=== block 1 ===
==> block_1/metal_stack.png <==
Scale bar: 20 um.
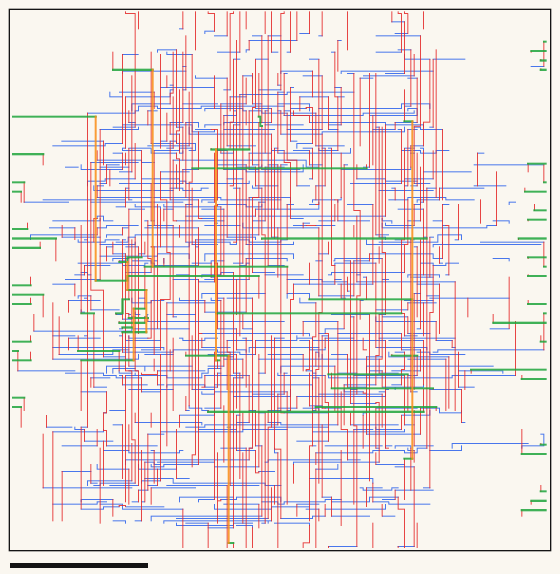
### config.mk
export PLATFORM = sky130hd
export DESIGN_NAME = field_window_arbiter
export DESIGN_NICKNAME = d
export VERILOG_FILES = /design/src/rtl/field_window_arbiter.sv
export SDC_FILE = /design/constraint.sdc
export NUM_CORES = 1
export LEC_CHECK = 0
export CAP_MARGIN = 5
export CORE_UTILIZATION = 44
export CTS_BUF_LIST = sky130_fd_sc_hd__clkbuf_8
export DETAILED_ROUTE_END_ITERATION = 12
export MAX_ROUTING_LAYER = met4
export PLACE_DENSITY = 0.89
export SETUP_SLACK_MARGIN = 0.5
export SYNTH_ARGS = -nofsm -noshare
export SYNTH_HDL_FRONTEND = slang
export SYNTH_SLANG_ARGS = --single-unit
### constraint.sdc
create_clock -name sys_clk -period 1.72 [get_ports sys_clk]
set_clock_uncertainty 0.2 [all_clocks]
set_input_delay 0.344 -clock sys_clk [delete_from_list [all_inputs] [get_ports sys_clk]]
set_output_delay 0.344 -clock sys_clk [all_outputs]
set_load 0.03 [all_outputs]
### src/rtl/field_window_arbiter.sv
// Round-robin arbiter feeding one shared windowing unit, with a tag pipeline matching its latency.
// Define FWA_OVF_CNT_EN to build the saturating dropped-request counter behind ovf_count.
module field_window_arbiter #(
  parameter int unsigned N_REQ      = 2,
  parameter int unsigned FIELD_SIZE = 16,
  parameter int unsigned WIN_LAT    = 1
) (
  input  logic                        sys_clk,
  input  logic                        reset_n,
  input  logic [N_REQ-1:0]            req_valid,
  input  logic [N_REQ*FIELD_SIZE-1:0] req_field,
  output logic                        win_valid,
  output logic [FIELD_SIZE-1:0]       win_field,
  input  logic                        win_found,
  output logic [N_REQ-1:0]            rsp_valid,
  output logic [N_REQ-1:0]            rsp_found,
  output logic [15:0]                 ovf_count
);

  localparam int unsigned IdxW = (N_REQ > 1) ? $clog2(N_REQ) : 1;

  logic [N_REQ-1:0]      slot_vld_q, slot_vld_d;
  logic [FIELD_SIZE-1:0] slot_fld_q [N_REQ];
  logic [IdxW-1:0]       last_q;
  logic                  win_vld_q;
  logic [FIELD_SIZE-1:0] win_fld_q;
  logic [IdxW-1:0]       win_idx_q;
  logic [WIN_LAT-1:0]    tag_vld_q;
  logic [IdxW-1:0]       tag_idx_q [WIN_LAT];
  logic [N_REQ-1:0]      rsp_vld_q, rsp_vld_d;
  logic [N_REQ-1:0]      rsp_fnd_q, rsp_fnd_d;

  logic [N_REQ-1:0] gnt;
  logic             gnt_any;
  logic [IdxW-1:0]  gnt_idx;
  logic [N_REQ-1:0] load;

  // Search pending slots starting just after the last grant.
  always_comb begin
    int unsigned     cand;
    logic [IdxW-1:0] cand_idx;
    cand     = 0;
    cand_idx = '0;
    gnt      = '0;
    gnt_any  = 1'b0;
    gnt_idx  = '0;
    for (int unsigned off = 1; off <= N_REQ; off++) begin
      cand     = (32'(last_q) + off) % N_REQ;
      cand_idx = cand[IdxW-1:0];
      if (!gnt_any && slot_vld_q[cand_idx]) begin
        gnt_any       = 1'b1;
        gnt_idx       = cand_idx;
        gnt[cand_idx] = 1'b1;
      end
    end
  end

  // A slot granted this edge is free, so a same-edge request refills it.
  assign load       = req_valid & (~slot_vld_q | gnt);
  assign slot_vld_d = (slot_vld_q & ~gnt) | req_valid;

  always_comb begin
    rsp_vld_d = '0;
    rsp_fnd_d = '0;
    if (tag_vld_q[WIN_LAT-1]) begin
      rsp_vld_d[tag_idx_q[WIN_LAT-1]] = 1'b1;
      rsp_fnd_d[tag_idx_q[WIN_LAT-1]] = win_found;
    end
  end

  always_ff @(posedge sys_clk or negedge reset_n) begin
    if (!reset_n) begin
      slot_vld_q <= '0;
      for (int i = 0; i < N_REQ; i++) slot_fld_q[i] <= '0;
      last_q    <= IdxW'(N_REQ - 1);
      win_vld_q <= 1'b0;
      win_fld_q <= '0;
      win_idx_q <= '0;
      tag_vld_q <= '0;
      for (int s = 0; s < WIN_LAT; s++) tag_idx_q[s] <= '0;
      rsp_vld_q <= '0;
      rsp_fnd_q <= '0;
    end else begin
      slot_vld_q <= slot_vld_d;
      for (int i = 0; i < N_REQ; i++) begin
        if (load[i]) slot_fld_q[i] <= req_field[i*FIELD_SIZE +: FIELD_SIZE];
      end
      win_vld_q <= gnt_any;
      if (gnt_any) begin
        win_fld_q <= slot_fld_q[gnt_idx];
        win_idx_q <= gnt_idx;
        last_q    <= gnt_idx;
      end
      tag_vld_q[0] <= win_vld_q;
      tag_idx_q[0] <= win_idx_q;
      for (int s = 1; s < WIN_LAT; s++) begin
        tag_vld_q[s] <= tag_vld_q[s-1];
        tag_idx_q[s] <= tag_idx_q[s-1];
      end
      rsp_vld_q <= rsp_vld_d;
      rsp_fnd_q <= rsp_fnd_d;
    end
  end

  assign win_valid = win_vld_q;
  assign win_field = win_fld_q;
  assign rsp_valid = rsp_vld_q;
  assign rsp_found = rsp_fnd_q;

`ifdef FWA_OVF_CNT_EN
  logic [N_REQ-1:0] drop;
  logic [16:0]      ovf_sum;
  logic [15:0]      ovf_q, ovf_d;

  assign drop = req_valid & slot_vld_q & ~gnt;

  always_comb begin
    ovf_sum = {1'b0, ovf_q};
    for (int i = 0; i < N_REQ; i++) ovf_sum = ovf_sum + 17'(drop[i]);
    ovf_d = ovf_sum[16] ? 16'hFFFF : ovf_sum[15:0];
  end

  always_ff @(posedge sys_clk or negedge reset_n) begin
    if (!reset_n) ovf_q <= '0;
    else          ovf_q <= ovf_d;
  end

  assign ovf_count = ovf_q;
`else
  assign ovf_count = '0;
`endif

endmodule

==> flow_summary.ini <==
; flow metrics
[run_status]
status = finished, final reports clean

[routing]
drcViolationCount = 0
drt_pre_antenna_iters = 4
drtIter0Drc = 178
detailroute.wirelength.met3_um = 383

[synthesis]
synth_chip_area_um2 = 2570
netlist_logic_family_top = multiplexers
yosys_warnings = 0

[clock_tree]
cts_root_buf = sky130_fd_sc_hd__clkbuf_8
clock_tree_from_tritoncts = done
cts_max_level = 3

[setup_path]
worst-path-buf-inv = 2
reg_to_reg_critical_path_startpoint = last_q
startpoint_type = register
worstPathCellList = buf_6, o21ai_4, buf_12, mux2_2

[worst_hold_path]
worst_hold_path.num_cells = 0

[power_and_ir_drop]
power.combinational.fraction_pct = 49.7

[floorplanning]
die_area_um2 = 6140
n_tap_cell = 72

[final_layout]
final_cell_area_um2 = 3980

[run]
warning_count = 29

[placed_design]
place.gp.congestion = 0.762
## Picture notes: block_1/metal_stack.png
legend:
  met3:
    color: green
    wire_length: 384 um
  met4:
    color: orange
    wire_length: 177 um
  met2:
    color: red
    wire_length: 3550 um
  met1:
    color: blue
    wire_length: 2900 um

sequential cells by signal, indices dropped and copies added (netlist names):
name        count
rsp_found       2
win_idx_q       1
slot_fld_q     32
tag_idx_q       1
win_field      16
rsp_valid       2
slot_vld_q      2
tag_vld_q       1
last_q          1
win_valid       1
power groups by stage:
stage / combinational, W / sequential [W] / clock (W)
2_1_floorplan: 0.00112 / 0.00256 / 0
3_3_place_gp: 0.00211 / 0.00218 / 0
3_5_place_dp: 0.00218 / 0.00220 / 0
4_1_cts: 0.00289 / 0.00223 / 0.00101
5_1_grt: 0.00342 / 0.00232 / 0.00112
6_report: 0.00327 / 0.00227 / 0.00103

=== block 2 ===
File: src/rtl/wb_sram_master_pkg.sv
// Shared types and defaults for the Wishbone SRAM block master.
//   state_t         : block-master FSM states
//   *_DEF           : default widths/timeout, shared with the SRAM responder
//   SEL_ALL         : full-word byte select for the default data width
package wb_sram_master_pkg;

  localparam int unsigned ADDR_WD_DEF     = 8;
  localparam int unsigned DATA_WD_DEF     = 32;
  localparam int unsigned LEN_WD_DEF      = 9;
  localparam int unsigned TIMEOUT_CYC_DEF = 16;
  localparam int unsigned SEL_WD_DEF      = DATA_WD_DEF / 8;

  localparam logic [SEL_WD_DEF-1:0] SEL_ALL = '1;

  typedef enum logic [2:0] {
    IDLE  = 3'd0,
    FETCH = 3'd1,
    ISSUE = 3'd2,
    DRAIN = 3'd3,
    DONE  = 3'd4
  } state_t;

endpackage : wb_sram_master_pkg

File: src/rtl/wb_ack_timer.sv
// Ack watchdog: counts cycles a strobe waits for an acknowledge.
//   wb_clk_i  in  clock
//   rst_n     in  async active-low reset
//   load_i    in  clear the count (strobe about to be raised)
//   en_i      in  strobe high and no ack this cycle
//   expire_c  out combinational: this un-acked cycle is the TIMEOUT_CYC-th one
module wb_ack_timer #(
  parameter int unsigned TIMEOUT_CYC = 16
) (
  input  logic wb_clk_i,
  input  logic rst_n,
  input  logic load_i,
  input  logic en_i,
  output logic expire_c
);

  localparam int unsigned CNT_WD = $clog2(TIMEOUT_CYC);

  logic [CNT_WD-1:0] cnt_q;

  // Count holds at the limit; the owner leaves ISSUE on expiry anyway.
  assign expire_c = en_i && (cnt_q == CNT_WD'(TIMEOUT_CYC - 1));

  always_ff @(posedge wb_clk_i or negedge rst_n) begin
    if (!rst_n) begin
      cnt_q <= '0;
    end else if (load_i) begin
      cnt_q <= '0;
    end else if (en_i && !expire_c) begin
      cnt_q <= cnt_q + CNT_WD'(1);
    end
  end

endmodule : wb_ack_timer

File: src/rtl/wb_sram_block_master.sv
// Wishbone classic-cycle block master: moves cmd_len_i words between local
// valid/ready streams and the SRAM responder, one single-beat cycle per word.
//   wb_clk_i, rst_n              clock, async active-low reset
//   cmd_valid_i/cmd_ready_o      command handshake (ready only in IDLE)
//   cmd_write_i/addr_i/len_i     direction, start word address, word count
//   wr_data_i/valid_i/ready_o    write stream (ready only while fetching a word)
//   rd_data_o/valid_o/ready_i    read stream, one-word registered buffer
//   busy_o, done_o, err_o        status; done/err are one-cycle pulses
//   wb_*                         Wishbone initiator port
module wb_sram_block_master
  import wb_sram_master_pkg::*;
#(
  parameter  int unsigned ADDR_WD     = ADDR_WD_DEF,
  parameter  int unsigned DATA_WD     = DATA_WD_DEF,
  parameter  int unsigned LEN_WD      = LEN_WD_DEF,
  parameter  int unsigned TIMEOUT_CYC = TIMEOUT_CYC_DEF,
  localparam int unsigned SEL_WD      = DATA_WD / 8
) (
  input  logic               wb_clk_i,
  input  logic               rst_n,
  input  logic               cmd_valid_i,
  output logic               cmd_ready_o,
  input  logic               cmd_write_i,
  input  logic [ADDR_WD-1:0] cmd_addr_i,
  input  logic [LEN_WD-1:0]  cmd_len_i,
  input  logic [DATA_WD-1:0] wr_data_i,
  input  logic               wr_valid_i,
  output logic               wr_ready_o,
  output logic [DATA_WD-1:0] rd_data_o,
  output logic               rd_valid_o,
  input  logic               rd_ready_i,
  output logic               busy_o,
  output logic               done_o,
  output logic               err_o,
  output logic               wb_cyc_o,
  output logic               wb_stb_o,
  output logic               wb_we_o,
  output logic [ADDR_WD-1:0] wb_adr_o,
  output logic [DATA_WD-1:0] wb_dat_o,
  output logic [SEL_WD-1:0]  wb_sel_o,
  input  logic [DATA_WD-1:0] wb_dat_i,
  input  logic               wb_ack_i
);

  localparam logic [SEL_WD-1:0] SEL_ONES = '1;

  state_t             state_q, state_d;
  logic [LEN_WD-1:0]  rem_q, rem_d;
  logic [ADDR_WD-1:0] adr_d;
  logic               we_d;
  logic [DATA_WD-1:0] wdat_d, rdat_d;
  logic               done_d, err_d;
  logic               issue_d;
  logic               tmr_load_c, tmr_en_c, tmr_expire_c;

  // Ack watchdog, restarted each time a strobe is about to be raised.
  assign tmr_load_c = (state_d == ISSUE) && (state_q != ISSUE);
  assign tmr_en_c   = (state_q == ISSUE) && !wb_ack_i;

  wb_ack_timer #(
    .TIMEOUT_CYC (TIMEOUT_CYC)
  ) u_ack_timer (
    .wb_clk_i (wb_clk_i),
    .rst_n    (rst_n),
    .load_i   (tmr_load_c),
    .en_i     (tmr_en_c),
    .expire_c (tmr_expire_c)
  );

  // Next-state and next-register values; all outputs are registered from these.
  always_comb begin
    state_d = state_q;
    rem_d   = rem_q;
    adr_d   = wb_adr_o;
    we_d    = wb_we_o;
    wdat_d  = wb_dat_o;
    rdat_d  = rd_data_o;
    done_d  = 1'b0;
    err_d   = 1'b0;
    issue_d = 1'b0;

    case (state_q)
      IDLE: begin
        if (cmd_valid_i) begin
          adr_d = cmd_addr_i;
          we_d  = cmd_write_i;
          rem_d = cmd_len_i;
          if (cmd_len_i == '0) begin
            done_d = 1'b1;
          end else if (cmd_write_i) begin
            state_d = FETCH;
          end else begin
            state_d = ISSUE;
          end
        end
      end

      FETCH: begin
        if (wr_valid_i) begin
          wdat_d  = wr_data_i;
          state_d = ISSUE;
        end
      end

      ISSUE: begin
        // Ack takes priority over a simultaneous timeout.
        if (wb_ack_i) begin
          adr_d = wb_adr_o + ADDR_WD'(1);
          rem_d = rem_q - LEN_WD'(1);
          if (!wb_we_o) begin
            rdat_d  = wb_dat_i;
            state_d = DRAIN;
          end else if (rem_q == LEN_WD'(1)) begin
            state_d = DONE;
          end else begin
            state_d = FETCH;
          end
        end else if (tmr_expire_c) begin
          err_d   = 1'b1;
          state_d = IDLE;
        end
      end

      DRAIN: begin
        // The read buffer holds one word; no new cycle until it is taken.
        if (rd_ready_i) begin
          state_d = (rem_q == '0) ? DONE : ISSUE;
        end
      end

      DONE: begin
        state_d = IDLE;
      end

      default: begin
        state_d = IDLE;
      end
    endcase

    if (state_d == DONE) begin
      done_d = 1'b1;
    end
    issue_d = (state_d == ISSUE);
  end

  // State, datapath and registered outputs.
  always_ff @(posedge wb_clk_i or negedge rst_n) begin
    if (!rst_n) begin
      state_q     <= IDLE;
      rem_q       <= '0;
      cmd_ready_o <= 1'b1;
      wr_ready_o  <= 1'b0;
      rd_data_o   <= '0;
      rd_valid_o  <= 1'b0;
      busy_o      <= 1'b0;
      done_o      <= 1'b0;
      err_o       <= 1'b0;
      wb_cyc_o    <= 1'b0;
      wb_stb_o    <= 1'b0;
      wb_we_o     <= 1'b0;
      wb_adr_o    <= '0;
      wb_dat_o    <= '0;
      wb_sel_o    <= '0;
    end else begin
      state_q     <= state_d;
      rem_q       <= rem_d;
      cmd_ready_o <= (state_d == IDLE);
      wr_ready_o  <= (state_d == FETCH);
      rd_data_o   <= rdat_d;
      rd_valid_o  <= (state_d == DRAIN);
      busy_o      <= (state_d != IDLE);
      done_o      <= done_d;
      err_o       <= err_d;
      wb_cyc_o    <= issue_d;
      wb_stb_o    <= issue_d;
      wb_we_o     <= we_d;
      wb_adr_o    <= adr_d;
      wb_dat_o    <= wdat_d;
      wb_sel_o    <= issue_d ? SEL_ONES : '0;
    end
  end

endmodule : wb_sram_block_master

File: config.mk
export PLATFORM = sky130hd
export DESIGN_NAME = wb_sram_block_master
export DESIGN_NICKNAME = d
export VERILOG_FILES = /design/src/rtl/wb_sram_master_pkg.sv /design/src/rtl/wb_ack_timer.sv /design/src/rtl/wb_sram_block_master.sv
export SDC_FILE = /design/constraint.sdc
export NUM_CORES = 1
export LEC_CHECK = 0
export CAP_MARGIN = 10
export CORE_MARGIN = 2
export CORE_UTILIZATION = 25
export CTS_CLUSTER_DIAMETER = 200
export DETAILED_ROUTE_END_ITERATION = 8
export SYNTH_ARGS = -nofsm -noshare
export SYNTH_HDL_FRONTEND = slang
export SYNTH_HIERARCHICAL = 1
export SYNTH_SLANG_ARGS = --single-unit
File: constraint.sdc
create_clock -name wb_clk_i -period 3.45 [get_ports wb_clk_i]
set_input_delay 0.69 -clock wb_clk_i [delete_from_list [all_inputs] [get_ports wb_clk_i]]
set_output_delay 0.69 -clock wb_clk_i [all_outputs]
set_load 0.01 [all_outputs]
==> block_2/metal_stack.png <==
Scale bar: 50 um.
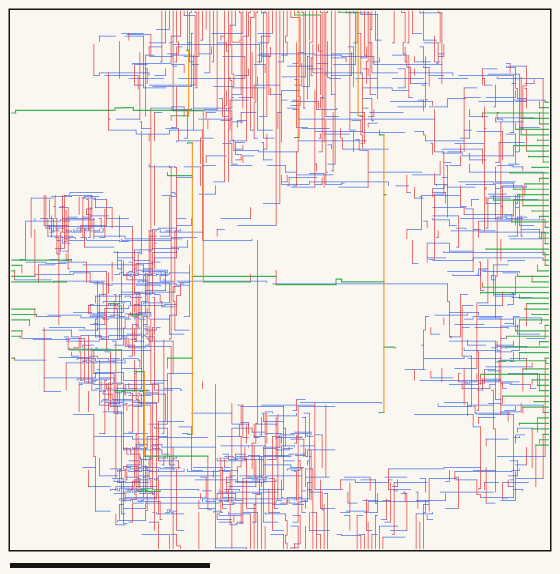
legend:
  met3:
    color: green
    wire_length: 633 um
  met1:
    color: blue
    wire_length: 4540 um
  met2:
    color: red
    wire_length: 5470 um
  met4:
    color: orange
    wire_length: 280 um
drt total wl: 10.9 mm
Tot GR Track Use: 12.1%
routed vias: 3308

==> block_2/final_congestion.png <==
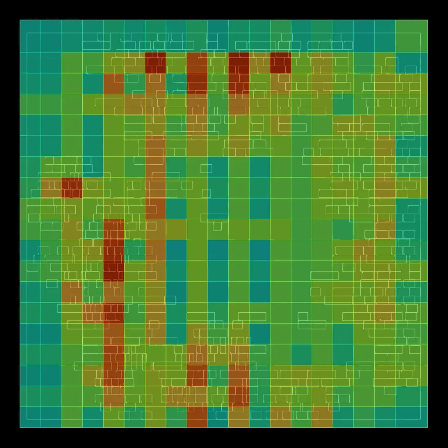
post-layout util: 39.0%
met2 GRT Util: 20.3%

==> flow_summary.ini <==
; flow metrics
[run_status]
status = finished, final reports clean

[setup_path]
cp_slowest_cell = sky130_fd_sc_hd__or3b_1
startpoint_type = register
rrSetupSlack_ns = 0.73
worstPathRequired_ns = 3.71
reg_to_reg_critical_path_startpoint = state_q[2]

[final_layout]
top_cell_excl_fill_tap = sky130_fd_sc_hd__clkdlybuf4s50_1
buffer_area_share_pct = 27.0
area_growth_syn_to_layout_pct = 51.7
layout_top_cells = 171 x sky130_fd_sc_hd__clkdlybuf4s50_1, 95 x sky130_fd_sc_hd__dfrtp_1, 65 x sky130_fd_sc_hd__mux2_2, 16 x sky130_fd_sc_hd__nor2_1, 16 x sky130_fd_sc_hd__o21ai_0
non_clock_inverter_count = 7
comb_area_share_pct = 26.8

[worst_hold_path]
worst_hold_path_type = input pin to asynchronous set/reset pin

[synthesis]
synth_chip_area_um2 = 4280
synth.avg_cell_area_um2 = 12.5
cell_area_leaders = sky130_fd_sc_hd__dfrtp_1 56%, sky130_fd_sc_hd__mux2_2 17%, sky130_fd_sc_hd__o21ai_0 1.9%
fp_nets = 435

[sta]
maxClockFrequency_ghz = 0.368
hold_ws_ns = 0.336

[power_and_ir_drop]
power_w = 0.00570
peakVddDrop_mv = 0.281

[grt]
grt_overflow = 0
wire_length_of_the_first_global_routing_pass_mm = 17.4

[floorplanning]
die_y_um = 135

[routing]
detail_route.wl_per_cell_um = 14.9

[placed_design]
port_buffers = 172

[run]
max_cap_viols = 0
==> worst max-delay path, delay by kind of cell (launching register included) <==
kind            cells  cell delay (ns)
simple gates        5             1.72
compound gates      2             0.43
flops               1             0.49
==> metal layers <==
layer,routed length (um),track usage [%],share of wire [%],vias up
met5,0,0,0,-
met3,632,2.59,5.8,20
met4,279,5.61,2.6,0
li1,-,-,-,1575
met2,5470,20.3,50,111
met1,4540,14.8,42,1602

=== block 3 ===
==> block_3/metal_stack.png <==
Scale bar: 20 um.
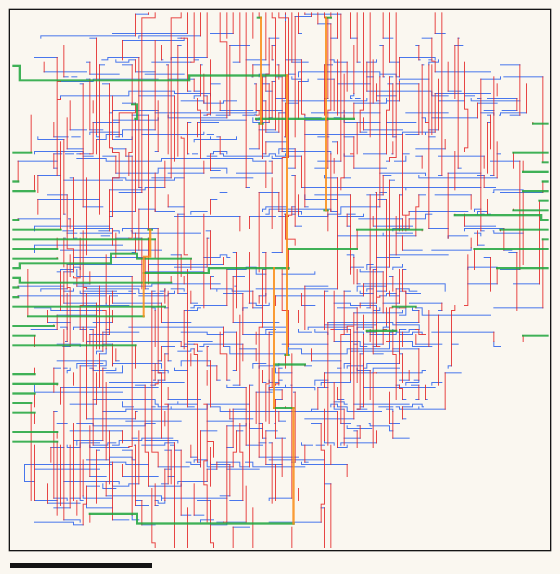
==> block_3/gate_families.png <==
Scale bar: 20 um.
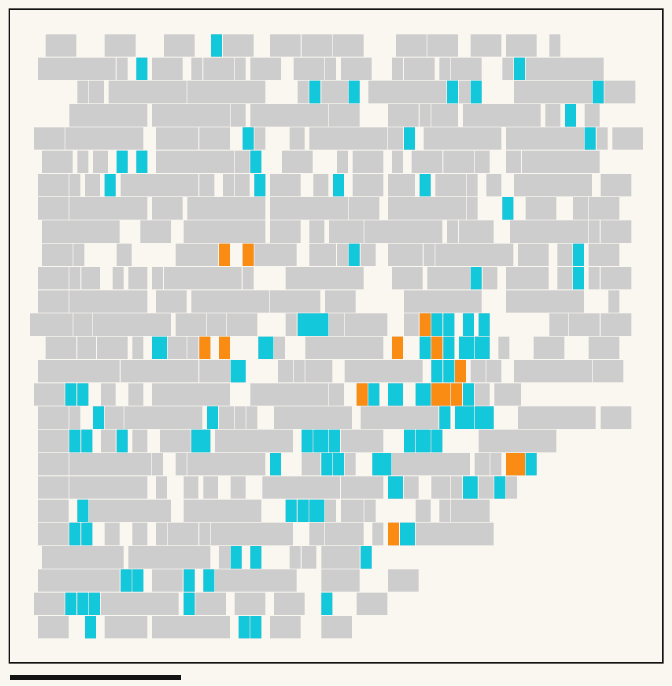
`config.mk`:
```
export PLATFORM = sky130hd
export DESIGN_NAME = audio_sample_reader_flat
export DESIGN_NICKNAME = d
export VERILOG_FILES = /design/src/rtl/audio_pkg.sv /design/src/rtl/audio_sample_reader_if.sv /design/src/rtl/fetch_timeout_counter.sv /design/src/rtl/audio_sample_reader.sv /design/src/flat_wrapper.sv
export SDC_FILE = /design/constraint.sdc
export NUM_CORES = 1
export LEC_CHECK = 0
export ABC_AREA = 1
export CAP_MARGIN = 20
export CORE_MARGIN = 2
export CORE_UTILIZATION = 50
export CTS_CLUSTER_DIAMETER = 150
export CTS_CLUSTER_SIZE = 16
export DETAILED_ROUTE_END_ITERATION = 7
export GPL_TIMING_DRIVEN = 0
export PLACE_DENSITY = 0.85
export SLEW_MARGIN = 10
export SYNTH_ARGS = -nofsm -noshare
export SYNTH_HDL_FRONTEND = slang
export SYNTH_SLANG_ARGS = --single-unit
```
`constraint.sdc`:
```
create_clock -name clk -period 4.6 [get_ports clk]
set_clock_uncertainty 0.2 [all_clocks]
set_input_delay 0.69 -clock clk [delete_from_list [all_inputs] [get_ports clk]]
set_output_delay 0.69 -clock clk [all_outputs]
set_load 0.03 [all_outputs]
```
`src/rtl/audio_pkg.sv`:
```
// Shared definitions for the audio playback path: fetch FSM states, sample
// constants and the sample rate also used by the address state machine.
package audio_pkg;

  typedef enum logic [1:0] {
    IDLE,
    REQ,
    WAIT,
    DONE
  } fetch_state_e;

  localparam logic [7:0]  SILENCE_SAMPLE = 8'h80;
  localparam logic [7:0]  END_MARKER     = 8'h00;
  localparam int unsigned SAMPLE_RATE_HZ = 3000;

  // The end-of-song marker is never played; it becomes mid-scale silence.
  function automatic logic [7:0] playable_sample(input logic [7:0] b,
                                                 input logic [7:0] silence);
    return (b == END_MARKER) ? silence : b;
  endfunction

endpackage

```
`src/rtl/audio_sample_reader_if.sv`:
```
// Program-memory read port: request/acknowledge with same-cycle read data.
interface audio_sample_reader_if #(
  parameter int unsigned AW = 24
) ();

  logic [AW-1:0] mem_addr;
  logic          mem_rd;
  logic          mem_ack;
  logic [7:0]    mem_data;

  modport master (
    output mem_addr,
    output mem_rd,
    input  mem_ack,
    input  mem_data
  );

  modport slave (
    input  mem_addr,
    input  mem_rd,
    output mem_ack,
    output mem_data
  );

endinterface

```
`src/rtl/fetch_timeout_counter.sv`:
```
// Counts cycles of an outstanding memory request; expired holds once TIMEOUT
// is reached until the counter is cleared.
module fetch_timeout_counter #(
  parameter int unsigned TIMEOUT = 255
) (
  input  logic clk,
  input  logic reset,
  input  logic clear,
  input  logic enable,
  output logic expired
);

  localparam int unsigned CW = (TIMEOUT < 2) ? 1 : $clog2(TIMEOUT + 1);

  logic [CW-1:0] cnt_q, cnt_d;

  assign expired = (cnt_q == CW'(TIMEOUT));

  always_comb begin
    cnt_d = cnt_q;
    if (clear) begin
      cnt_d = '0;
    end else if (enable && !expired) begin
      cnt_d = cnt_q + 1'b1;
    end
  end

  always_ff @(posedge clk or posedge reset) begin
    if (reset) begin
      cnt_q <= '0;
    end else begin
      cnt_q <= cnt_d;
    end
  end

endmodule

```
`src/rtl/audio_sample_reader.sv`:
```
// Fetches 8-bit samples from program memory into a one-entry buffer and hands
// them to the PWM stage on each sample tick; reports fetched bytes for end-of-song.
module audio_sample_reader
  import audio_pkg::*;
#(
  parameter int unsigned ADDR_W  = 22,
  parameter int unsigned SEL_W   = 2,
  parameter int unsigned TIMEOUT = 255,
  parameter logic [7:0]  SILENCE = SILENCE_SAMPLE
) (
  input  logic                  clk,
  input  logic                  reset,
  input  logic                  play,
  input  logic                  sample_tick,
  input  logic [SEL_W-1:0]      song_sel,
  input  logic [ADDR_W-1:0]     endereco,
  output logic                  count,
  output logic [7:0]            current_value,
  audio_sample_reader_if.master mem,
  output logic [7:0]            sample_out,
  output logic                  sample_valid,
  output logic                  underrun,
  output logic                  timeout_err
);

  fetch_state_e state_q, state_d;

  logic                    buf_full_q, buf_full_d;
  logic [7:0]              buf_q, buf_d;
  logic [7:0]              current_value_q, current_value_d;
  logic [7:0]              sample_out_q, sample_out_d;
  logic                    sample_valid_q, sample_valid_d;
  logic                    underrun_q, underrun_d;
  logic                    timeout_err_q, timeout_err_d;
  logic [SEL_W+ADDR_W-1:0] mem_addr_q, mem_addr_d;

  logic busy;
  logic expired;

  // Decoded from the state register so reset drops the request immediately.
  assign busy         = (state_q == REQ) || (state_q == WAIT);
  assign mem.mem_rd   = busy;
  assign mem.mem_addr = mem_addr_q;
  assign count        = (state_q == DONE);

  assign current_value = current_value_q;
  assign sample_out    = sample_out_q;
  assign sample_valid  = sample_valid_q;
  assign underrun      = underrun_q;
  assign timeout_err   = timeout_err_q;

  fetch_timeout_counter #(
    .TIMEOUT (TIMEOUT)
  ) u_timeout (
    .clk     (clk),
    .reset   (reset),
    .clear   (!busy),
    .enable  (busy),
    .expired (expired)
  );

  always_comb begin
    state_d         = state_q;
    buf_full_d      = buf_full_q;
    buf_d           = buf_q;
    current_value_d = current_value_q;
    sample_out_d    = sample_out_q;
    sample_valid_d  = 1'b0;
    underrun_d      = underrun_q;
    timeout_err_d   = timeout_err_q;
    mem_addr_d      = mem_addr_q;

    // The tick looks at the registered buffer state, so a fill landing in the
    // same cycle is only seen by the next tick.
    if (sample_tick) begin
      if (!play) begin
        sample_out_d   = SILENCE;
        sample_valid_d = 1'b1;
      end else if (buf_full_q) begin
        sample_out_d   = playable_sample(buf_q, SILENCE);
        sample_valid_d = 1'b1;
        buf_full_d     = 1'b0;
      end else begin
        underrun_d = 1'b1;
      end
    end

    unique case (state_q)
      IDLE: begin
        if (play && !buf_full_q) begin
          state_d    = REQ;
          mem_addr_d = {song_sel, endereco};
        end
      end
      REQ: begin
        state_d = WAIT;
      end
      WAIT: begin
        if (mem.mem_ack) begin
          state_d         = DONE;
          buf_d           = mem.mem_data;
          current_value_d = mem.mem_data;
          buf_full_d      = 1'b1;
        end else if (expired) begin
          state_d       = IDLE;
          timeout_err_d = 1'b1;
        end
      end
      DONE: begin
        state_d = IDLE;
      end
      default: begin
        state_d = IDLE;
      end
    endcase
  end

  always_ff @(posedge clk or posedge reset) begin
    if (reset) begin
      state_q         <= IDLE;
      buf_full_q      <= 1'b0;
      buf_q           <= '0;
      current_value_q <= '1;
      sample_out_q    <= SILENCE;
      sample_valid_q  <= 1'b0;
      underrun_q      <= 1'b0;
      timeout_err_q   <= 1'b0;
      mem_addr_q      <= '0;
    end else begin
      state_q         <= state_d;
      buf_full_q      <= buf_full_d;
      buf_q           <= buf_d;
      current_value_q <= current_value_d;
      sample_out_q    <= sample_out_d;
      sample_valid_q  <= sample_valid_d;
      underrun_q      <= underrun_d;
      timeout_err_q   <= timeout_err_d;
      mem_addr_q      <= mem_addr_d;
    end
  end

endmodule

```
`src/flat_wrapper.sv`:
```
// flat-port wrapper written by rule: the top's interface ports become plain ports
module audio_sample_reader_flat import audio_pkg::*;
#(
  parameter int unsigned ADDR_W  = 22,
  parameter int unsigned SEL_W   = 2,
  parameter int unsigned TIMEOUT = 255,
  parameter logic [7:0]  SILENCE = SILENCE_SAMPLE
)
  (clk, reset, play, sample_tick, song_sel, endereco, count, current_value, sample_out, sample_valid, underrun, timeout_err, mem_mem_addr, mem_mem_rd, mem_mem_ack, mem_mem_data);
  audio_sample_reader_if #(.AW(SEL_W + ADDR_W)) mem_i ();
  input  logic clk;
  input  logic reset;
  input  logic play;
  input  logic sample_tick;
  input  logic [SEL_W-1:0] song_sel;
  input  logic [ADDR_W-1:0] endereco;
  output logic count;
  output logic [7:0] current_value;
  output logic [7:0] sample_out;
  output logic sample_valid;
  output logic underrun;
  output logic timeout_err;
  output wire logic [$bits(mem_i.mem_addr)-1:0] mem_mem_addr;
  output wire logic [$bits(mem_i.mem_rd)-1:0] mem_mem_rd;
  input wire logic [$bits(mem_i.mem_ack)-1:0] mem_mem_ack;
  input wire logic [$bits(mem_i.mem_data)-1:0] mem_mem_data;
  assign mem_mem_addr = mem_i.mem_addr;
  assign mem_mem_rd = mem_i.mem_rd;
  assign mem_i.mem_ack = mem_mem_ack;
  assign mem_i.mem_data = mem_mem_data;
  audio_sample_reader #(.ADDR_W(ADDR_W), .SEL_W(SEL_W), .TIMEOUT(TIMEOUT), .SILENCE(SILENCE)) u_core (.clk(clk), .reset(reset), .play(play), .sample_tick(sample_tick), .song_sel(song_sel), .endereco(endereco), .count(count), .current_value(current_value), .mem(mem_i), .sample_out(sample_out), .sample_valid(sample_valid), .underrun(underrun), .timeout_err(timeout_err));
endmodule
```
==> flow_summary.ini <==
; flow metrics
[final_layout]
utilization_pct = 72.5
area_growth_syn_to_layout_pct = 41.0
layout_top_cells = 81 x sky130_fd_sc_hd__clkdlybuf4s50_1, 71 x sky130_fd_sc_hd__nand2_1, 53 x sky130_fd_sc_hd__inv_1, 53 x sky130_fd_sc_hd__dfrtp_1, 18 x sky130_fd_sc_hd__o21ai_0

[sta]
setup_ws_ns = 1.92
final-max-slew-violation-count = 0
worstMarginPinSlew_ns = 0.728

[synthesis]
synthDominantAreaCellType = sky130_fd_sc_hd__dfrtp_1
synth_cell_type_count = 22
yosys_warnings = 0

[run_status]
status = finished, final reports clean

[placed_design]
place_area_um2 = 3510
cell_total_after_placement = 435

[power_and_ir_drop]
leakagePower_nw = 1.78

[worst_hold_path]
worst_hold_path.num_cells = 2
worstHoldStart = u_core.current_value[4]

[clock_tree]
cts_buffer_depth = 2
cts_post_setup_buffers_inserted = 0
About block_3/metal_stack.png:
legend:
  met4:
    color: orange
    wire_length: 131 um
  met2:
    color: red
    wire_length: 2990 um
  met1:
    color: blue
    wire_length: 2390 um
  met3:
    color: green
    wire_length: 400 um
wire length per cell after detailed routing: 13.1 um
routed vias: 2172

About block_3/gate_families.png:
legend:
  NAND gates:
    color: cyan
    cells: 89
    most_used: nand2_1
    where: all over the die
  NOR gates:
    color: orange
    cells: 13
    most_used: nor2_1

[power by group]
part	switching, W	leakage, nW	internal (W)
clock	0.000202	0.0861	0.000207
sequential	0.000110	0.769	0.000781
combinational	0.000697	0.929	0.000469
[cell type report]
type	count	area (um2)	area share, %
Sequential cell	62	1560	42.5
Timing Repair Buffer	81	811	22.0
Multi-Input combinational cell	160	786	21.4
Inverter	54	205	5.58
Clock buffer	12	145	3.95
Tap cell	70	87.6	2.38
Buffer	8	57.6	1.57
Clock inverter	4	22.5	0.612

=== block 4 ===
<file path="config.mk">
export PLATFORM = sky130hd
export DESIGN_NAME = uart_rx_axil_poller
export DESIGN_NICKNAME = d
export VERILOG_FILES = /design/src/rtl/uart_rx_pkg.sv /design/src/rtl/sync_fifo.sv /design/src/rtl/uart_rx_axil_poller.sv
export SDC_FILE = /design/constraint.sdc
export NUM_CORES = 1
export LEC_CHECK = 0
export ABC_CLOCK_PERIOD_IN_PS = 2350
export CORE_ASPECT_RATIO = 0.9
export CORE_MARGIN = 4
export CORE_UTILIZATION = 40
export DETAILED_ROUTE_END_ITERATION = 8
export PLACE_DENSITY_LB_ADDON = 0.12
export SETUP_SLACK_MARGIN = 0.1
export SYNTH_ARGS = -nofsm -noshare
export SYNTH_HDL_FRONTEND = slang
export SYNTH_SLANG_ARGS = --single-unit
</file>
<file path="constraint.sdc">
create_clock -name clk -period 2.35 [get_ports clk]
set_input_delay 0.5875 -clock clk [delete_from_list [all_inputs] [get_ports clk]]
set_output_delay 0.5875 -clock clk [all_outputs]
set_load 0.005 [all_outputs]
</file>
<file path="src/rtl/uart_rx_pkg.sv">
// Shared definitions for the UART-Lite RX poller.
//   - state_e       : poller FSM states
//   - RESP_*        : AXI read response encodings
//   - STAT_*        : bit positions inside the peripheral status register
//   - DEF_*_ADDR    : default register offsets of the peripheral
//   - line_errors() : extracts {parity, frame, overrun} from a status byte
package uart_rx_pkg;

    typedef enum logic [2:0] {
        IDLE,
        STAT_AR,
        STAT_R,
        DATA_AR,
        DATA_R,
        BACKOFF
    } state_e;

    localparam logic [1:0] RESP_OKAY   = 2'b00;
    localparam logic [1:0] RESP_EXOKAY = 2'b01;
    localparam logic [1:0] RESP_SLVERR = 2'b10;
    localparam logic [1:0] RESP_DECERR = 2'b11;

    localparam int unsigned STAT_RX_VALID = 0;
    localparam int unsigned STAT_OVERRUN  = 5;
    localparam int unsigned STAT_FRAME    = 6;
    localparam int unsigned STAT_PARITY   = 7;

    localparam int unsigned DEF_RX_ADDR   = 'h0;
    localparam int unsigned DEF_STAT_ADDR = 'h8;

    // Line-error bits in the order they are reported on err_flags.
    function automatic logic [2:0] line_errors(input logic [7:0] status);
        return {status[STAT_PARITY], status[STAT_FRAME], status[STAT_OVERRUN]};
    endfunction

endpackage

</file>
<file path="src/rtl/sync_fifo.sv">
// Single-clock show-ahead FIFO.
//   push/din   : write din when push is high and there is room
//   pop        : drop the head entry; ignored while empty
//   dout       : current head entry (zero while empty)
//   empty/full : occupancy flags
//   level      : number of stored entries, 0..DEPTH
// Push and pop may occur in the same cycle; on an empty FIFO only the push
// takes effect. DEPTH must be a power of two so the pointers wrap naturally.
module sync_fifo #(
    parameter int unsigned WIDTH = 8,
    parameter int unsigned DEPTH = 8,
    parameter int unsigned LVL_W = $clog2(DEPTH) + 1
) (
    input  logic             clk,
    input  logic             rst,
    input  logic             push,
    input  logic             pop,
    input  logic [WIDTH-1:0] din,
    output logic [WIDTH-1:0] dout,
    output logic             empty,
    output logic             full,
    output logic [LVL_W-1:0] level
);

    localparam int unsigned PTR_W = $clog2(DEPTH);

    logic [WIDTH-1:0] mem_q [DEPTH];
    logic [PTR_W-1:0] wr_ptr_q, wr_ptr_d;
    logic [PTR_W-1:0] rd_ptr_q, rd_ptr_d;
    logic [LVL_W-1:0] level_q, level_d;
    logic             do_push;
    logic             do_pop;

    assign empty = (level_q == '0);
    assign full  = (level_q == LVL_W'(DEPTH));
    assign level = level_q;

    // A full FIFO can still accept a write when the head leaves in the same cycle.
    assign do_pop  = pop & ~empty;
    assign do_push = push & (~full | do_pop);

    // Masking keeps dout at zero while nothing valid is stored.
    assign dout = empty ? '0 : mem_q[rd_ptr_q];

    always_comb begin
        wr_ptr_d = wr_ptr_q;
        rd_ptr_d = rd_ptr_q;
        level_d  = level_q;
        if (do_push) begin
            wr_ptr_d = wr_ptr_q + PTR_W'(1);
        end
        if (do_pop) begin
            rd_ptr_d = rd_ptr_q + PTR_W'(1);
        end
        case ({do_push, do_pop})
            2'b10:   level_d = level_q + LVL_W'(1);
            2'b01:   level_d = level_q - LVL_W'(1);
            default: level_d = level_q;
        endcase
    end

    // NOTE: the storage array has no reset; every entry is written before
    // it can be read, and leaving it unreset lets it map onto plain RAM.
    always_ff @(posedge clk) begin
        if (do_push) begin
            mem_q[wr_ptr_q] <= din;
        end
    end

    always_ff @(posedge clk or posedge rst) begin
        if (rst) begin
            wr_ptr_q <= '0;
            rd_ptr_q <= '0;
            level_q  <= '0;
        end else begin
            wr_ptr_q <= wr_ptr_d;
            rd_ptr_q <= rd_ptr_d;
            level_q  <= level_d;
        end
    end

endmodule

</file>
<file path="src/rtl/uart_rx_axil_poller.sv">
// AXI4-Lite read master that polls a UART-Lite style peripheral and drains
// received characters into a local FIFO presented as a ready/valid stream.
//   enable                 : polling allowed while high (sampled in IDLE only)
//   m_data/m_valid/m_ready : downstream character stream (FIFO head)
//   fifo_level             : FIFO occupancy
//   err_flags              : sticky {parity, frame, overrun} from status reads
//   resp_err               : sticky, set by any non-OKAY read response
//   err_clr                : clears err_flags and resp_err
//   araddr/arvalid/arready : AXI read address channel
//   rdata/rresp/rvalid/rready : AXI read data channel
// A poll reads the status register; if a character is waiting it then reads
// the RX register. Empty status or an error response waits POLL_GAP cycles
// before the next poll.
module uart_rx_axil_poller
    import uart_rx_pkg::*;
#(
    parameter int unsigned ADDR_W     = 4,
    parameter int unsigned AXI_DATA_W = 32,
    parameter int unsigned CHAR_W     = 8,
    parameter int unsigned FIFO_DEPTH = 8,
    parameter int unsigned RX_ADDR    = DEF_RX_ADDR,
    parameter int unsigned STAT_ADDR  = DEF_STAT_ADDR,
    parameter int unsigned POLL_GAP   = 16
) (
    input  logic                        clk,
    input  logic                        rst,
    input  logic                        enable,
    output logic [CHAR_W-1:0]           m_data,
    output logic                        m_valid,
    input  logic                        m_ready,
    output logic [$clog2(FIFO_DEPTH):0] fifo_level,
    output logic [2:0]                  err_flags,
    output logic                        resp_err,
    input  logic                        err_clr,
    output logic [ADDR_W-1:0]           araddr,
    output logic                        arvalid,
    input  logic                        arready,
    input  logic [AXI_DATA_W-1:0]       rdata,
    input  logic [1:0]                  rresp,
    input  logic                        rvalid,
    output logic                        rready
);

    localparam int unsigned CNT_W = (POLL_GAP > 1) ? $clog2(POLL_GAP) : 1;
    localparam logic [CNT_W-1:0] GAP_LOAD = CNT_W'(POLL_GAP - 1);

    state_e           state_q, state_d;
    logic [CNT_W-1:0] bo_cnt_q, bo_cnt_d;
    logic [2:0]       err_flags_q, err_flags_d;
    logic             resp_err_q, resp_err_d;
    logic             fifo_push;
    logic             fifo_empty;
    logic             fifo_full;
    logic             resp_ok;

    // Only the character and status bits are consumed; the rest of the
    // read word is intentionally ignored.
    logic unused_rdata;
    assign unused_rdata = ^rdata;

    assign resp_ok = (rresp == RESP_OKAY);

    sync_fifo #(
        .WIDTH (CHAR_W),
        .DEPTH (FIFO_DEPTH)
    ) u_fifo (
        .clk   (clk),
        .rst   (rst),
        .push  (fifo_push),
        .pop   (m_ready),
        .din   (rdata[CHAR_W-1:0]),
        .dout  (m_data),
        .empty (fifo_empty),
        .full  (fifo_full),
        .level (fifo_level)
    );

    assign m_valid   = ~fifo_empty;
    assign err_flags = err_flags_q;
    assign resp_err  = resp_err_q;

    // Next-state logic. err_clr is applied first so an error captured in
    // the same cycle is OR-ed on top and survives the clear.
    always_comb begin
        // NOTE: every signal written here gets a default before the case, so
        // no path leaves one unassigned and no latch is inferred.
        state_d     = state_q;
        bo_cnt_d    = bo_cnt_q;
        err_flags_d = err_clr ? 3'b000 : err_flags_q;
        resp_err_d  = err_clr ? 1'b0 : resp_err_q;
        fifo_push   = 1'b0;

        case (state_q)
            IDLE: begin
                // Space is checked before polling, so a data read always
                // has a free FIFO slot waiting for it.
                if (enable && !fifo_full) begin
                    state_d = STAT_AR;
                end
            end
            STAT_AR: begin
                if (arready) begin
                    state_d = STAT_R;
                end
            end
            STAT_R: begin
                if (rvalid) begin
                    if (!resp_ok) begin
                        resp_err_d = 1'b1;
                        state_d    = BACKOFF;
                        bo_cnt_d   = GAP_LOAD;
                    end else begin
                        err_flags_d = err_flags_d | line_errors(rdata[7:0]);
                        if (rdata[STAT_RX_VALID]) begin
                            state_d = DATA_AR;
                        end else begin
                            state_d  = BACKOFF;
                            bo_cnt_d = GAP_LOAD;
                        end
                    end
                end
            end
            DATA_AR: begin
                if (arready) begin
                    state_d = DATA_R;
                end
            end
            DATA_R: begin
                if (rvalid) begin
                    if (resp_ok) begin
                        fifo_push = 1'b1;
                        state_d   = IDLE;
                    end else begin
                        resp_err_d = 1'b1;
                        state_d    = BACKOFF;
                        bo_cnt_d   = GAP_LOAD;
                    end
                end
            end
            BACKOFF: begin
                if (bo_cnt_q == '0) begin
                    state_d = IDLE;
                end else begin
                    bo_cnt_d = bo_cnt_q - CNT_W'(1);
                end
            end
            default: begin
                state_d = IDLE;
            end
        endcase
    end

    // AXI channel controls are pure decodes of the registered state, so
    // araddr cannot move while arvalid waits for arready.
    always_comb begin
        arvalid = 1'b0;
        rready  = 1'b0;
        araddr  = '0;
        case (state_q)
            STAT_AR: begin
                arvalid = 1'b1;
                araddr  = ADDR_W'(STAT_ADDR);
            end
            DATA_AR: begin
                arvalid = 1'b1;
                araddr  = ADDR_W'(RX_ADDR);
            end
            STAT_R, DATA_R: begin
                rready = 1'b1;
            end
            default: begin
                arvalid = 1'b0;
            end
        endcase
    end

    // NOTE: registers update with non-blocking assignments so every flop
    // samples values from before the clock edge, independent of block order.
    always_ff @(posedge clk or posedge rst) begin
        if (rst) begin
            state_q     <= IDLE;
            bo_cnt_q    <= '0;
            err_flags_q <= 3'b000;
            resp_err_q  <= 1'b0;
        end else begin
            state_q     <= state_d;
            bo_cnt_q    <= bo_cnt_d;
            err_flags_q <= err_flags_d;
            resp_err_q  <= resp_err_d;
        end
    end

endmodule

</file>
==> block_4/metal_stack.png <==
Scale bar: 20 um.
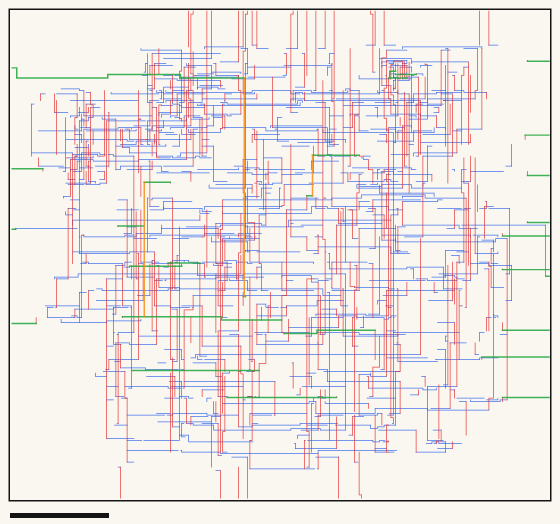
legend:
  met1:
    color: blue
    wire_length: 3510 um
  met4:
    color: orange
    wire_length: 79.6 um
  met3:
    color: green
    wire_length: 281 um
  met2:
    color: red
    wire_length: 3720 um

==> flow_summary.ini <==
; flow metrics
[final_layout]
drive_gt1_share_pct = 37.2
non_clock_inverter_count = 10
layout_top_cells = 64 x sky130_fd_sc_hd__edfxtp_1, 27 x sky130_fd_sc_hd__buf_4, 22 x sky130_fd_sc_hd__clkdlybuf4s50_1, 18 x sky130_fd_sc_hd__dfrtp_1, 17 x sky130_fd_sc_hd__nor2_1
top_cell_excl_fill_tap = sky130_fd_sc_hd__edfxtp_1
utilization_pct = 56.7
n_multi_input_combinational_cell = 127
multiInputGateArea_um2 = 1270

[sta]
final-max-slew-violation-count = 0
setup-violations-final = 8
finalWorstPathRequiredPeriod_ns = 2.47
final.setup_skew_ns = 0.0123
setup_ws_ns = -0.122

[grt]
wire_length_of_the_first_global_routing_pass_mm = 11.8
pin_count_of_the_biggest_net_entering_global_routing = 22

[placed_design]
placement.setup.worst_slack_ns = -0.675
detailedPlacementHpwl_mm = 5.17

[clock_tree]
cts_root_buf = sky130_fd_sc_hd__clkbuf_8
clock_tree_from_tritoncts = done
cts_hold_buf = 0
clock_slew_at_reported_path_ffs_ns = 0.09

[worst_hold_path]
worst_hold_path.num_cells = 2

[synthesis]
synth_cell_type_count = 43
yosysCellCount = 231
synthMuxAreaShare_pct = 13.2
synthesis.area_um2 = 3690
dominantRegCellSynth = sky130_fd_sc_hd__edfxtp_1
ys_seq_elements = 85
netlist_logic_family_top = multiplexers
synth.cellmix.adderShare_pct = 2.04

[routing]
drt-total-wl_mm = 7.59
detail_route.wl_per_cell_um = 17.1
top_layer_used = met4
wl_met2_mm = 3.72

[setup_path]
cp_slowest_cell = sky130_fd_sc_hd__mux4_2
worstPathRequired_ns = 1.76
crit_end = m_data[0]

[run_status]
status = finished, violations left
failed_checks = setup timing

[run]
warning_count = 54

[floorplanning]
num_io_pins = 64
core.rowCount = 32
die_y_um = 99.1

[power_and_ir_drop]
pwr_per_cell_area_nw_per_um2 = 1030
power_w = 0.00511
==> block_4/density.png <==
11 x 10 tiles, from dark blue (low) to red (high), 0 to 100% covered.
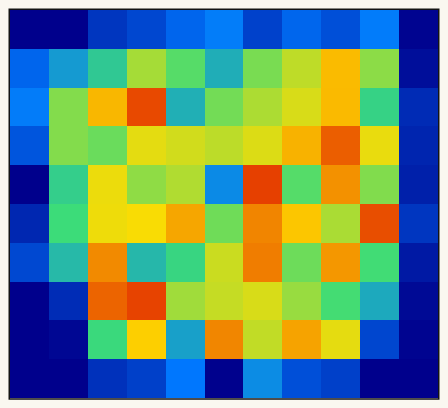
mean over tiles: 45%
nearly empty tiles: 13%
fullest tile: 93%
tiles over 75% full: 18%

what timing repair did:
item | in CTS | in global routing
endpoints found under the setup margin | 78 | 77
buffers inserted | 13 | 5
pin swaps | 13 | 12
hold endpoints to repair | 0 | 0
resized | 59 | 13
gates cloned | 1 | 0
power breakdown:
part,internal [W],switching [W],total [W]
combinational,0.00124,0.000934,0.00217
sequential,0.00177,0.000159,0.00193
clock,0.000494,0.000506,0.00100
total,0.00351,0.00160,0.00511

=== block 5 ===
==> block_5/final_congestion.png <==
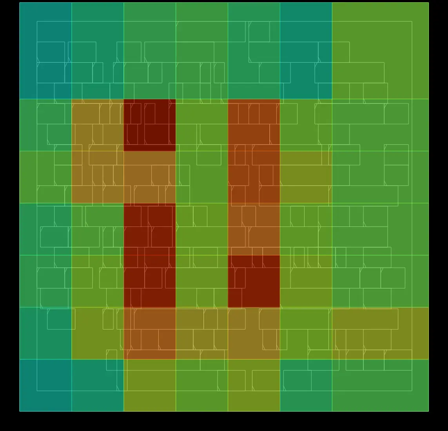
==> block_5/metal_stack.png <==
Scale bar: 20 um.
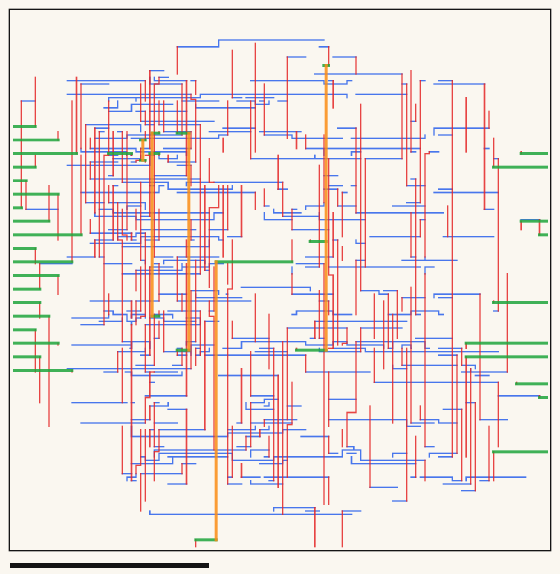
==> block_5/clock_map.png <==
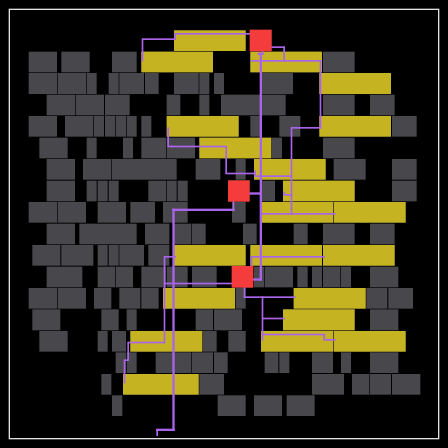
--- src/rtl/pipelined_mux_tree.sv ---
// Pipelined N:1 channel selector built from registered 4:1 stages (the final
// stage is 2:1 when SEL_W is odd). The select comes either from sel_in or
// from an internal scan counter that sweeps every channel in order. hold
// freezes the whole pipeline and the counter. data_out/sel_out keep the last
// valid result while out_valid is low.
module pipelined_mux_tree #(
  parameter  int DATA_W = 1,
  parameter  int SEL_W  = 4,
  localparam int N      = 1 << SEL_W,
  localparam int LEVELS = (SEL_W + 1) / 2
) (
  input  logic                  clk,
  input  logic                  rst_n,
  input  logic [N*DATA_W-1:0]   data_in,
  input  logic [SEL_W-1:0]      sel_in,
  input  logic                  in_valid,
  input  logic                  scan_en,
  input  logic                  hold,
  output logic [DATA_W-1:0]     data_out,
  output logic [SEL_W-1:0]      sel_out,
  output logic                  out_valid,
  output logic                  scan_done
);

  logic [SEL_W-1:0] scan_cnt_d, scan_cnt_q;
  logic [SEL_W-1:0] eff_sel;
  logic             eff_vld;
  logic             eff_last;

  // Choose the select/valid source feeding the first stage.
  always_comb begin
    eff_sel  = sel_in;
    eff_vld  = in_valid;
    eff_last = 1'b0;
    if (scan_en) begin
      eff_sel  = scan_cnt_q;
      eff_vld  = 1'b1;
      eff_last = (scan_cnt_q == '1);
    end
  end

  // Scan counter: advance while scanning, park at channel 0 otherwise.
  always_comb begin
    scan_cnt_d = scan_cnt_q;
    if (!hold) begin
      scan_cnt_d = scan_en ? (scan_cnt_q + SEL_W'(1)) : '0;
    end
  end

  // Scan counter register.
  always_ff @(posedge clk or negedge rst_n) begin
    if (!rst_n) begin
      scan_cnt_q <= '0;
    end else begin
      scan_cnt_q <= scan_cnt_d;
    end
  end

  for (genvar l = 0; l < LEVELS; l++) begin : g_stage
    // HALF marks the trailing 2:1 stage that resolves the select MSB.
    localparam bit HALF  = (2*l + 1 == SEL_W);
    localparam bit LAST  = (l == LEVELS - 1);
    localparam int RADIX = HALF ? 2 : 4;
    localparam int CI    = 1 << (SEL_W - 2*l);
    localparam int CO    = CI / RADIX;

    logic [CI*DATA_W-1:0] src_data;
    logic [SEL_W-1:0]     src_sel;
    logic                 src_vld;
    logic                 src_last;
    logic [1:0]           digit;
    logic [CO*DATA_W-1:0] mux;

    // The full select index travels with the data; the bits above the ones
    // consumed here are the remaining select for the stages downstream.
    logic [CO*DATA_W-1:0] data_d, data_q;
    logic [SEL_W-1:0]     sel_d,  sel_q;
    logic                 vld_d,  vld_q;
    logic                 last_d, last_q;

    if (l == 0) begin : g_src
      assign src_data = data_in;
      assign src_sel  = eff_sel;
      assign src_vld  = eff_vld;
      assign src_last = eff_last;
    end else begin : g_src
      assign src_data = g_stage[l-1].data_q;
      assign src_sel  = g_stage[l-1].sel_q;
      assign src_vld  = g_stage[l-1].vld_q;
      assign src_last = g_stage[l-1].last_q;
    end

    if (HALF) begin : g_digit
      assign digit = {1'b0, src_sel[2*l]};
    end else begin : g_digit
      assign digit = src_sel[2*l+1 -: 2];
    end

    // Select one channel out of each group of RADIX inputs.
    always_comb begin
      mux = '0;
      for (int j = 0; j < CO; j++) begin
        mux[j*DATA_W +: DATA_W] = src_data[(j*RADIX + int'(digit))*DATA_W +: DATA_W];
      end
    end

    // Next stage contents; the output stage keeps its last valid result.
    always_comb begin
      data_d = mux;
      sel_d  = src_sel;
      vld_d  = src_vld;
      last_d = src_last;
      if (LAST && !src_vld) begin
        data_d = data_q;
        sel_d  = sel_q;
      end
      if (hold) begin
        data_d = data_q;
        sel_d  = sel_q;
        vld_d  = vld_q;
        last_d = last_q;
      end
    end

    // Stage registers.
    always_ff @(posedge clk or negedge rst_n) begin
      if (!rst_n) begin
        data_q <= '0;
        sel_q  <= '0;
        vld_q  <= 1'b0;
        last_q <= 1'b0;
      end else begin
        data_q <= data_d;
        sel_q  <= sel_d;
        vld_q  <= vld_d;
        last_q <= last_d;
      end
    end
  end

  assign data_out  = g_stage[LEVELS-1].data_q;
  assign sel_out   = g_stage[LEVELS-1].sel_q;
  assign out_valid = g_stage[LEVELS-1].vld_q;
  assign scan_done = g_stage[LEVELS-1].last_q & g_stage[LEVELS-1].vld_q;

endmodule

--- config.mk ---
export PLATFORM = sky130hd
export DESIGN_NAME = pipelined_mux_tree
export DESIGN_NICKNAME = d
export VERILOG_FILES = /design/src/rtl/pipelined_mux_tree.sv
export SDC_FILE = /design/constraint.sdc
export NUM_CORES = 1
export LEC_CHECK = 0
export CAP_MARGIN = 40
export CORE_MARGIN = 2
export CORE_UTILIZATION = 47
export CTS_CLUSTER_SIZE = 16
export DETAILED_ROUTE_END_ITERATION = 7
export GPL_ROUTABILITY_DRIVEN = 0
export PLACE_DENSITY = 0.79
export SETUP_SLACK_MARGIN = 0.3
export SLEW_MARGIN = 10
export SYNTH_ARGS = -nofsm -noshare
export SYNTH_HDL_FRONTEND = slang
export SYNTH_SLANG_ARGS = --single-unit
--- constraint.sdc ---
create_clock -name clk -period 1.7 [get_ports clk]
set_input_delay 0.255 -clock clk [delete_from_list [all_inputs] [get_ports clk]]
set_output_delay 0.255 -clock clk [all_outputs]
set_load 0.02 [all_outputs]
==> flow_summary.ini <==
; flow metrics
[run_status]
status = finished, final reports clean

[final_layout]
comb_area_share_pct = 38.8
non_clock_inverter_count = 0
share_of_cell_area_taken_by_flip_flops_and_latches_pct = 33.8

[synthesis]
asyncSetResetFlopFracSynth_pct = 100
cell_area_leaders = sky130_fd_sc_hd__dfrtp_1 44%, sky130_fd_sc_hd__mux2_2 7.6%, sky130_fd_sc_hd__nor2_1 5.7%
netlist_logic_family_top = simple AND/OR/NAND/NOR gates

[power_and_ir_drop]
pwr-share-clk_pct = 17.8
sequentialPowerShare_pct = 50.1
seq_power_w = 0.000661

[floorplanning]
num_io_pins = 32
placeableCoreArea_um2 = 2430
n_tap_cell = 30
die_area_um2 = 2940

[setup_path]
startpoint_type = register

[clock_tree]
clock_tree_from_tritoncts = done
cts_post_setup_buffers_inserted = 0

[grt]
groute.layer.met3.usage_pct = 1.94
gr-usage-met1_pct = 22.0
pin_count_of_the_biggest_net_entering_global_routing = 22

[sta]
hold_ws_ns = 0.283
setup-violations-final = 0
About block_5/final_congestion.png:
Tot GR Track Use: 20.2%
post-layout util: 64.1%
met2 GRT Util: 36.9%
wire length per cell after detailed routing: 14.3 um
routing layer with the top usage in global route: met2

About block_5/metal_stack.png:
legend:
  met4:
    color: orange
    wire_length: 98.6 um
  met2:
    color: red
    wire_length: 1250 um
  met3:
    color: green
    wire_length: 130 um
  met1:
    color: blue
    wire_length: 1120 um
drt total wl: 2.60 mm
routed vias: 1019

About block_5/clock_map.png:
legend:
  cells driving clock nets:
    color: red
    count: 3
  clock wires:
    color: purple
    length: 234 um
  flip-flops:
    color: yellow
    count: 21
routed clock nets: 4

## per-layer routing
| metal | up-vias | wire length [um] |
|---|---|---|
| met1 | 474 | 1120 |
| met2 | 44 | 1250 |
| met3 | 11 | 129 |
| li1 | 490 | - |
| met4 | 0 | 98 |
| met5 | - | 0 |
## registers in the layout, summed over array words and instances, names as in the netlist
register and cells:
out_valid 1, sel_out 4, g_stage.data_q 4, scan_cnt_q 4
g_stage.vld_q 1, data_out 1, g_stage.sel_q 4, g_stage.last_q 2

=== block 6 ===
==> block_6/metal_stack.png <==
Scale bar: 20 um.
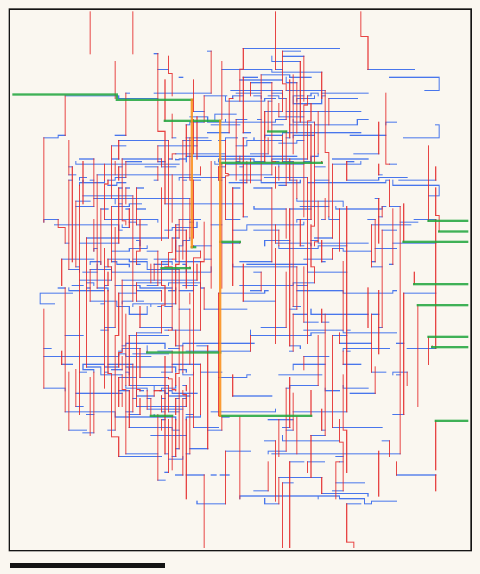
==> block_6/clock_map.png <==
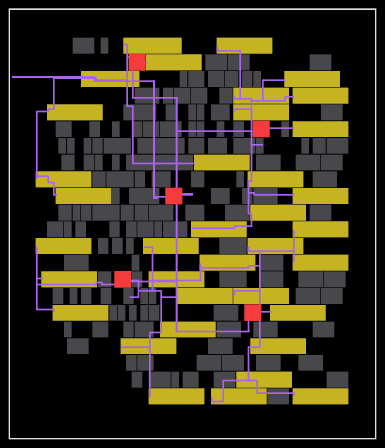
===== config.mk =====
export PLATFORM = sky130hd
export DESIGN_NAME = rs232_rx
export DESIGN_NICKNAME = d
export VERILOG_FILES = /design/src/rtl/rs232_rx.sv
export SDC_FILE = /design/constraint.sdc
export NUM_CORES = 1
export LEC_CHECK = 0
export CAP_MARGIN = 10
export CORE_ASPECT_RATIO = 1.2
export CORE_MARGIN = 4
export CORE_UTILIZATION = 55
export CTS_CLUSTER_SIZE = 28
export DETAILED_ROUTE_END_ITERATION = 10
export PLACE_DENSITY_LB_ADDON = 0.2
export SLEW_MARGIN = 20
export SYNTH_ARGS = -nofsm -noshare
export SYNTH_HDL_FRONTEND = slang
export SYNTH_SLANG_ARGS = --single-unit

===== constraint.sdc =====
create_clock -name clk -period 5 [get_ports clk]
set_clock_uncertainty 0.2 [all_clocks]
set_input_delay 0.5 -clock clk [delete_from_list [all_inputs] [get_ports clk]]
set_output_delay 0.5 -clock clk [all_outputs]
set_load 0.02 [all_outputs]

===== src/rtl/rs232_rx.sv =====
// RS-232 receiver: 8N1 by default; define RS232_RX_PARITY_EN for 8E1 with even-parity checking.
// Delivered bytes are held in data with a valid/ack handshake; errors are one-cycle pulses.
module rs232_rx #(
    parameter int FREQ = 50_000_000,
    parameter int BAUD = 115200
) (
    input  logic       clk,
    input  logic       rst,
    input  logic       rx,
    output logic [7:0] data,
    output logic       valid,
    input  logic       ack,
    output logic       busy,
    output logic       frame_err,
    output logic       overrun,
    output logic       parity_err
);
    localparam int BIT_CLKS  = FREQ / BAUD;
    localparam int HALF_CLKS = BIT_CLKS / 2;
    localparam int CW        = $clog2(BIT_CLKS + 1);

    typedef enum logic [2:0] {
        IDLE,
        START,
        DATA,
`ifdef RS232_RX_PARITY_EN
        PARITY,
`endif
        STOP,
        BREAK
    } state_t;

    state_t        state;
    logic          rx_meta;
    logic          rxs;
    logic [CW-1:0] clk_cnt;
    logic [2:0]    bit_cnt;
    logic [7:0]    shift;
    logic          bit_tick;

    // Two-flop synchronizer; resets to the idle-high line level.
    always_ff @(posedge clk or posedge rst) begin
        if (rst) begin
            rx_meta <= 1'b1;
            rxs     <= 1'b1;
        end else begin
            rx_meta <= rx;
            rxs     <= rx_meta;
        end
    end

    assign bit_tick = (clk_cnt == CW'(BIT_CLKS - 1));
    assign busy     = (state != IDLE);

`ifdef RS232_RX_PARITY_EN
    logic par_ok;
`else
    assign parity_err = 1'b0;
`endif

    always_ff @(posedge clk or posedge rst) begin
        if (rst) begin
            state     <= IDLE;
            clk_cnt   <= '0;
            bit_cnt   <= '0;
            shift     <= '0;
            data      <= '0;
            valid     <= 1'b0;
            frame_err <= 1'b0;
            overrun   <= 1'b0;
`ifdef RS232_RX_PARITY_EN
            par_ok     <= 1'b1;
            parity_err <= 1'b0;
`endif
        end else begin
            frame_err <= 1'b0;
            overrun   <= 1'b0;
`ifdef RS232_RX_PARITY_EN
            parity_err <= 1'b0;
`endif
            if (valid && ack)
                valid <= 1'b0;

            case (state)
                IDLE: begin
                    clk_cnt <= '0;
                    bit_cnt <= '0;
                    if (!rxs)
                        state <= START;
                end
                // Re-check the start bit at mid-bit so every later sample lands mid-bit.
                START: begin
                    if (clk_cnt == CW'(HALF_CLKS - 1)) begin
                        clk_cnt <= '0;
                        bit_cnt <= '0;
                        state   <= rxs ? IDLE : DATA;
                    end else begin
                        clk_cnt <= clk_cnt + 1'b1;
                    end
                end
                DATA: begin
                    if (bit_tick) begin
                        clk_cnt <= '0;
                        shift   <= {rxs, shift[7:1]};
                        bit_cnt <= bit_cnt + 1'b1;
                        if (bit_cnt == 3'd7) begin
`ifdef RS232_RX_PARITY_EN
                            state <= PARITY;
`else
                            state <= STOP;
`endif
                        end
                    end else begin
                        clk_cnt <= clk_cnt + 1'b1;
                    end
                end
`ifdef RS232_RX_PARITY_EN
                PARITY: begin
                    if (bit_tick) begin
                        clk_cnt <= '0;
                        par_ok  <= ~(^{shift, rxs});
                        state   <= STOP;
                    end else begin
                        clk_cnt <= clk_cnt + 1'b1;
                    end
                end
`endif
                // A later valid assignment overrides the ack clear above, so an ack
                // coinciding with delivery keeps the new byte valid.
                STOP: begin
                    if (bit_tick) begin
                        clk_cnt <= '0;
                        if (!rxs) begin
                            frame_err <= 1'b1;
                            state     <= BREAK;
`ifdef RS232_RX_PARITY_EN
                        end else if (!par_ok) begin
                            parity_err <= 1'b1;
                            state      <= IDLE;
`endif
                        end else begin
                            data  <= shift;
                            valid <= 1'b1;
                            if (valid && !ack)
                                overrun <= 1'b1;
                            state <= IDLE;
                        end
                    end else begin
                        clk_cnt <= clk_cnt + 1'b1;
                    end
                end
                BREAK: begin
                    clk_cnt <= '0;
                    if (rxs)
                        state <= IDLE;
                end
                default: state <= IDLE;
            endcase
        end
    end
endmodule

==> flow_summary.ini <==
; flow metrics
[routing]
detail_route.wirelength.met1_mm = 1.38
wl_met2_mm = 1.75

[synthesis]
synth.most_common_cell = sky130_fd_sc_hd__dfrtp_1
synthMuxAreaShare_pct = 12.1
synthesis.area_um2 = 1750
synth.yosys.seq_area_share_pct = 51.7
synthDominantAreaCellType = sky130_fd_sc_hd__dfrtp_1
ys_seq_elements = 36
yosysCellCount = 156
synth-xor-area-share_pct = 0

[worst_hold_path]
worst_hold_path_type = register to register
worst_hold_path.num_cells = 0
min_to = rxs

[run_status]
status = finished, final reports clean

[power_and_ir_drop]
peakVddDrop_mv = 0.164
pwr_per_cell_area_nw_per_um2 = 253
leakagePower_nw = 0.890

[final_layout]
area_growth_syn_to_layout_pct = 14.4
buffers_excl_clock = 16

[setup_path]
worst_path_largest_cell_delay_ns = 0.60
rrSetupSlack_ns = 2.75
worst-setup-path-type = register to output port

[grt]
wire_length_of_the_first_global_routing_pass_mm = 5.76
routing_layer_with_the_top_usage_in_global_route = met2
antenna_found_initial = 0

[sta]
worst_slew_margin_rel_pct = 66.5

[clock_tree]
cts_buffer_depth = 2

[floorplanning]
die_x_um = 59.4

[placed_design]
detailedPlacementHpwl_mm = 2.29
## Picture notes: block_6/metal_stack.png
legend:
  met2:
    color: red
    wire_length: 1750 um
  met3:
    color: green
    wire_length: 120 um
  met1:
    color: blue
    wire_length: 1380 um
  met4:
    color: orange
    wire_length: 57.1 um
routed vias: 1250
Tot GR Track Use: 18.3%
drt total wl: 3.31 mm
wire length per cell after detailed routing: 15.7 um

## Picture notes: block_6/clock_map.png
legend:
  flip-flops:
    color: yellow
    count: 36
  clock wires:
    color: purple
    length: 448 um
  cells driving clock nets:
    color: red
    count: 5
routed clock nets: 6
Clock Latency Late Sink: 0.34 ns
power of the clock network: 0.000202 W

[report_power, final]
| group | switching (W) | internal, W |
|---|---|---|
| combinational | 0.00000645 | 0.00000292 |
| clock | 0.0000969 | 0.000105 |
| sequential | 0.00000100 | 0.000293 |
[sequential cells by signal (all words and copies together), names as in the netlist]
signal	count
clk_cnt	9
data	8
shift	8
bit_cnt	3
state	3
frame_err	1
overrun	1
rx_meta	1
rxs	1
valid	1
[critical path: cells and delay by family (launching register included)]
family        cells  cell delay [ns]
flops             1             0.60
simple gates      1             0.09
buf+inv           2             0.75

=== block 7 ===
--- src/rtl/clock_ratio_meter.sv ---
// Measures period and high time of a slow same-domain strobe in clk cycles; flags lock and timeout.
// Latency: a rise sampled at edge t updates period/highTime/measValid/locked/timeout at edge t.
// Backpressure: none; measValid is a single-cycle pulse with no ready handshake.
module clock_ratio_meter #(
    parameter int MAX_PERIOD = 256,
    parameter int LOCK_COUNT = 4,
    localparam int W = $clog2(MAX_PERIOD + 1)
) (
    input  logic         clk,
    input  logic         rst,
    input  logic         sigIn,
    output logic [W-1:0] period,
    output logic [W-1:0] highTime,
    output logic         measValid,
    output logic         locked,
    output logic         timeout
);

    localparam int MW = $clog2(LOCK_COUNT);
    localparam logic [W-1:0]  CNT_MAX   = W'(MAX_PERIOD);
    localparam logic [MW-1:0] MATCH_TOP = MW'(LOCK_COUNT - 1);

    typedef enum logic {IDLE, MEASURE} state_t;

    state_t        state;
    logic [W-1:0]  cnt;
    logic [W-1:0]  hiLatch;
    logic [MW-1:0] matchCnt;
    logic [MW-1:0] matchNxt;
    logic          sigD;
    logic          havePrev;
    logic          rise;
    logic          fall;

    assign rise = sigIn & ~sigD;
    assign fall = ~sigIn & sigD;

    // Run length of identical periods, saturating one short of LOCK_COUNT.
    always_comb begin
        matchNxt = '0;
        if (havePrev && (cnt == period)) begin
            matchNxt = (matchCnt == MATCH_TOP) ? matchCnt : matchCnt + MW'(1);
        end
    end

    always_ff @(posedge clk) begin
        if (rst) begin
            state     <= IDLE;
            cnt       <= '0;
            hiLatch   <= '0;
            matchCnt  <= '0;
            havePrev  <= 1'b0;
            sigD      <= 1'b1;
            period    <= '0;
            highTime  <= '0;
            measValid <= 1'b0;
            locked    <= 1'b0;
            timeout   <= 1'b0;
        end else begin
            sigD      <= sigIn;
            measValid <= 1'b0;
            case (state)
                IDLE: begin
                    if (rise) begin
                        cnt     <= W'(1);
                        timeout <= 1'b0;
                        state   <= MEASURE;
                    end
                end
                MEASURE: begin
                    if (rise) begin
                        period    <= cnt;
                        highTime  <= hiLatch;
                        measValid <= 1'b1;
                        cnt       <= W'(1);
                        timeout   <= 1'b0;
                        matchCnt  <= matchNxt;
                        locked    <= (matchNxt == MATCH_TOP);
                        havePrev  <= 1'b1;
                    end else if (cnt == CNT_MAX) begin
                        // Rise has priority above, so a period of exactly MAX_PERIOD still measures.
                        state    <= IDLE;
                        cnt      <= '0;
                        timeout  <= 1'b1;
                        locked   <= 1'b0;
                        matchCnt <= '0;
                        havePrev <= 1'b0;
                    end else begin
                        cnt <= cnt + W'(1);
                        if (fall) begin
                            hiLatch <= cnt;
                        end
                    end
                end
                default: state <= IDLE;
            endcase
        end
    end

endmodule

--- config.mk ---
export PLATFORM = sky130hd
export DESIGN_NAME = clock_ratio_meter
export DESIGN_NICKNAME = d
export VERILOG_FILES = /design/src/rtl/clock_ratio_meter.sv
export SDC_FILE = /design/constraint.sdc
export NUM_CORES = 1
export LEC_CHECK = 0
export CORE_MARGIN = 2
export CORE_UTILIZATION = 40
export CTS_CLUSTER_SIZE = 24
export DETAILED_ROUTE_END_ITERATION = 8
export GPL_ROUTABILITY_DRIVEN = 0
export PLACE_DENSITY_LB_ADDON = 0.2
export SKIP_LAST_GASP = 1
export SLEW_MARGIN = 0
export SYNTH_ARGS = -nofsm -noshare
export SYNTH_HDL_FRONTEND = slang
export SYNTH_SLANG_ARGS = --single-unit
--- constraint.sdc ---
create_clock -name clk -period 1.8 [get_ports clk]
set_input_delay 0.45 -clock clk [delete_from_list [all_inputs] [get_ports clk]]
set_output_delay 0.45 -clock clk [all_outputs]
set_load 0.01 [all_outputs]
==> block_7/final_congestion.png <==
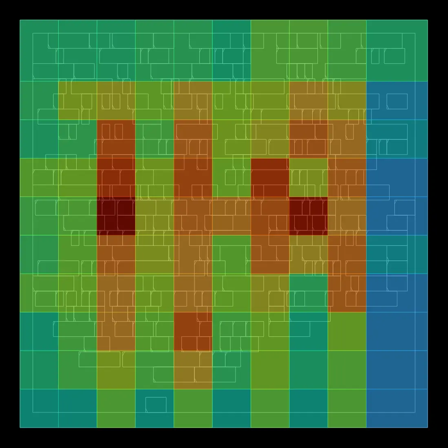
GR Layer Usage met1: 25.2%
met3 routing resource usage after global routing: 3.87%
routing layer with the top usage in global route: met2

==> block_7/gate_families.png <==
Scale bar: 20 um.
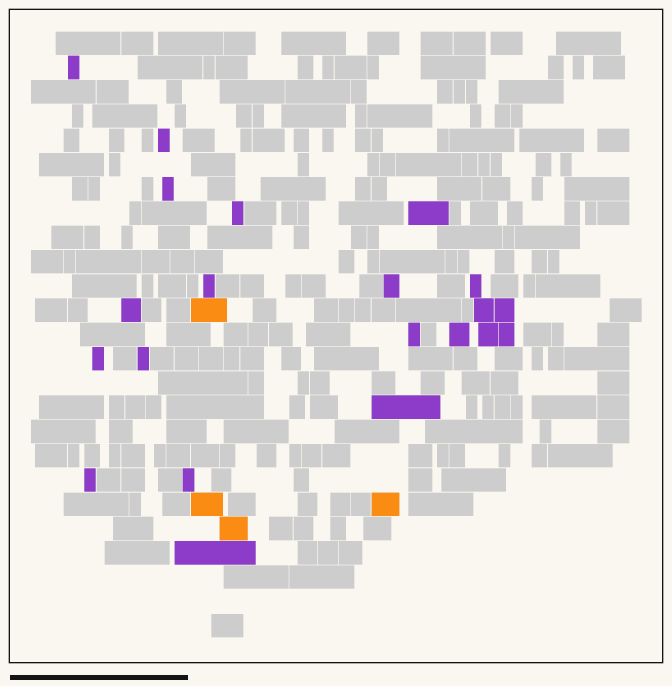
legend:
  NOR gates:
    color: purple
    cells: 21
    most_used: nor2_1
  AND-OR and OR-AND gates:
    color: orange
    cells: 4
    most_used: a22o_1
Top cell excl fill/tap: sky130_fd_sc_hd__nand2_1
fraction of area in multi-input gates: 37.7%

==> flow_summary.ini <==
; flow metrics
[placed_design]
place_area_um2 = 2330

[routing]
top_layer_used = met4
detail_route.wirelength.met1_mm = 2.18
final_antenna_net_count = 0
routed_via_density = 5.16

[sta]
worstMarginPinSlew_ns = 0.358

[power_and_ir_drop]
leakagePower_nw = 0.963
switching_share_pct = 20.2
power_w = 0.00196

[synthesis]
synthesis.area_um2 = 1910
fp_nets = 230
synth-edff-count = 0
synthDominantAreaCellType = sky130_fd_sc_hd__dfxtp_1
synthMuxAreaShare_pct = 1.57
synth_chip_area_um2 = 1910
synth.cellmix.simpleShare_pct = 23.9

[final_layout]
final-instance-count-excl-fill = 320
share_of_cell_area_taken_by_flip_flops_and_latches_pct = 35.7
clkbuf_count = 5

[clock_tree]
cts_post_setup_buffers_inserted = 0
cts_hold_buf = 0
cts-buffers-inserted = 5

[run_status]
status = finished, final reports clean

[setup_path]
critical_path.max_fanout = 3
worst-setup-path-type = register to output port
worst_path_largest_cell_delay_ns = 0.56

[floorplanning]
die_x_um = 73.1

[grt]
grt_pass1_vias = 1506
-- path summary, 6_finish.rpt --
check / from / to / slack (ns) / cells past startpoint
worst max-delay path: period[3] / period[3] / 0.11 / 1
worst min-delay path: timeout / timeout / 0.45 / 2
worst max register to register: cnt[0] / hiLatch[0] / 0.18 / 6
worst min register to register: timeout / timeout / 0.45 / 2
-- worst min-delay path, delay by kind of cell (launching register included) --
kind	cells	cell delay (ns)
AND-OR/OR-AND	1	0.05
buffers and inverters	1	0.05
flip-flops	1	0.31

=== block 8 ===
==> block_8/clock_map.png <==
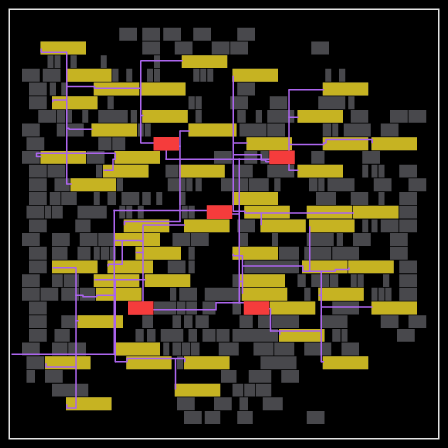
==> block_8/density.png <==
9 x 9 tiles, from dark blue (low) to red (high), 0 to 100% covered.
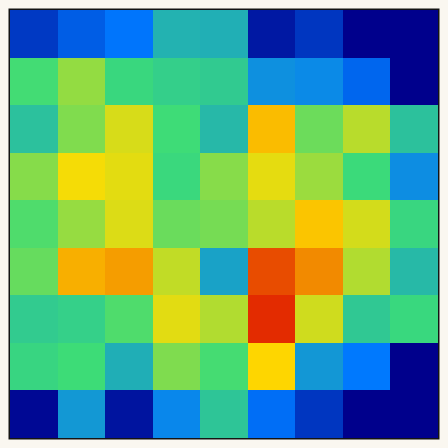
==> block_8/final_congestion.png <==
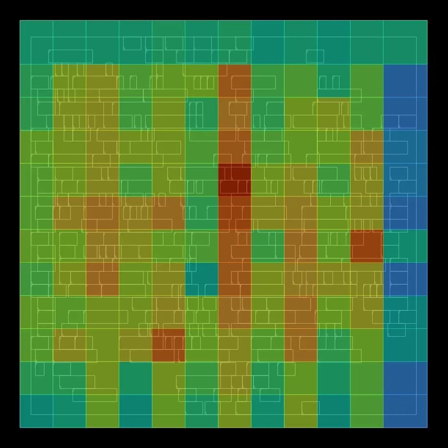
File: src/rtl/cpu_bus_router_if.sv
`default_nettype none
// +--------------------------------------------------------------------+
// | cpu_bus_router_if : CPU request/completion and target req/ack bus   |
// | Rev 1.0                                                             |
// +--------------------------------------------------------------------+
// Signal suffixes are written from the router's point of view.
interface cpu_bus_router_if;
  logic        cpu_req_i;
  logic        cpu_we_i;
  logic [15:0] cpu_addr_i;
  logic [7:0]  cpu_wdata_i;
  logic        cpu_busy_o;
  logic        cpu_done_o;
  logic [7:0]  cpu_rdata_o;
  logic        cpu_err_o;
  logic [3:0]  tgt_sel_o;
  logic        tgt_req_o;
  logic        tgt_we_o;
  logic [15:0] tgt_addr_o;
  logic [7:0]  tgt_wdata_o;
  logic        tgt_ack_i;
  logic [7:0]  tgt_rdata_i;

  // CPU core plus memory/register targets
  modport master (
    output cpu_req_i, cpu_we_i, cpu_addr_i, cpu_wdata_i, tgt_ack_i, tgt_rdata_i,
    input  cpu_busy_o, cpu_done_o, cpu_rdata_o, cpu_err_o,
           tgt_sel_o, tgt_req_o, tgt_we_o, tgt_addr_o, tgt_wdata_o
  );

  // Router
  modport slave (
    input  cpu_req_i, cpu_we_i, cpu_addr_i, cpu_wdata_i, tgt_ack_i, tgt_rdata_i,
    output cpu_busy_o, cpu_done_o, cpu_rdata_o, cpu_err_o,
           tgt_sel_o, tgt_req_o, tgt_we_o, tgt_addr_o, tgt_wdata_o
  );
endinterface
`default_nettype wire

File: src/rtl/cpu_bus_router.sv
`default_nettype none
// +--------------------------------------------------------------------+
// | cpu_bus_router : 6502 address decoder and req/ack bus sequencer     |
// | Rev 1.0                                                             |
// +--------------------------------------------------------------------+
module cpu_bus_router #(
  parameter int RAM_ADDR_W = 11,
  parameter int PPU_REG_W  = 3,
  parameter bit MIRROR_RAM = 1'b1,
  parameter int TIMEOUT    = 15
) (
  input  logic             clk,
  input  logic             rst_n,
  cpu_bus_router_if.slave  bus
);

  localparam logic [1:0] S_IDLE   = 2'd0;
  localparam logic [1:0] S_ACCESS = 2'd1;
  localparam logic [1:0] S_DONE   = 2'd2;

  localparam int              CNT_W      = (TIMEOUT > 1) ? $clog2(TIMEOUT) : 1;
  localparam logic [CNT_W-1:0] c_CNT_LAST = CNT_W'(TIMEOUT - 1);
  localparam logic [CNT_W-1:0] c_CNT_ONE  = CNT_W'(1);
  localparam logic [15:0]     c_RAM_MASK = 16'((32'd1 << RAM_ADDR_W) - 32'd1);
  localparam logic [15:0]     c_PPU_MASK = 16'((32'd1 << PPU_REG_W) - 32'd1);

  logic [1:0]       state_q, state_d;
  logic [CNT_W-1:0] cnt_q, cnt_d;
  logic [3:0]       sel_q, sel_d;
  logic [15:0]      addr_q, addr_d;
  logic             we_q, we_d;
  logic [7:0]       wdata_q, wdata_d;
  logic [7:0]       rdata_q, rdata_d;
  logic             err_q, err_d;
  logic             ok_q, ok_d;
  logic [7:0]       obus_q, obus_d;

  logic [3:0]       w_sel;
  logic [15:0]      w_addr;
  logic             w_ram_fit;

  generate
    if (MIRROR_RAM) begin : g_ram_mirror
      assign w_ram_fit = 1'b1;
    end else begin : g_ram_flat
      assign w_ram_fit = ((bus.cpu_addr_i & 16'h1FFF) & ~c_RAM_MASK) == 16'h0000;
    end
  endgenerate

  // An all-zero select marks an unmapped access.
  always_comb begin
    w_sel  = 4'b0000;
    w_addr = bus.cpu_addr_i;
    if (bus.cpu_addr_i[15:13] == 3'b000) begin
      w_addr = bus.cpu_addr_i & c_RAM_MASK;
      w_sel  = w_ram_fit ? 4'b0001 : 4'b0000;
    end else if (bus.cpu_addr_i[15:13] == 3'b001) begin
      w_addr = 16'h2000 | (bus.cpu_addr_i & c_PPU_MASK);
      w_sel  = 4'b0010;
    end else if (bus.cpu_addr_i[15:5] == 11'h200) begin
      w_sel  = 4'b0100;
    end else begin
      w_sel  = 4'b1000;
    end
  end

  always_comb begin
    state_d = state_q;
    cnt_d   = cnt_q;
    sel_d   = sel_q;
    addr_d  = addr_q;
    we_d    = we_q;
    wdata_d = wdata_q;
    rdata_d = rdata_q;
    err_d   = 1'b0;
    ok_d    = ok_q;
    obus_d  = obus_q;
    case (state_q)
      S_IDLE: begin
        if (bus.cpu_req_i) begin
          sel_d   = w_sel;
          addr_d  = w_addr;
          we_d    = bus.cpu_we_i;
          wdata_d = bus.cpu_wdata_i;
          cnt_d   = '0;
          ok_d    = 1'b0;
          if (w_sel != 4'b0000) begin
            state_d = S_ACCESS;
          end else begin
            state_d = S_DONE;
            rdata_d = obus_q;
          end
        end
      end
      S_ACCESS: begin
        if (bus.tgt_ack_i) begin
          state_d = S_DONE;
          ok_d    = 1'b1;
          rdata_d = we_q ? obus_q : bus.tgt_rdata_i;
        end else if (cnt_q == c_CNT_LAST) begin
          state_d = S_DONE;
          err_d   = 1'b1;
          rdata_d = obus_q;
        end else begin
          cnt_d = cnt_q + c_CNT_ONE;
        end
      end
      S_DONE: begin
        // Open bus follows only completed transfers, committed on the way out.
        state_d = S_IDLE;
        if (ok_q) begin
          obus_d = we_q ? wdata_q : rdata_q;
        end
      end
      default: begin
        state_d = S_IDLE;
      end
    endcase
  end

  always_ff @(posedge clk or negedge rst_n) begin
    if (!rst_n) begin
      state_q <= S_IDLE;
      cnt_q   <= '0;
      sel_q   <= 4'b0000;
      addr_q  <= 16'h0000;
      we_q    <= 1'b0;
      wdata_q <= 8'h00;
      rdata_q <= 8'h00;
      err_q   <= 1'b0;
      ok_q    <= 1'b0;
      obus_q  <= 8'h00;
    end else begin
      state_q <= state_d;
      cnt_q   <= cnt_d;
      sel_q   <= sel_d;
      addr_q  <= addr_d;
      we_q    <= we_d;
      wdata_q <= wdata_d;
      rdata_q <= rdata_d;
      err_q   <= err_d;
      ok_q    <= ok_d;
      obus_q  <= obus_d;
    end
  end

  assign bus.cpu_busy_o  = (state_q != S_IDLE);
  assign bus.cpu_done_o  = (state_q == S_DONE);
  assign bus.cpu_rdata_o = rdata_q;
  assign bus.cpu_err_o   = err_q;
  assign bus.tgt_sel_o   = sel_q;
  assign bus.tgt_req_o   = (state_q == S_ACCESS);
  assign bus.tgt_we_o    = we_q;
  assign bus.tgt_addr_o  = addr_q;
  assign bus.tgt_wdata_o = wdata_q;

endmodule
`default_nettype wire

File: src/flat_wrapper.sv
// flat-port wrapper written by rule: the top's interface ports become plain ports
module cpu_bus_router_flat 
#(
  parameter int RAM_ADDR_W = 11,
  parameter int PPU_REG_W  = 3,
  parameter bit MIRROR_RAM = 1'b1,
  parameter int TIMEOUT    = 15
)
  (clk, rst_n, bus_cpu_req_i, bus_cpu_we_i, bus_cpu_addr_i, bus_cpu_wdata_i, bus_tgt_ack_i, bus_tgt_rdata_i, bus_cpu_busy_o, bus_cpu_done_o, bus_cpu_rdata_o, bus_cpu_err_o, bus_tgt_sel_o, bus_tgt_req_o, bus_tgt_we_o, bus_tgt_addr_o, bus_tgt_wdata_o);
  cpu_bus_router_if bus_i ();
  input  logic clk;
  input  logic rst_n;
  input wire logic [$bits(bus_i.cpu_req_i)-1:0] bus_cpu_req_i;
  input wire logic [$bits(bus_i.cpu_we_i)-1:0] bus_cpu_we_i;
  input wire logic [$bits(bus_i.cpu_addr_i)-1:0] bus_cpu_addr_i;
  input wire logic [$bits(bus_i.cpu_wdata_i)-1:0] bus_cpu_wdata_i;
  input wire logic [$bits(bus_i.tgt_ack_i)-1:0] bus_tgt_ack_i;
  input wire logic [$bits(bus_i.tgt_rdata_i)-1:0] bus_tgt_rdata_i;
  output wire logic [$bits(bus_i.cpu_busy_o)-1:0] bus_cpu_busy_o;
  output wire logic [$bits(bus_i.cpu_done_o)-1:0] bus_cpu_done_o;
  output wire logic [$bits(bus_i.cpu_rdata_o)-1:0] bus_cpu_rdata_o;
  output wire logic [$bits(bus_i.cpu_err_o)-1:0] bus_cpu_err_o;
  output wire logic [$bits(bus_i.tgt_sel_o)-1:0] bus_tgt_sel_o;
  output wire logic [$bits(bus_i.tgt_req_o)-1:0] bus_tgt_req_o;
  output wire logic [$bits(bus_i.tgt_we_o)-1:0] bus_tgt_we_o;
  output wire logic [$bits(bus_i.tgt_addr_o)-1:0] bus_tgt_addr_o;
  output wire logic [$bits(bus_i.tgt_wdata_o)-1:0] bus_tgt_wdata_o;
  assign bus_i.cpu_req_i = bus_cpu_req_i;
  assign bus_i.cpu_we_i = bus_cpu_we_i;
  assign bus_i.cpu_addr_i = bus_cpu_addr_i;
  assign bus_i.cpu_wdata_i = bus_cpu_wdata_i;
  assign bus_i.tgt_ack_i = bus_tgt_ack_i;
  assign bus_i.tgt_rdata_i = bus_tgt_rdata_i;
  assign bus_cpu_busy_o = bus_i.cpu_busy_o;
  assign bus_cpu_done_o = bus_i.cpu_done_o;
  assign bus_cpu_rdata_o = bus_i.cpu_rdata_o;
  assign bus_cpu_err_o = bus_i.cpu_err_o;
  assign bus_tgt_sel_o = bus_i.tgt_sel_o;
  assign bus_tgt_req_o = bus_i.tgt_req_o;
  assign bus_tgt_we_o = bus_i.tgt_we_o;
  assign bus_tgt_addr_o = bus_i.tgt_addr_o;
  assign bus_tgt_wdata_o = bus_i.tgt_wdata_o;
  cpu_bus_router #(.RAM_ADDR_W(RAM_ADDR_W), .PPU_REG_W(PPU_REG_W), .MIRROR_RAM(MIRROR_RAM), .TIMEOUT(TIMEOUT)) u_core (.clk(clk), .rst_n(rst_n), .bus(bus_i));
endmodule
File: config.mk
export PLATFORM = sky130hd
export DESIGN_NAME = cpu_bus_router_flat
export DESIGN_NICKNAME = d
export VERILOG_FILES = /design/src/rtl/cpu_bus_router_if.sv /design/src/rtl/cpu_bus_router.sv /design/src/flat_wrapper.sv
export SDC_FILE = /design/constraint.sdc
export NUM_CORES = 1
export LEC_CHECK = 0
export ABC_AREA = 0
export ABC_CLOCK_PERIOD_IN_PS = 1670
export CORE_MARGIN = 2
export CORE_UTILIZATION = 35
export DETAILED_ROUTE_END_ITERATION = 10
export GPL_ROUTABILITY_DRIVEN = 0
export PLACE_DENSITY = 0.67
export SLEW_MARGIN = 15
export SYNTH_ARGS = -nofsm -noshare
export SYNTH_HDL_FRONTEND = slang
export SYNTH_SLANG_ARGS = --single-unit
File: constraint.sdc
create_clock -name clk -period 1.67 [get_ports clk]
set_input_delay 0.2505 -clock clk [delete_from_list [all_inputs] [get_ports clk]]
set_output_delay 0.2505 -clock clk [all_outputs]
set_load 0.01 [all_outputs]
==> flow_summary.ini <==
; flow metrics
[routing]
drt_pre_antenna_iters = 4

[synthesis]
synth.cellmix.adderShare_pct = 1.09
netlist_logic_family_top = simple AND/OR/NAND/NOR gates
synth_cell_type_count = 32
synthesis.instances = 207
synthDominantAreaCellType = sky130_fd_sc_hd__dfrtp_1
synth.yosys.seq_area_share_pct = 57.7
dominantRegCellSynth = sky130_fd_sc_hd__dfrtp_1
top_cell_area_share_pct = 57.7

[run]
warning_count = 30
max_cap_viols = 0

[setup_path]
worst_path_largest_cell_delay_ns = 0.40
crit_end = u_core.bus.cpu_rdata_o[5]
worstPathCellList = buf_6, nor4bb_4, buf_6, mux2_4, mux2_4
worstPathRequired_ns = 1.86
worstSetupEndpointType = register
timing.critical_path.arrival_ns = 1.88
worst-path-buf-inv = 2

[final_layout]
n_multi_input_combinational_cell = 144
top_cell_excl_fill_tap = sky130_fd_sc_hd__clkdlybuf4s50_1
utilization_pct = 54.2
area_used_by_sequential_logic_in_the_layout_um2 = 1330
design.seq.count = 53
final.fill_count = 563
finish.net_count = 338
buffers_excl_clock = 94

[sta]
finalWorstPathRequiredPeriod_ns = 1.69
setup-violations-final = 8
setup_ws_ns = -0.0202
worst_slew_margin_rel_pct = 62.7

[power_and_ir_drop]
pwr_per_cell_area_nw_per_um2 = 1460
top_power_group = combinational logic

[floorplanning]
num_io_pins = 78
core.rowCount = 29

[run_status]
failed_checks = setup timing
status = finished, violations left
Notes on block_8/clock_map.png above:
legend:
  cells driving clock nets:
    color: red
    count: 5
  flip-flops:
    color: yellow
    count: 53
  clock wires:
    color: purple
    length: 634 um
routed clock nets: 6

Notes on block_8/density.png above:
fullest tile: 95%
tiles over 75% full: 9.9%
nearly empty tiles: 8.6%
mean over tiles: 46%
densest ninth of the die: left middle

Notes on block_8/final_congestion.png above:
wire length per cell after detailed routing: 14.7 um
Tot GR Track Use: 15.7%
met2 GRT Util: 24.6%
GR Layer Usage met1: 20.6%
met3 routing resource usage after global routing: 6.03%

## metal layers
layer	up-vias	routed length (um)
met5	-	0
met4	0	57
met3	5	499
met2	65	2440
met1	848	2510
li1	885	-
## repair_timing
action,CTS,global route
hold endpoints to repair,53,0
resized,7,19
buffers inserted,2,0
setup endpoints to repair,4,16
hold buffers,1,0
gates cloned,0,1
pin swaps,1,1
## stage by stage
step                      hold WS, ns  power, W  instance area (um2)
after floorplan               -0.0451   0.00297                 2300
after global placement          0.267   0.00405                 3240
after detailed placement        0.269   0.00409                 3240
after CTS                       0.456   0.00497                 3370
after global routing            0.475   0.00536                 3440
final                           0.458   0.00503                 3440

=== block 9 ===
==> block_9/metal_stack.png <==
Scale bar: 50 um.
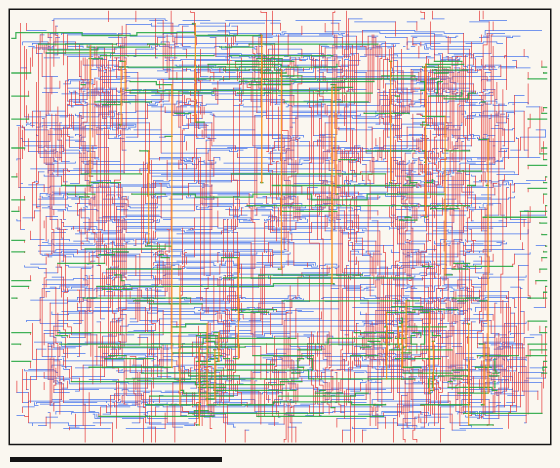
==> block_9/gate_families.png <==
Scale bar: 50 um.
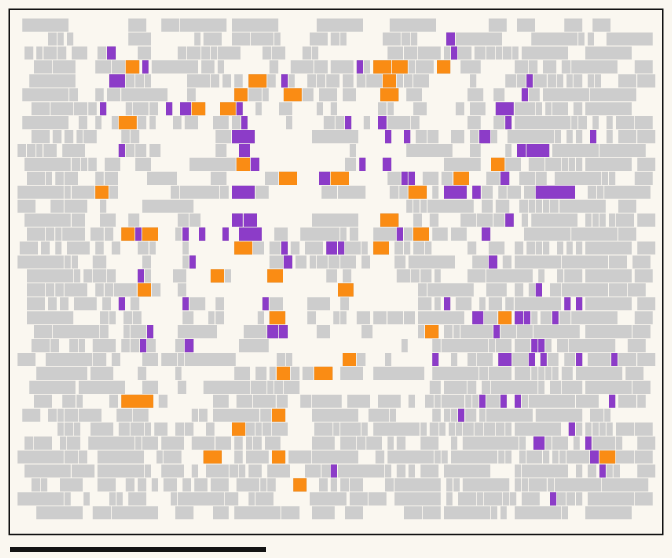
**src/rtl/conv_mac_accum_if.sv**
```systemverilog
// Handshake bus for the convolution MAC accumulator: a product stream in, a normalized pixel result out.
interface conv_mac_accum_if;
    logic        in_valid;
    logic        in_ready;
    logic [31:0] in_prod;
    logic        flush;
    logic        out_valid;
    logic        out_ready;
    logic [7:0]  out_pixel;
    logic        out_sat;
    logic [35:0] out_acc;

    modport master (
        output in_valid, in_prod, flush, out_ready,
        input  in_ready, out_valid, out_pixel, out_sat, out_acc
    );

    modport slave (
        input  in_valid, in_prod, flush, out_ready,
        output in_ready, out_valid, out_pixel, out_sat, out_acc
    );
endinterface

```
**src/rtl/conv_mac_accum.sv**
```systemverilog
// Sums TAPS unsigned products per output pixel, then rounds, shifts and saturates the sum to 8 bits.
module conv_mac_accum #(
    parameter int TAPS  = 9,
    parameter int SHIFT = 8
) (
    input  logic              clk,
    input  logic              rst,
    conv_mac_accum_if.slave   bus
);

    typedef enum logic [1:0] {
        IDLE  = 2'd0,
        ACCUM = 2'd1,
        HOLD  = 2'd2
    } state_t;

    state_t      r_state;
    logic [35:0] r_acc;
    logic [3:0]  r_tapCnt;
    logic        r_outValid;
    logic [7:0]  r_outPixel;
    logic        r_outSat;
    logic [35:0] r_outAcc;

    logic        w_beat;
    logic        w_lastBeat;
    logic [35:0] w_sum;
    logic [36:0] w_rounded;
    logic [36:0] w_shifted;
    logic        w_sat;
    logic [7:0]  w_pixel;

    assign w_beat     = bus.in_valid && (r_state != HOLD);
    assign w_lastBeat = (r_state == ACCUM) && (r_tapCnt == 4'(TAPS - 1));

    // 36 bits holds 15 full-scale products, so the running sum never wraps.
    assign w_sum     = r_acc + {4'b0, bus.in_prod};
    assign w_rounded = {1'b0, w_sum} + (37'd1 << (SHIFT - 1));
    assign w_shifted = w_rounded >> SHIFT;
    assign w_sat     = |w_shifted[36:8];
    assign w_pixel   = w_sat ? 8'hFF : w_shifted[7:0];

    always_ff @(posedge clk or posedge rst) begin
        if (rst) begin
            r_state    <= IDLE;
            r_acc      <= '0;
            r_tapCnt   <= '0;
            r_outValid <= 1'b0;
            r_outPixel <= '0;
            r_outSat   <= 1'b0;
            r_outAcc   <= '0;
        end else begin
            case (r_state)
                IDLE: begin
                    if (bus.flush) begin
                        r_acc    <= '0;
                        r_tapCnt <= '0;
                    end else if (w_beat) begin
                        r_acc    <= {4'b0, bus.in_prod};
                        r_tapCnt <= 4'd1;
                        r_state  <= ACCUM;
                    end
                end
                ACCUM: begin
                    if (bus.flush) begin
                        r_acc    <= '0;
                        r_tapCnt <= '0;
                        r_state  <= IDLE;
                    end else if (w_beat) begin
                        r_acc    <= w_sum;
                        r_tapCnt <= r_tapCnt + 4'd1;
                        if (w_lastBeat) begin
                            r_state    <= HOLD;
                            r_outValid <= 1'b1;
                            r_outAcc   <= w_sum;
                            r_outPixel <= w_pixel;
                            r_outSat   <= w_sat;
                        end
                    end
                end
                HOLD: begin
                    // Result stays put until downstream takes it; flush has no effect here.
                    if (bus.out_ready) begin
                        r_outValid <= 1'b0;
                        r_acc      <= '0;
                        r_tapCnt   <= '0;
                        r_state    <= IDLE;
                    end
                end
                default: begin
                    r_state <= IDLE;
                end
            endcase
        end
    end

    assign bus.in_ready  = (r_state != HOLD);
    assign bus.out_valid = r_outValid;
    assign bus.out_pixel = r_outPixel;
    assign bus.out_sat   = r_outSat;
    assign bus.out_acc   = r_outAcc;

endmodule

```
**src/flat_wrapper.sv**
```systemverilog
// flat-port wrapper written by rule: the top's interface ports become plain ports
module conv_mac_accum_flat 
#(
    parameter int TAPS  = 9,
    parameter int SHIFT = 8
)
  (clk, rst, bus_in_valid, bus_in_prod, bus_flush, bus_out_ready, bus_in_ready, bus_out_valid, bus_out_pixel, bus_out_sat, bus_out_acc);
  conv_mac_accum_if bus_i ();
  input  logic clk;
  input  logic rst;
  input wire logic [$bits(bus_i.in_valid)-1:0] bus_in_valid;
  input wire logic [$bits(bus_i.in_prod)-1:0] bus_in_prod;
  input wire logic [$bits(bus_i.flush)-1:0] bus_flush;
  input wire logic [$bits(bus_i.out_ready)-1:0] bus_out_ready;
  output wire logic [$bits(bus_i.in_ready)-1:0] bus_in_ready;
  output wire logic [$bits(bus_i.out_valid)-1:0] bus_out_valid;
  output wire logic [$bits(bus_i.out_pixel)-1:0] bus_out_pixel;
  output wire logic [$bits(bus_i.out_sat)-1:0] bus_out_sat;
  output wire logic [$bits(bus_i.out_acc)-1:0] bus_out_acc;
  assign bus_i.in_valid = bus_in_valid;
  assign bus_i.in_prod = bus_in_prod;
  assign bus_i.flush = bus_flush;
  assign bus_i.out_ready = bus_out_ready;
  assign bus_in_ready = bus_i.in_ready;
  assign bus_out_valid = bus_i.out_valid;
  assign bus_out_pixel = bus_i.out_pixel;
  assign bus_out_sat = bus_i.out_sat;
  assign bus_out_acc = bus_i.out_acc;
  conv_mac_accum #(.TAPS(TAPS), .SHIFT(SHIFT)) u_core (.clk(clk), .rst(rst), .bus(bus_i));
endmodule
```
**config.mk**
```make
export PLATFORM = sky130hd
export DESIGN_NAME = conv_mac_accum_flat
export DESIGN_NICKNAME = d
export VERILOG_FILES = /design/src/rtl/conv_mac_accum_if.sv /design/src/rtl/conv_mac_accum.sv /design/src/flat_wrapper.sv
export SDC_FILE = /design/constraint.sdc
export NUM_CORES = 1
export LEC_CHECK = 0
export CORE_ASPECT_RATIO = 0.8
export CORE_UTILIZATION = 55
export DETAILED_ROUTE_END_ITERATION = 16
export GPL_TIMING_DRIVEN = 0
export MAX_ROUTING_LAYER = met4
export PLACE_DENSITY_LB_ADDON = 0.05
export RECOVER_POWER = 25
export SYNTH_ARGS = -nofsm -noshare
export SYNTH_HDL_FRONTEND = slang
export SYNTH_SLANG_ARGS = --single-unit
```
**constraint.sdc**
```tcl
create_clock -name clk -period 8.32 [get_ports clk]
set_clock_uncertainty 0.1 [all_clocks]
set_input_delay 1.248 -clock clk [delete_from_list [all_inputs] [get_ports clk]]
set_output_delay 1.248 -clock clk [all_outputs]
set_load 0.02 [all_outputs]
```
==> flow_summary.ini <==
; flow metrics
[synthesis]
dominantRegCellSynth = sky130_fd_sc_hd__dfrtp_1
synthesis.instances = 831
yosysCellCount = 831

[run]
max_cap_viols = 2
warning_count = 30

[worst_hold_path]
worst_hold_path_type = register to register

[grt]
routing_layer_with_the_top_usage_in_global_route = met2
gr-usage-met1_pct = 50.9
grtUsageMet2_pct = 56.9

[setup_path]
worstSetupEndpointType = register
worstPathCellList = clkdlybuf4s50_1, ha_1, fa_1, a211oi_2, o21a_1, o21ai_1, xor2_1, ha_1, nand2_1, or4_4, nor3_2, mux2_2, a2bb2oi_1, nor4_4, a31oi_1
worst_path_largest_cell_delay_ns = 0.63

[sta]
hold_ws_ns = 0.381
final-max-slew-violation-count = 91
report.final.hold_viol_count = 0

[clock_tree]
cts_hold_buf = 0
cts_buffer_depth = 2
clock_tree_from_tritoncts = done
clock_latency_ns = 0.37

[routing]
detailroute.wirelength.met3_mm = 2.39
drt_pre_antenna_iters = 5
top_layer_used = met4

[final_layout]
diodes = 0
share_of_cell_area_taken_by_flip_flops_and_latches_pct = 26.6
clock_tree_area_fraction_pct = 3.83
area_growth_syn_to_layout_pct = 19.8

[power_and_ir_drop]
power_of_the_clock_network_w = 0.000456
power.combinational.fraction_pct = 63.8
switchingPower_w = 0.00142

[floorplanning]
die_x_um = 127

[run_status]
failed_checks = capacitance limit, slew limit
status = finished, violations left
Notes on block_9/metal_stack.png above:
legend:
  met1:
    color: blue
    wire_length: 10300 um
  met4:
    color: orange
    wire_length: 697 um
  met3:
    color: green
    wire_length: 2390 um
  met2:
    color: red
    wire_length: 9960 um

Notes on block_9/gate_families.png above:
legend:
  NOR gates:
    color: purple
    cells: 92
    most_used: nor2_1
  AND-OR and OR-AND gates:
    color: orange
    cells: 42
    most_used: o21a_1
number of non-filler instances in the completed layout: 1101
Top cell excl fill/tap: sky130_fd_sc_hd__nand2_1
fraction of area in multi-input gates: 54.2%

## path summary, 6_finish.rpt
kind / startpoint / endpoint / slack [ns]
setup / recovery: bus_in_prod[0] / u_core.bus.out_pixel[3] / 2.29
hold / removal: u_core.bus.out_acc[21] / u_core.bus.out_acc[21] / 0.38
setup reg to reg: u_core.r_acc[0] / u_core.bus.out_pixel[3] / 3.27
hold reg to reg: u_core.bus.out_acc[21] / u_core.bus.out_acc[21] / 0.38
max in group asynchronous: rst / u_core.r_acc[24] / 3.13
min in group asynchronous: rst / u_core.bus.out_acc[9] / 1.64

=== block 10 ===
==> block_10/final_congestion.png <==
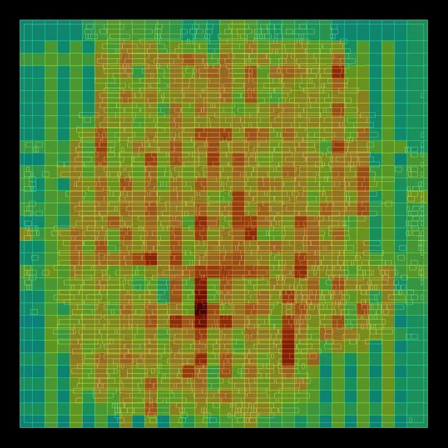
==> block_10/metal_stack.png <==
Scale bar: 50 um.
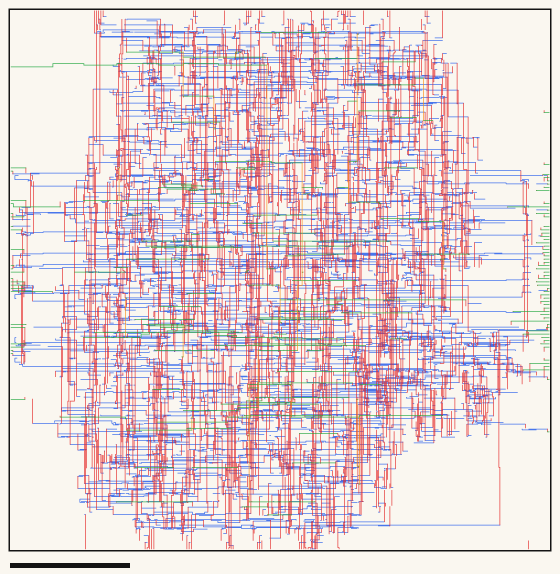
`config.mk`:
```
export PLATFORM = sky130hd
export DESIGN_NAME = crossbar_in_port
export DESIGN_NICKNAME = d
export VERILOG_FILES = /design/src/rtl/crossbar_pkg.sv /design/src/rtl/inport_fifo.sv /design/src/rtl/crossbar_in_port.sv
export SDC_FILE = /design/constraint.sdc
export NUM_CORES = 1
export LEC_CHECK = 0
export ABC_CLOCK_PERIOD_IN_PS = 9600
export CAP_MARGIN = 20
export CORE_MARGIN = 2
export CORE_UTILIZATION = 45
export DETAILED_ROUTE_END_ITERATION = 10
export GPL_ROUTABILITY_DRIVEN = 0
export PLACE_DENSITY = 0.71
export SYNTH_ARGS = -nofsm -noshare
export SYNTH_HDL_FRONTEND = slang
export SYNTH_SLANG_ARGS = --single-unit
```
`constraint.sdc`:
```
create_clock -name clk_i -period 9.6 [get_ports clk_i]
set_clock_uncertainty 0.05 [all_clocks]
set_input_delay 0.96 -clock clk_i [delete_from_list [all_inputs] [get_ports clk_i]]
set_output_delay 0.96 -clock clk_i [all_outputs]
set_load 0.01 [all_outputs]
```
`src/rtl/crossbar_pkg.sv`:
```
// Shared definitions for the 4x4 crossbar switch.
// Holds the datapath width, port count and port-index width, the position of the
// destination field inside a header word, and the state types of the ingress
// port controller FSMs.
package crossbar_pkg;

  localparam int unsigned DataW    = 32;
  localparam int unsigned NumPorts = 4;
  localparam int unsigned PortIdxW = 2;

  // Destination output port lives in the top bits of the header word.
  localparam int unsigned DestMsb = DataW - 1;
  localparam int unsigned DestLsb = DataW - PortIdxW;

  typedef enum logic [1:0] {
    EgIdle,
    EgReq,
    EgXfer
  } eg_state_e;

  typedef enum logic {
    InNorm,
    InDrop
  } in_state_e;

endpackage

```
`src/rtl/inport_fifo.sv`:
```
// Synchronous FIFO holding {last, data} entries for one crossbar input port.
// Pointers carry an extra wrap bit so full and empty are distinguishable.
// The write pointer can be rewound to a saved position, which discards any
// words written after that position.
//
// Ports:
//   clk_i, rst_ni       clock, asynchronous active-low reset
//   wr_en_i             write {wr_last_i, wr_data_i} at the write pointer
//   rewind_i            load the write pointer from rewind_ptr_i
//   rd_en_i             pop the head entry
//   rd_data_o/rd_last_o head entry (valid when !empty_o)
//   full_o, empty_o     occupancy flags
//   wr_ptr_o            current write pointer, including wrap bit
module inport_fifo #(
  parameter int unsigned DataW = 32,
  parameter int unsigned Depth = 16,
  localparam int unsigned AddrW = $clog2(Depth),
  localparam int unsigned PtrW  = AddrW + 1
) (
  input  logic             clk_i,
  input  logic             rst_ni,
  input  logic             wr_en_i,
  input  logic [DataW-1:0] wr_data_i,
  input  logic             wr_last_i,
  input  logic             rewind_i,
  input  logic [PtrW-1:0]  rewind_ptr_i,
  input  logic             rd_en_i,
  output logic [DataW-1:0] rd_data_o,
  output logic             rd_last_o,
  output logic             full_o,
  output logic             empty_o,
  output logic [PtrW-1:0]  wr_ptr_o
);

  logic [DataW:0]    mem_q [Depth];
  logic [PtrW-1:0]   wr_ptr_q, wr_ptr_d;
  logic [PtrW-1:0]   rd_ptr_q, rd_ptr_d;

  always_comb begin
    wr_ptr_d = wr_ptr_q;
    if (rewind_i) begin
      wr_ptr_d = rewind_ptr_i;
    end else if (wr_en_i) begin
      wr_ptr_d = wr_ptr_q + PtrW'(1);
    end
  end

  assign rd_ptr_d = rd_en_i ? rd_ptr_q + PtrW'(1) : rd_ptr_q;

  always_ff @(posedge clk_i or negedge rst_ni) begin
    if (!rst_ni) begin
      wr_ptr_q <= '0;
      rd_ptr_q <= '0;
    end else begin
      wr_ptr_q <= wr_ptr_d;
      rd_ptr_q <= rd_ptr_d;
    end
  end

  // Storage needs no reset: every read is qualified by the occupancy flags.
  always_ff @(posedge clk_i) begin
    if (wr_en_i) begin
      mem_q[wr_ptr_q[AddrW-1:0]] <= {wr_last_i, wr_data_i};
    end
  end

  assign {rd_last_o, rd_data_o} = mem_q[rd_ptr_q[AddrW-1:0]];

  assign empty_o  = (wr_ptr_q == rd_ptr_q);
  assign full_o   = (wr_ptr_q[AddrW] != rd_ptr_q[AddrW]) &&
                    (wr_ptr_q[AddrW-1:0] == rd_ptr_q[AddrW-1:0]);
  assign wr_ptr_o = wr_ptr_q;

endmodule

```
`src/rtl/crossbar_in_port.sv`:
```
// Ingress controller for one input of the 4x4 crossbar. Buffers packets
// store-and-forward, requests an output once a complete packet sits at the FIFO
// head, and streams it into the crossbar while granted. Packets longer than the
// FIFO are discarded.
//
// Ports:
//   clk_i, rst_ni                          clock, asynchronous active-low reset
//   in_data_i/in_valid_i/in_last_i/in_ready_o   ingress link
//   req_o, addr_o                          request and header word to arbiter
//   gnt_i                                  grant from arbiter
//   out_data_o/out_valid_o/out_last_o/out_ready_i  link into the crossbar
//   pkt_tx_cnt_o, drop_cnt_o               saturating statistics
//
// Build option: define INPORT_STATS_EN to implement the statistics counters;
// otherwise both statistics outputs read 0.
module crossbar_in_port
  import crossbar_pkg::*;
#(
  parameter int unsigned DATA_W = DataW,
  parameter int unsigned DEPTH  = 16
) (
  input  logic              clk_i,
  input  logic              rst_ni,
  input  logic [DATA_W-1:0] in_data_i,
  input  logic              in_valid_i,
  input  logic              in_last_i,
  output logic              in_ready_o,
  output logic              req_o,
  output logic [DATA_W-1:0] addr_o,
  input  logic              gnt_i,
  output logic [DATA_W-1:0] out_data_o,
  output logic              out_valid_o,
  output logic              out_last_o,
  input  logic              out_ready_i,
  output logic [15:0]       pkt_tx_cnt_o,
  output logic [15:0]       drop_cnt_o
);

  localparam int unsigned PtrW = $clog2(DEPTH) + 1;

  in_state_e in_st_q, in_st_d;
  eg_state_e eg_st_q, eg_st_d;

  logic [PtrW-1:0]   pkt_cnt_q, pkt_cnt_d;
  logic [PtrW-1:0]   wr_start_q, wr_start_d;
  logic [PtrW-1:0]   wr_ptr;
  logic [DATA_W-1:0] head_data;
  logic              head_last, full, empty;
  logic              wr_en, wr_last, drop_start, pop, pkt_done;

  inport_fifo #(
    .DataW (DATA_W),
    .Depth (DEPTH)
  ) u_fifo (
    .clk_i        (clk_i),
    .rst_ni       (rst_ni),
    .wr_en_i      (wr_en),
    .wr_data_i    (in_data_i),
    .wr_last_i    (in_last_i),
    .rewind_i     (drop_start),
    .rewind_ptr_i (wr_start_q),
    .rd_en_i      (pop),
    .rd_data_o    (head_data),
    .rd_last_o    (head_last),
    .full_o       (full),
    .empty_o      (empty),
    .wr_ptr_o     (wr_ptr)
  );

  // Ingress: a full FIFO with no complete packet means the packet being
  // written cannot fit, so drop it and swallow the rest of it.
  always_comb begin
    in_st_d    = in_st_q;
    in_ready_o = 1'b0;
    drop_start = 1'b0;
    unique case (in_st_q)
      InNorm: begin
        in_ready_o = rst_ni & ~full;
        if (full && in_valid_i && (pkt_cnt_q == '0)) begin
          drop_start = 1'b1;
          in_st_d    = InDrop;
        end
      end
      InDrop: begin
        in_ready_o = rst_ni;
        if (in_valid_i && in_last_i) begin
          in_st_d = InNorm;
        end
      end
      default: in_st_d = InNorm;
    endcase
  end

  assign wr_en   = (in_st_q == InNorm) && in_valid_i && in_ready_o;
  assign wr_last = wr_en && in_last_i;

  // The next packet starts right after the last word of the previous one.
  assign wr_start_d = wr_last ? wr_ptr + PtrW'(1) : wr_start_q;

  // Egress
  assign out_valid_o = (eg_st_q == EgXfer) && gnt_i && !empty;
  assign pop         = out_valid_o && out_ready_i;
  assign pkt_done    = pop && head_last;
  assign out_data_o  = out_valid_o ? head_data : '0;
  assign out_last_o  = out_valid_o && head_last;
  assign req_o       = (eg_st_q == EgReq);
  // Head is not popped before XFER, so addr holds steady while requesting.
  assign addr_o      = req_o ? head_data : '0;

  always_comb begin
    eg_st_d = eg_st_q;
    unique case (eg_st_q)
      EgIdle:  if (pkt_cnt_q != '0) eg_st_d = EgReq;
      EgReq:   if (gnt_i) eg_st_d = EgXfer;
      EgXfer:  if (pkt_done) eg_st_d = EgIdle;
      default: eg_st_d = EgIdle;
    endcase
  end

  always_comb begin
    pkt_cnt_d = pkt_cnt_q;
    if (wr_last && !pkt_done) begin
      pkt_cnt_d = pkt_cnt_q + PtrW'(1);
    end else if (!wr_last && pkt_done) begin
      pkt_cnt_d = pkt_cnt_q - PtrW'(1);
    end
  end

  always_ff @(posedge clk_i or negedge rst_ni) begin
    if (!rst_ni) begin
      in_st_q    <= InNorm;
      eg_st_q    <= EgIdle;
      pkt_cnt_q  <= '0;
      wr_start_q <= '0;
    end else begin
      in_st_q    <= in_st_d;
      eg_st_q    <= eg_st_d;
      pkt_cnt_q  <= pkt_cnt_d;
      wr_start_q <= wr_start_d;
    end
  end

`ifdef INPORT_STATS_EN
  logic [15:0] tx_cnt_q, tx_cnt_d;
  logic [15:0] drop_cnt_q, drop_cnt_d;

  assign tx_cnt_d   = (pkt_done && (tx_cnt_q != 16'hFFFF)) ? tx_cnt_q + 16'd1 : tx_cnt_q;
  assign drop_cnt_d = (drop_start && (drop_cnt_q != 16'hFFFF)) ? drop_cnt_q + 16'd1 :
                                                                  drop_cnt_q;

  always_ff @(posedge clk_i or negedge rst_ni) begin
    if (!rst_ni) begin
      tx_cnt_q   <= '0;
      drop_cnt_q <= '0;
    end else begin
      tx_cnt_q   <= tx_cnt_d;
      drop_cnt_q <= drop_cnt_d;
    end
  end

  assign pkt_tx_cnt_o = tx_cnt_q;
  assign drop_cnt_o   = drop_cnt_q;
`else
  assign pkt_tx_cnt_o = '0;
  assign drop_cnt_o   = '0;
`endif

endmodule

```
==> flow_summary.ini <==
; flow metrics
[placed_design]
port_buffers = 105

[sta]
worstMarginPinSlew_ns = 1.06

[final_layout]
area_growth_syn_to_layout_pct = 15.2
diodes = 0
final_cell_area_um2 = 25400
layout_top_cells = 528 x sky130_fd_sc_hd__edfxtp_1, 129 x sky130_fd_sc_hd__mux4_2, 105 x sky130_fd_sc_hd__clkdlybuf4s50_1, 68 x sky130_fd_sc_hd__nor2_1, 55 x sky130_fd_sc_hd__clkbuf_16
final-instance-count-excl-fill = 1872

[power_and_ir_drop]
peakVddDrop_mv = 0.148

[run_status]
status = finished, final reports clean

[setup_path]
worstSetupEndpointType = output port

[clock_tree]
cts_resized = 0

[routing]
detail_route.wl_per_cell_um = 23.5

[synthesis]
synth.avg_cell_area_um2 = 20.2
synthMuxAreaShare_pct = 17.2
synth-xor-area-share_pct = 0.834
netlist_logic_family_top = multiplexers
Notes on block_10/final_congestion.png above:
post-layout util: 52.2%
Tot GR Track Use: 17.5%
GR Layer Usage met1: 25.2%

Notes on block_10/metal_stack.png above:
legend:
  met4:
    color: orange
    wire_length: 512 um
  met2:
    color: red
    wire_length: 21.6 mm
  met1:
    color: blue
    wire_length: 19300 um
  met3:
    color: green
    wire_length: 2570 um

## worst paths after layout
check	cells past startpoint	slack (ns)	endpoint	from
min reg2reg	1	0.41	pkt_cnt_q[4]	pkt_cnt_q[4]
max	6	4.24	addr_o[4]	u_fifo.rd_ptr_q[0]
max in group asynchronous	2	8.52	u_fifo.rd_ptr_q[0]	rst_ni
min	1	0.41	pkt_cnt_q[4]	pkt_cnt_q[4]
min in group asynchronous	2	0.70	pkt_cnt_q[4]	rst_ni
max reg2reg	14	4.82	pkt_cnt_q[4]	u_fifo.rd_ptr_q[3]

=== block 11 ===
==> block_11/final_congestion.png <==
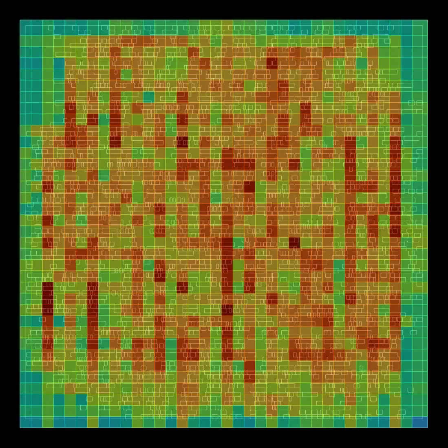
==> block_11/metal_stack.png <==
Scale bar: 100 um.
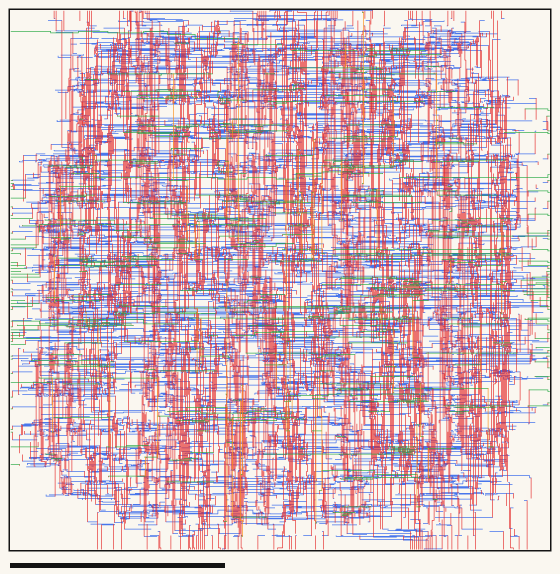
$ cat config.mk
export PLATFORM = sky130hd
export DESIGN_NAME = issueque_int_flat
export DESIGN_NICKNAME = d
export VERILOG_FILES = /design/src/rtl/issueque_int_if.sv /design/src/rtl/issueque_int.sv /design/src/flat_wrapper.sv
export SDC_FILE = /design/constraint.sdc
export NUM_CORES = 1
export LEC_CHECK = 0
export CELL_PAD_IN_SITES_DETAIL_PLACEMENT = 0
export CELL_PAD_IN_SITES_GLOBAL_PLACEMENT = 1
export CORE_MARGIN = 3
export CORE_UTILIZATION = 40
export DETAILED_ROUTE_END_ITERATION = 8
export GPL_ROUTABILITY_DRIVEN = 0
export PLACE_DENSITY_LB_ADDON = 0.1
export SKIP_CTS_REPAIR_TIMING = 1
export SYNTH_ARGS = -nofsm -noshare
export SYNTH_HDL_FRONTEND = slang
export SYNTH_SLANG_ARGS = --single-unit
$ cat constraint.sdc
create_clock -name clk -period 25.4 [get_ports clk]
set_clock_uncertainty 0.2 [all_clocks]
set_input_delay 3.81 -clock clk [delete_from_list [all_inputs] [get_ports clk]]
set_output_delay 3.81 -clock clk [all_outputs]
set_load 0.01 [all_outputs]
$ cat src/rtl/issueque_int_if.sv
// Issue-queue port bundle: dispatch, CDB snoop, issue bundle and occupancy status.
// The queue side uses the slave modport; whoever drives dispatch/CDB uses master.
interface issueque_int_if #(
  parameter int DEPTH  = 4,
  parameter int TAG_W  = 6,
  parameter int DATA_W = 32,
  parameter int OP_W   = 4
);
  localparam int CNT_W = $clog2(DEPTH + 1);

  logic              flush;
  logic              dispatch_en;
  logic [OP_W-1:0]   dispatch_opcode;
  logic [DATA_W-1:0] dispatch_rsdata;
  logic              dispatch_rsvalid;
  logic [TAG_W-1:0]  dispatch_rstag;
  logic [DATA_W-1:0] dispatch_rtdata;
  logic              dispatch_rtvalid;
  logic [TAG_W-1:0]  dispatch_rttag;
  logic [TAG_W-1:0]  dispatch_rdtag;
  logic              cdb_valid;
  logic [TAG_W-1:0]  cdb_tag;
  logic [DATA_W-1:0] cdb_data;
  logic              issue_stall;
  logic              issueque_full;
  logic              issueque_dispatch_ok;
  logic [CNT_W-1:0]  issueque_count;
  logic              issueint_ready;
  logic [OP_W-1:0]   issueint_opcode;
  logic [DATA_W-1:0] issueint_rsdata;
  logic [DATA_W-1:0] issueint_rtdata;
  logic [TAG_W-1:0]  issueint_rdtag;

  modport slave (
    input  flush, dispatch_en, dispatch_opcode, dispatch_rsdata, dispatch_rsvalid,
           dispatch_rstag, dispatch_rtdata, dispatch_rtvalid, dispatch_rttag,
           dispatch_rdtag, cdb_valid, cdb_tag, cdb_data, issue_stall,
    output issueque_full, issueque_dispatch_ok, issueque_count, issueint_ready,
           issueint_opcode, issueint_rsdata, issueint_rtdata, issueint_rdtag
  );

  modport master (
    output flush, dispatch_en, dispatch_opcode, dispatch_rsdata, dispatch_rsvalid,
           dispatch_rstag, dispatch_rtdata, dispatch_rtvalid, dispatch_rttag,
           dispatch_rdtag, cdb_valid, cdb_tag, cdb_data, issue_stall,
    input  issueque_full, issueque_dispatch_ok, issueque_count, issueint_ready,
           issueint_opcode, issueint_rsdata, issueint_rtdata, issueint_rdtag
  );
endinterface

$ cat src/rtl/issueque_int.sv
// Integer issue queue: collapsing reservation station, CDB wakeup, oldest-ready issue.
// Optional ISSUEQUE_INT_CDB_BYPASS_EN: capture a same-cycle CDB broadcast at dispatch.
module issueque_int #(
  parameter int DEPTH  = 4,
  parameter int TAG_W  = 6,
  parameter int DATA_W = 32,
  parameter int OP_W   = 4
) (
  input  logic          clk,
  input  logic          reset,
  issueque_int_if.slave iq
);
  localparam int CNT_W = $clog2(DEPTH + 1);
  localparam int IDX_W = $clog2(DEPTH);

  typedef struct packed {
    logic [OP_W-1:0]   opcode;
    logic [DATA_W-1:0] rsdata;
    logic              rsvalid;
    logic [TAG_W-1:0]  rstag;
    logic [DATA_W-1:0] rtdata;
    logic              rtvalid;
    logic [TAG_W-1:0]  rttag;
    logic [TAG_W-1:0]  rdtag;
  } entry_t;

  entry_t            ent_q [DEPTH];
  entry_t            ent_d [DEPTH];
  entry_t            new_ent;
  logic [CNT_W-1:0]  count_q;
  logic [CNT_W-1:0]  count_d;
  logic [CNT_W-1:0]  count_after;
  logic              sel_found;
  logic [IDX_W-1:0]  sel_idx;
  logic              full;
  logic              dispatch_ok;
  logic              do_dispatch;
  logic              do_issue;
  logic              ready_q;
  logic [OP_W-1:0]   opcode_q;
  logic [DATA_W-1:0] rsdata_q;
  logic [DATA_W-1:0] rtdata_q;
  logic [TAG_W-1:0]  rdtag_q;

  function automatic entry_t wake(input entry_t e, input logic cv,
                                  input logic [TAG_W-1:0] ct, input logic [DATA_W-1:0] cd);
    entry_t r;
    r = e;
    if (cv && !r.rsvalid && (r.rstag == ct)) begin
      r.rsvalid = 1'b1;
      r.rsdata  = cd;
    end
    if (cv && !r.rtvalid && (r.rttag == ct)) begin
      r.rtvalid = 1'b1;
      r.rtdata  = cd;
    end
    return r;
  endfunction

  assign full = (count_q == CNT_W'(DEPTH));
`ifdef ISSUEQUE_INT_CDB_BYPASS_EN
  assign dispatch_ok = !full;
`else
  assign dispatch_ok = !full && !iq.cdb_valid;
`endif
  assign do_dispatch = iq.dispatch_en && dispatch_ok;
  assign do_issue    = sel_found && !iq.issue_stall;

  // Selection looks only at registered state, so a wakeup this edge issues next cycle at the earliest.
  always_comb begin
    sel_found = 1'b0;
    sel_idx   = '0;
    for (int i = DEPTH - 1; i >= 0; i--) begin
      if ((i < int'(count_q)) && ent_q[i].rsvalid && ent_q[i].rtvalid) begin
        sel_found = 1'b1;
        sel_idx   = IDX_W'(i);
      end
    end
  end

  always_comb begin
    new_ent         = '0;
    new_ent.opcode  = iq.dispatch_opcode;
    new_ent.rsdata  = iq.dispatch_rsdata;
    new_ent.rsvalid = iq.dispatch_rsvalid;
    new_ent.rstag   = iq.dispatch_rstag;
    new_ent.rtdata  = iq.dispatch_rtdata;
    new_ent.rtvalid = iq.dispatch_rtvalid;
    new_ent.rttag   = iq.dispatch_rttag;
    new_ent.rdtag   = iq.dispatch_rdtag;
`ifdef ISSUEQUE_INT_CDB_BYPASS_EN
    new_ent = wake(new_ent, iq.cdb_valid, iq.cdb_tag, iq.cdb_data);
`endif
  end

  // Collapse above the issued slot, apply wakeup, then append the dispatched op at the new tail.
  always_comb begin
    count_after = count_q - CNT_W'(do_issue);
    for (int j = 0; j < DEPTH; j++) begin
      ent_d[j] = '0;
      if (do_issue && (j >= int'(sel_idx))) begin
        if (j < DEPTH - 1) begin
          ent_d[j] = wake(ent_q[(j + 1) % DEPTH], iq.cdb_valid, iq.cdb_tag, iq.cdb_data);
        end
      end else begin
        ent_d[j] = wake(ent_q[j], iq.cdb_valid, iq.cdb_tag, iq.cdb_data);
      end
      if (do_dispatch && (j == int'(count_after))) begin
        ent_d[j] = new_ent;
      end
    end
    if (iq.flush) begin
      count_d = '0;
    end else begin
      count_d = count_after + CNT_W'(do_dispatch);
    end
  end

  always_ff @(posedge clk or posedge reset) begin
    if (reset) begin
      count_q  <= '0;
      ready_q  <= 1'b0;
      opcode_q <= '0;
      rsdata_q <= '0;
      rtdata_q <= '0;
      rdtag_q  <= '0;
      for (int i = 0; i < DEPTH; i++) begin
        ent_q[i] <= '0;
      end
    end else begin
      count_q <= count_d;
      for (int i = 0; i < DEPTH; i++) begin
        ent_q[i] <= ent_d[i];
      end
      if (iq.flush) begin
        ready_q <= 1'b0;
      end else if (!iq.issue_stall) begin
        ready_q <= sel_found;
        if (sel_found) begin
          opcode_q <= ent_q[sel_idx].opcode;
          rsdata_q <= ent_q[sel_idx].rsdata;
          rtdata_q <= ent_q[sel_idx].rtdata;
          rdtag_q  <= ent_q[sel_idx].rdtag;
        end
      end
    end
  end

  assign iq.issueque_full        = full;
  assign iq.issueque_dispatch_ok = dispatch_ok;
  assign iq.issueque_count       = count_q;
  assign iq.issueint_ready       = ready_q;
  assign iq.issueint_opcode      = opcode_q;
  assign iq.issueint_rsdata      = rsdata_q;
  assign iq.issueint_rtdata      = rtdata_q;
  assign iq.issueint_rdtag       = rdtag_q;
endmodule

$ cat src/flat_wrapper.sv
// flat-port wrapper written by rule: the top's interface ports become plain ports
module issueque_int_flat 
#(
  parameter int DEPTH  = 4,
  parameter int TAG_W  = 6,
  parameter int DATA_W = 32,
  parameter int OP_W   = 4
)
  (clk, reset, iq_flush, iq_dispatch_en, iq_dispatch_opcode, iq_dispatch_rsdata, iq_dispatch_rsvalid, iq_dispatch_rstag, iq_dispatch_rtdata, iq_dispatch_rtvalid, iq_dispatch_rttag, iq_dispatch_rdtag, iq_cdb_valid, iq_cdb_tag, iq_cdb_data, iq_issue_stall, iq_issueque_full, iq_issueque_dispatch_ok, iq_issueque_count, iq_issueint_ready, iq_issueint_opcode, iq_issueint_rsdata, iq_issueint_rtdata, iq_issueint_rdtag);
  issueque_int_if #(.DEPTH(DEPTH), .TAG_W(TAG_W), .DATA_W(DATA_W), .OP_W(OP_W)) iq_i ();
  input  logic clk;
  input  logic reset;
  input wire logic [$bits(iq_i.flush)-1:0] iq_flush;
  input wire logic [$bits(iq_i.dispatch_en)-1:0] iq_dispatch_en;
  input wire logic [$bits(iq_i.dispatch_opcode)-1:0] iq_dispatch_opcode;
  input wire logic [$bits(iq_i.dispatch_rsdata)-1:0] iq_dispatch_rsdata;
  input wire logic [$bits(iq_i.dispatch_rsvalid)-1:0] iq_dispatch_rsvalid;
  input wire logic [$bits(iq_i.dispatch_rstag)-1:0] iq_dispatch_rstag;
  input wire logic [$bits(iq_i.dispatch_rtdata)-1:0] iq_dispatch_rtdata;
  input wire logic [$bits(iq_i.dispatch_rtvalid)-1:0] iq_dispatch_rtvalid;
  input wire logic [$bits(iq_i.dispatch_rttag)-1:0] iq_dispatch_rttag;
  input wire logic [$bits(iq_i.dispatch_rdtag)-1:0] iq_dispatch_rdtag;
  input wire logic [$bits(iq_i.cdb_valid)-1:0] iq_cdb_valid;
  input wire logic [$bits(iq_i.cdb_tag)-1:0] iq_cdb_tag;
  input wire logic [$bits(iq_i.cdb_data)-1:0] iq_cdb_data;
  input wire logic [$bits(iq_i.issue_stall)-1:0] iq_issue_stall;
  output wire logic [$bits(iq_i.issueque_full)-1:0] iq_issueque_full;
  output wire logic [$bits(iq_i.issueque_dispatch_ok)-1:0] iq_issueque_dispatch_ok;
  output wire logic [$bits(iq_i.issueque_count)-1:0] iq_issueque_count;
  output wire logic [$bits(iq_i.issueint_ready)-1:0] iq_issueint_ready;
  output wire logic [$bits(iq_i.issueint_opcode)-1:0] iq_issueint_opcode;
  output wire logic [$bits(iq_i.issueint_rsdata)-1:0] iq_issueint_rsdata;
  output wire logic [$bits(iq_i.issueint_rtdata)-1:0] iq_issueint_rtdata;
  output wire logic [$bits(iq_i.issueint_rdtag)-1:0] iq_issueint_rdtag;
  assign iq_i.flush = iq_flush;
  assign iq_i.dispatch_en = iq_dispatch_en;
  assign iq_i.dispatch_opcode = iq_dispatch_opcode;
  assign iq_i.dispatch_rsdata = iq_dispatch_rsdata;
  assign iq_i.dispatch_rsvalid = iq_dispatch_rsvalid;
  assign iq_i.dispatch_rstag = iq_dispatch_rstag;
  assign iq_i.dispatch_rtdata = iq_dispatch_rtdata;
  assign iq_i.dispatch_rtvalid = iq_dispatch_rtvalid;
  assign iq_i.dispatch_rttag = iq_dispatch_rttag;
  assign iq_i.dispatch_rdtag = iq_dispatch_rdtag;
  assign iq_i.cdb_valid = iq_cdb_valid;
  assign iq_i.cdb_tag = iq_cdb_tag;
  assign iq_i.cdb_data = iq_cdb_data;
  assign iq_i.issue_stall = iq_issue_stall;
  assign iq_issueque_full = iq_i.issueque_full;
  assign iq_issueque_dispatch_ok = iq_i.issueque_dispatch_ok;
  assign iq_issueque_count = iq_i.issueque_count;
  assign iq_issueint_ready = iq_i.issueint_ready;
  assign iq_issueint_opcode = iq_i.issueint_opcode;
  assign iq_issueint_rsdata = iq_i.issueint_rsdata;
  assign iq_issueint_rtdata = iq_i.issueint_rtdata;
  assign iq_issueint_rdtag = iq_i.issueint_rdtag;
  issueque_int #(.DEPTH(DEPTH), .TAG_W(TAG_W), .DATA_W(DATA_W), .OP_W(OP_W)) u_core (.clk(clk), .reset(reset), .iq(iq_i));
endmodule
==> flow_summary.ini <==
; flow metrics
[run]
max_cap_viols = 0

[sta]
finalWorstPathRequiredPeriod_ns = 9.13
setup-violations-final = 0

[final_layout]
area_used_by_sequential_logic_in_the_layout_um2 = 10800
area_growth_syn_to_layout_pct = 16.7
max_flop_register = u_core.ent_q
final-instance-count-excl-fill = 3301

[run_status]
status = finished, final reports clean

[clock_tree]
clock_tree_from_tritoncts = done
cts_root_buf = sky130_fd_sc_hd__clkbuf_16
cts_buffer_depth = 3
cts_max_level = 2

[routing]
drcViolationCount = 0
wl_met2_mm = 42.9
final_antenna_net_count = 0

[placed_design]
port_buffers = 211

[synthesis]
synthesis.instances = 2434
asyncSetResetFlopFracSynth_pct = 100
netlist_top_cells_count = 430 x sky130_fd_sc_hd__dfrtp_1, 286 x sky130_fd_sc_hd__nand2_1, 248 x sky130_fd_sc_hd__mux2i_1

[power_and_ir_drop]
power_of_the_clock_network_w = 0.000756
power_w = 0.00334
switchingPower_w = 0.00128
comb-power_w = 0.00136

[grt]
wire_length_of_the_first_global_routing_pass_mm = 138

[setup_path]
worst_flop_to_flop_path_endpoint = u_core.ent_q[321]
Notes on block_11/final_congestion.png above:
routing layer with the top usage in global route: met2
wire length per cell after detailed routing: 27.5 um
met2 GRT Util: 46.1%
post-layout util: 47.3%

Notes on block_11/metal_stack.png above:
legend:
  met2:
    color: red
    wire_length: 42.9 mm
  met1:
    color: blue
    wire_length: 39.7 mm
  met4:
    color: orange
    wire_length: 1740 um
  met3:
    color: green
    wire_length: 6370 um
routed vias: 20800
Tot GR Track Use: 28.4%

## cell type report
type / instances / area share (%)
clock buffers: 76 / 5.54
well taps: 773 / 3.45
repair buffers: 255 / 8.77
flip-flops and latches: 430 / 38.4
diodes: 3 / 0.0268
inverters: 9 / 0.147
clock inverters: 15 / 0.545
multi-input cells: 1740 / 43.1
## worst max-delay path: stages
cell and delay, ns:
sky130_fd_sc_hd__clkdlybuf4s50_1 0.57, sky130_fd_sc_hd__nor2_1 0.18, sky130_fd_sc_hd__clkdlybuf4s50_1 0.55

=== block 12 ===
==> block_12/metal_stack.png <==
Scale bar: 20 um.
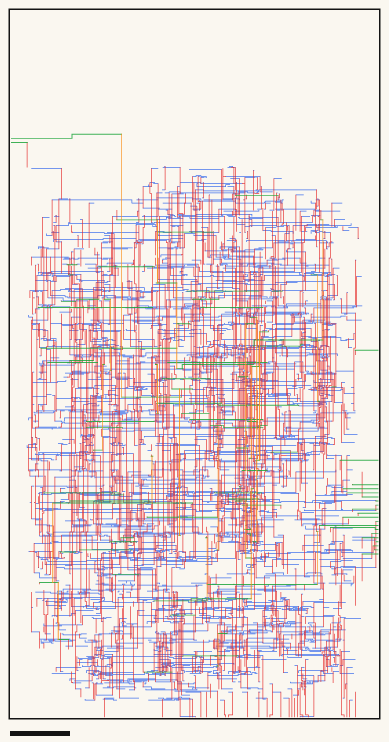
`src/rtl/bcnn_layer2_scheduler.sv`:
```
// rtl/bcnn_layer2_scheduler.sv - layer-2 binary conv scheduler: frame capture, per-filter replay, binarized output
// Optional BCNN_THRESH_ROM_EN: per-filter threshold read from the weight ROM instead of THRESH.
module bcnn_layer2_scheduler #(
  parameter int IMG_WIDTH     = 13,
  parameter int IMG_HEIGHT    = 13,
  parameter int KERNEL_SIZE   = 3,
  parameter int SUM_WIDTH     = 4,
  parameter int NUM_FILTERS   = 4,
  parameter int THRESH        = 5,
  parameter int DRAIN_TIMEOUT = 64,
  localparam int KK      = KERNEL_SIZE * KERNEL_SIZE,
  localparam int OUT_PIX = (IMG_WIDTH - KERNEL_SIZE + 1) * (IMG_HEIGHT - KERNEL_SIZE + 1),
  localparam int FW      = (NUM_FILTERS > 1) ? $clog2(NUM_FILTERS) : 1,
  localparam int IW      = (OUT_PIX > 1) ? $clog2(OUT_PIX) : 1
) (
  input  logic                 clk,
  input  logic                 reset,
  input  logic                 start,
  input  logic                 in_pixel,
  input  logic                 in_valid,
  output logic                 in_ready,
  output logic [FW-1:0]        w_addr,
  input  logic [KK-1:0]        w_data,
`ifdef BCNN_THRESH_ROM_EN
  input  logic [SUM_WIDTH-1:0] w_thresh,
`endif
  output logic                 dp_pixel,
  output logic                 dp_valid,
  output logic [KK-1:0]        dp_weight,
  output logic                 dp_flush,
  input  logic [SUM_WIDTH-1:0] dp_popcount,
  input  logic                 dp_valid_out,
  output logic                 out_bit,
  output logic [FW-1:0]        out_filter,
  output logic [IW-1:0]        out_index,
  output logic                 out_valid,
  output logic                 busy,
  output logic                 done,
  output logic                 err
);

  localparam int NPIX = IMG_WIDTH * IMG_HEIGHT;
  localparam int PW   = $clog2(NPIX + 1);
  localparam int CW   = $clog2(OUT_PIX + 1);
  localparam int DW   = $clog2(DRAIN_TIMEOUT + 1);

  typedef enum logic [2:0] {
    S_IDLE, S_LOAD, S_FLUSH, S_FETCH, S_STREAM, S_DRAIN, S_DONE
  } state_t;

  state_t               state, state_nx;
  logic                 frame_buf [NPIX];
  logic [PW-1:0]        ld_ptr, ptr;
  logic [CW-1:0]        out_cnt;
  logic [DW-1:0]        drain_cnt;
  logic [FW-1:0]        filt;
  logic [KK-1:0]        wreg;
  logic                 fetch_ph;
  logic [SUM_WIDTH-1:0] thr;
  logic                 accept, last_out, timeout, load_last, stream_last, last_filt;

  assign accept      = dp_valid_out && (state == S_STREAM || state == S_DRAIN) && (out_cnt < CW'(OUT_PIX));
  // Completion is recognised in the same cycle the final output is latched.
  assign last_out    = (out_cnt == CW'(OUT_PIX)) || (accept && out_cnt == CW'(OUT_PIX - 1));
  assign timeout     = drain_cnt == DW'(DRAIN_TIMEOUT - 1);
  assign load_last   = in_valid && (ld_ptr == PW'(NPIX - 1));
  assign stream_last = ptr == PW'(NPIX - 1);
  assign last_filt   = filt == FW'(NUM_FILTERS - 1);
  assign dp_weight   = wreg;

  always_ff @(posedge clk or negedge reset) begin
    if (!reset) state <= S_IDLE;
    else        state <= state_nx;
  end

  always_comb begin
    state_nx = state;
    case (state)
      S_IDLE:   if (start) state_nx = S_LOAD;
      S_LOAD:   if (load_last) state_nx = S_FLUSH;
      S_FLUSH:  state_nx = S_FETCH;
      S_FETCH:  if (fetch_ph) state_nx = S_STREAM;
      S_STREAM: if (stream_last) state_nx = S_DRAIN;
      S_DRAIN:  if (last_out || timeout) state_nx = last_filt ? S_DONE : S_FLUSH;
      S_DONE:   state_nx = S_IDLE;
      default:  state_nx = S_IDLE;
    endcase
  end

  always_comb begin
    in_ready = 1'b0;
    dp_flush = 1'b0;
    dp_valid = 1'b0;
    dp_pixel = 1'b0;
    done     = 1'b0;
    busy     = (state != S_IDLE);
    case (state)
      S_LOAD:   in_ready = 1'b1;
      S_FLUSH:  dp_flush = 1'b1;
      S_STREAM: begin
        dp_valid = 1'b1;
        dp_pixel = frame_buf[ptr];
      end
      S_DONE:   done = 1'b1;
      default:  ;
    endcase
  end

  // Frame buffer is retained across frames, so it carries no reset.
  always_ff @(posedge clk) begin
    if (state == S_LOAD && in_valid) frame_buf[ld_ptr] <= in_pixel;
  end

  always_ff @(posedge clk or negedge reset) begin
    if (!reset) begin
      ld_ptr     <= '0;
      ptr        <= '0;
      out_cnt    <= '0;
      drain_cnt  <= '0;
      filt       <= '0;
      wreg       <= '0;
      fetch_ph   <= 1'b0;
      w_addr     <= '0;
      err        <= 1'b0;
      out_valid  <= 1'b0;
      out_bit    <= 1'b0;
      out_filter <= '0;
      out_index  <= '0;
    end else begin
      out_valid <= 1'b0;
      case (state)
        S_IDLE: if (start) begin
          err    <= 1'b0;
          filt   <= '0;
          ld_ptr <= '0;
        end
        S_LOAD: if (in_valid) ld_ptr <= ld_ptr + 1'b1;
        S_FLUSH: begin
          ptr       <= '0;
          out_cnt   <= '0;
          drain_cnt <= '0;
          fetch_ph  <= 1'b0;
          w_addr    <= filt;
        end
        S_FETCH: begin
          fetch_ph <= ~fetch_ph;
          if (fetch_ph) wreg <= w_data;
        end
        S_STREAM: ptr <= ptr + 1'b1;
        S_DRAIN: begin
          if (last_out || timeout) begin
            if (!last_out) err <= 1'b1;
            if (!last_filt) filt <= filt + 1'b1;
          end else begin
            drain_cnt <= drain_cnt + 1'b1;
          end
        end
        default: ;
      endcase
      if (accept) begin
        out_valid  <= 1'b1;
        out_bit    <= (dp_popcount >= thr);
        out_filter <= filt;
        out_index  <= IW'(out_cnt);
        out_cnt    <= out_cnt + 1'b1;
      end
    end
  end

`ifdef BCNN_THRESH_ROM_EN
  always_ff @(posedge clk or negedge reset) begin
    if (!reset)                           thr <= '0;
    else if (state == S_FETCH && fetch_ph) thr <= w_thresh;
  end
`else
  assign thr = SUM_WIDTH'(THRESH);
`endif

endmodule

```
`config.mk`:
```
export PLATFORM = sky130hd
export DESIGN_NAME = bcnn_layer2_scheduler
export DESIGN_NICKNAME = d
export VERILOG_FILES = /design/src/rtl/bcnn_layer2_scheduler.sv
export SDC_FILE = /design/constraint.sdc
export NUM_CORES = 1
export LEC_CHECK = 0
export CORE_ASPECT_RATIO = 2
export CORE_MARGIN = 5
export CORE_UTILIZATION = 40
export CTS_CLUSTER_SIZE = 12
export DETAILED_ROUTE_END_ITERATION = 12
export HOLD_SLACK_MARGIN = 0.08
export PLACE_DENSITY = 0.6
export SYNTH_ARGS = -nofsm -noshare
export SYNTH_HDL_FRONTEND = slang
export SYNTH_SLANG_ARGS = --single-unit
```
`constraint.sdc`:
```
create_clock -name clk -period 4.3 [get_ports clk]
set_input_delay 0.86 -clock clk [delete_from_list [all_inputs] [get_ports clk]]
set_output_delay 0.86 -clock clk [all_outputs]
set_load 0.1 [all_outputs]
```
==> flow_summary.ini <==
; flow metrics
[setup_path]
worst-setup-path-type = register to output port
cp_slowest_cell = sky130_fd_sc_hd__dfrtp_1
worst_path_largest_cell_delay_ns = 0.84
worst_flop_to_flop_path_endpoint = dp_weight[4]

[grt]
grt_overflow = 0
grtUsageMet2_pct = 27.6
tot_gr_track_use_pct = 16.5

[power_and_ir_drop]
switchingPower_w = 0.00231
peakVddDrop_mv = 0.314
comb-power_w = 0.00204
pwr-share-clk_pct = 27.1
sequentialPowerShare_pct = 41.6

[routing]
detailroute.wirelength.met3_mm = 1.11
detail_route.wl_per_cell_um = 19.8

[final_layout]
n_multi_input_combinational_cell = 519
area_growth_syn_to_layout_pct = 14.3
drive_gt1_share_pct = 10.7
design.seq.count = 228
clock_tree_area_fraction_pct = 5.40

[sta]
worst_slew_margin_rel_pct = 33.9
setup-violations-final = 0
report.final.hold_viol_count = 0

[floorplanning]
core.rowCount = 83
die_x_um = 123
fp_util_pct = 40.3
placeableCoreArea_um2 = 25400

[placed_design]
detailedPlacementHpwl_mm = 15.5

[run]
max_cap_viols = 0

[synthesis]
netlist_logic_family_top = simple AND/OR/NAND/NOR gates
yosysCellCount = 817

[run_status]
status = finished, final reports clean

[clock_tree]
clock_slew_at_reported_path_ffs_ns = 0.06
About block_12/metal_stack.png:
legend:
  met3:
    color: green
    wire_length: 1110 um
  met1:
    color: blue
    wire_length: 9900 um
  met2:
    color: red
    wire_length: 12000 um
  met4:
    color: orange
    wire_length: 742 um

## how the worst min path moves through the flow
stage / from / to / slack, ns / cells past startpoint
3_5_place_dp: out_index[4] / out_index[4] / 0.46 / 2
3_3_place_gp: w_addr[1] / w_addr[1] / 0.46 / 2
5_1_grt: reset / drain_cnt[6] / 0.48 / 1
4_1_cts: reset / w_addr[1] / 0.42 / 1
6_report: reset / w_addr[1] / 0.42 / 1
2_1_floorplan: drain_cnt[6] / err / 0.45 / 1

=== block 13 ===
==> block_13/metal_stack.png <==
Scale bar: 50 um.
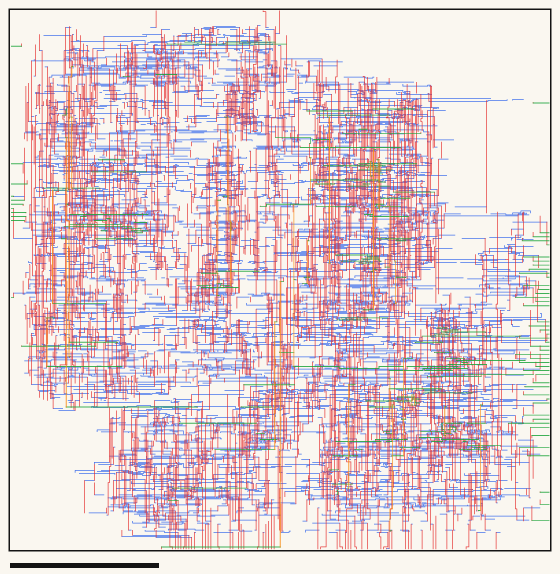
==> block_13/final_congestion.png <==
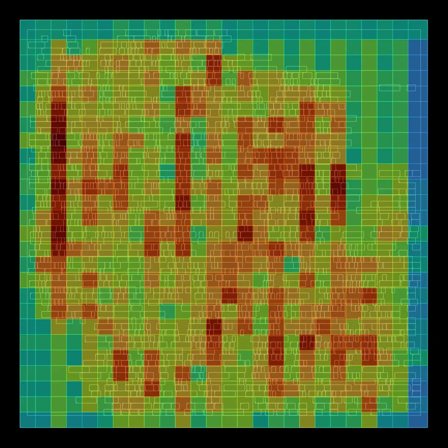
[config.mk]
export PLATFORM = sky130hd
export DESIGN_NAME = conv_channel_scheduler
export DESIGN_NICKNAME = d
export VERILOG_FILES = /design/src/rtl/conv_channel_scheduler.sv
export SDC_FILE = /design/constraint.sdc
export NUM_CORES = 1
export LEC_CHECK = 0
export CAP_MARGIN = 20
export CORE_MARGIN = 3
export CORE_UTILIZATION = 45
export DETAILED_ROUTE_END_ITERATION = 8
export GPL_TIMING_DRIVEN = 0
export HOLD_SLACK_MARGIN = 0.12
export PLACE_DENSITY = 0.65
export SKIP_LAST_GASP = 1
export SYNTH_ARGS = -nofsm -noshare
export SYNTH_HDL_FRONTEND = slang
export SYNTH_SLANG_ARGS = --single-unit
export TNS_END_PERCENT = 20
[constraint.sdc]
create_clock -name clk_i -period 2.4 [get_ports clk_i]
set_input_delay 0.24 -clock clk_i [delete_from_list [all_inputs] [get_ports clk_i]]
set_output_delay 0.24 -clock clk_i [all_outputs]
set_load 0.02 [all_outputs]
[src/rtl/conv_channel_scheduler.sv]
// Multi-channel sequencer for one convolution layer: per channel it resets/starts the layer,
// streams size*size activation words from memory and waits for the layer's done flag.
module conv_channel_scheduler #(
  parameter int N             = 8,
  parameter int MaxMatrixSize = 16383,
  parameter int MaxChannels   = 256,
  parameter int AddrWidth     = 24,
  localparam int ChW          = $clog2(MaxChannels + 1),
  localparam int SizeW        = $clog2(MaxMatrixSize + 1),
  localparam int CntW         = 2 * SizeW
) (
  input  logic                 clk_i,
  input  logic                 rst_ni,
  input  logic                 start_i,
  input  logic                 abort_i,
  input  logic [ChW-1:0]       channel_count_i,
  input  logic [SizeW-1:0]     matrix_size_i,
  input  logic [AddrWidth-1:0] base_addr_i,
  output logic                 act_rd_o,
  output logic [AddrWidth-1:0] act_addr_o,
  input  logic                 act_valid_i,
  input  logic [N-1:0]         act_data_i,
  output logic                 conv_rst_o,
  output logic                 conv_start_o,
  output logic                 conv_req_next_o,
  output logic [N-1:0]         conv_data_o,
  input  logic                 conv_done_i,
  output logic                 accumulate_o,
  output logic                 save_to_ram_o,
  output logic                 save_to_buffer_o,
  output logic [ChW-1:0]       channel_o,
  output logic                 busy_o,
  output logic                 done_o
);

  typedef enum logic [2:0] {
    S_IDLE, S_CRST, S_CSTART, S_STREAM, S_WAIT, S_DONE
  } state_t;

  state_t               state;
  logic [ChW-1:0]       count_q;
  logic [CntW-1:0]      total_q;
  logic [CntW-1:0]      word_cnt;
  logic [AddrWidth-1:0] ptr;
  logic                 is_last;
  logic                 next_is_last;

  assign is_last      = (channel_o == count_q - ChW'(1));
  assign next_is_last = (channel_o + ChW'(1) == count_q - ChW'(1));

  // Pulse outputs default low every cycle; abort overrides all in-flight activity.
  always_ff @(posedge clk_i or negedge rst_ni) begin
    if (!rst_ni) begin
      state            <= S_IDLE;
      count_q          <= '0;
      total_q          <= '0;
      word_cnt         <= '0;
      ptr              <= '0;
      act_rd_o         <= 1'b0;
      act_addr_o       <= '0;
      conv_rst_o       <= 1'b0;
      conv_start_o     <= 1'b0;
      conv_req_next_o  <= 1'b0;
      conv_data_o      <= '0;
      accumulate_o     <= 1'b0;
      save_to_ram_o    <= 1'b0;
      save_to_buffer_o <= 1'b0;
      channel_o        <= '0;
      busy_o           <= 1'b0;
      done_o           <= 1'b0;
    end else begin
      conv_rst_o      <= 1'b0;
      conv_start_o    <= 1'b0;
      conv_req_next_o <= 1'b0;
      done_o          <= 1'b0;
      if (abort_i && state != S_IDLE) begin
        state            <= S_IDLE;
        conv_rst_o       <= 1'b1;
        act_rd_o         <= 1'b0;
        act_addr_o       <= '0;
        conv_data_o      <= '0;
        accumulate_o     <= 1'b0;
        save_to_ram_o    <= 1'b0;
        save_to_buffer_o <= 1'b0;
        channel_o        <= '0;
        busy_o           <= 1'b0;
      end else begin
        case (state)
          S_IDLE: begin
            if (start_i) begin
              count_q   <= channel_count_i;
              total_q   <= CntW'(matrix_size_i) * CntW'(matrix_size_i);
              ptr       <= base_addr_i;
              channel_o <= '0;
              busy_o    <= 1'b1;
              if (channel_count_i == '0 || matrix_size_i == '0) begin
                state <= S_DONE;
              end else begin
                state            <= S_CRST;
                conv_rst_o       <= 1'b1;
                accumulate_o     <= 1'b0;
                save_to_buffer_o <= (channel_count_i == ChW'(1));
                save_to_ram_o    <= (channel_count_i != ChW'(1));
              end
            end
          end
          S_CRST: begin
            conv_start_o <= 1'b1;
            state        <= S_CSTART;
          end
          S_CSTART: begin
            word_cnt   <= '0;
            act_rd_o   <= 1'b1;
            act_addr_o <= ptr;
            state      <= S_STREAM;
          end
          S_STREAM: begin
            if (act_valid_i) begin
              conv_data_o     <= act_data_i;
              conv_req_next_o <= 1'b1;
              ptr             <= ptr + AddrWidth'(1);
              act_addr_o      <= ptr + AddrWidth'(1);
              word_cnt        <= word_cnt + CntW'(1);
              if (word_cnt + CntW'(1) == total_q) begin
                act_rd_o <= 1'b0;
                state    <= S_WAIT;
              end
            end
          end
          S_WAIT: begin
            if (conv_done_i) begin
              if (is_last) begin
                done_o           <= 1'b1;
                accumulate_o     <= 1'b0;
                save_to_ram_o    <= 1'b0;
                save_to_buffer_o <= 1'b0;
                state            <= S_DONE;
              end else begin
                channel_o        <= channel_o + ChW'(1);
                conv_rst_o       <= 1'b1;
                accumulate_o     <= 1'b1;
                save_to_buffer_o <= next_is_last;
                save_to_ram_o    <= !next_is_last;
                state            <= S_CRST;
              end
            end
          end
          // A degenerate start arrives here with done_o still low and spends one extra cycle.
          S_DONE: begin
            if (done_o) begin
              busy_o    <= 1'b0;
              channel_o <= '0;
              state     <= S_IDLE;
            end else begin
              done_o <= 1'b1;
            end
          end
          default: state <= S_IDLE;
        endcase
      end
    end
  end

endmodule

==> flow_summary.ini <==
; flow metrics
[final_layout]
comb_area_share_pct = 55.8
reg.largest.list = word_cnt (28), total_q (27)
utilization_pct = 60.2
final_cell_area_um2 = 18000
multiInputGateArea_um2 = 10100
top_cell_excl_fill_tap = sky130_fd_sc_hd__inv_1
drive_gt1_share_pct = 19.1
buffers_excl_clock = 282
finish.net_count = 2073
layout_top_cells = 190 x sky130_fd_sc_hd__inv_1, 147 x sky130_fd_sc_hd__nand2_1, 129 x sky130_fd_sc_hd__dfrtp_1, 109 x sky130_fd_sc_hd__fa_1, 107 x sky130_fd_sc_hd__o21ai_0

[placed_design]
port_buffers = 104

[sta]
setup_ws_ns = -2.92
finalClockPeriodUsage_pct = 222
setup-violations-final = 102

[grt]
grt_pass1_vias = 12000
grt_overflow = 0

[power_and_ir_drop]
power_w = 0.0251
power.combinational.fraction_pct = 74.1

[clock_tree]
cts_max_level = 4
cts_resized = 154
numClockSinks = 141
cts_hold_buf = 1

[run]
warning_count = 33

[routing]
routed_vias = 12100
drt_pre_antenna_iters = 6
detail_route.wirelength.met1_mm = 17.1
routed_via_density = 5.48

[setup_path]
worst-path-buf-inv = 8
worstPathRequired_ns = 2.71
critical_path.max_fanout = 6
cp_slowest_cell = sky130_fd_sc_hd__fa_1

[floorplanning]
fp_util_pct = 46.1
die_area_um2 = 32800
placeableCoreArea_um2 = 30000

[run_status]
status = finished, violations left
failed_checks = setup timing

[synthesis]
yosys_warnings = 0
synth-xor-area-share_pct = 7.36
top_cell_area_share_pct = 25.6
synthesis.area_um2 = 13800
compound_area_share_pct = 14.7
synth.most_common_cell = sky130_fd_sc_hd__inv_1

[worst_hold_path]
worst_hold_path_type = input pin to register
Notes on block_13/metal_stack.png above:
legend:
  met2:
    color: red
    wire_length: 18200 um
  met4:
    color: orange
    wire_length: 899 um
  met3:
    color: green
    wire_length: 1780 um
  met1:
    color: blue
    wire_length: 17100 um

Notes on block_13/final_congestion.png above:
Tot GR Track Use: 22.9%
GR Layer Usage met1: 31.8%

[path summary, 6_finish.rpt]
path / cells after the start / start / endpoint / slack (ns)
max in group asynchronous: 3 / rst_ni / total_q[16] / 1.22
min in group asynchronous: 2 / rst_ni / act_addr_o[10] / 0.35
worst min register to register: 2 / act_addr_o[7] / act_addr_o[7] / 0.47
worst max-delay path: 23 / matrix_size_i[7] / total_q[27] / -2.92
worst max register to register: 8 / state[0] / ptr[0] / -0.72
worst min-delay path: 3 / matrix_size_i[1] / total_q[2] / 0.13

=== block 14 ===
### config.mk
export PLATFORM = sky130hd
export DESIGN_NAME = seq_frame_tx_1101_flat
export DESIGN_NICKNAME = d
export VERILOG_FILES = /design/src/rtl/seq_1101_pkg.sv /design/src/rtl/seq_frame_tx_1101_if.sv /design/src/rtl/seq_frame_tx_1101_piso.sv /design/src/rtl/seq_frame_tx_1101.sv /design/src/flat_wrapper.sv
export SDC_FILE = /design/constraint.sdc
export NUM_CORES = 1
export LEC_CHECK = 0
export CAP_MARGIN = 20
export CORE_MARGIN = 4
export CORE_UTILIZATION = 47
export DETAILED_ROUTE_END_ITERATION = 7
export GPL_ROUTABILITY_DRIVEN = 0
export MAX_ROUTING_LAYER = met4
export PLACE_DENSITY = 0.8
export SLEW_MARGIN = 20
export SYNTH_ARGS = -nofsm -noshare
export SYNTH_HDL_FRONTEND = slang
export SYNTH_SLANG_ARGS = --single-unit
### constraint.sdc
create_clock -name clk -period 1.6 [get_ports clk]
set_input_delay 0.48 -clock clk [delete_from_list [all_inputs] [get_ports clk]]
set_output_delay 0.48 -clock clk [all_outputs]
set_load 0.05 [all_outputs]
### src/rtl/seq_1101_pkg.sv
// Shared definitions for the 1101 frame transmitter and its detector.
// Both ends take the preamble from here so the pattern cannot drift.
package seq_1101_pkg;

  localparam logic [3:0] PREAMBLE = 4'b1101;
  localparam int         PRE_LEN  = 4;

  typedef enum logic [2:0] {
    IDLE,
    PRE,
    DATA,
    PAR,
    GAP
  } state_e;

endpackage

### src/rtl/seq_frame_tx_1101_if.sv
// Payload handshake and serial line bundle for seq_frame_tx_1101.
// The master side offers payloads, and the transmitter is the slave side.
interface seq_frame_tx_1101_if #(
  parameter int PAYLOAD_W = 8
);

  logic                 load;
  logic [PAYLOAD_W-1:0] payload;
  logic                 ready;
  logic                 busy;
  logic                 dout;
  logic                 frame_done;

  modport master (
    output load,
    output payload,
    input  ready,
    input  busy,
    input  dout,
    input  frame_done
  );

  modport slave (
    input  load,
    input  payload,
    output ready,
    output busy,
    output dout,
    output frame_done
  );

endinterface

### src/rtl/seq_frame_tx_1101_piso.sv
// Parallel-in serial-out register, MSB first, synchronous active-low clear.
// so always shows the bit that the next shift will consume.
module piso_shift_reg #(
  parameter int W = 8
) (
  input  logic         clk,
  input  logic         reset,
  input  logic         ld,
  input  logic         sh,
  input  logic [W-1:0] din,
  output logic         so
);

  logic [W-1:0] sr_q;
  logic [W-1:0] sr_d;

  always_comb begin
    sr_d = sr_q;
    if (ld) begin
      sr_d = din;
    end else if (sh) begin
      sr_d = sr_q << 1;
    end
  end

  always_ff @(posedge clk) begin
    if (!reset) begin
      sr_q <= '0;
    end else begin
      sr_q <= sr_d;
    end
  end

  assign so = sr_q[W-1];

endmodule

### src/rtl/seq_frame_tx_1101.sv
// 1101-preamble serial frame transmitter with idle gap between frames.
// Define PARITY_EN to append an even-parity bit after the payload.
module seq_frame_tx_1101
  import seq_1101_pkg::*;
#(
  parameter int PAYLOAD_W = 8,
  parameter int GAP       = 2
) (
  input logic                clk,
  input logic                reset,
  seq_frame_tx_1101_if.slave bus
);

  localparam int CW = $clog2(PAYLOAD_W + 1);
  localparam int GW = (GAP > 0) ? $clog2(GAP + 1) : 1;
  localparam state_e S_GAP = seq_1101_pkg::GAP;

  state_e        state_q, state_d;
  logic [1:0]    pre_q, pre_d;
  logic [CW-1:0] cnt_q, cnt_d;
  logic [GW-1:0] gcnt_q, gcnt_d;
  logic          dout_q, dout_d;
  logic          fd_q, fd_d;
  logic          ld;
  logic          sh;
  logic          so;
  logic          ready_c;

`ifdef PARITY_EN
  localparam bit HAS_PAR = 1'b1;
  logic par_q, par_d;
`else
  localparam bit HAS_PAR = 1'b0;
`endif

  piso_shift_reg #(
    .W (PAYLOAD_W)
  ) u_piso (
    .clk   (clk),
    .reset (reset),
    .ld    (ld),
    .sh    (sh),
    .din   (bus.payload),
    .so    (so)
  );

  always_ff @(posedge clk) begin
    if (!reset) begin
      state_q <= IDLE;
      pre_q   <= '0;
      cnt_q   <= '0;
      gcnt_q  <= '0;
      dout_q  <= 1'b0;
      fd_q    <= 1'b0;
`ifdef PARITY_EN
      par_q   <= 1'b0;
`endif
    end else begin
      state_q <= state_d;
      pre_q   <= pre_d;
      cnt_q   <= cnt_d;
      gcnt_q  <= gcnt_d;
      dout_q  <= dout_d;
      fd_q    <= fd_d;
`ifdef PARITY_EN
      par_q   <= par_d;
`endif
    end
  end

  // dout_d is the bit the line carries in the cycle after this edge.
  always_comb begin
    state_d = state_q;
    pre_d   = pre_q;
    cnt_d   = cnt_q;
    gcnt_d  = gcnt_q;
    dout_d  = 1'b0;
    fd_d    = 1'b0;
    ld      = 1'b0;
    sh      = 1'b0;
`ifdef PARITY_EN
    par_d   = par_q;
`endif
    case (state_q)
      IDLE: begin
        if (bus.load) begin
          state_d = PRE;
          pre_d   = '0;
          cnt_d   = '0;
          ld      = 1'b1;
          dout_d  = PREAMBLE[PRE_LEN-1];
`ifdef PARITY_EN
          par_d   = ^bus.payload;
`endif
        end
      end
      PRE: begin
        if (pre_q == 2'(PRE_LEN - 1)) begin
          state_d = DATA;
          cnt_d   = CW'(1);
          sh      = 1'b1;
          dout_d  = so;
          fd_d    = !HAS_PAR && (PAYLOAD_W == 1);
        end else begin
          pre_d  = pre_q + 2'd1;
          dout_d = PREAMBLE[2'd2 - pre_q];
        end
      end
      DATA: begin
        if (cnt_q != CW'(PAYLOAD_W)) begin
          sh     = 1'b1;
          dout_d = so;
          cnt_d  = cnt_q + 1'b1;
          fd_d   = !HAS_PAR &&
                   ((cnt_q + 1'b1) == CW'(PAYLOAD_W));
        end else begin
`ifdef PARITY_EN
          state_d = PAR;
          dout_d  = par_q;
          fd_d    = 1'b1;
`else
          cnt_d = '0;
          if (GAP > 0) begin
            state_d = S_GAP;
            gcnt_d  = GW'(1);
          end else begin
            state_d = IDLE;
          end
`endif
        end
      end
`ifdef PARITY_EN
      PAR: begin
        cnt_d = '0;
        if (GAP > 0) begin
          state_d = S_GAP;
          gcnt_d  = GW'(1);
        end else begin
          state_d = IDLE;
        end
      end
`endif
      S_GAP: begin
        if (gcnt_q == GW'(GAP)) begin
          state_d = IDLE;
          gcnt_d  = '0;
        end else begin
          gcnt_d = gcnt_q + 1'b1;
        end
      end
      default: begin
        state_d = IDLE;
      end
    endcase
  end

  always_comb begin
    ready_c = (state_q == IDLE);
  end

  assign bus.ready      = ready_c;
  assign bus.busy       = ~ready_c;
  assign bus.dout       = dout_q;
  assign bus.frame_done = fd_q;

endmodule

### src/flat_wrapper.sv
// flat-port wrapper written by rule: the top's interface ports become plain ports
module seq_frame_tx_1101_flat import seq_1101_pkg::*;
#(
  parameter int PAYLOAD_W = 8,
  parameter int GAP       = 2
)
  (clk, reset, bus_load, bus_payload, bus_ready, bus_busy, bus_dout, bus_frame_done);
  seq_frame_tx_1101_if #(.PAYLOAD_W(PAYLOAD_W)) bus_i ();
  input logic clk;
  input logic reset;
  input wire logic [$bits(bus_i.load)-1:0] bus_load;
  input wire logic [$bits(bus_i.payload)-1:0] bus_payload;
  output wire logic [$bits(bus_i.ready)-1:0] bus_ready;
  output wire logic [$bits(bus_i.busy)-1:0] bus_busy;
  output wire logic [$bits(bus_i.dout)-1:0] bus_dout;
  output wire logic [$bits(bus_i.frame_done)-1:0] bus_frame_done;
  assign bus_i.load = bus_load;
  assign bus_i.payload = bus_payload;
  assign bus_ready = bus_i.ready;
  assign bus_busy = bus_i.busy;
  assign bus_dout = bus_i.dout;
  assign bus_frame_done = bus_i.frame_done;
  seq_frame_tx_1101 #(.PAYLOAD_W(PAYLOAD_W), .GAP(GAP)) u_core (.clk(clk), .reset(reset), .bus(bus_i));
endmodule
==> block_14/gate_families.png <==
Scale bar: 20 um.
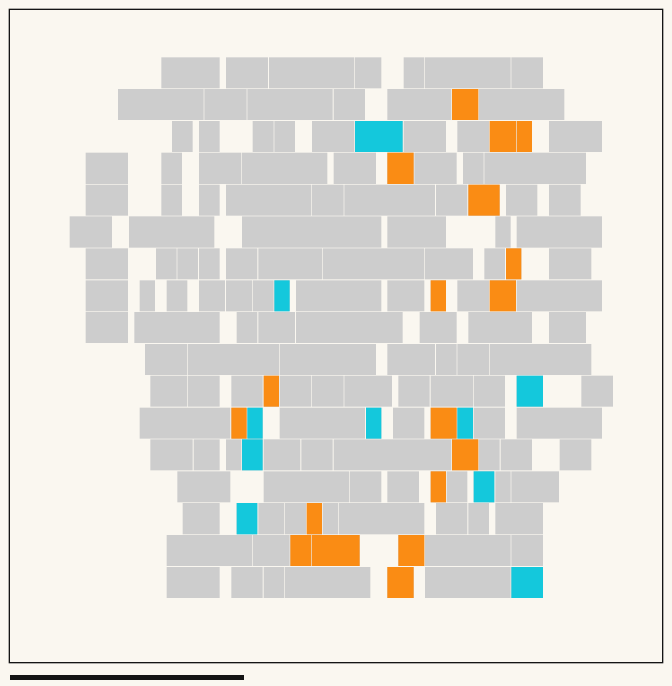
legend:
  NOR gates:
    color: orange
    cells: 18
    most_used: nor2b_1
  NAND gates:
    color: cyan
    cells: 10
    most_used: nand2_1
Top cell excl fill/tap: sky130_fd_sc_hd__buf_4
number of non-filler instances in the completed layout: 183
fraction of area in multi-input gates: 40.3%

==> flow_summary.ini <==
; flow metrics
[final_layout]
clkbuf_count = 3
dominant_cells = multi-input combinational cells
clock_tree_area_fraction_pct = 1.72
non_clock_inverter_count = 6
buffer_area_share_pct = 27.0
finish.net_count = 171

[sta]
setup_ws_ns = -0.171
finalWorstPathRequiredPeriod_ns = 1.77
setup-violations-final = 10
hold_ws_ns = 0.509

[floorplanning]
core.rowCount = 17
num_io_pins = 15

[routing]
drtIter0Drc = 19
drcViolationCount = 0

[synthesis]
netlist_logic_family_top = AND-OR/OR-AND gates
fp_nets = 136

[setup_path]
reg_to_reg_critical_path_startpoint = u_core.state_q[1]

[run_status]
status = finished, violations left
failed_checks = setup timing

[power_and_ir_drop]
seq_power_w = 0.000571
leakagePower_nw = 0.655
power_of_the_clock_network_w = 0.000262

[grt]
wire_length_of_the_first_global_routing_pass_mm = 4.43
grtUsageMet2_pct = 34.1
worst min path at each step:
stage	from	to	slack (ns)	cells past startpoint
global placement	u_core.u_piso.sr_q[7]	u_core.bus.dout	0.47	2
CTS	u_core.cnt_q[2]	u_core.bus.frame_done	0.51	2
global route	u_core.gcnt_q[1]	u_core.gcnt_q[1]	0.55	2
detailed placement	u_core.cnt_q[3]	u_core.cnt_q[3]	0.48	1
floorplan	u_core.u_piso.sr_q[7]	u_core.bus.dout	0.44	2
finish	u_core.gcnt_q[1]	u_core.gcnt_q[1]	0.51	2

=== block 15 ===
==> block_15/metal_stack.png <==
Scale bar: 20 um.
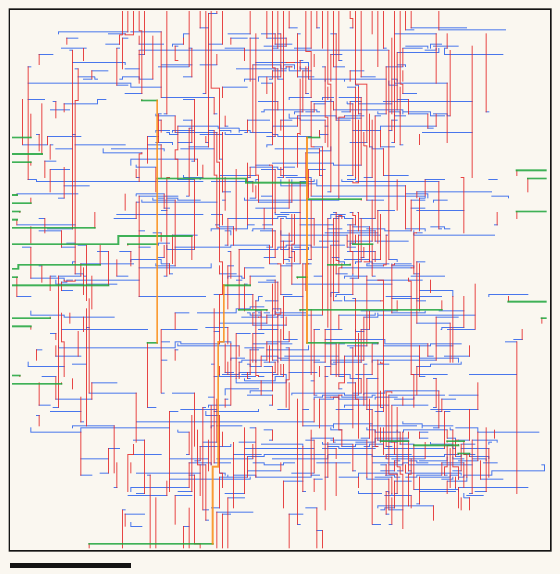
==> block_15/gate_families.png <==
Scale bar: 20 um.
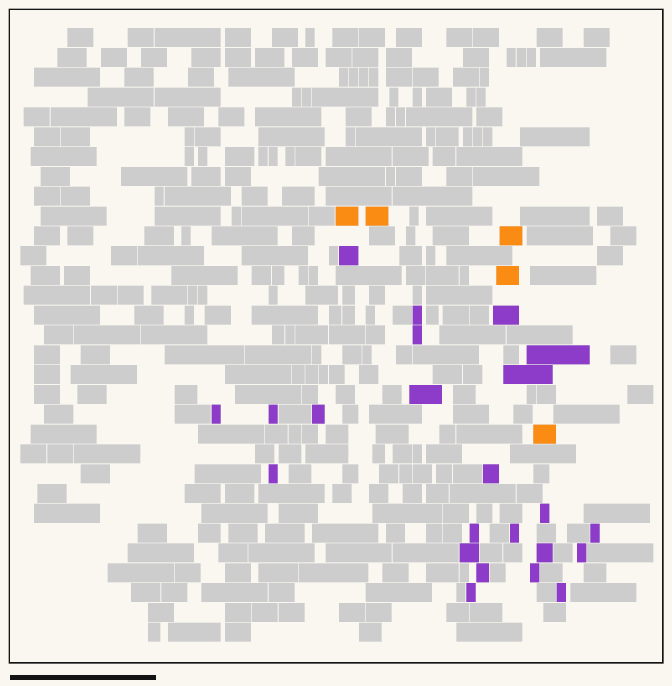
**config.mk**
```make
export PLATFORM = sky130hd
export DESIGN_NAME = canny_window_driver
export DESIGN_NICKNAME = d
export VERILOG_FILES = /design/src/rtl/canny_window_driver.sv
export SDC_FILE = /design/constraint.sdc
export NUM_CORES = 1
export LEC_CHECK = 0
export CORE_UTILIZATION = 40
export DETAILED_ROUTE_END_ITERATION = 10
export PLACE_DENSITY = 0.69
export SLEW_MARGIN = 10
export SYNTH_ARGS = -nofsm -noshare
export SYNTH_HDL_FRONTEND = slang
export SYNTH_SLANG_ARGS = --single-unit
```
**constraint.sdc**
```tcl
create_clock -name clk -period 2 [get_ports clk]
set_clock_uncertainty 0.05 [all_clocks]
set_input_delay 0.3 -clock clk [delete_from_list [all_inputs] [get_ports clk]]
set_output_delay 0.3 -clock clk [all_outputs]
set_load 0.02 [all_outputs]
```
**src/rtl/canny_window_driver.sv**
```systemverilog
// canny_window_driver: streams 25 pixels into a Canny core window, runs one op, reads back one result byte
module canny_window_driver #(
  parameter int DATA_WIDTH = 8,
  parameter int OP_CYCLES  = 4,
  parameter int READ_ROW   = 1,
  parameter int READ_COL   = 1
) (
  input  logic                  clk,
  input  logic                  rst_b,
  input  logic                  start,
  input  logic [2:0]            op_mode,
  input  logic [3:0]            write_sel,
  input  logic [3:0]            read_sel,
  input  logic                  pix_valid,
  input  logic [DATA_WIDTH-1:0] pix_data,
  output logic                  pix_ready,
  output logic [2:0]            core_row,
  output logic [2:0]            core_col,
  output logic                  core_bCE,
  output logic                  core_bWE,
  output logic [DATA_WIDTH-1:0] core_InData,
  output logic [2:0]            core_OPMode,
  output logic                  core_bOPEnable,
  output logic [3:0]            core_dReadReg,
  output logic [3:0]            core_dWriteReg,
  input  logic [DATA_WIDTH-1:0] core_OutData,
  output logic                  busy,
  output logic                  res_valid,
  output logic [DATA_WIDTH-1:0] res_data
);
  typedef enum logic [2:0] {IDLE, LOAD, OP, READ, CAPTURE} state_t;
  state_t state_q, state_d;
  logic [4:0] count_q, count_d;
  logic [2:0] row_q, row_d, col_q, col_d, mode_q, mode_d;
  logic [7:0] opcnt_q, opcnt_d;
  logic [3:0] wsel_q, wsel_d, rsel_q, rsel_d;
  logic [2:0] crow_q, crow_d, ccol_q, ccol_d, opm_q, opm_d;
  logic bce_q, bce_d, bwe_q, bwe_d, bop_q, bop_d, busy_q, busy_d, rv_q, rv_d;
  logic [DATA_WIDTH-1:0] ind_q, ind_d, rd_q, rd_d;
  logic [3:0] drd_q, drd_d, dwr_q, dwr_d;
  logic accept;
  assign pix_ready = (state_q == LOAD) && (count_q < 5'd25);
  assign accept = pix_valid && pix_ready;
  assign core_row = crow_q;
  assign core_col = ccol_q;
  assign core_bCE = bce_q;
  assign core_bWE = bwe_q;
  assign core_InData = ind_q;
  assign core_OPMode = opm_q;
  assign core_bOPEnable = bop_q;
  assign core_dReadReg = drd_q;
  assign core_dWriteReg = dwr_q;
  assign busy = busy_q;
  assign res_valid = rv_q;
  assign res_data = rd_q;
  // Next state, counters and the registered core-side strobes derived from the upcoming state
  always_comb begin
    state_d = state_q;
    count_d = count_q;
    row_d = row_q;
    col_d = col_q;
    opcnt_d = opcnt_q;
    mode_d = mode_q;
    wsel_d = wsel_q;
    rsel_d = rsel_q;
    case (state_q)
      IDLE: if (start) begin
        state_d = LOAD;
        mode_d = op_mode;
        wsel_d = write_sel;
        rsel_d = read_sel;
        count_d = '0;
        row_d = '0;
        col_d = '0;
      end
      LOAD: if (accept) begin
        count_d = count_q + 5'd1;
        col_d = (col_q == 3'd4) ? 3'd0 : col_q + 3'd1;
        row_d = (col_q == 3'd4) ? row_q + 3'd1 : row_q;
      end else if (count_q == 5'd25) begin
        state_d = OP;
        opcnt_d = 8'(OP_CYCLES - 1);
      end
      OP: if (opcnt_q == 8'd0) state_d = READ;
          else opcnt_d = opcnt_q - 8'd1;
      READ: state_d = CAPTURE;
      CAPTURE: state_d = IDLE;
      default: state_d = IDLE;
    endcase
    bce_d = !(accept || state_d == READ);
    bwe_d = !accept;
    bop_d = state_d != OP;
    crow_d = accept ? row_q : (state_d == READ) ? 3'(READ_ROW) : crow_q;
    ccol_d = accept ? col_q : (state_d == READ) ? 3'(READ_COL) : ccol_q;
    ind_d = accept ? pix_data : ind_q;
    dwr_d = accept ? wsel_q : dwr_q;
    opm_d = (state_d == OP) ? mode_q : opm_q;
    drd_d = (state_d == READ) ? rsel_q : drd_q;
    busy_d = state_d != IDLE;
    rv_d = state_q == CAPTURE;
    rd_d = (state_q == CAPTURE) ? core_OutData : rd_q;
  end
  // State and output registers with asynchronous active-low reset
  always_ff @(posedge clk or negedge rst_b) begin
    if (!rst_b) begin
      state_q <= IDLE;
      count_q <= '0;
      row_q <= '0;
      col_q <= '0;
      opcnt_q <= '0;
      mode_q <= '0;
      wsel_q <= '0;
      rsel_q <= '0;
      crow_q <= '0;
      ccol_q <= '0;
      opm_q <= '0;
      bce_q <= 1'b1;
      bwe_q <= 1'b1;
      bop_q <= 1'b1;
      busy_q <= 1'b0;
      rv_q <= 1'b0;
      ind_q <= '0;
      rd_q <= '0;
      drd_q <= '0;
      dwr_q <= '0;
    end else begin
      state_q <= state_d;
      count_q <= count_d;
      row_q <= row_d;
      col_q <= col_d;
      opcnt_q <= opcnt_d;
      mode_q <= mode_d;
      wsel_q <= wsel_d;
      rsel_q <= rsel_d;
      crow_q <= crow_d;
      ccol_q <= ccol_d;
      opm_q <= opm_d;
      bce_q <= bce_d;
      bwe_q <= bwe_d;
      bop_q <= bop_d;
      busy_q <= busy_d;
      rv_q <= rv_d;
      ind_q <= ind_d;
      rd_q <= rd_d;
      drd_q <= drd_d;
      dwr_q <= dwr_d;
    end
  end
endmodule
```
==> flow_summary.ini <==
; flow metrics
[grt]
antenna_found_initial = 0
grt_overflow = 0
gr-usage-met1_pct = 22.3

[final_layout]
utilization_pct = 57.7
share_of_cell_area_taken_by_flip_flops_and_latches_pct = 42.1
final-instance-count-excl-fill = 446
top_cell_excl_fill_tap = sky130_fd_sc_hd__dfrtp_1
buffer_area_share_pct = 20.1

[sta]
setup_ws_ns = 0.101
worstMarginPinSlew_ns = 0.376
finalClockPeriodUsage_pct = 94.9
fin_tns_setup_ns = 0

[clock_tree]
cts_root_buf = sky130_fd_sc_hd__clkbuf_8
cts_resized = 1
cts_hold_buf = 1
clock_tree_from_tritoncts = done

[synthesis]
synth_chip_area_um2 = 3060
netlist_top_cells_count = 68 x sky130_fd_sc_hd__dfrtp_1, 43 x sky130_fd_sc_hd__nand2_1, 24 x sky130_fd_sc_hd__mux2_2
cell_area_leaders = sky130_fd_sc_hd__dfrtp_1 56%, sky130_fd_sc_hd__mux2_2 8.8%, sky130_fd_sc_hd__nand2_1 5.3%
synth-edff-count = 0
synth.most_common_cell = sky130_fd_sc_hd__dfrtp_1
ys_seq_elements = 71

[placed_design]
port_buffers = 69

[run_status]
status = finished, final reports clean

[setup_path]
worst-path-buf-inv = 1
critical_path.max_fanout = 5
timing.critical_path.arrival_ns = 1.55
critPathTopFamily = flip-flops
worstPathRequired_ns = 1.65

[routing]
detail_route.wirelength.met1_mm = 2.80

[floorplanning]
n_tap_cell = 99
About block_15/metal_stack.png:
legend:
  met3:
    color: green
    wire_length: 266 um
  met4:
    color: orange
    wire_length: 119 um
  met2:
    color: red
    wire_length: 3080 um
  met1:
    color: blue
    wire_length: 2800 um

About block_15/gate_families.png:
legend:
  AND-OR and OR-AND gates:
    color: orange
    cells: 5
    most_used: a22o_1
  NOR gates:
    color: purple
    cells: 23
    most_used: nor2_1

==> path summary, 6_finish.rpt <==
path | cells after the start | slack [ns] | to | startpoint
setup / recovery | 3 | 0.10 | pix_ready | count_q[1]
hold / removal | 2 | 0.42 | core_dWriteReg[1] | wsel_q[1]
setup reg to reg | 4 | 0.14 | core_OPMode[0] | state_q[1]
hold reg to reg | 2 | 0.42 | core_dWriteReg[1] | wsel_q[1]
max in group asynchronous | 3 | 1.10 | core_bCE | rst_b
min in group asynchronous | 3 | 0.46 | mode_q[2] | rst_b

=== block 16 ===
==> block_16/metal_stack.png <==
Scale bar: 20 um.
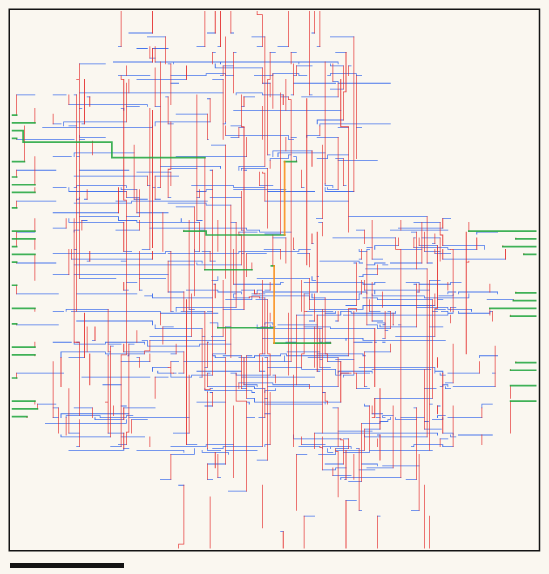
==> block_16/gate_families.png <==
Scale bar: 20 um.
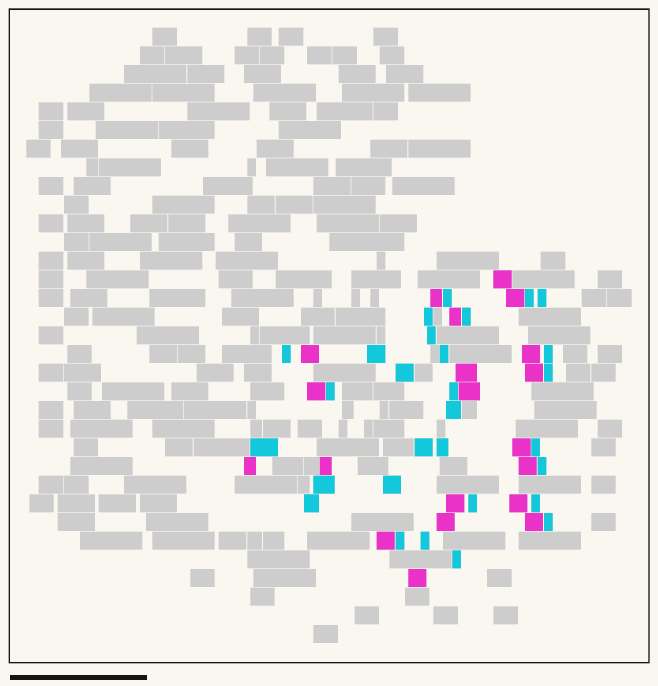
File: src/rtl/serial_add_ctrl.sv
// serial_add_ctrl: nibble-serial adder reusing a single 4-bit ripple-carry datapath.
// Optional subtract mode (op port, ~b with initial carry 1) is enabled by defining SERIAL_ADD_SUB_EN.

// serial_add_fa: 1-bit full adder cell
module serial_add_fa (
    input  logic x,
    input  logic y,
    input  logic ci,
    output logic s,
    output logic co
);
    assign s  = x ^ y ^ ci;
    assign co = (x & y) | (ci & (x ^ y));
endmodule

module serial_add_ctrl #(
    parameter int NIBBLES = 4
) (
    input  logic                   clk,
    input  logic                   reset_n,
    input  logic                   start,
    input  logic [4*NIBBLES-1:0]   a,
    input  logic [4*NIBBLES-1:0]   b,
`ifdef SERIAL_ADD_SUB_EN
    input  logic                   op,
`endif
    output logic                   busy,
    output logic                   done,
    output logic [4*NIBBLES-1:0]   sum,
    output logic                   cout
);
    localparam int W  = 4 * NIBBLES;
    localparam int CW = (NIBBLES > 2) ? $clog2(NIBBLES) : 1;

    typedef enum logic [1:0] {IDLE, RUN, DONE} state_t;

    state_t        state_q, state_d;
    logic [CW-1:0] cnt_q, cnt_d;
    logic          carry_q, carry_d;
    logic [W-1:0]  a_q, a_d, b_q, b_d, sum_q, sum_d;
    logic          cout_q, cout_d, busy_q, busy_d, done_q, done_d;
    logic [3:0]    nib_a, nib_b, nib_s;
    logic [4:0]    c;
    logic          last;

`ifdef SERIAL_ADD_SUB_EN
    logic          op_q, op_d;
    assign nib_b = b_q[{cnt_q, 2'b00} +: 4] ^ {4{op_q}};
`else
    assign nib_b = b_q[{cnt_q, 2'b00} +: 4];
`endif
    assign nib_a = a_q[{cnt_q, 2'b00} +: 4];
    assign last  = cnt_q == CW'(NIBBLES - 1);
    assign c[0]  = carry_q;

    genvar i;
    generate
        for (i = 0; i < 4; i++) begin : g_fa
            serial_add_fa u_fa (
                .x (nib_a[i]),
                .y (nib_b[i]),
                .ci(c[i]),
                .s (nib_s[i]),
                .co(c[i+1])
            );
        end
    endgenerate

    // next-state: accept start outside RUN, otherwise step one nibble per cycle in RUN
    always_comb begin
        state_d = state_q;
        cnt_d   = cnt_q;
        carry_d = carry_q;
        a_d     = a_q;
        b_d     = b_q;
        sum_d   = sum_q;
        cout_d  = cout_q;
`ifdef SERIAL_ADD_SUB_EN
        op_d    = op_q;
`endif
        if (state_q == RUN) begin
            sum_d[{cnt_q, 2'b00} +: 4] = nib_s;
            carry_d = c[4];
            cnt_d   = last ? '0 : cnt_q + 1'b1;
            if (last) begin
                state_d = DONE;
                cout_d  = c[4];
            end
        end else if (start) begin
            state_d = RUN;
            a_d     = a;
            b_d     = b;
            cnt_d   = '0;
`ifdef SERIAL_ADD_SUB_EN
            op_d    = op;
            carry_d = op;
`else
            carry_d = 1'b0;
`endif
        end else begin
            state_d = IDLE;
        end
        busy_d = state_d != IDLE;
        done_d = state_d == DONE;
    end

    // state and registered outputs, asynchronously cleared
    always_ff @(posedge clk or negedge reset_n) begin
        if (!reset_n) begin
            state_q <= IDLE;
            cnt_q   <= '0;
            carry_q <= 1'b0;
            a_q     <= '0;
            b_q     <= '0;
            sum_q   <= '0;
            cout_q  <= 1'b0;
            busy_q  <= 1'b0;
            done_q  <= 1'b0;
`ifdef SERIAL_ADD_SUB_EN
            op_q    <= 1'b0;
`endif
        end else begin
            state_q <= state_d;
            cnt_q   <= cnt_d;
            carry_q <= carry_d;
            a_q     <= a_d;
            b_q     <= b_d;
            sum_q   <= sum_d;
            cout_q  <= cout_d;
            busy_q  <= busy_d;
            done_q  <= done_d;
`ifdef SERIAL_ADD_SUB_EN
            op_q    <= op_d;
`endif
        end
    end

    assign busy = busy_q;
    assign done = done_q;
    assign sum  = sum_q;
    assign cout = cout_q;
endmodule

File: config.mk
export PLATFORM = sky130hd
export DESIGN_NAME = serial_add_ctrl
export DESIGN_NICKNAME = d
export VERILOG_FILES = /design/src/rtl/serial_add_ctrl.sv
export SDC_FILE = /design/constraint.sdc
export NUM_CORES = 1
export LEC_CHECK = 0
export ABC_CLOCK_PERIOD_IN_PS = 8400
export CAP_MARGIN = 5
export CORE_AREA = 2 2 91 93
export DETAILED_ROUTE_END_ITERATION = 10
export DIE_AREA = 0 0 93 95
export GPL_TIMING_DRIVEN = 0
export MAX_ROUTING_LAYER = met4
export PLACE_DENSITY = 0.57
export SYNTH_ARGS = -nofsm -noshare
export SYNTH_HDL_FRONTEND = slang
export SYNTH_SLANG_ARGS = --single-unit
export TNS_END_PERCENT = 20
File: constraint.sdc
create_clock -name clk -period 8.4 [get_ports clk]
set_input_delay 0.84 -clock clk [delete_from_list [all_inputs] [get_ports clk]]
set_output_delay 0.84 -clock clk [all_outputs]
set_load 0.05 [all_outputs]
==> flow_summary.ini <==
; flow metrics
[run_status]
status = finished, final reports clean

[synthesis]
synth.yosys.seq_area_share_pct = 52.6
fp_nets = 227
cell_area_leaders = sky130_fd_sc_hd__dfrtp_1 53%, sky130_fd_sc_hd__mux2_4 16%, sky130_fd_sc_hd__mux4_2 6.8%
synth.cellmix.adderShare_pct = 5.83
yosys_warnings = 0
synthDominantAreaCellType = sky130_fd_sc_hd__dfrtp_1
synthMuxAreaShare_pct = 24.8

[power_and_ir_drop]
seq_power_w = 0.000464
power_w = 0.00148
leakagePower_nw = 1.55
power_of_the_clock_network_w = 0.000172
switching_share_pct = 41.2
switchingPower_w = 0.000608

[worst_hold_path]
min_to = sum[2]
worst_hold_path.num_cells = 2

[final_layout]
layout_top_cells = 56 x sky130_fd_sc_hd__dfrtp_1, 52 x sky130_fd_sc_hd__clkdlybuf4s50_1, 29 x sky130_fd_sc_hd__mux2_4, 20 x sky130_fd_sc_hd__nand2_1, 14 x sky130_fd_sc_hd__o31ai_1

[grt]
routing_layer_with_the_top_usage_in_global_route = met2
tot_gr_track_use_pct = 12.6

[routing]
detail_route.wirelength.met1_mm = 2.37
detail_route.wl_per_cell_um = 14.3
wl_met2_mm = 2.38

[sta]
hold_ws_ns = 0.483
setup_repair_after_global_routing_missed_its_margin = false

[floorplanning]
die_area_um2 = 8840

[clock_tree]
cts_hold_buf = 0

[placed_design]
detailedPlacementHpwl_mm = 3.85

[setup_path]
critical_path.max_fanout = 10
About block_16/metal_stack.png:
legend:
  met3:
    color: green
    wire_length: 201 um
  met1:
    color: blue
    wire_length: 2370 um
  met2:
    color: red
    wire_length: 2380 um
  met4:
    color: orange
    wire_length: 26.5 um

About block_16/gate_families.png:
legend:
  NAND gates:
    color: cyan
    cells: 29
    most_used: nand2_1
  inverting AOI/OAI gates:
    color: magenta
    cells: 20
    most_used: o31ai_1
Top cell excl fill/tap: sky130_fd_sc_hd__dfrtp_1
fraction of area in multi-input gates: 33.6%
number of non-filler instances in the completed layout: 349

[layout make-up]
class	count	share of cell area, %
Timing Repair Buffer	54	15.8
Clock inverter	2	1.02
Inverter	13	1.42
Buffer	6	1.60
Clock buffer	6	2.11
Multi-Input combinational cell	107	33.6
Sequential cell	56	40.7
Tap cell	105	3.81
[state kept, by name (all words and copies together) (netlist names)]
signal   count
cnt_q        2
b_q         16
sum         16
state_q      2
done         1
a_q         16
carry_q      1
cout         1
busy         1
[tightest hold or removal path: cells and delay by family (launching register included)]
kind            cells  cell delay (ns)
flops               1             0.35
simple gates        1             0.05
compound gates      1             0.05


==> notes/layouts.md <==
Pictures saved along the way, in no particular order.

Congestion heat map.
shot_01.png
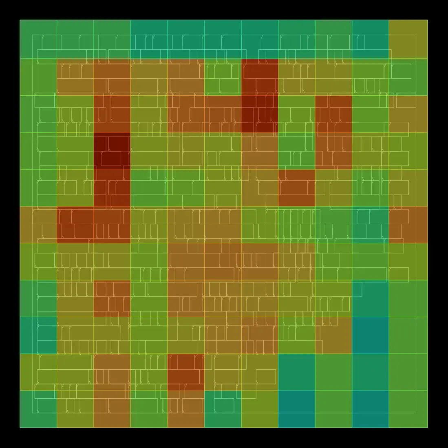
shot_02.png
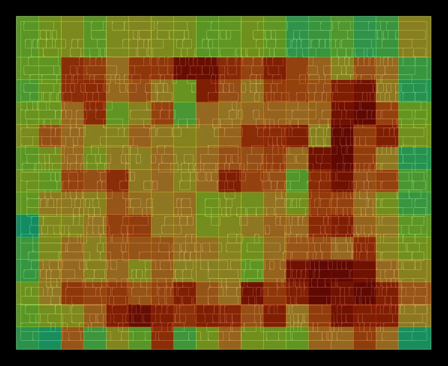
shot_03.png
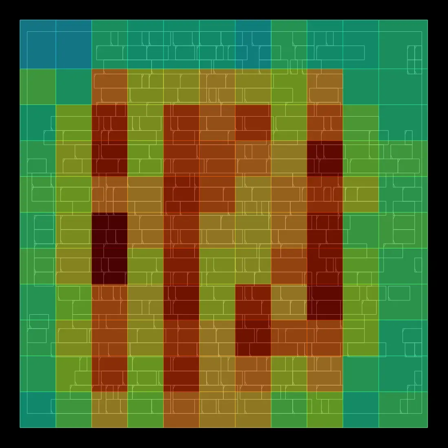
shot_04.png
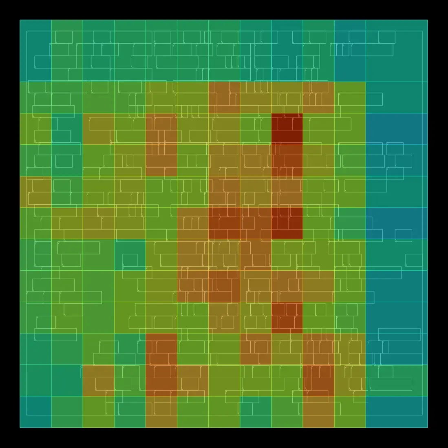
shot_05.png
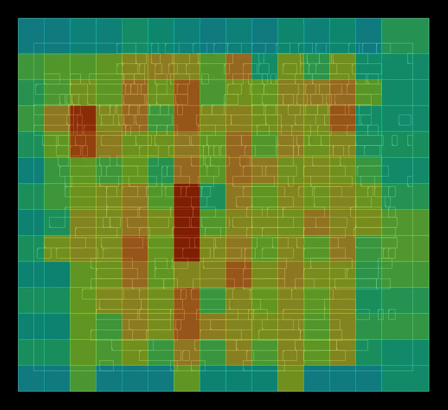
shot_06.png
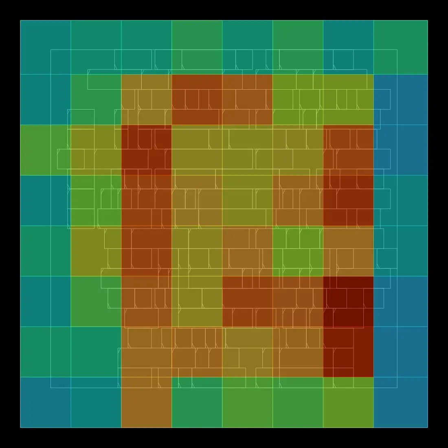
| picture | from |
|---|---|
| shot_02.png | block 9 |
| shot_03.png | block 1 |
| shot_06.png | block 14 |
| shot_05.png | block 4 |
| shot_04.png | block 15 |
| shot_01.png | block 3 |
Of these, lowest track usage: shot_05.png


==> layout pictures side by side <==
Signal wires by layer.
Scale bar: 20 um.
(a)
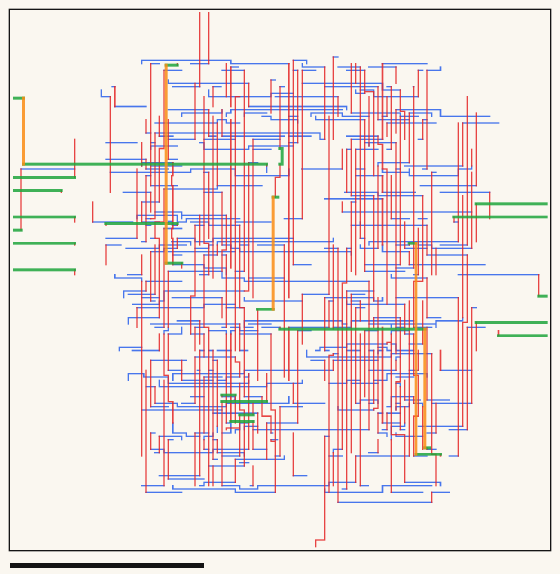
(b)
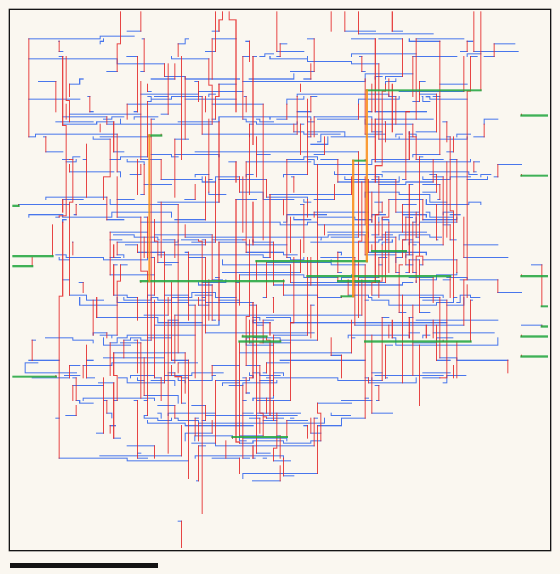
(c)
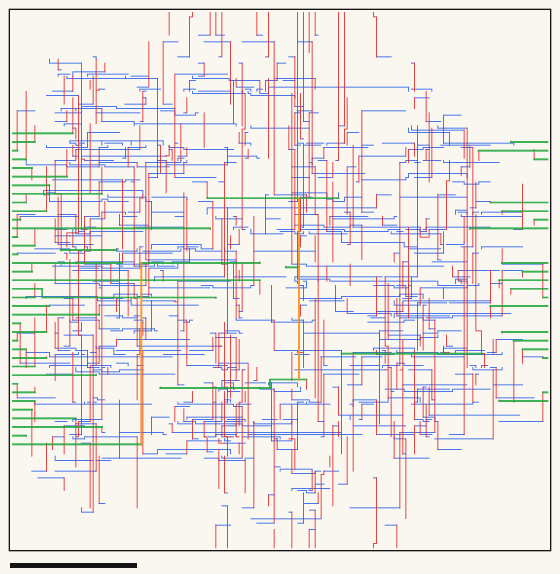
The one with the most wire is (c).
| from | picture |
|---|---|
| block 7 | (b) |
| block 8 | (c) |
| block 14 | (a) |

Key to (b):
legend:
  met2:
    color: red
    wire_length: 1910 um
  met3:
    color: green
    wire_length: 147 um
  met4:
    color: orange
    wire_length: 61.2 um
  met1:
    color: blue
    wire_length: 2180 um

Power is estimated from default activity; no workload was simulated.
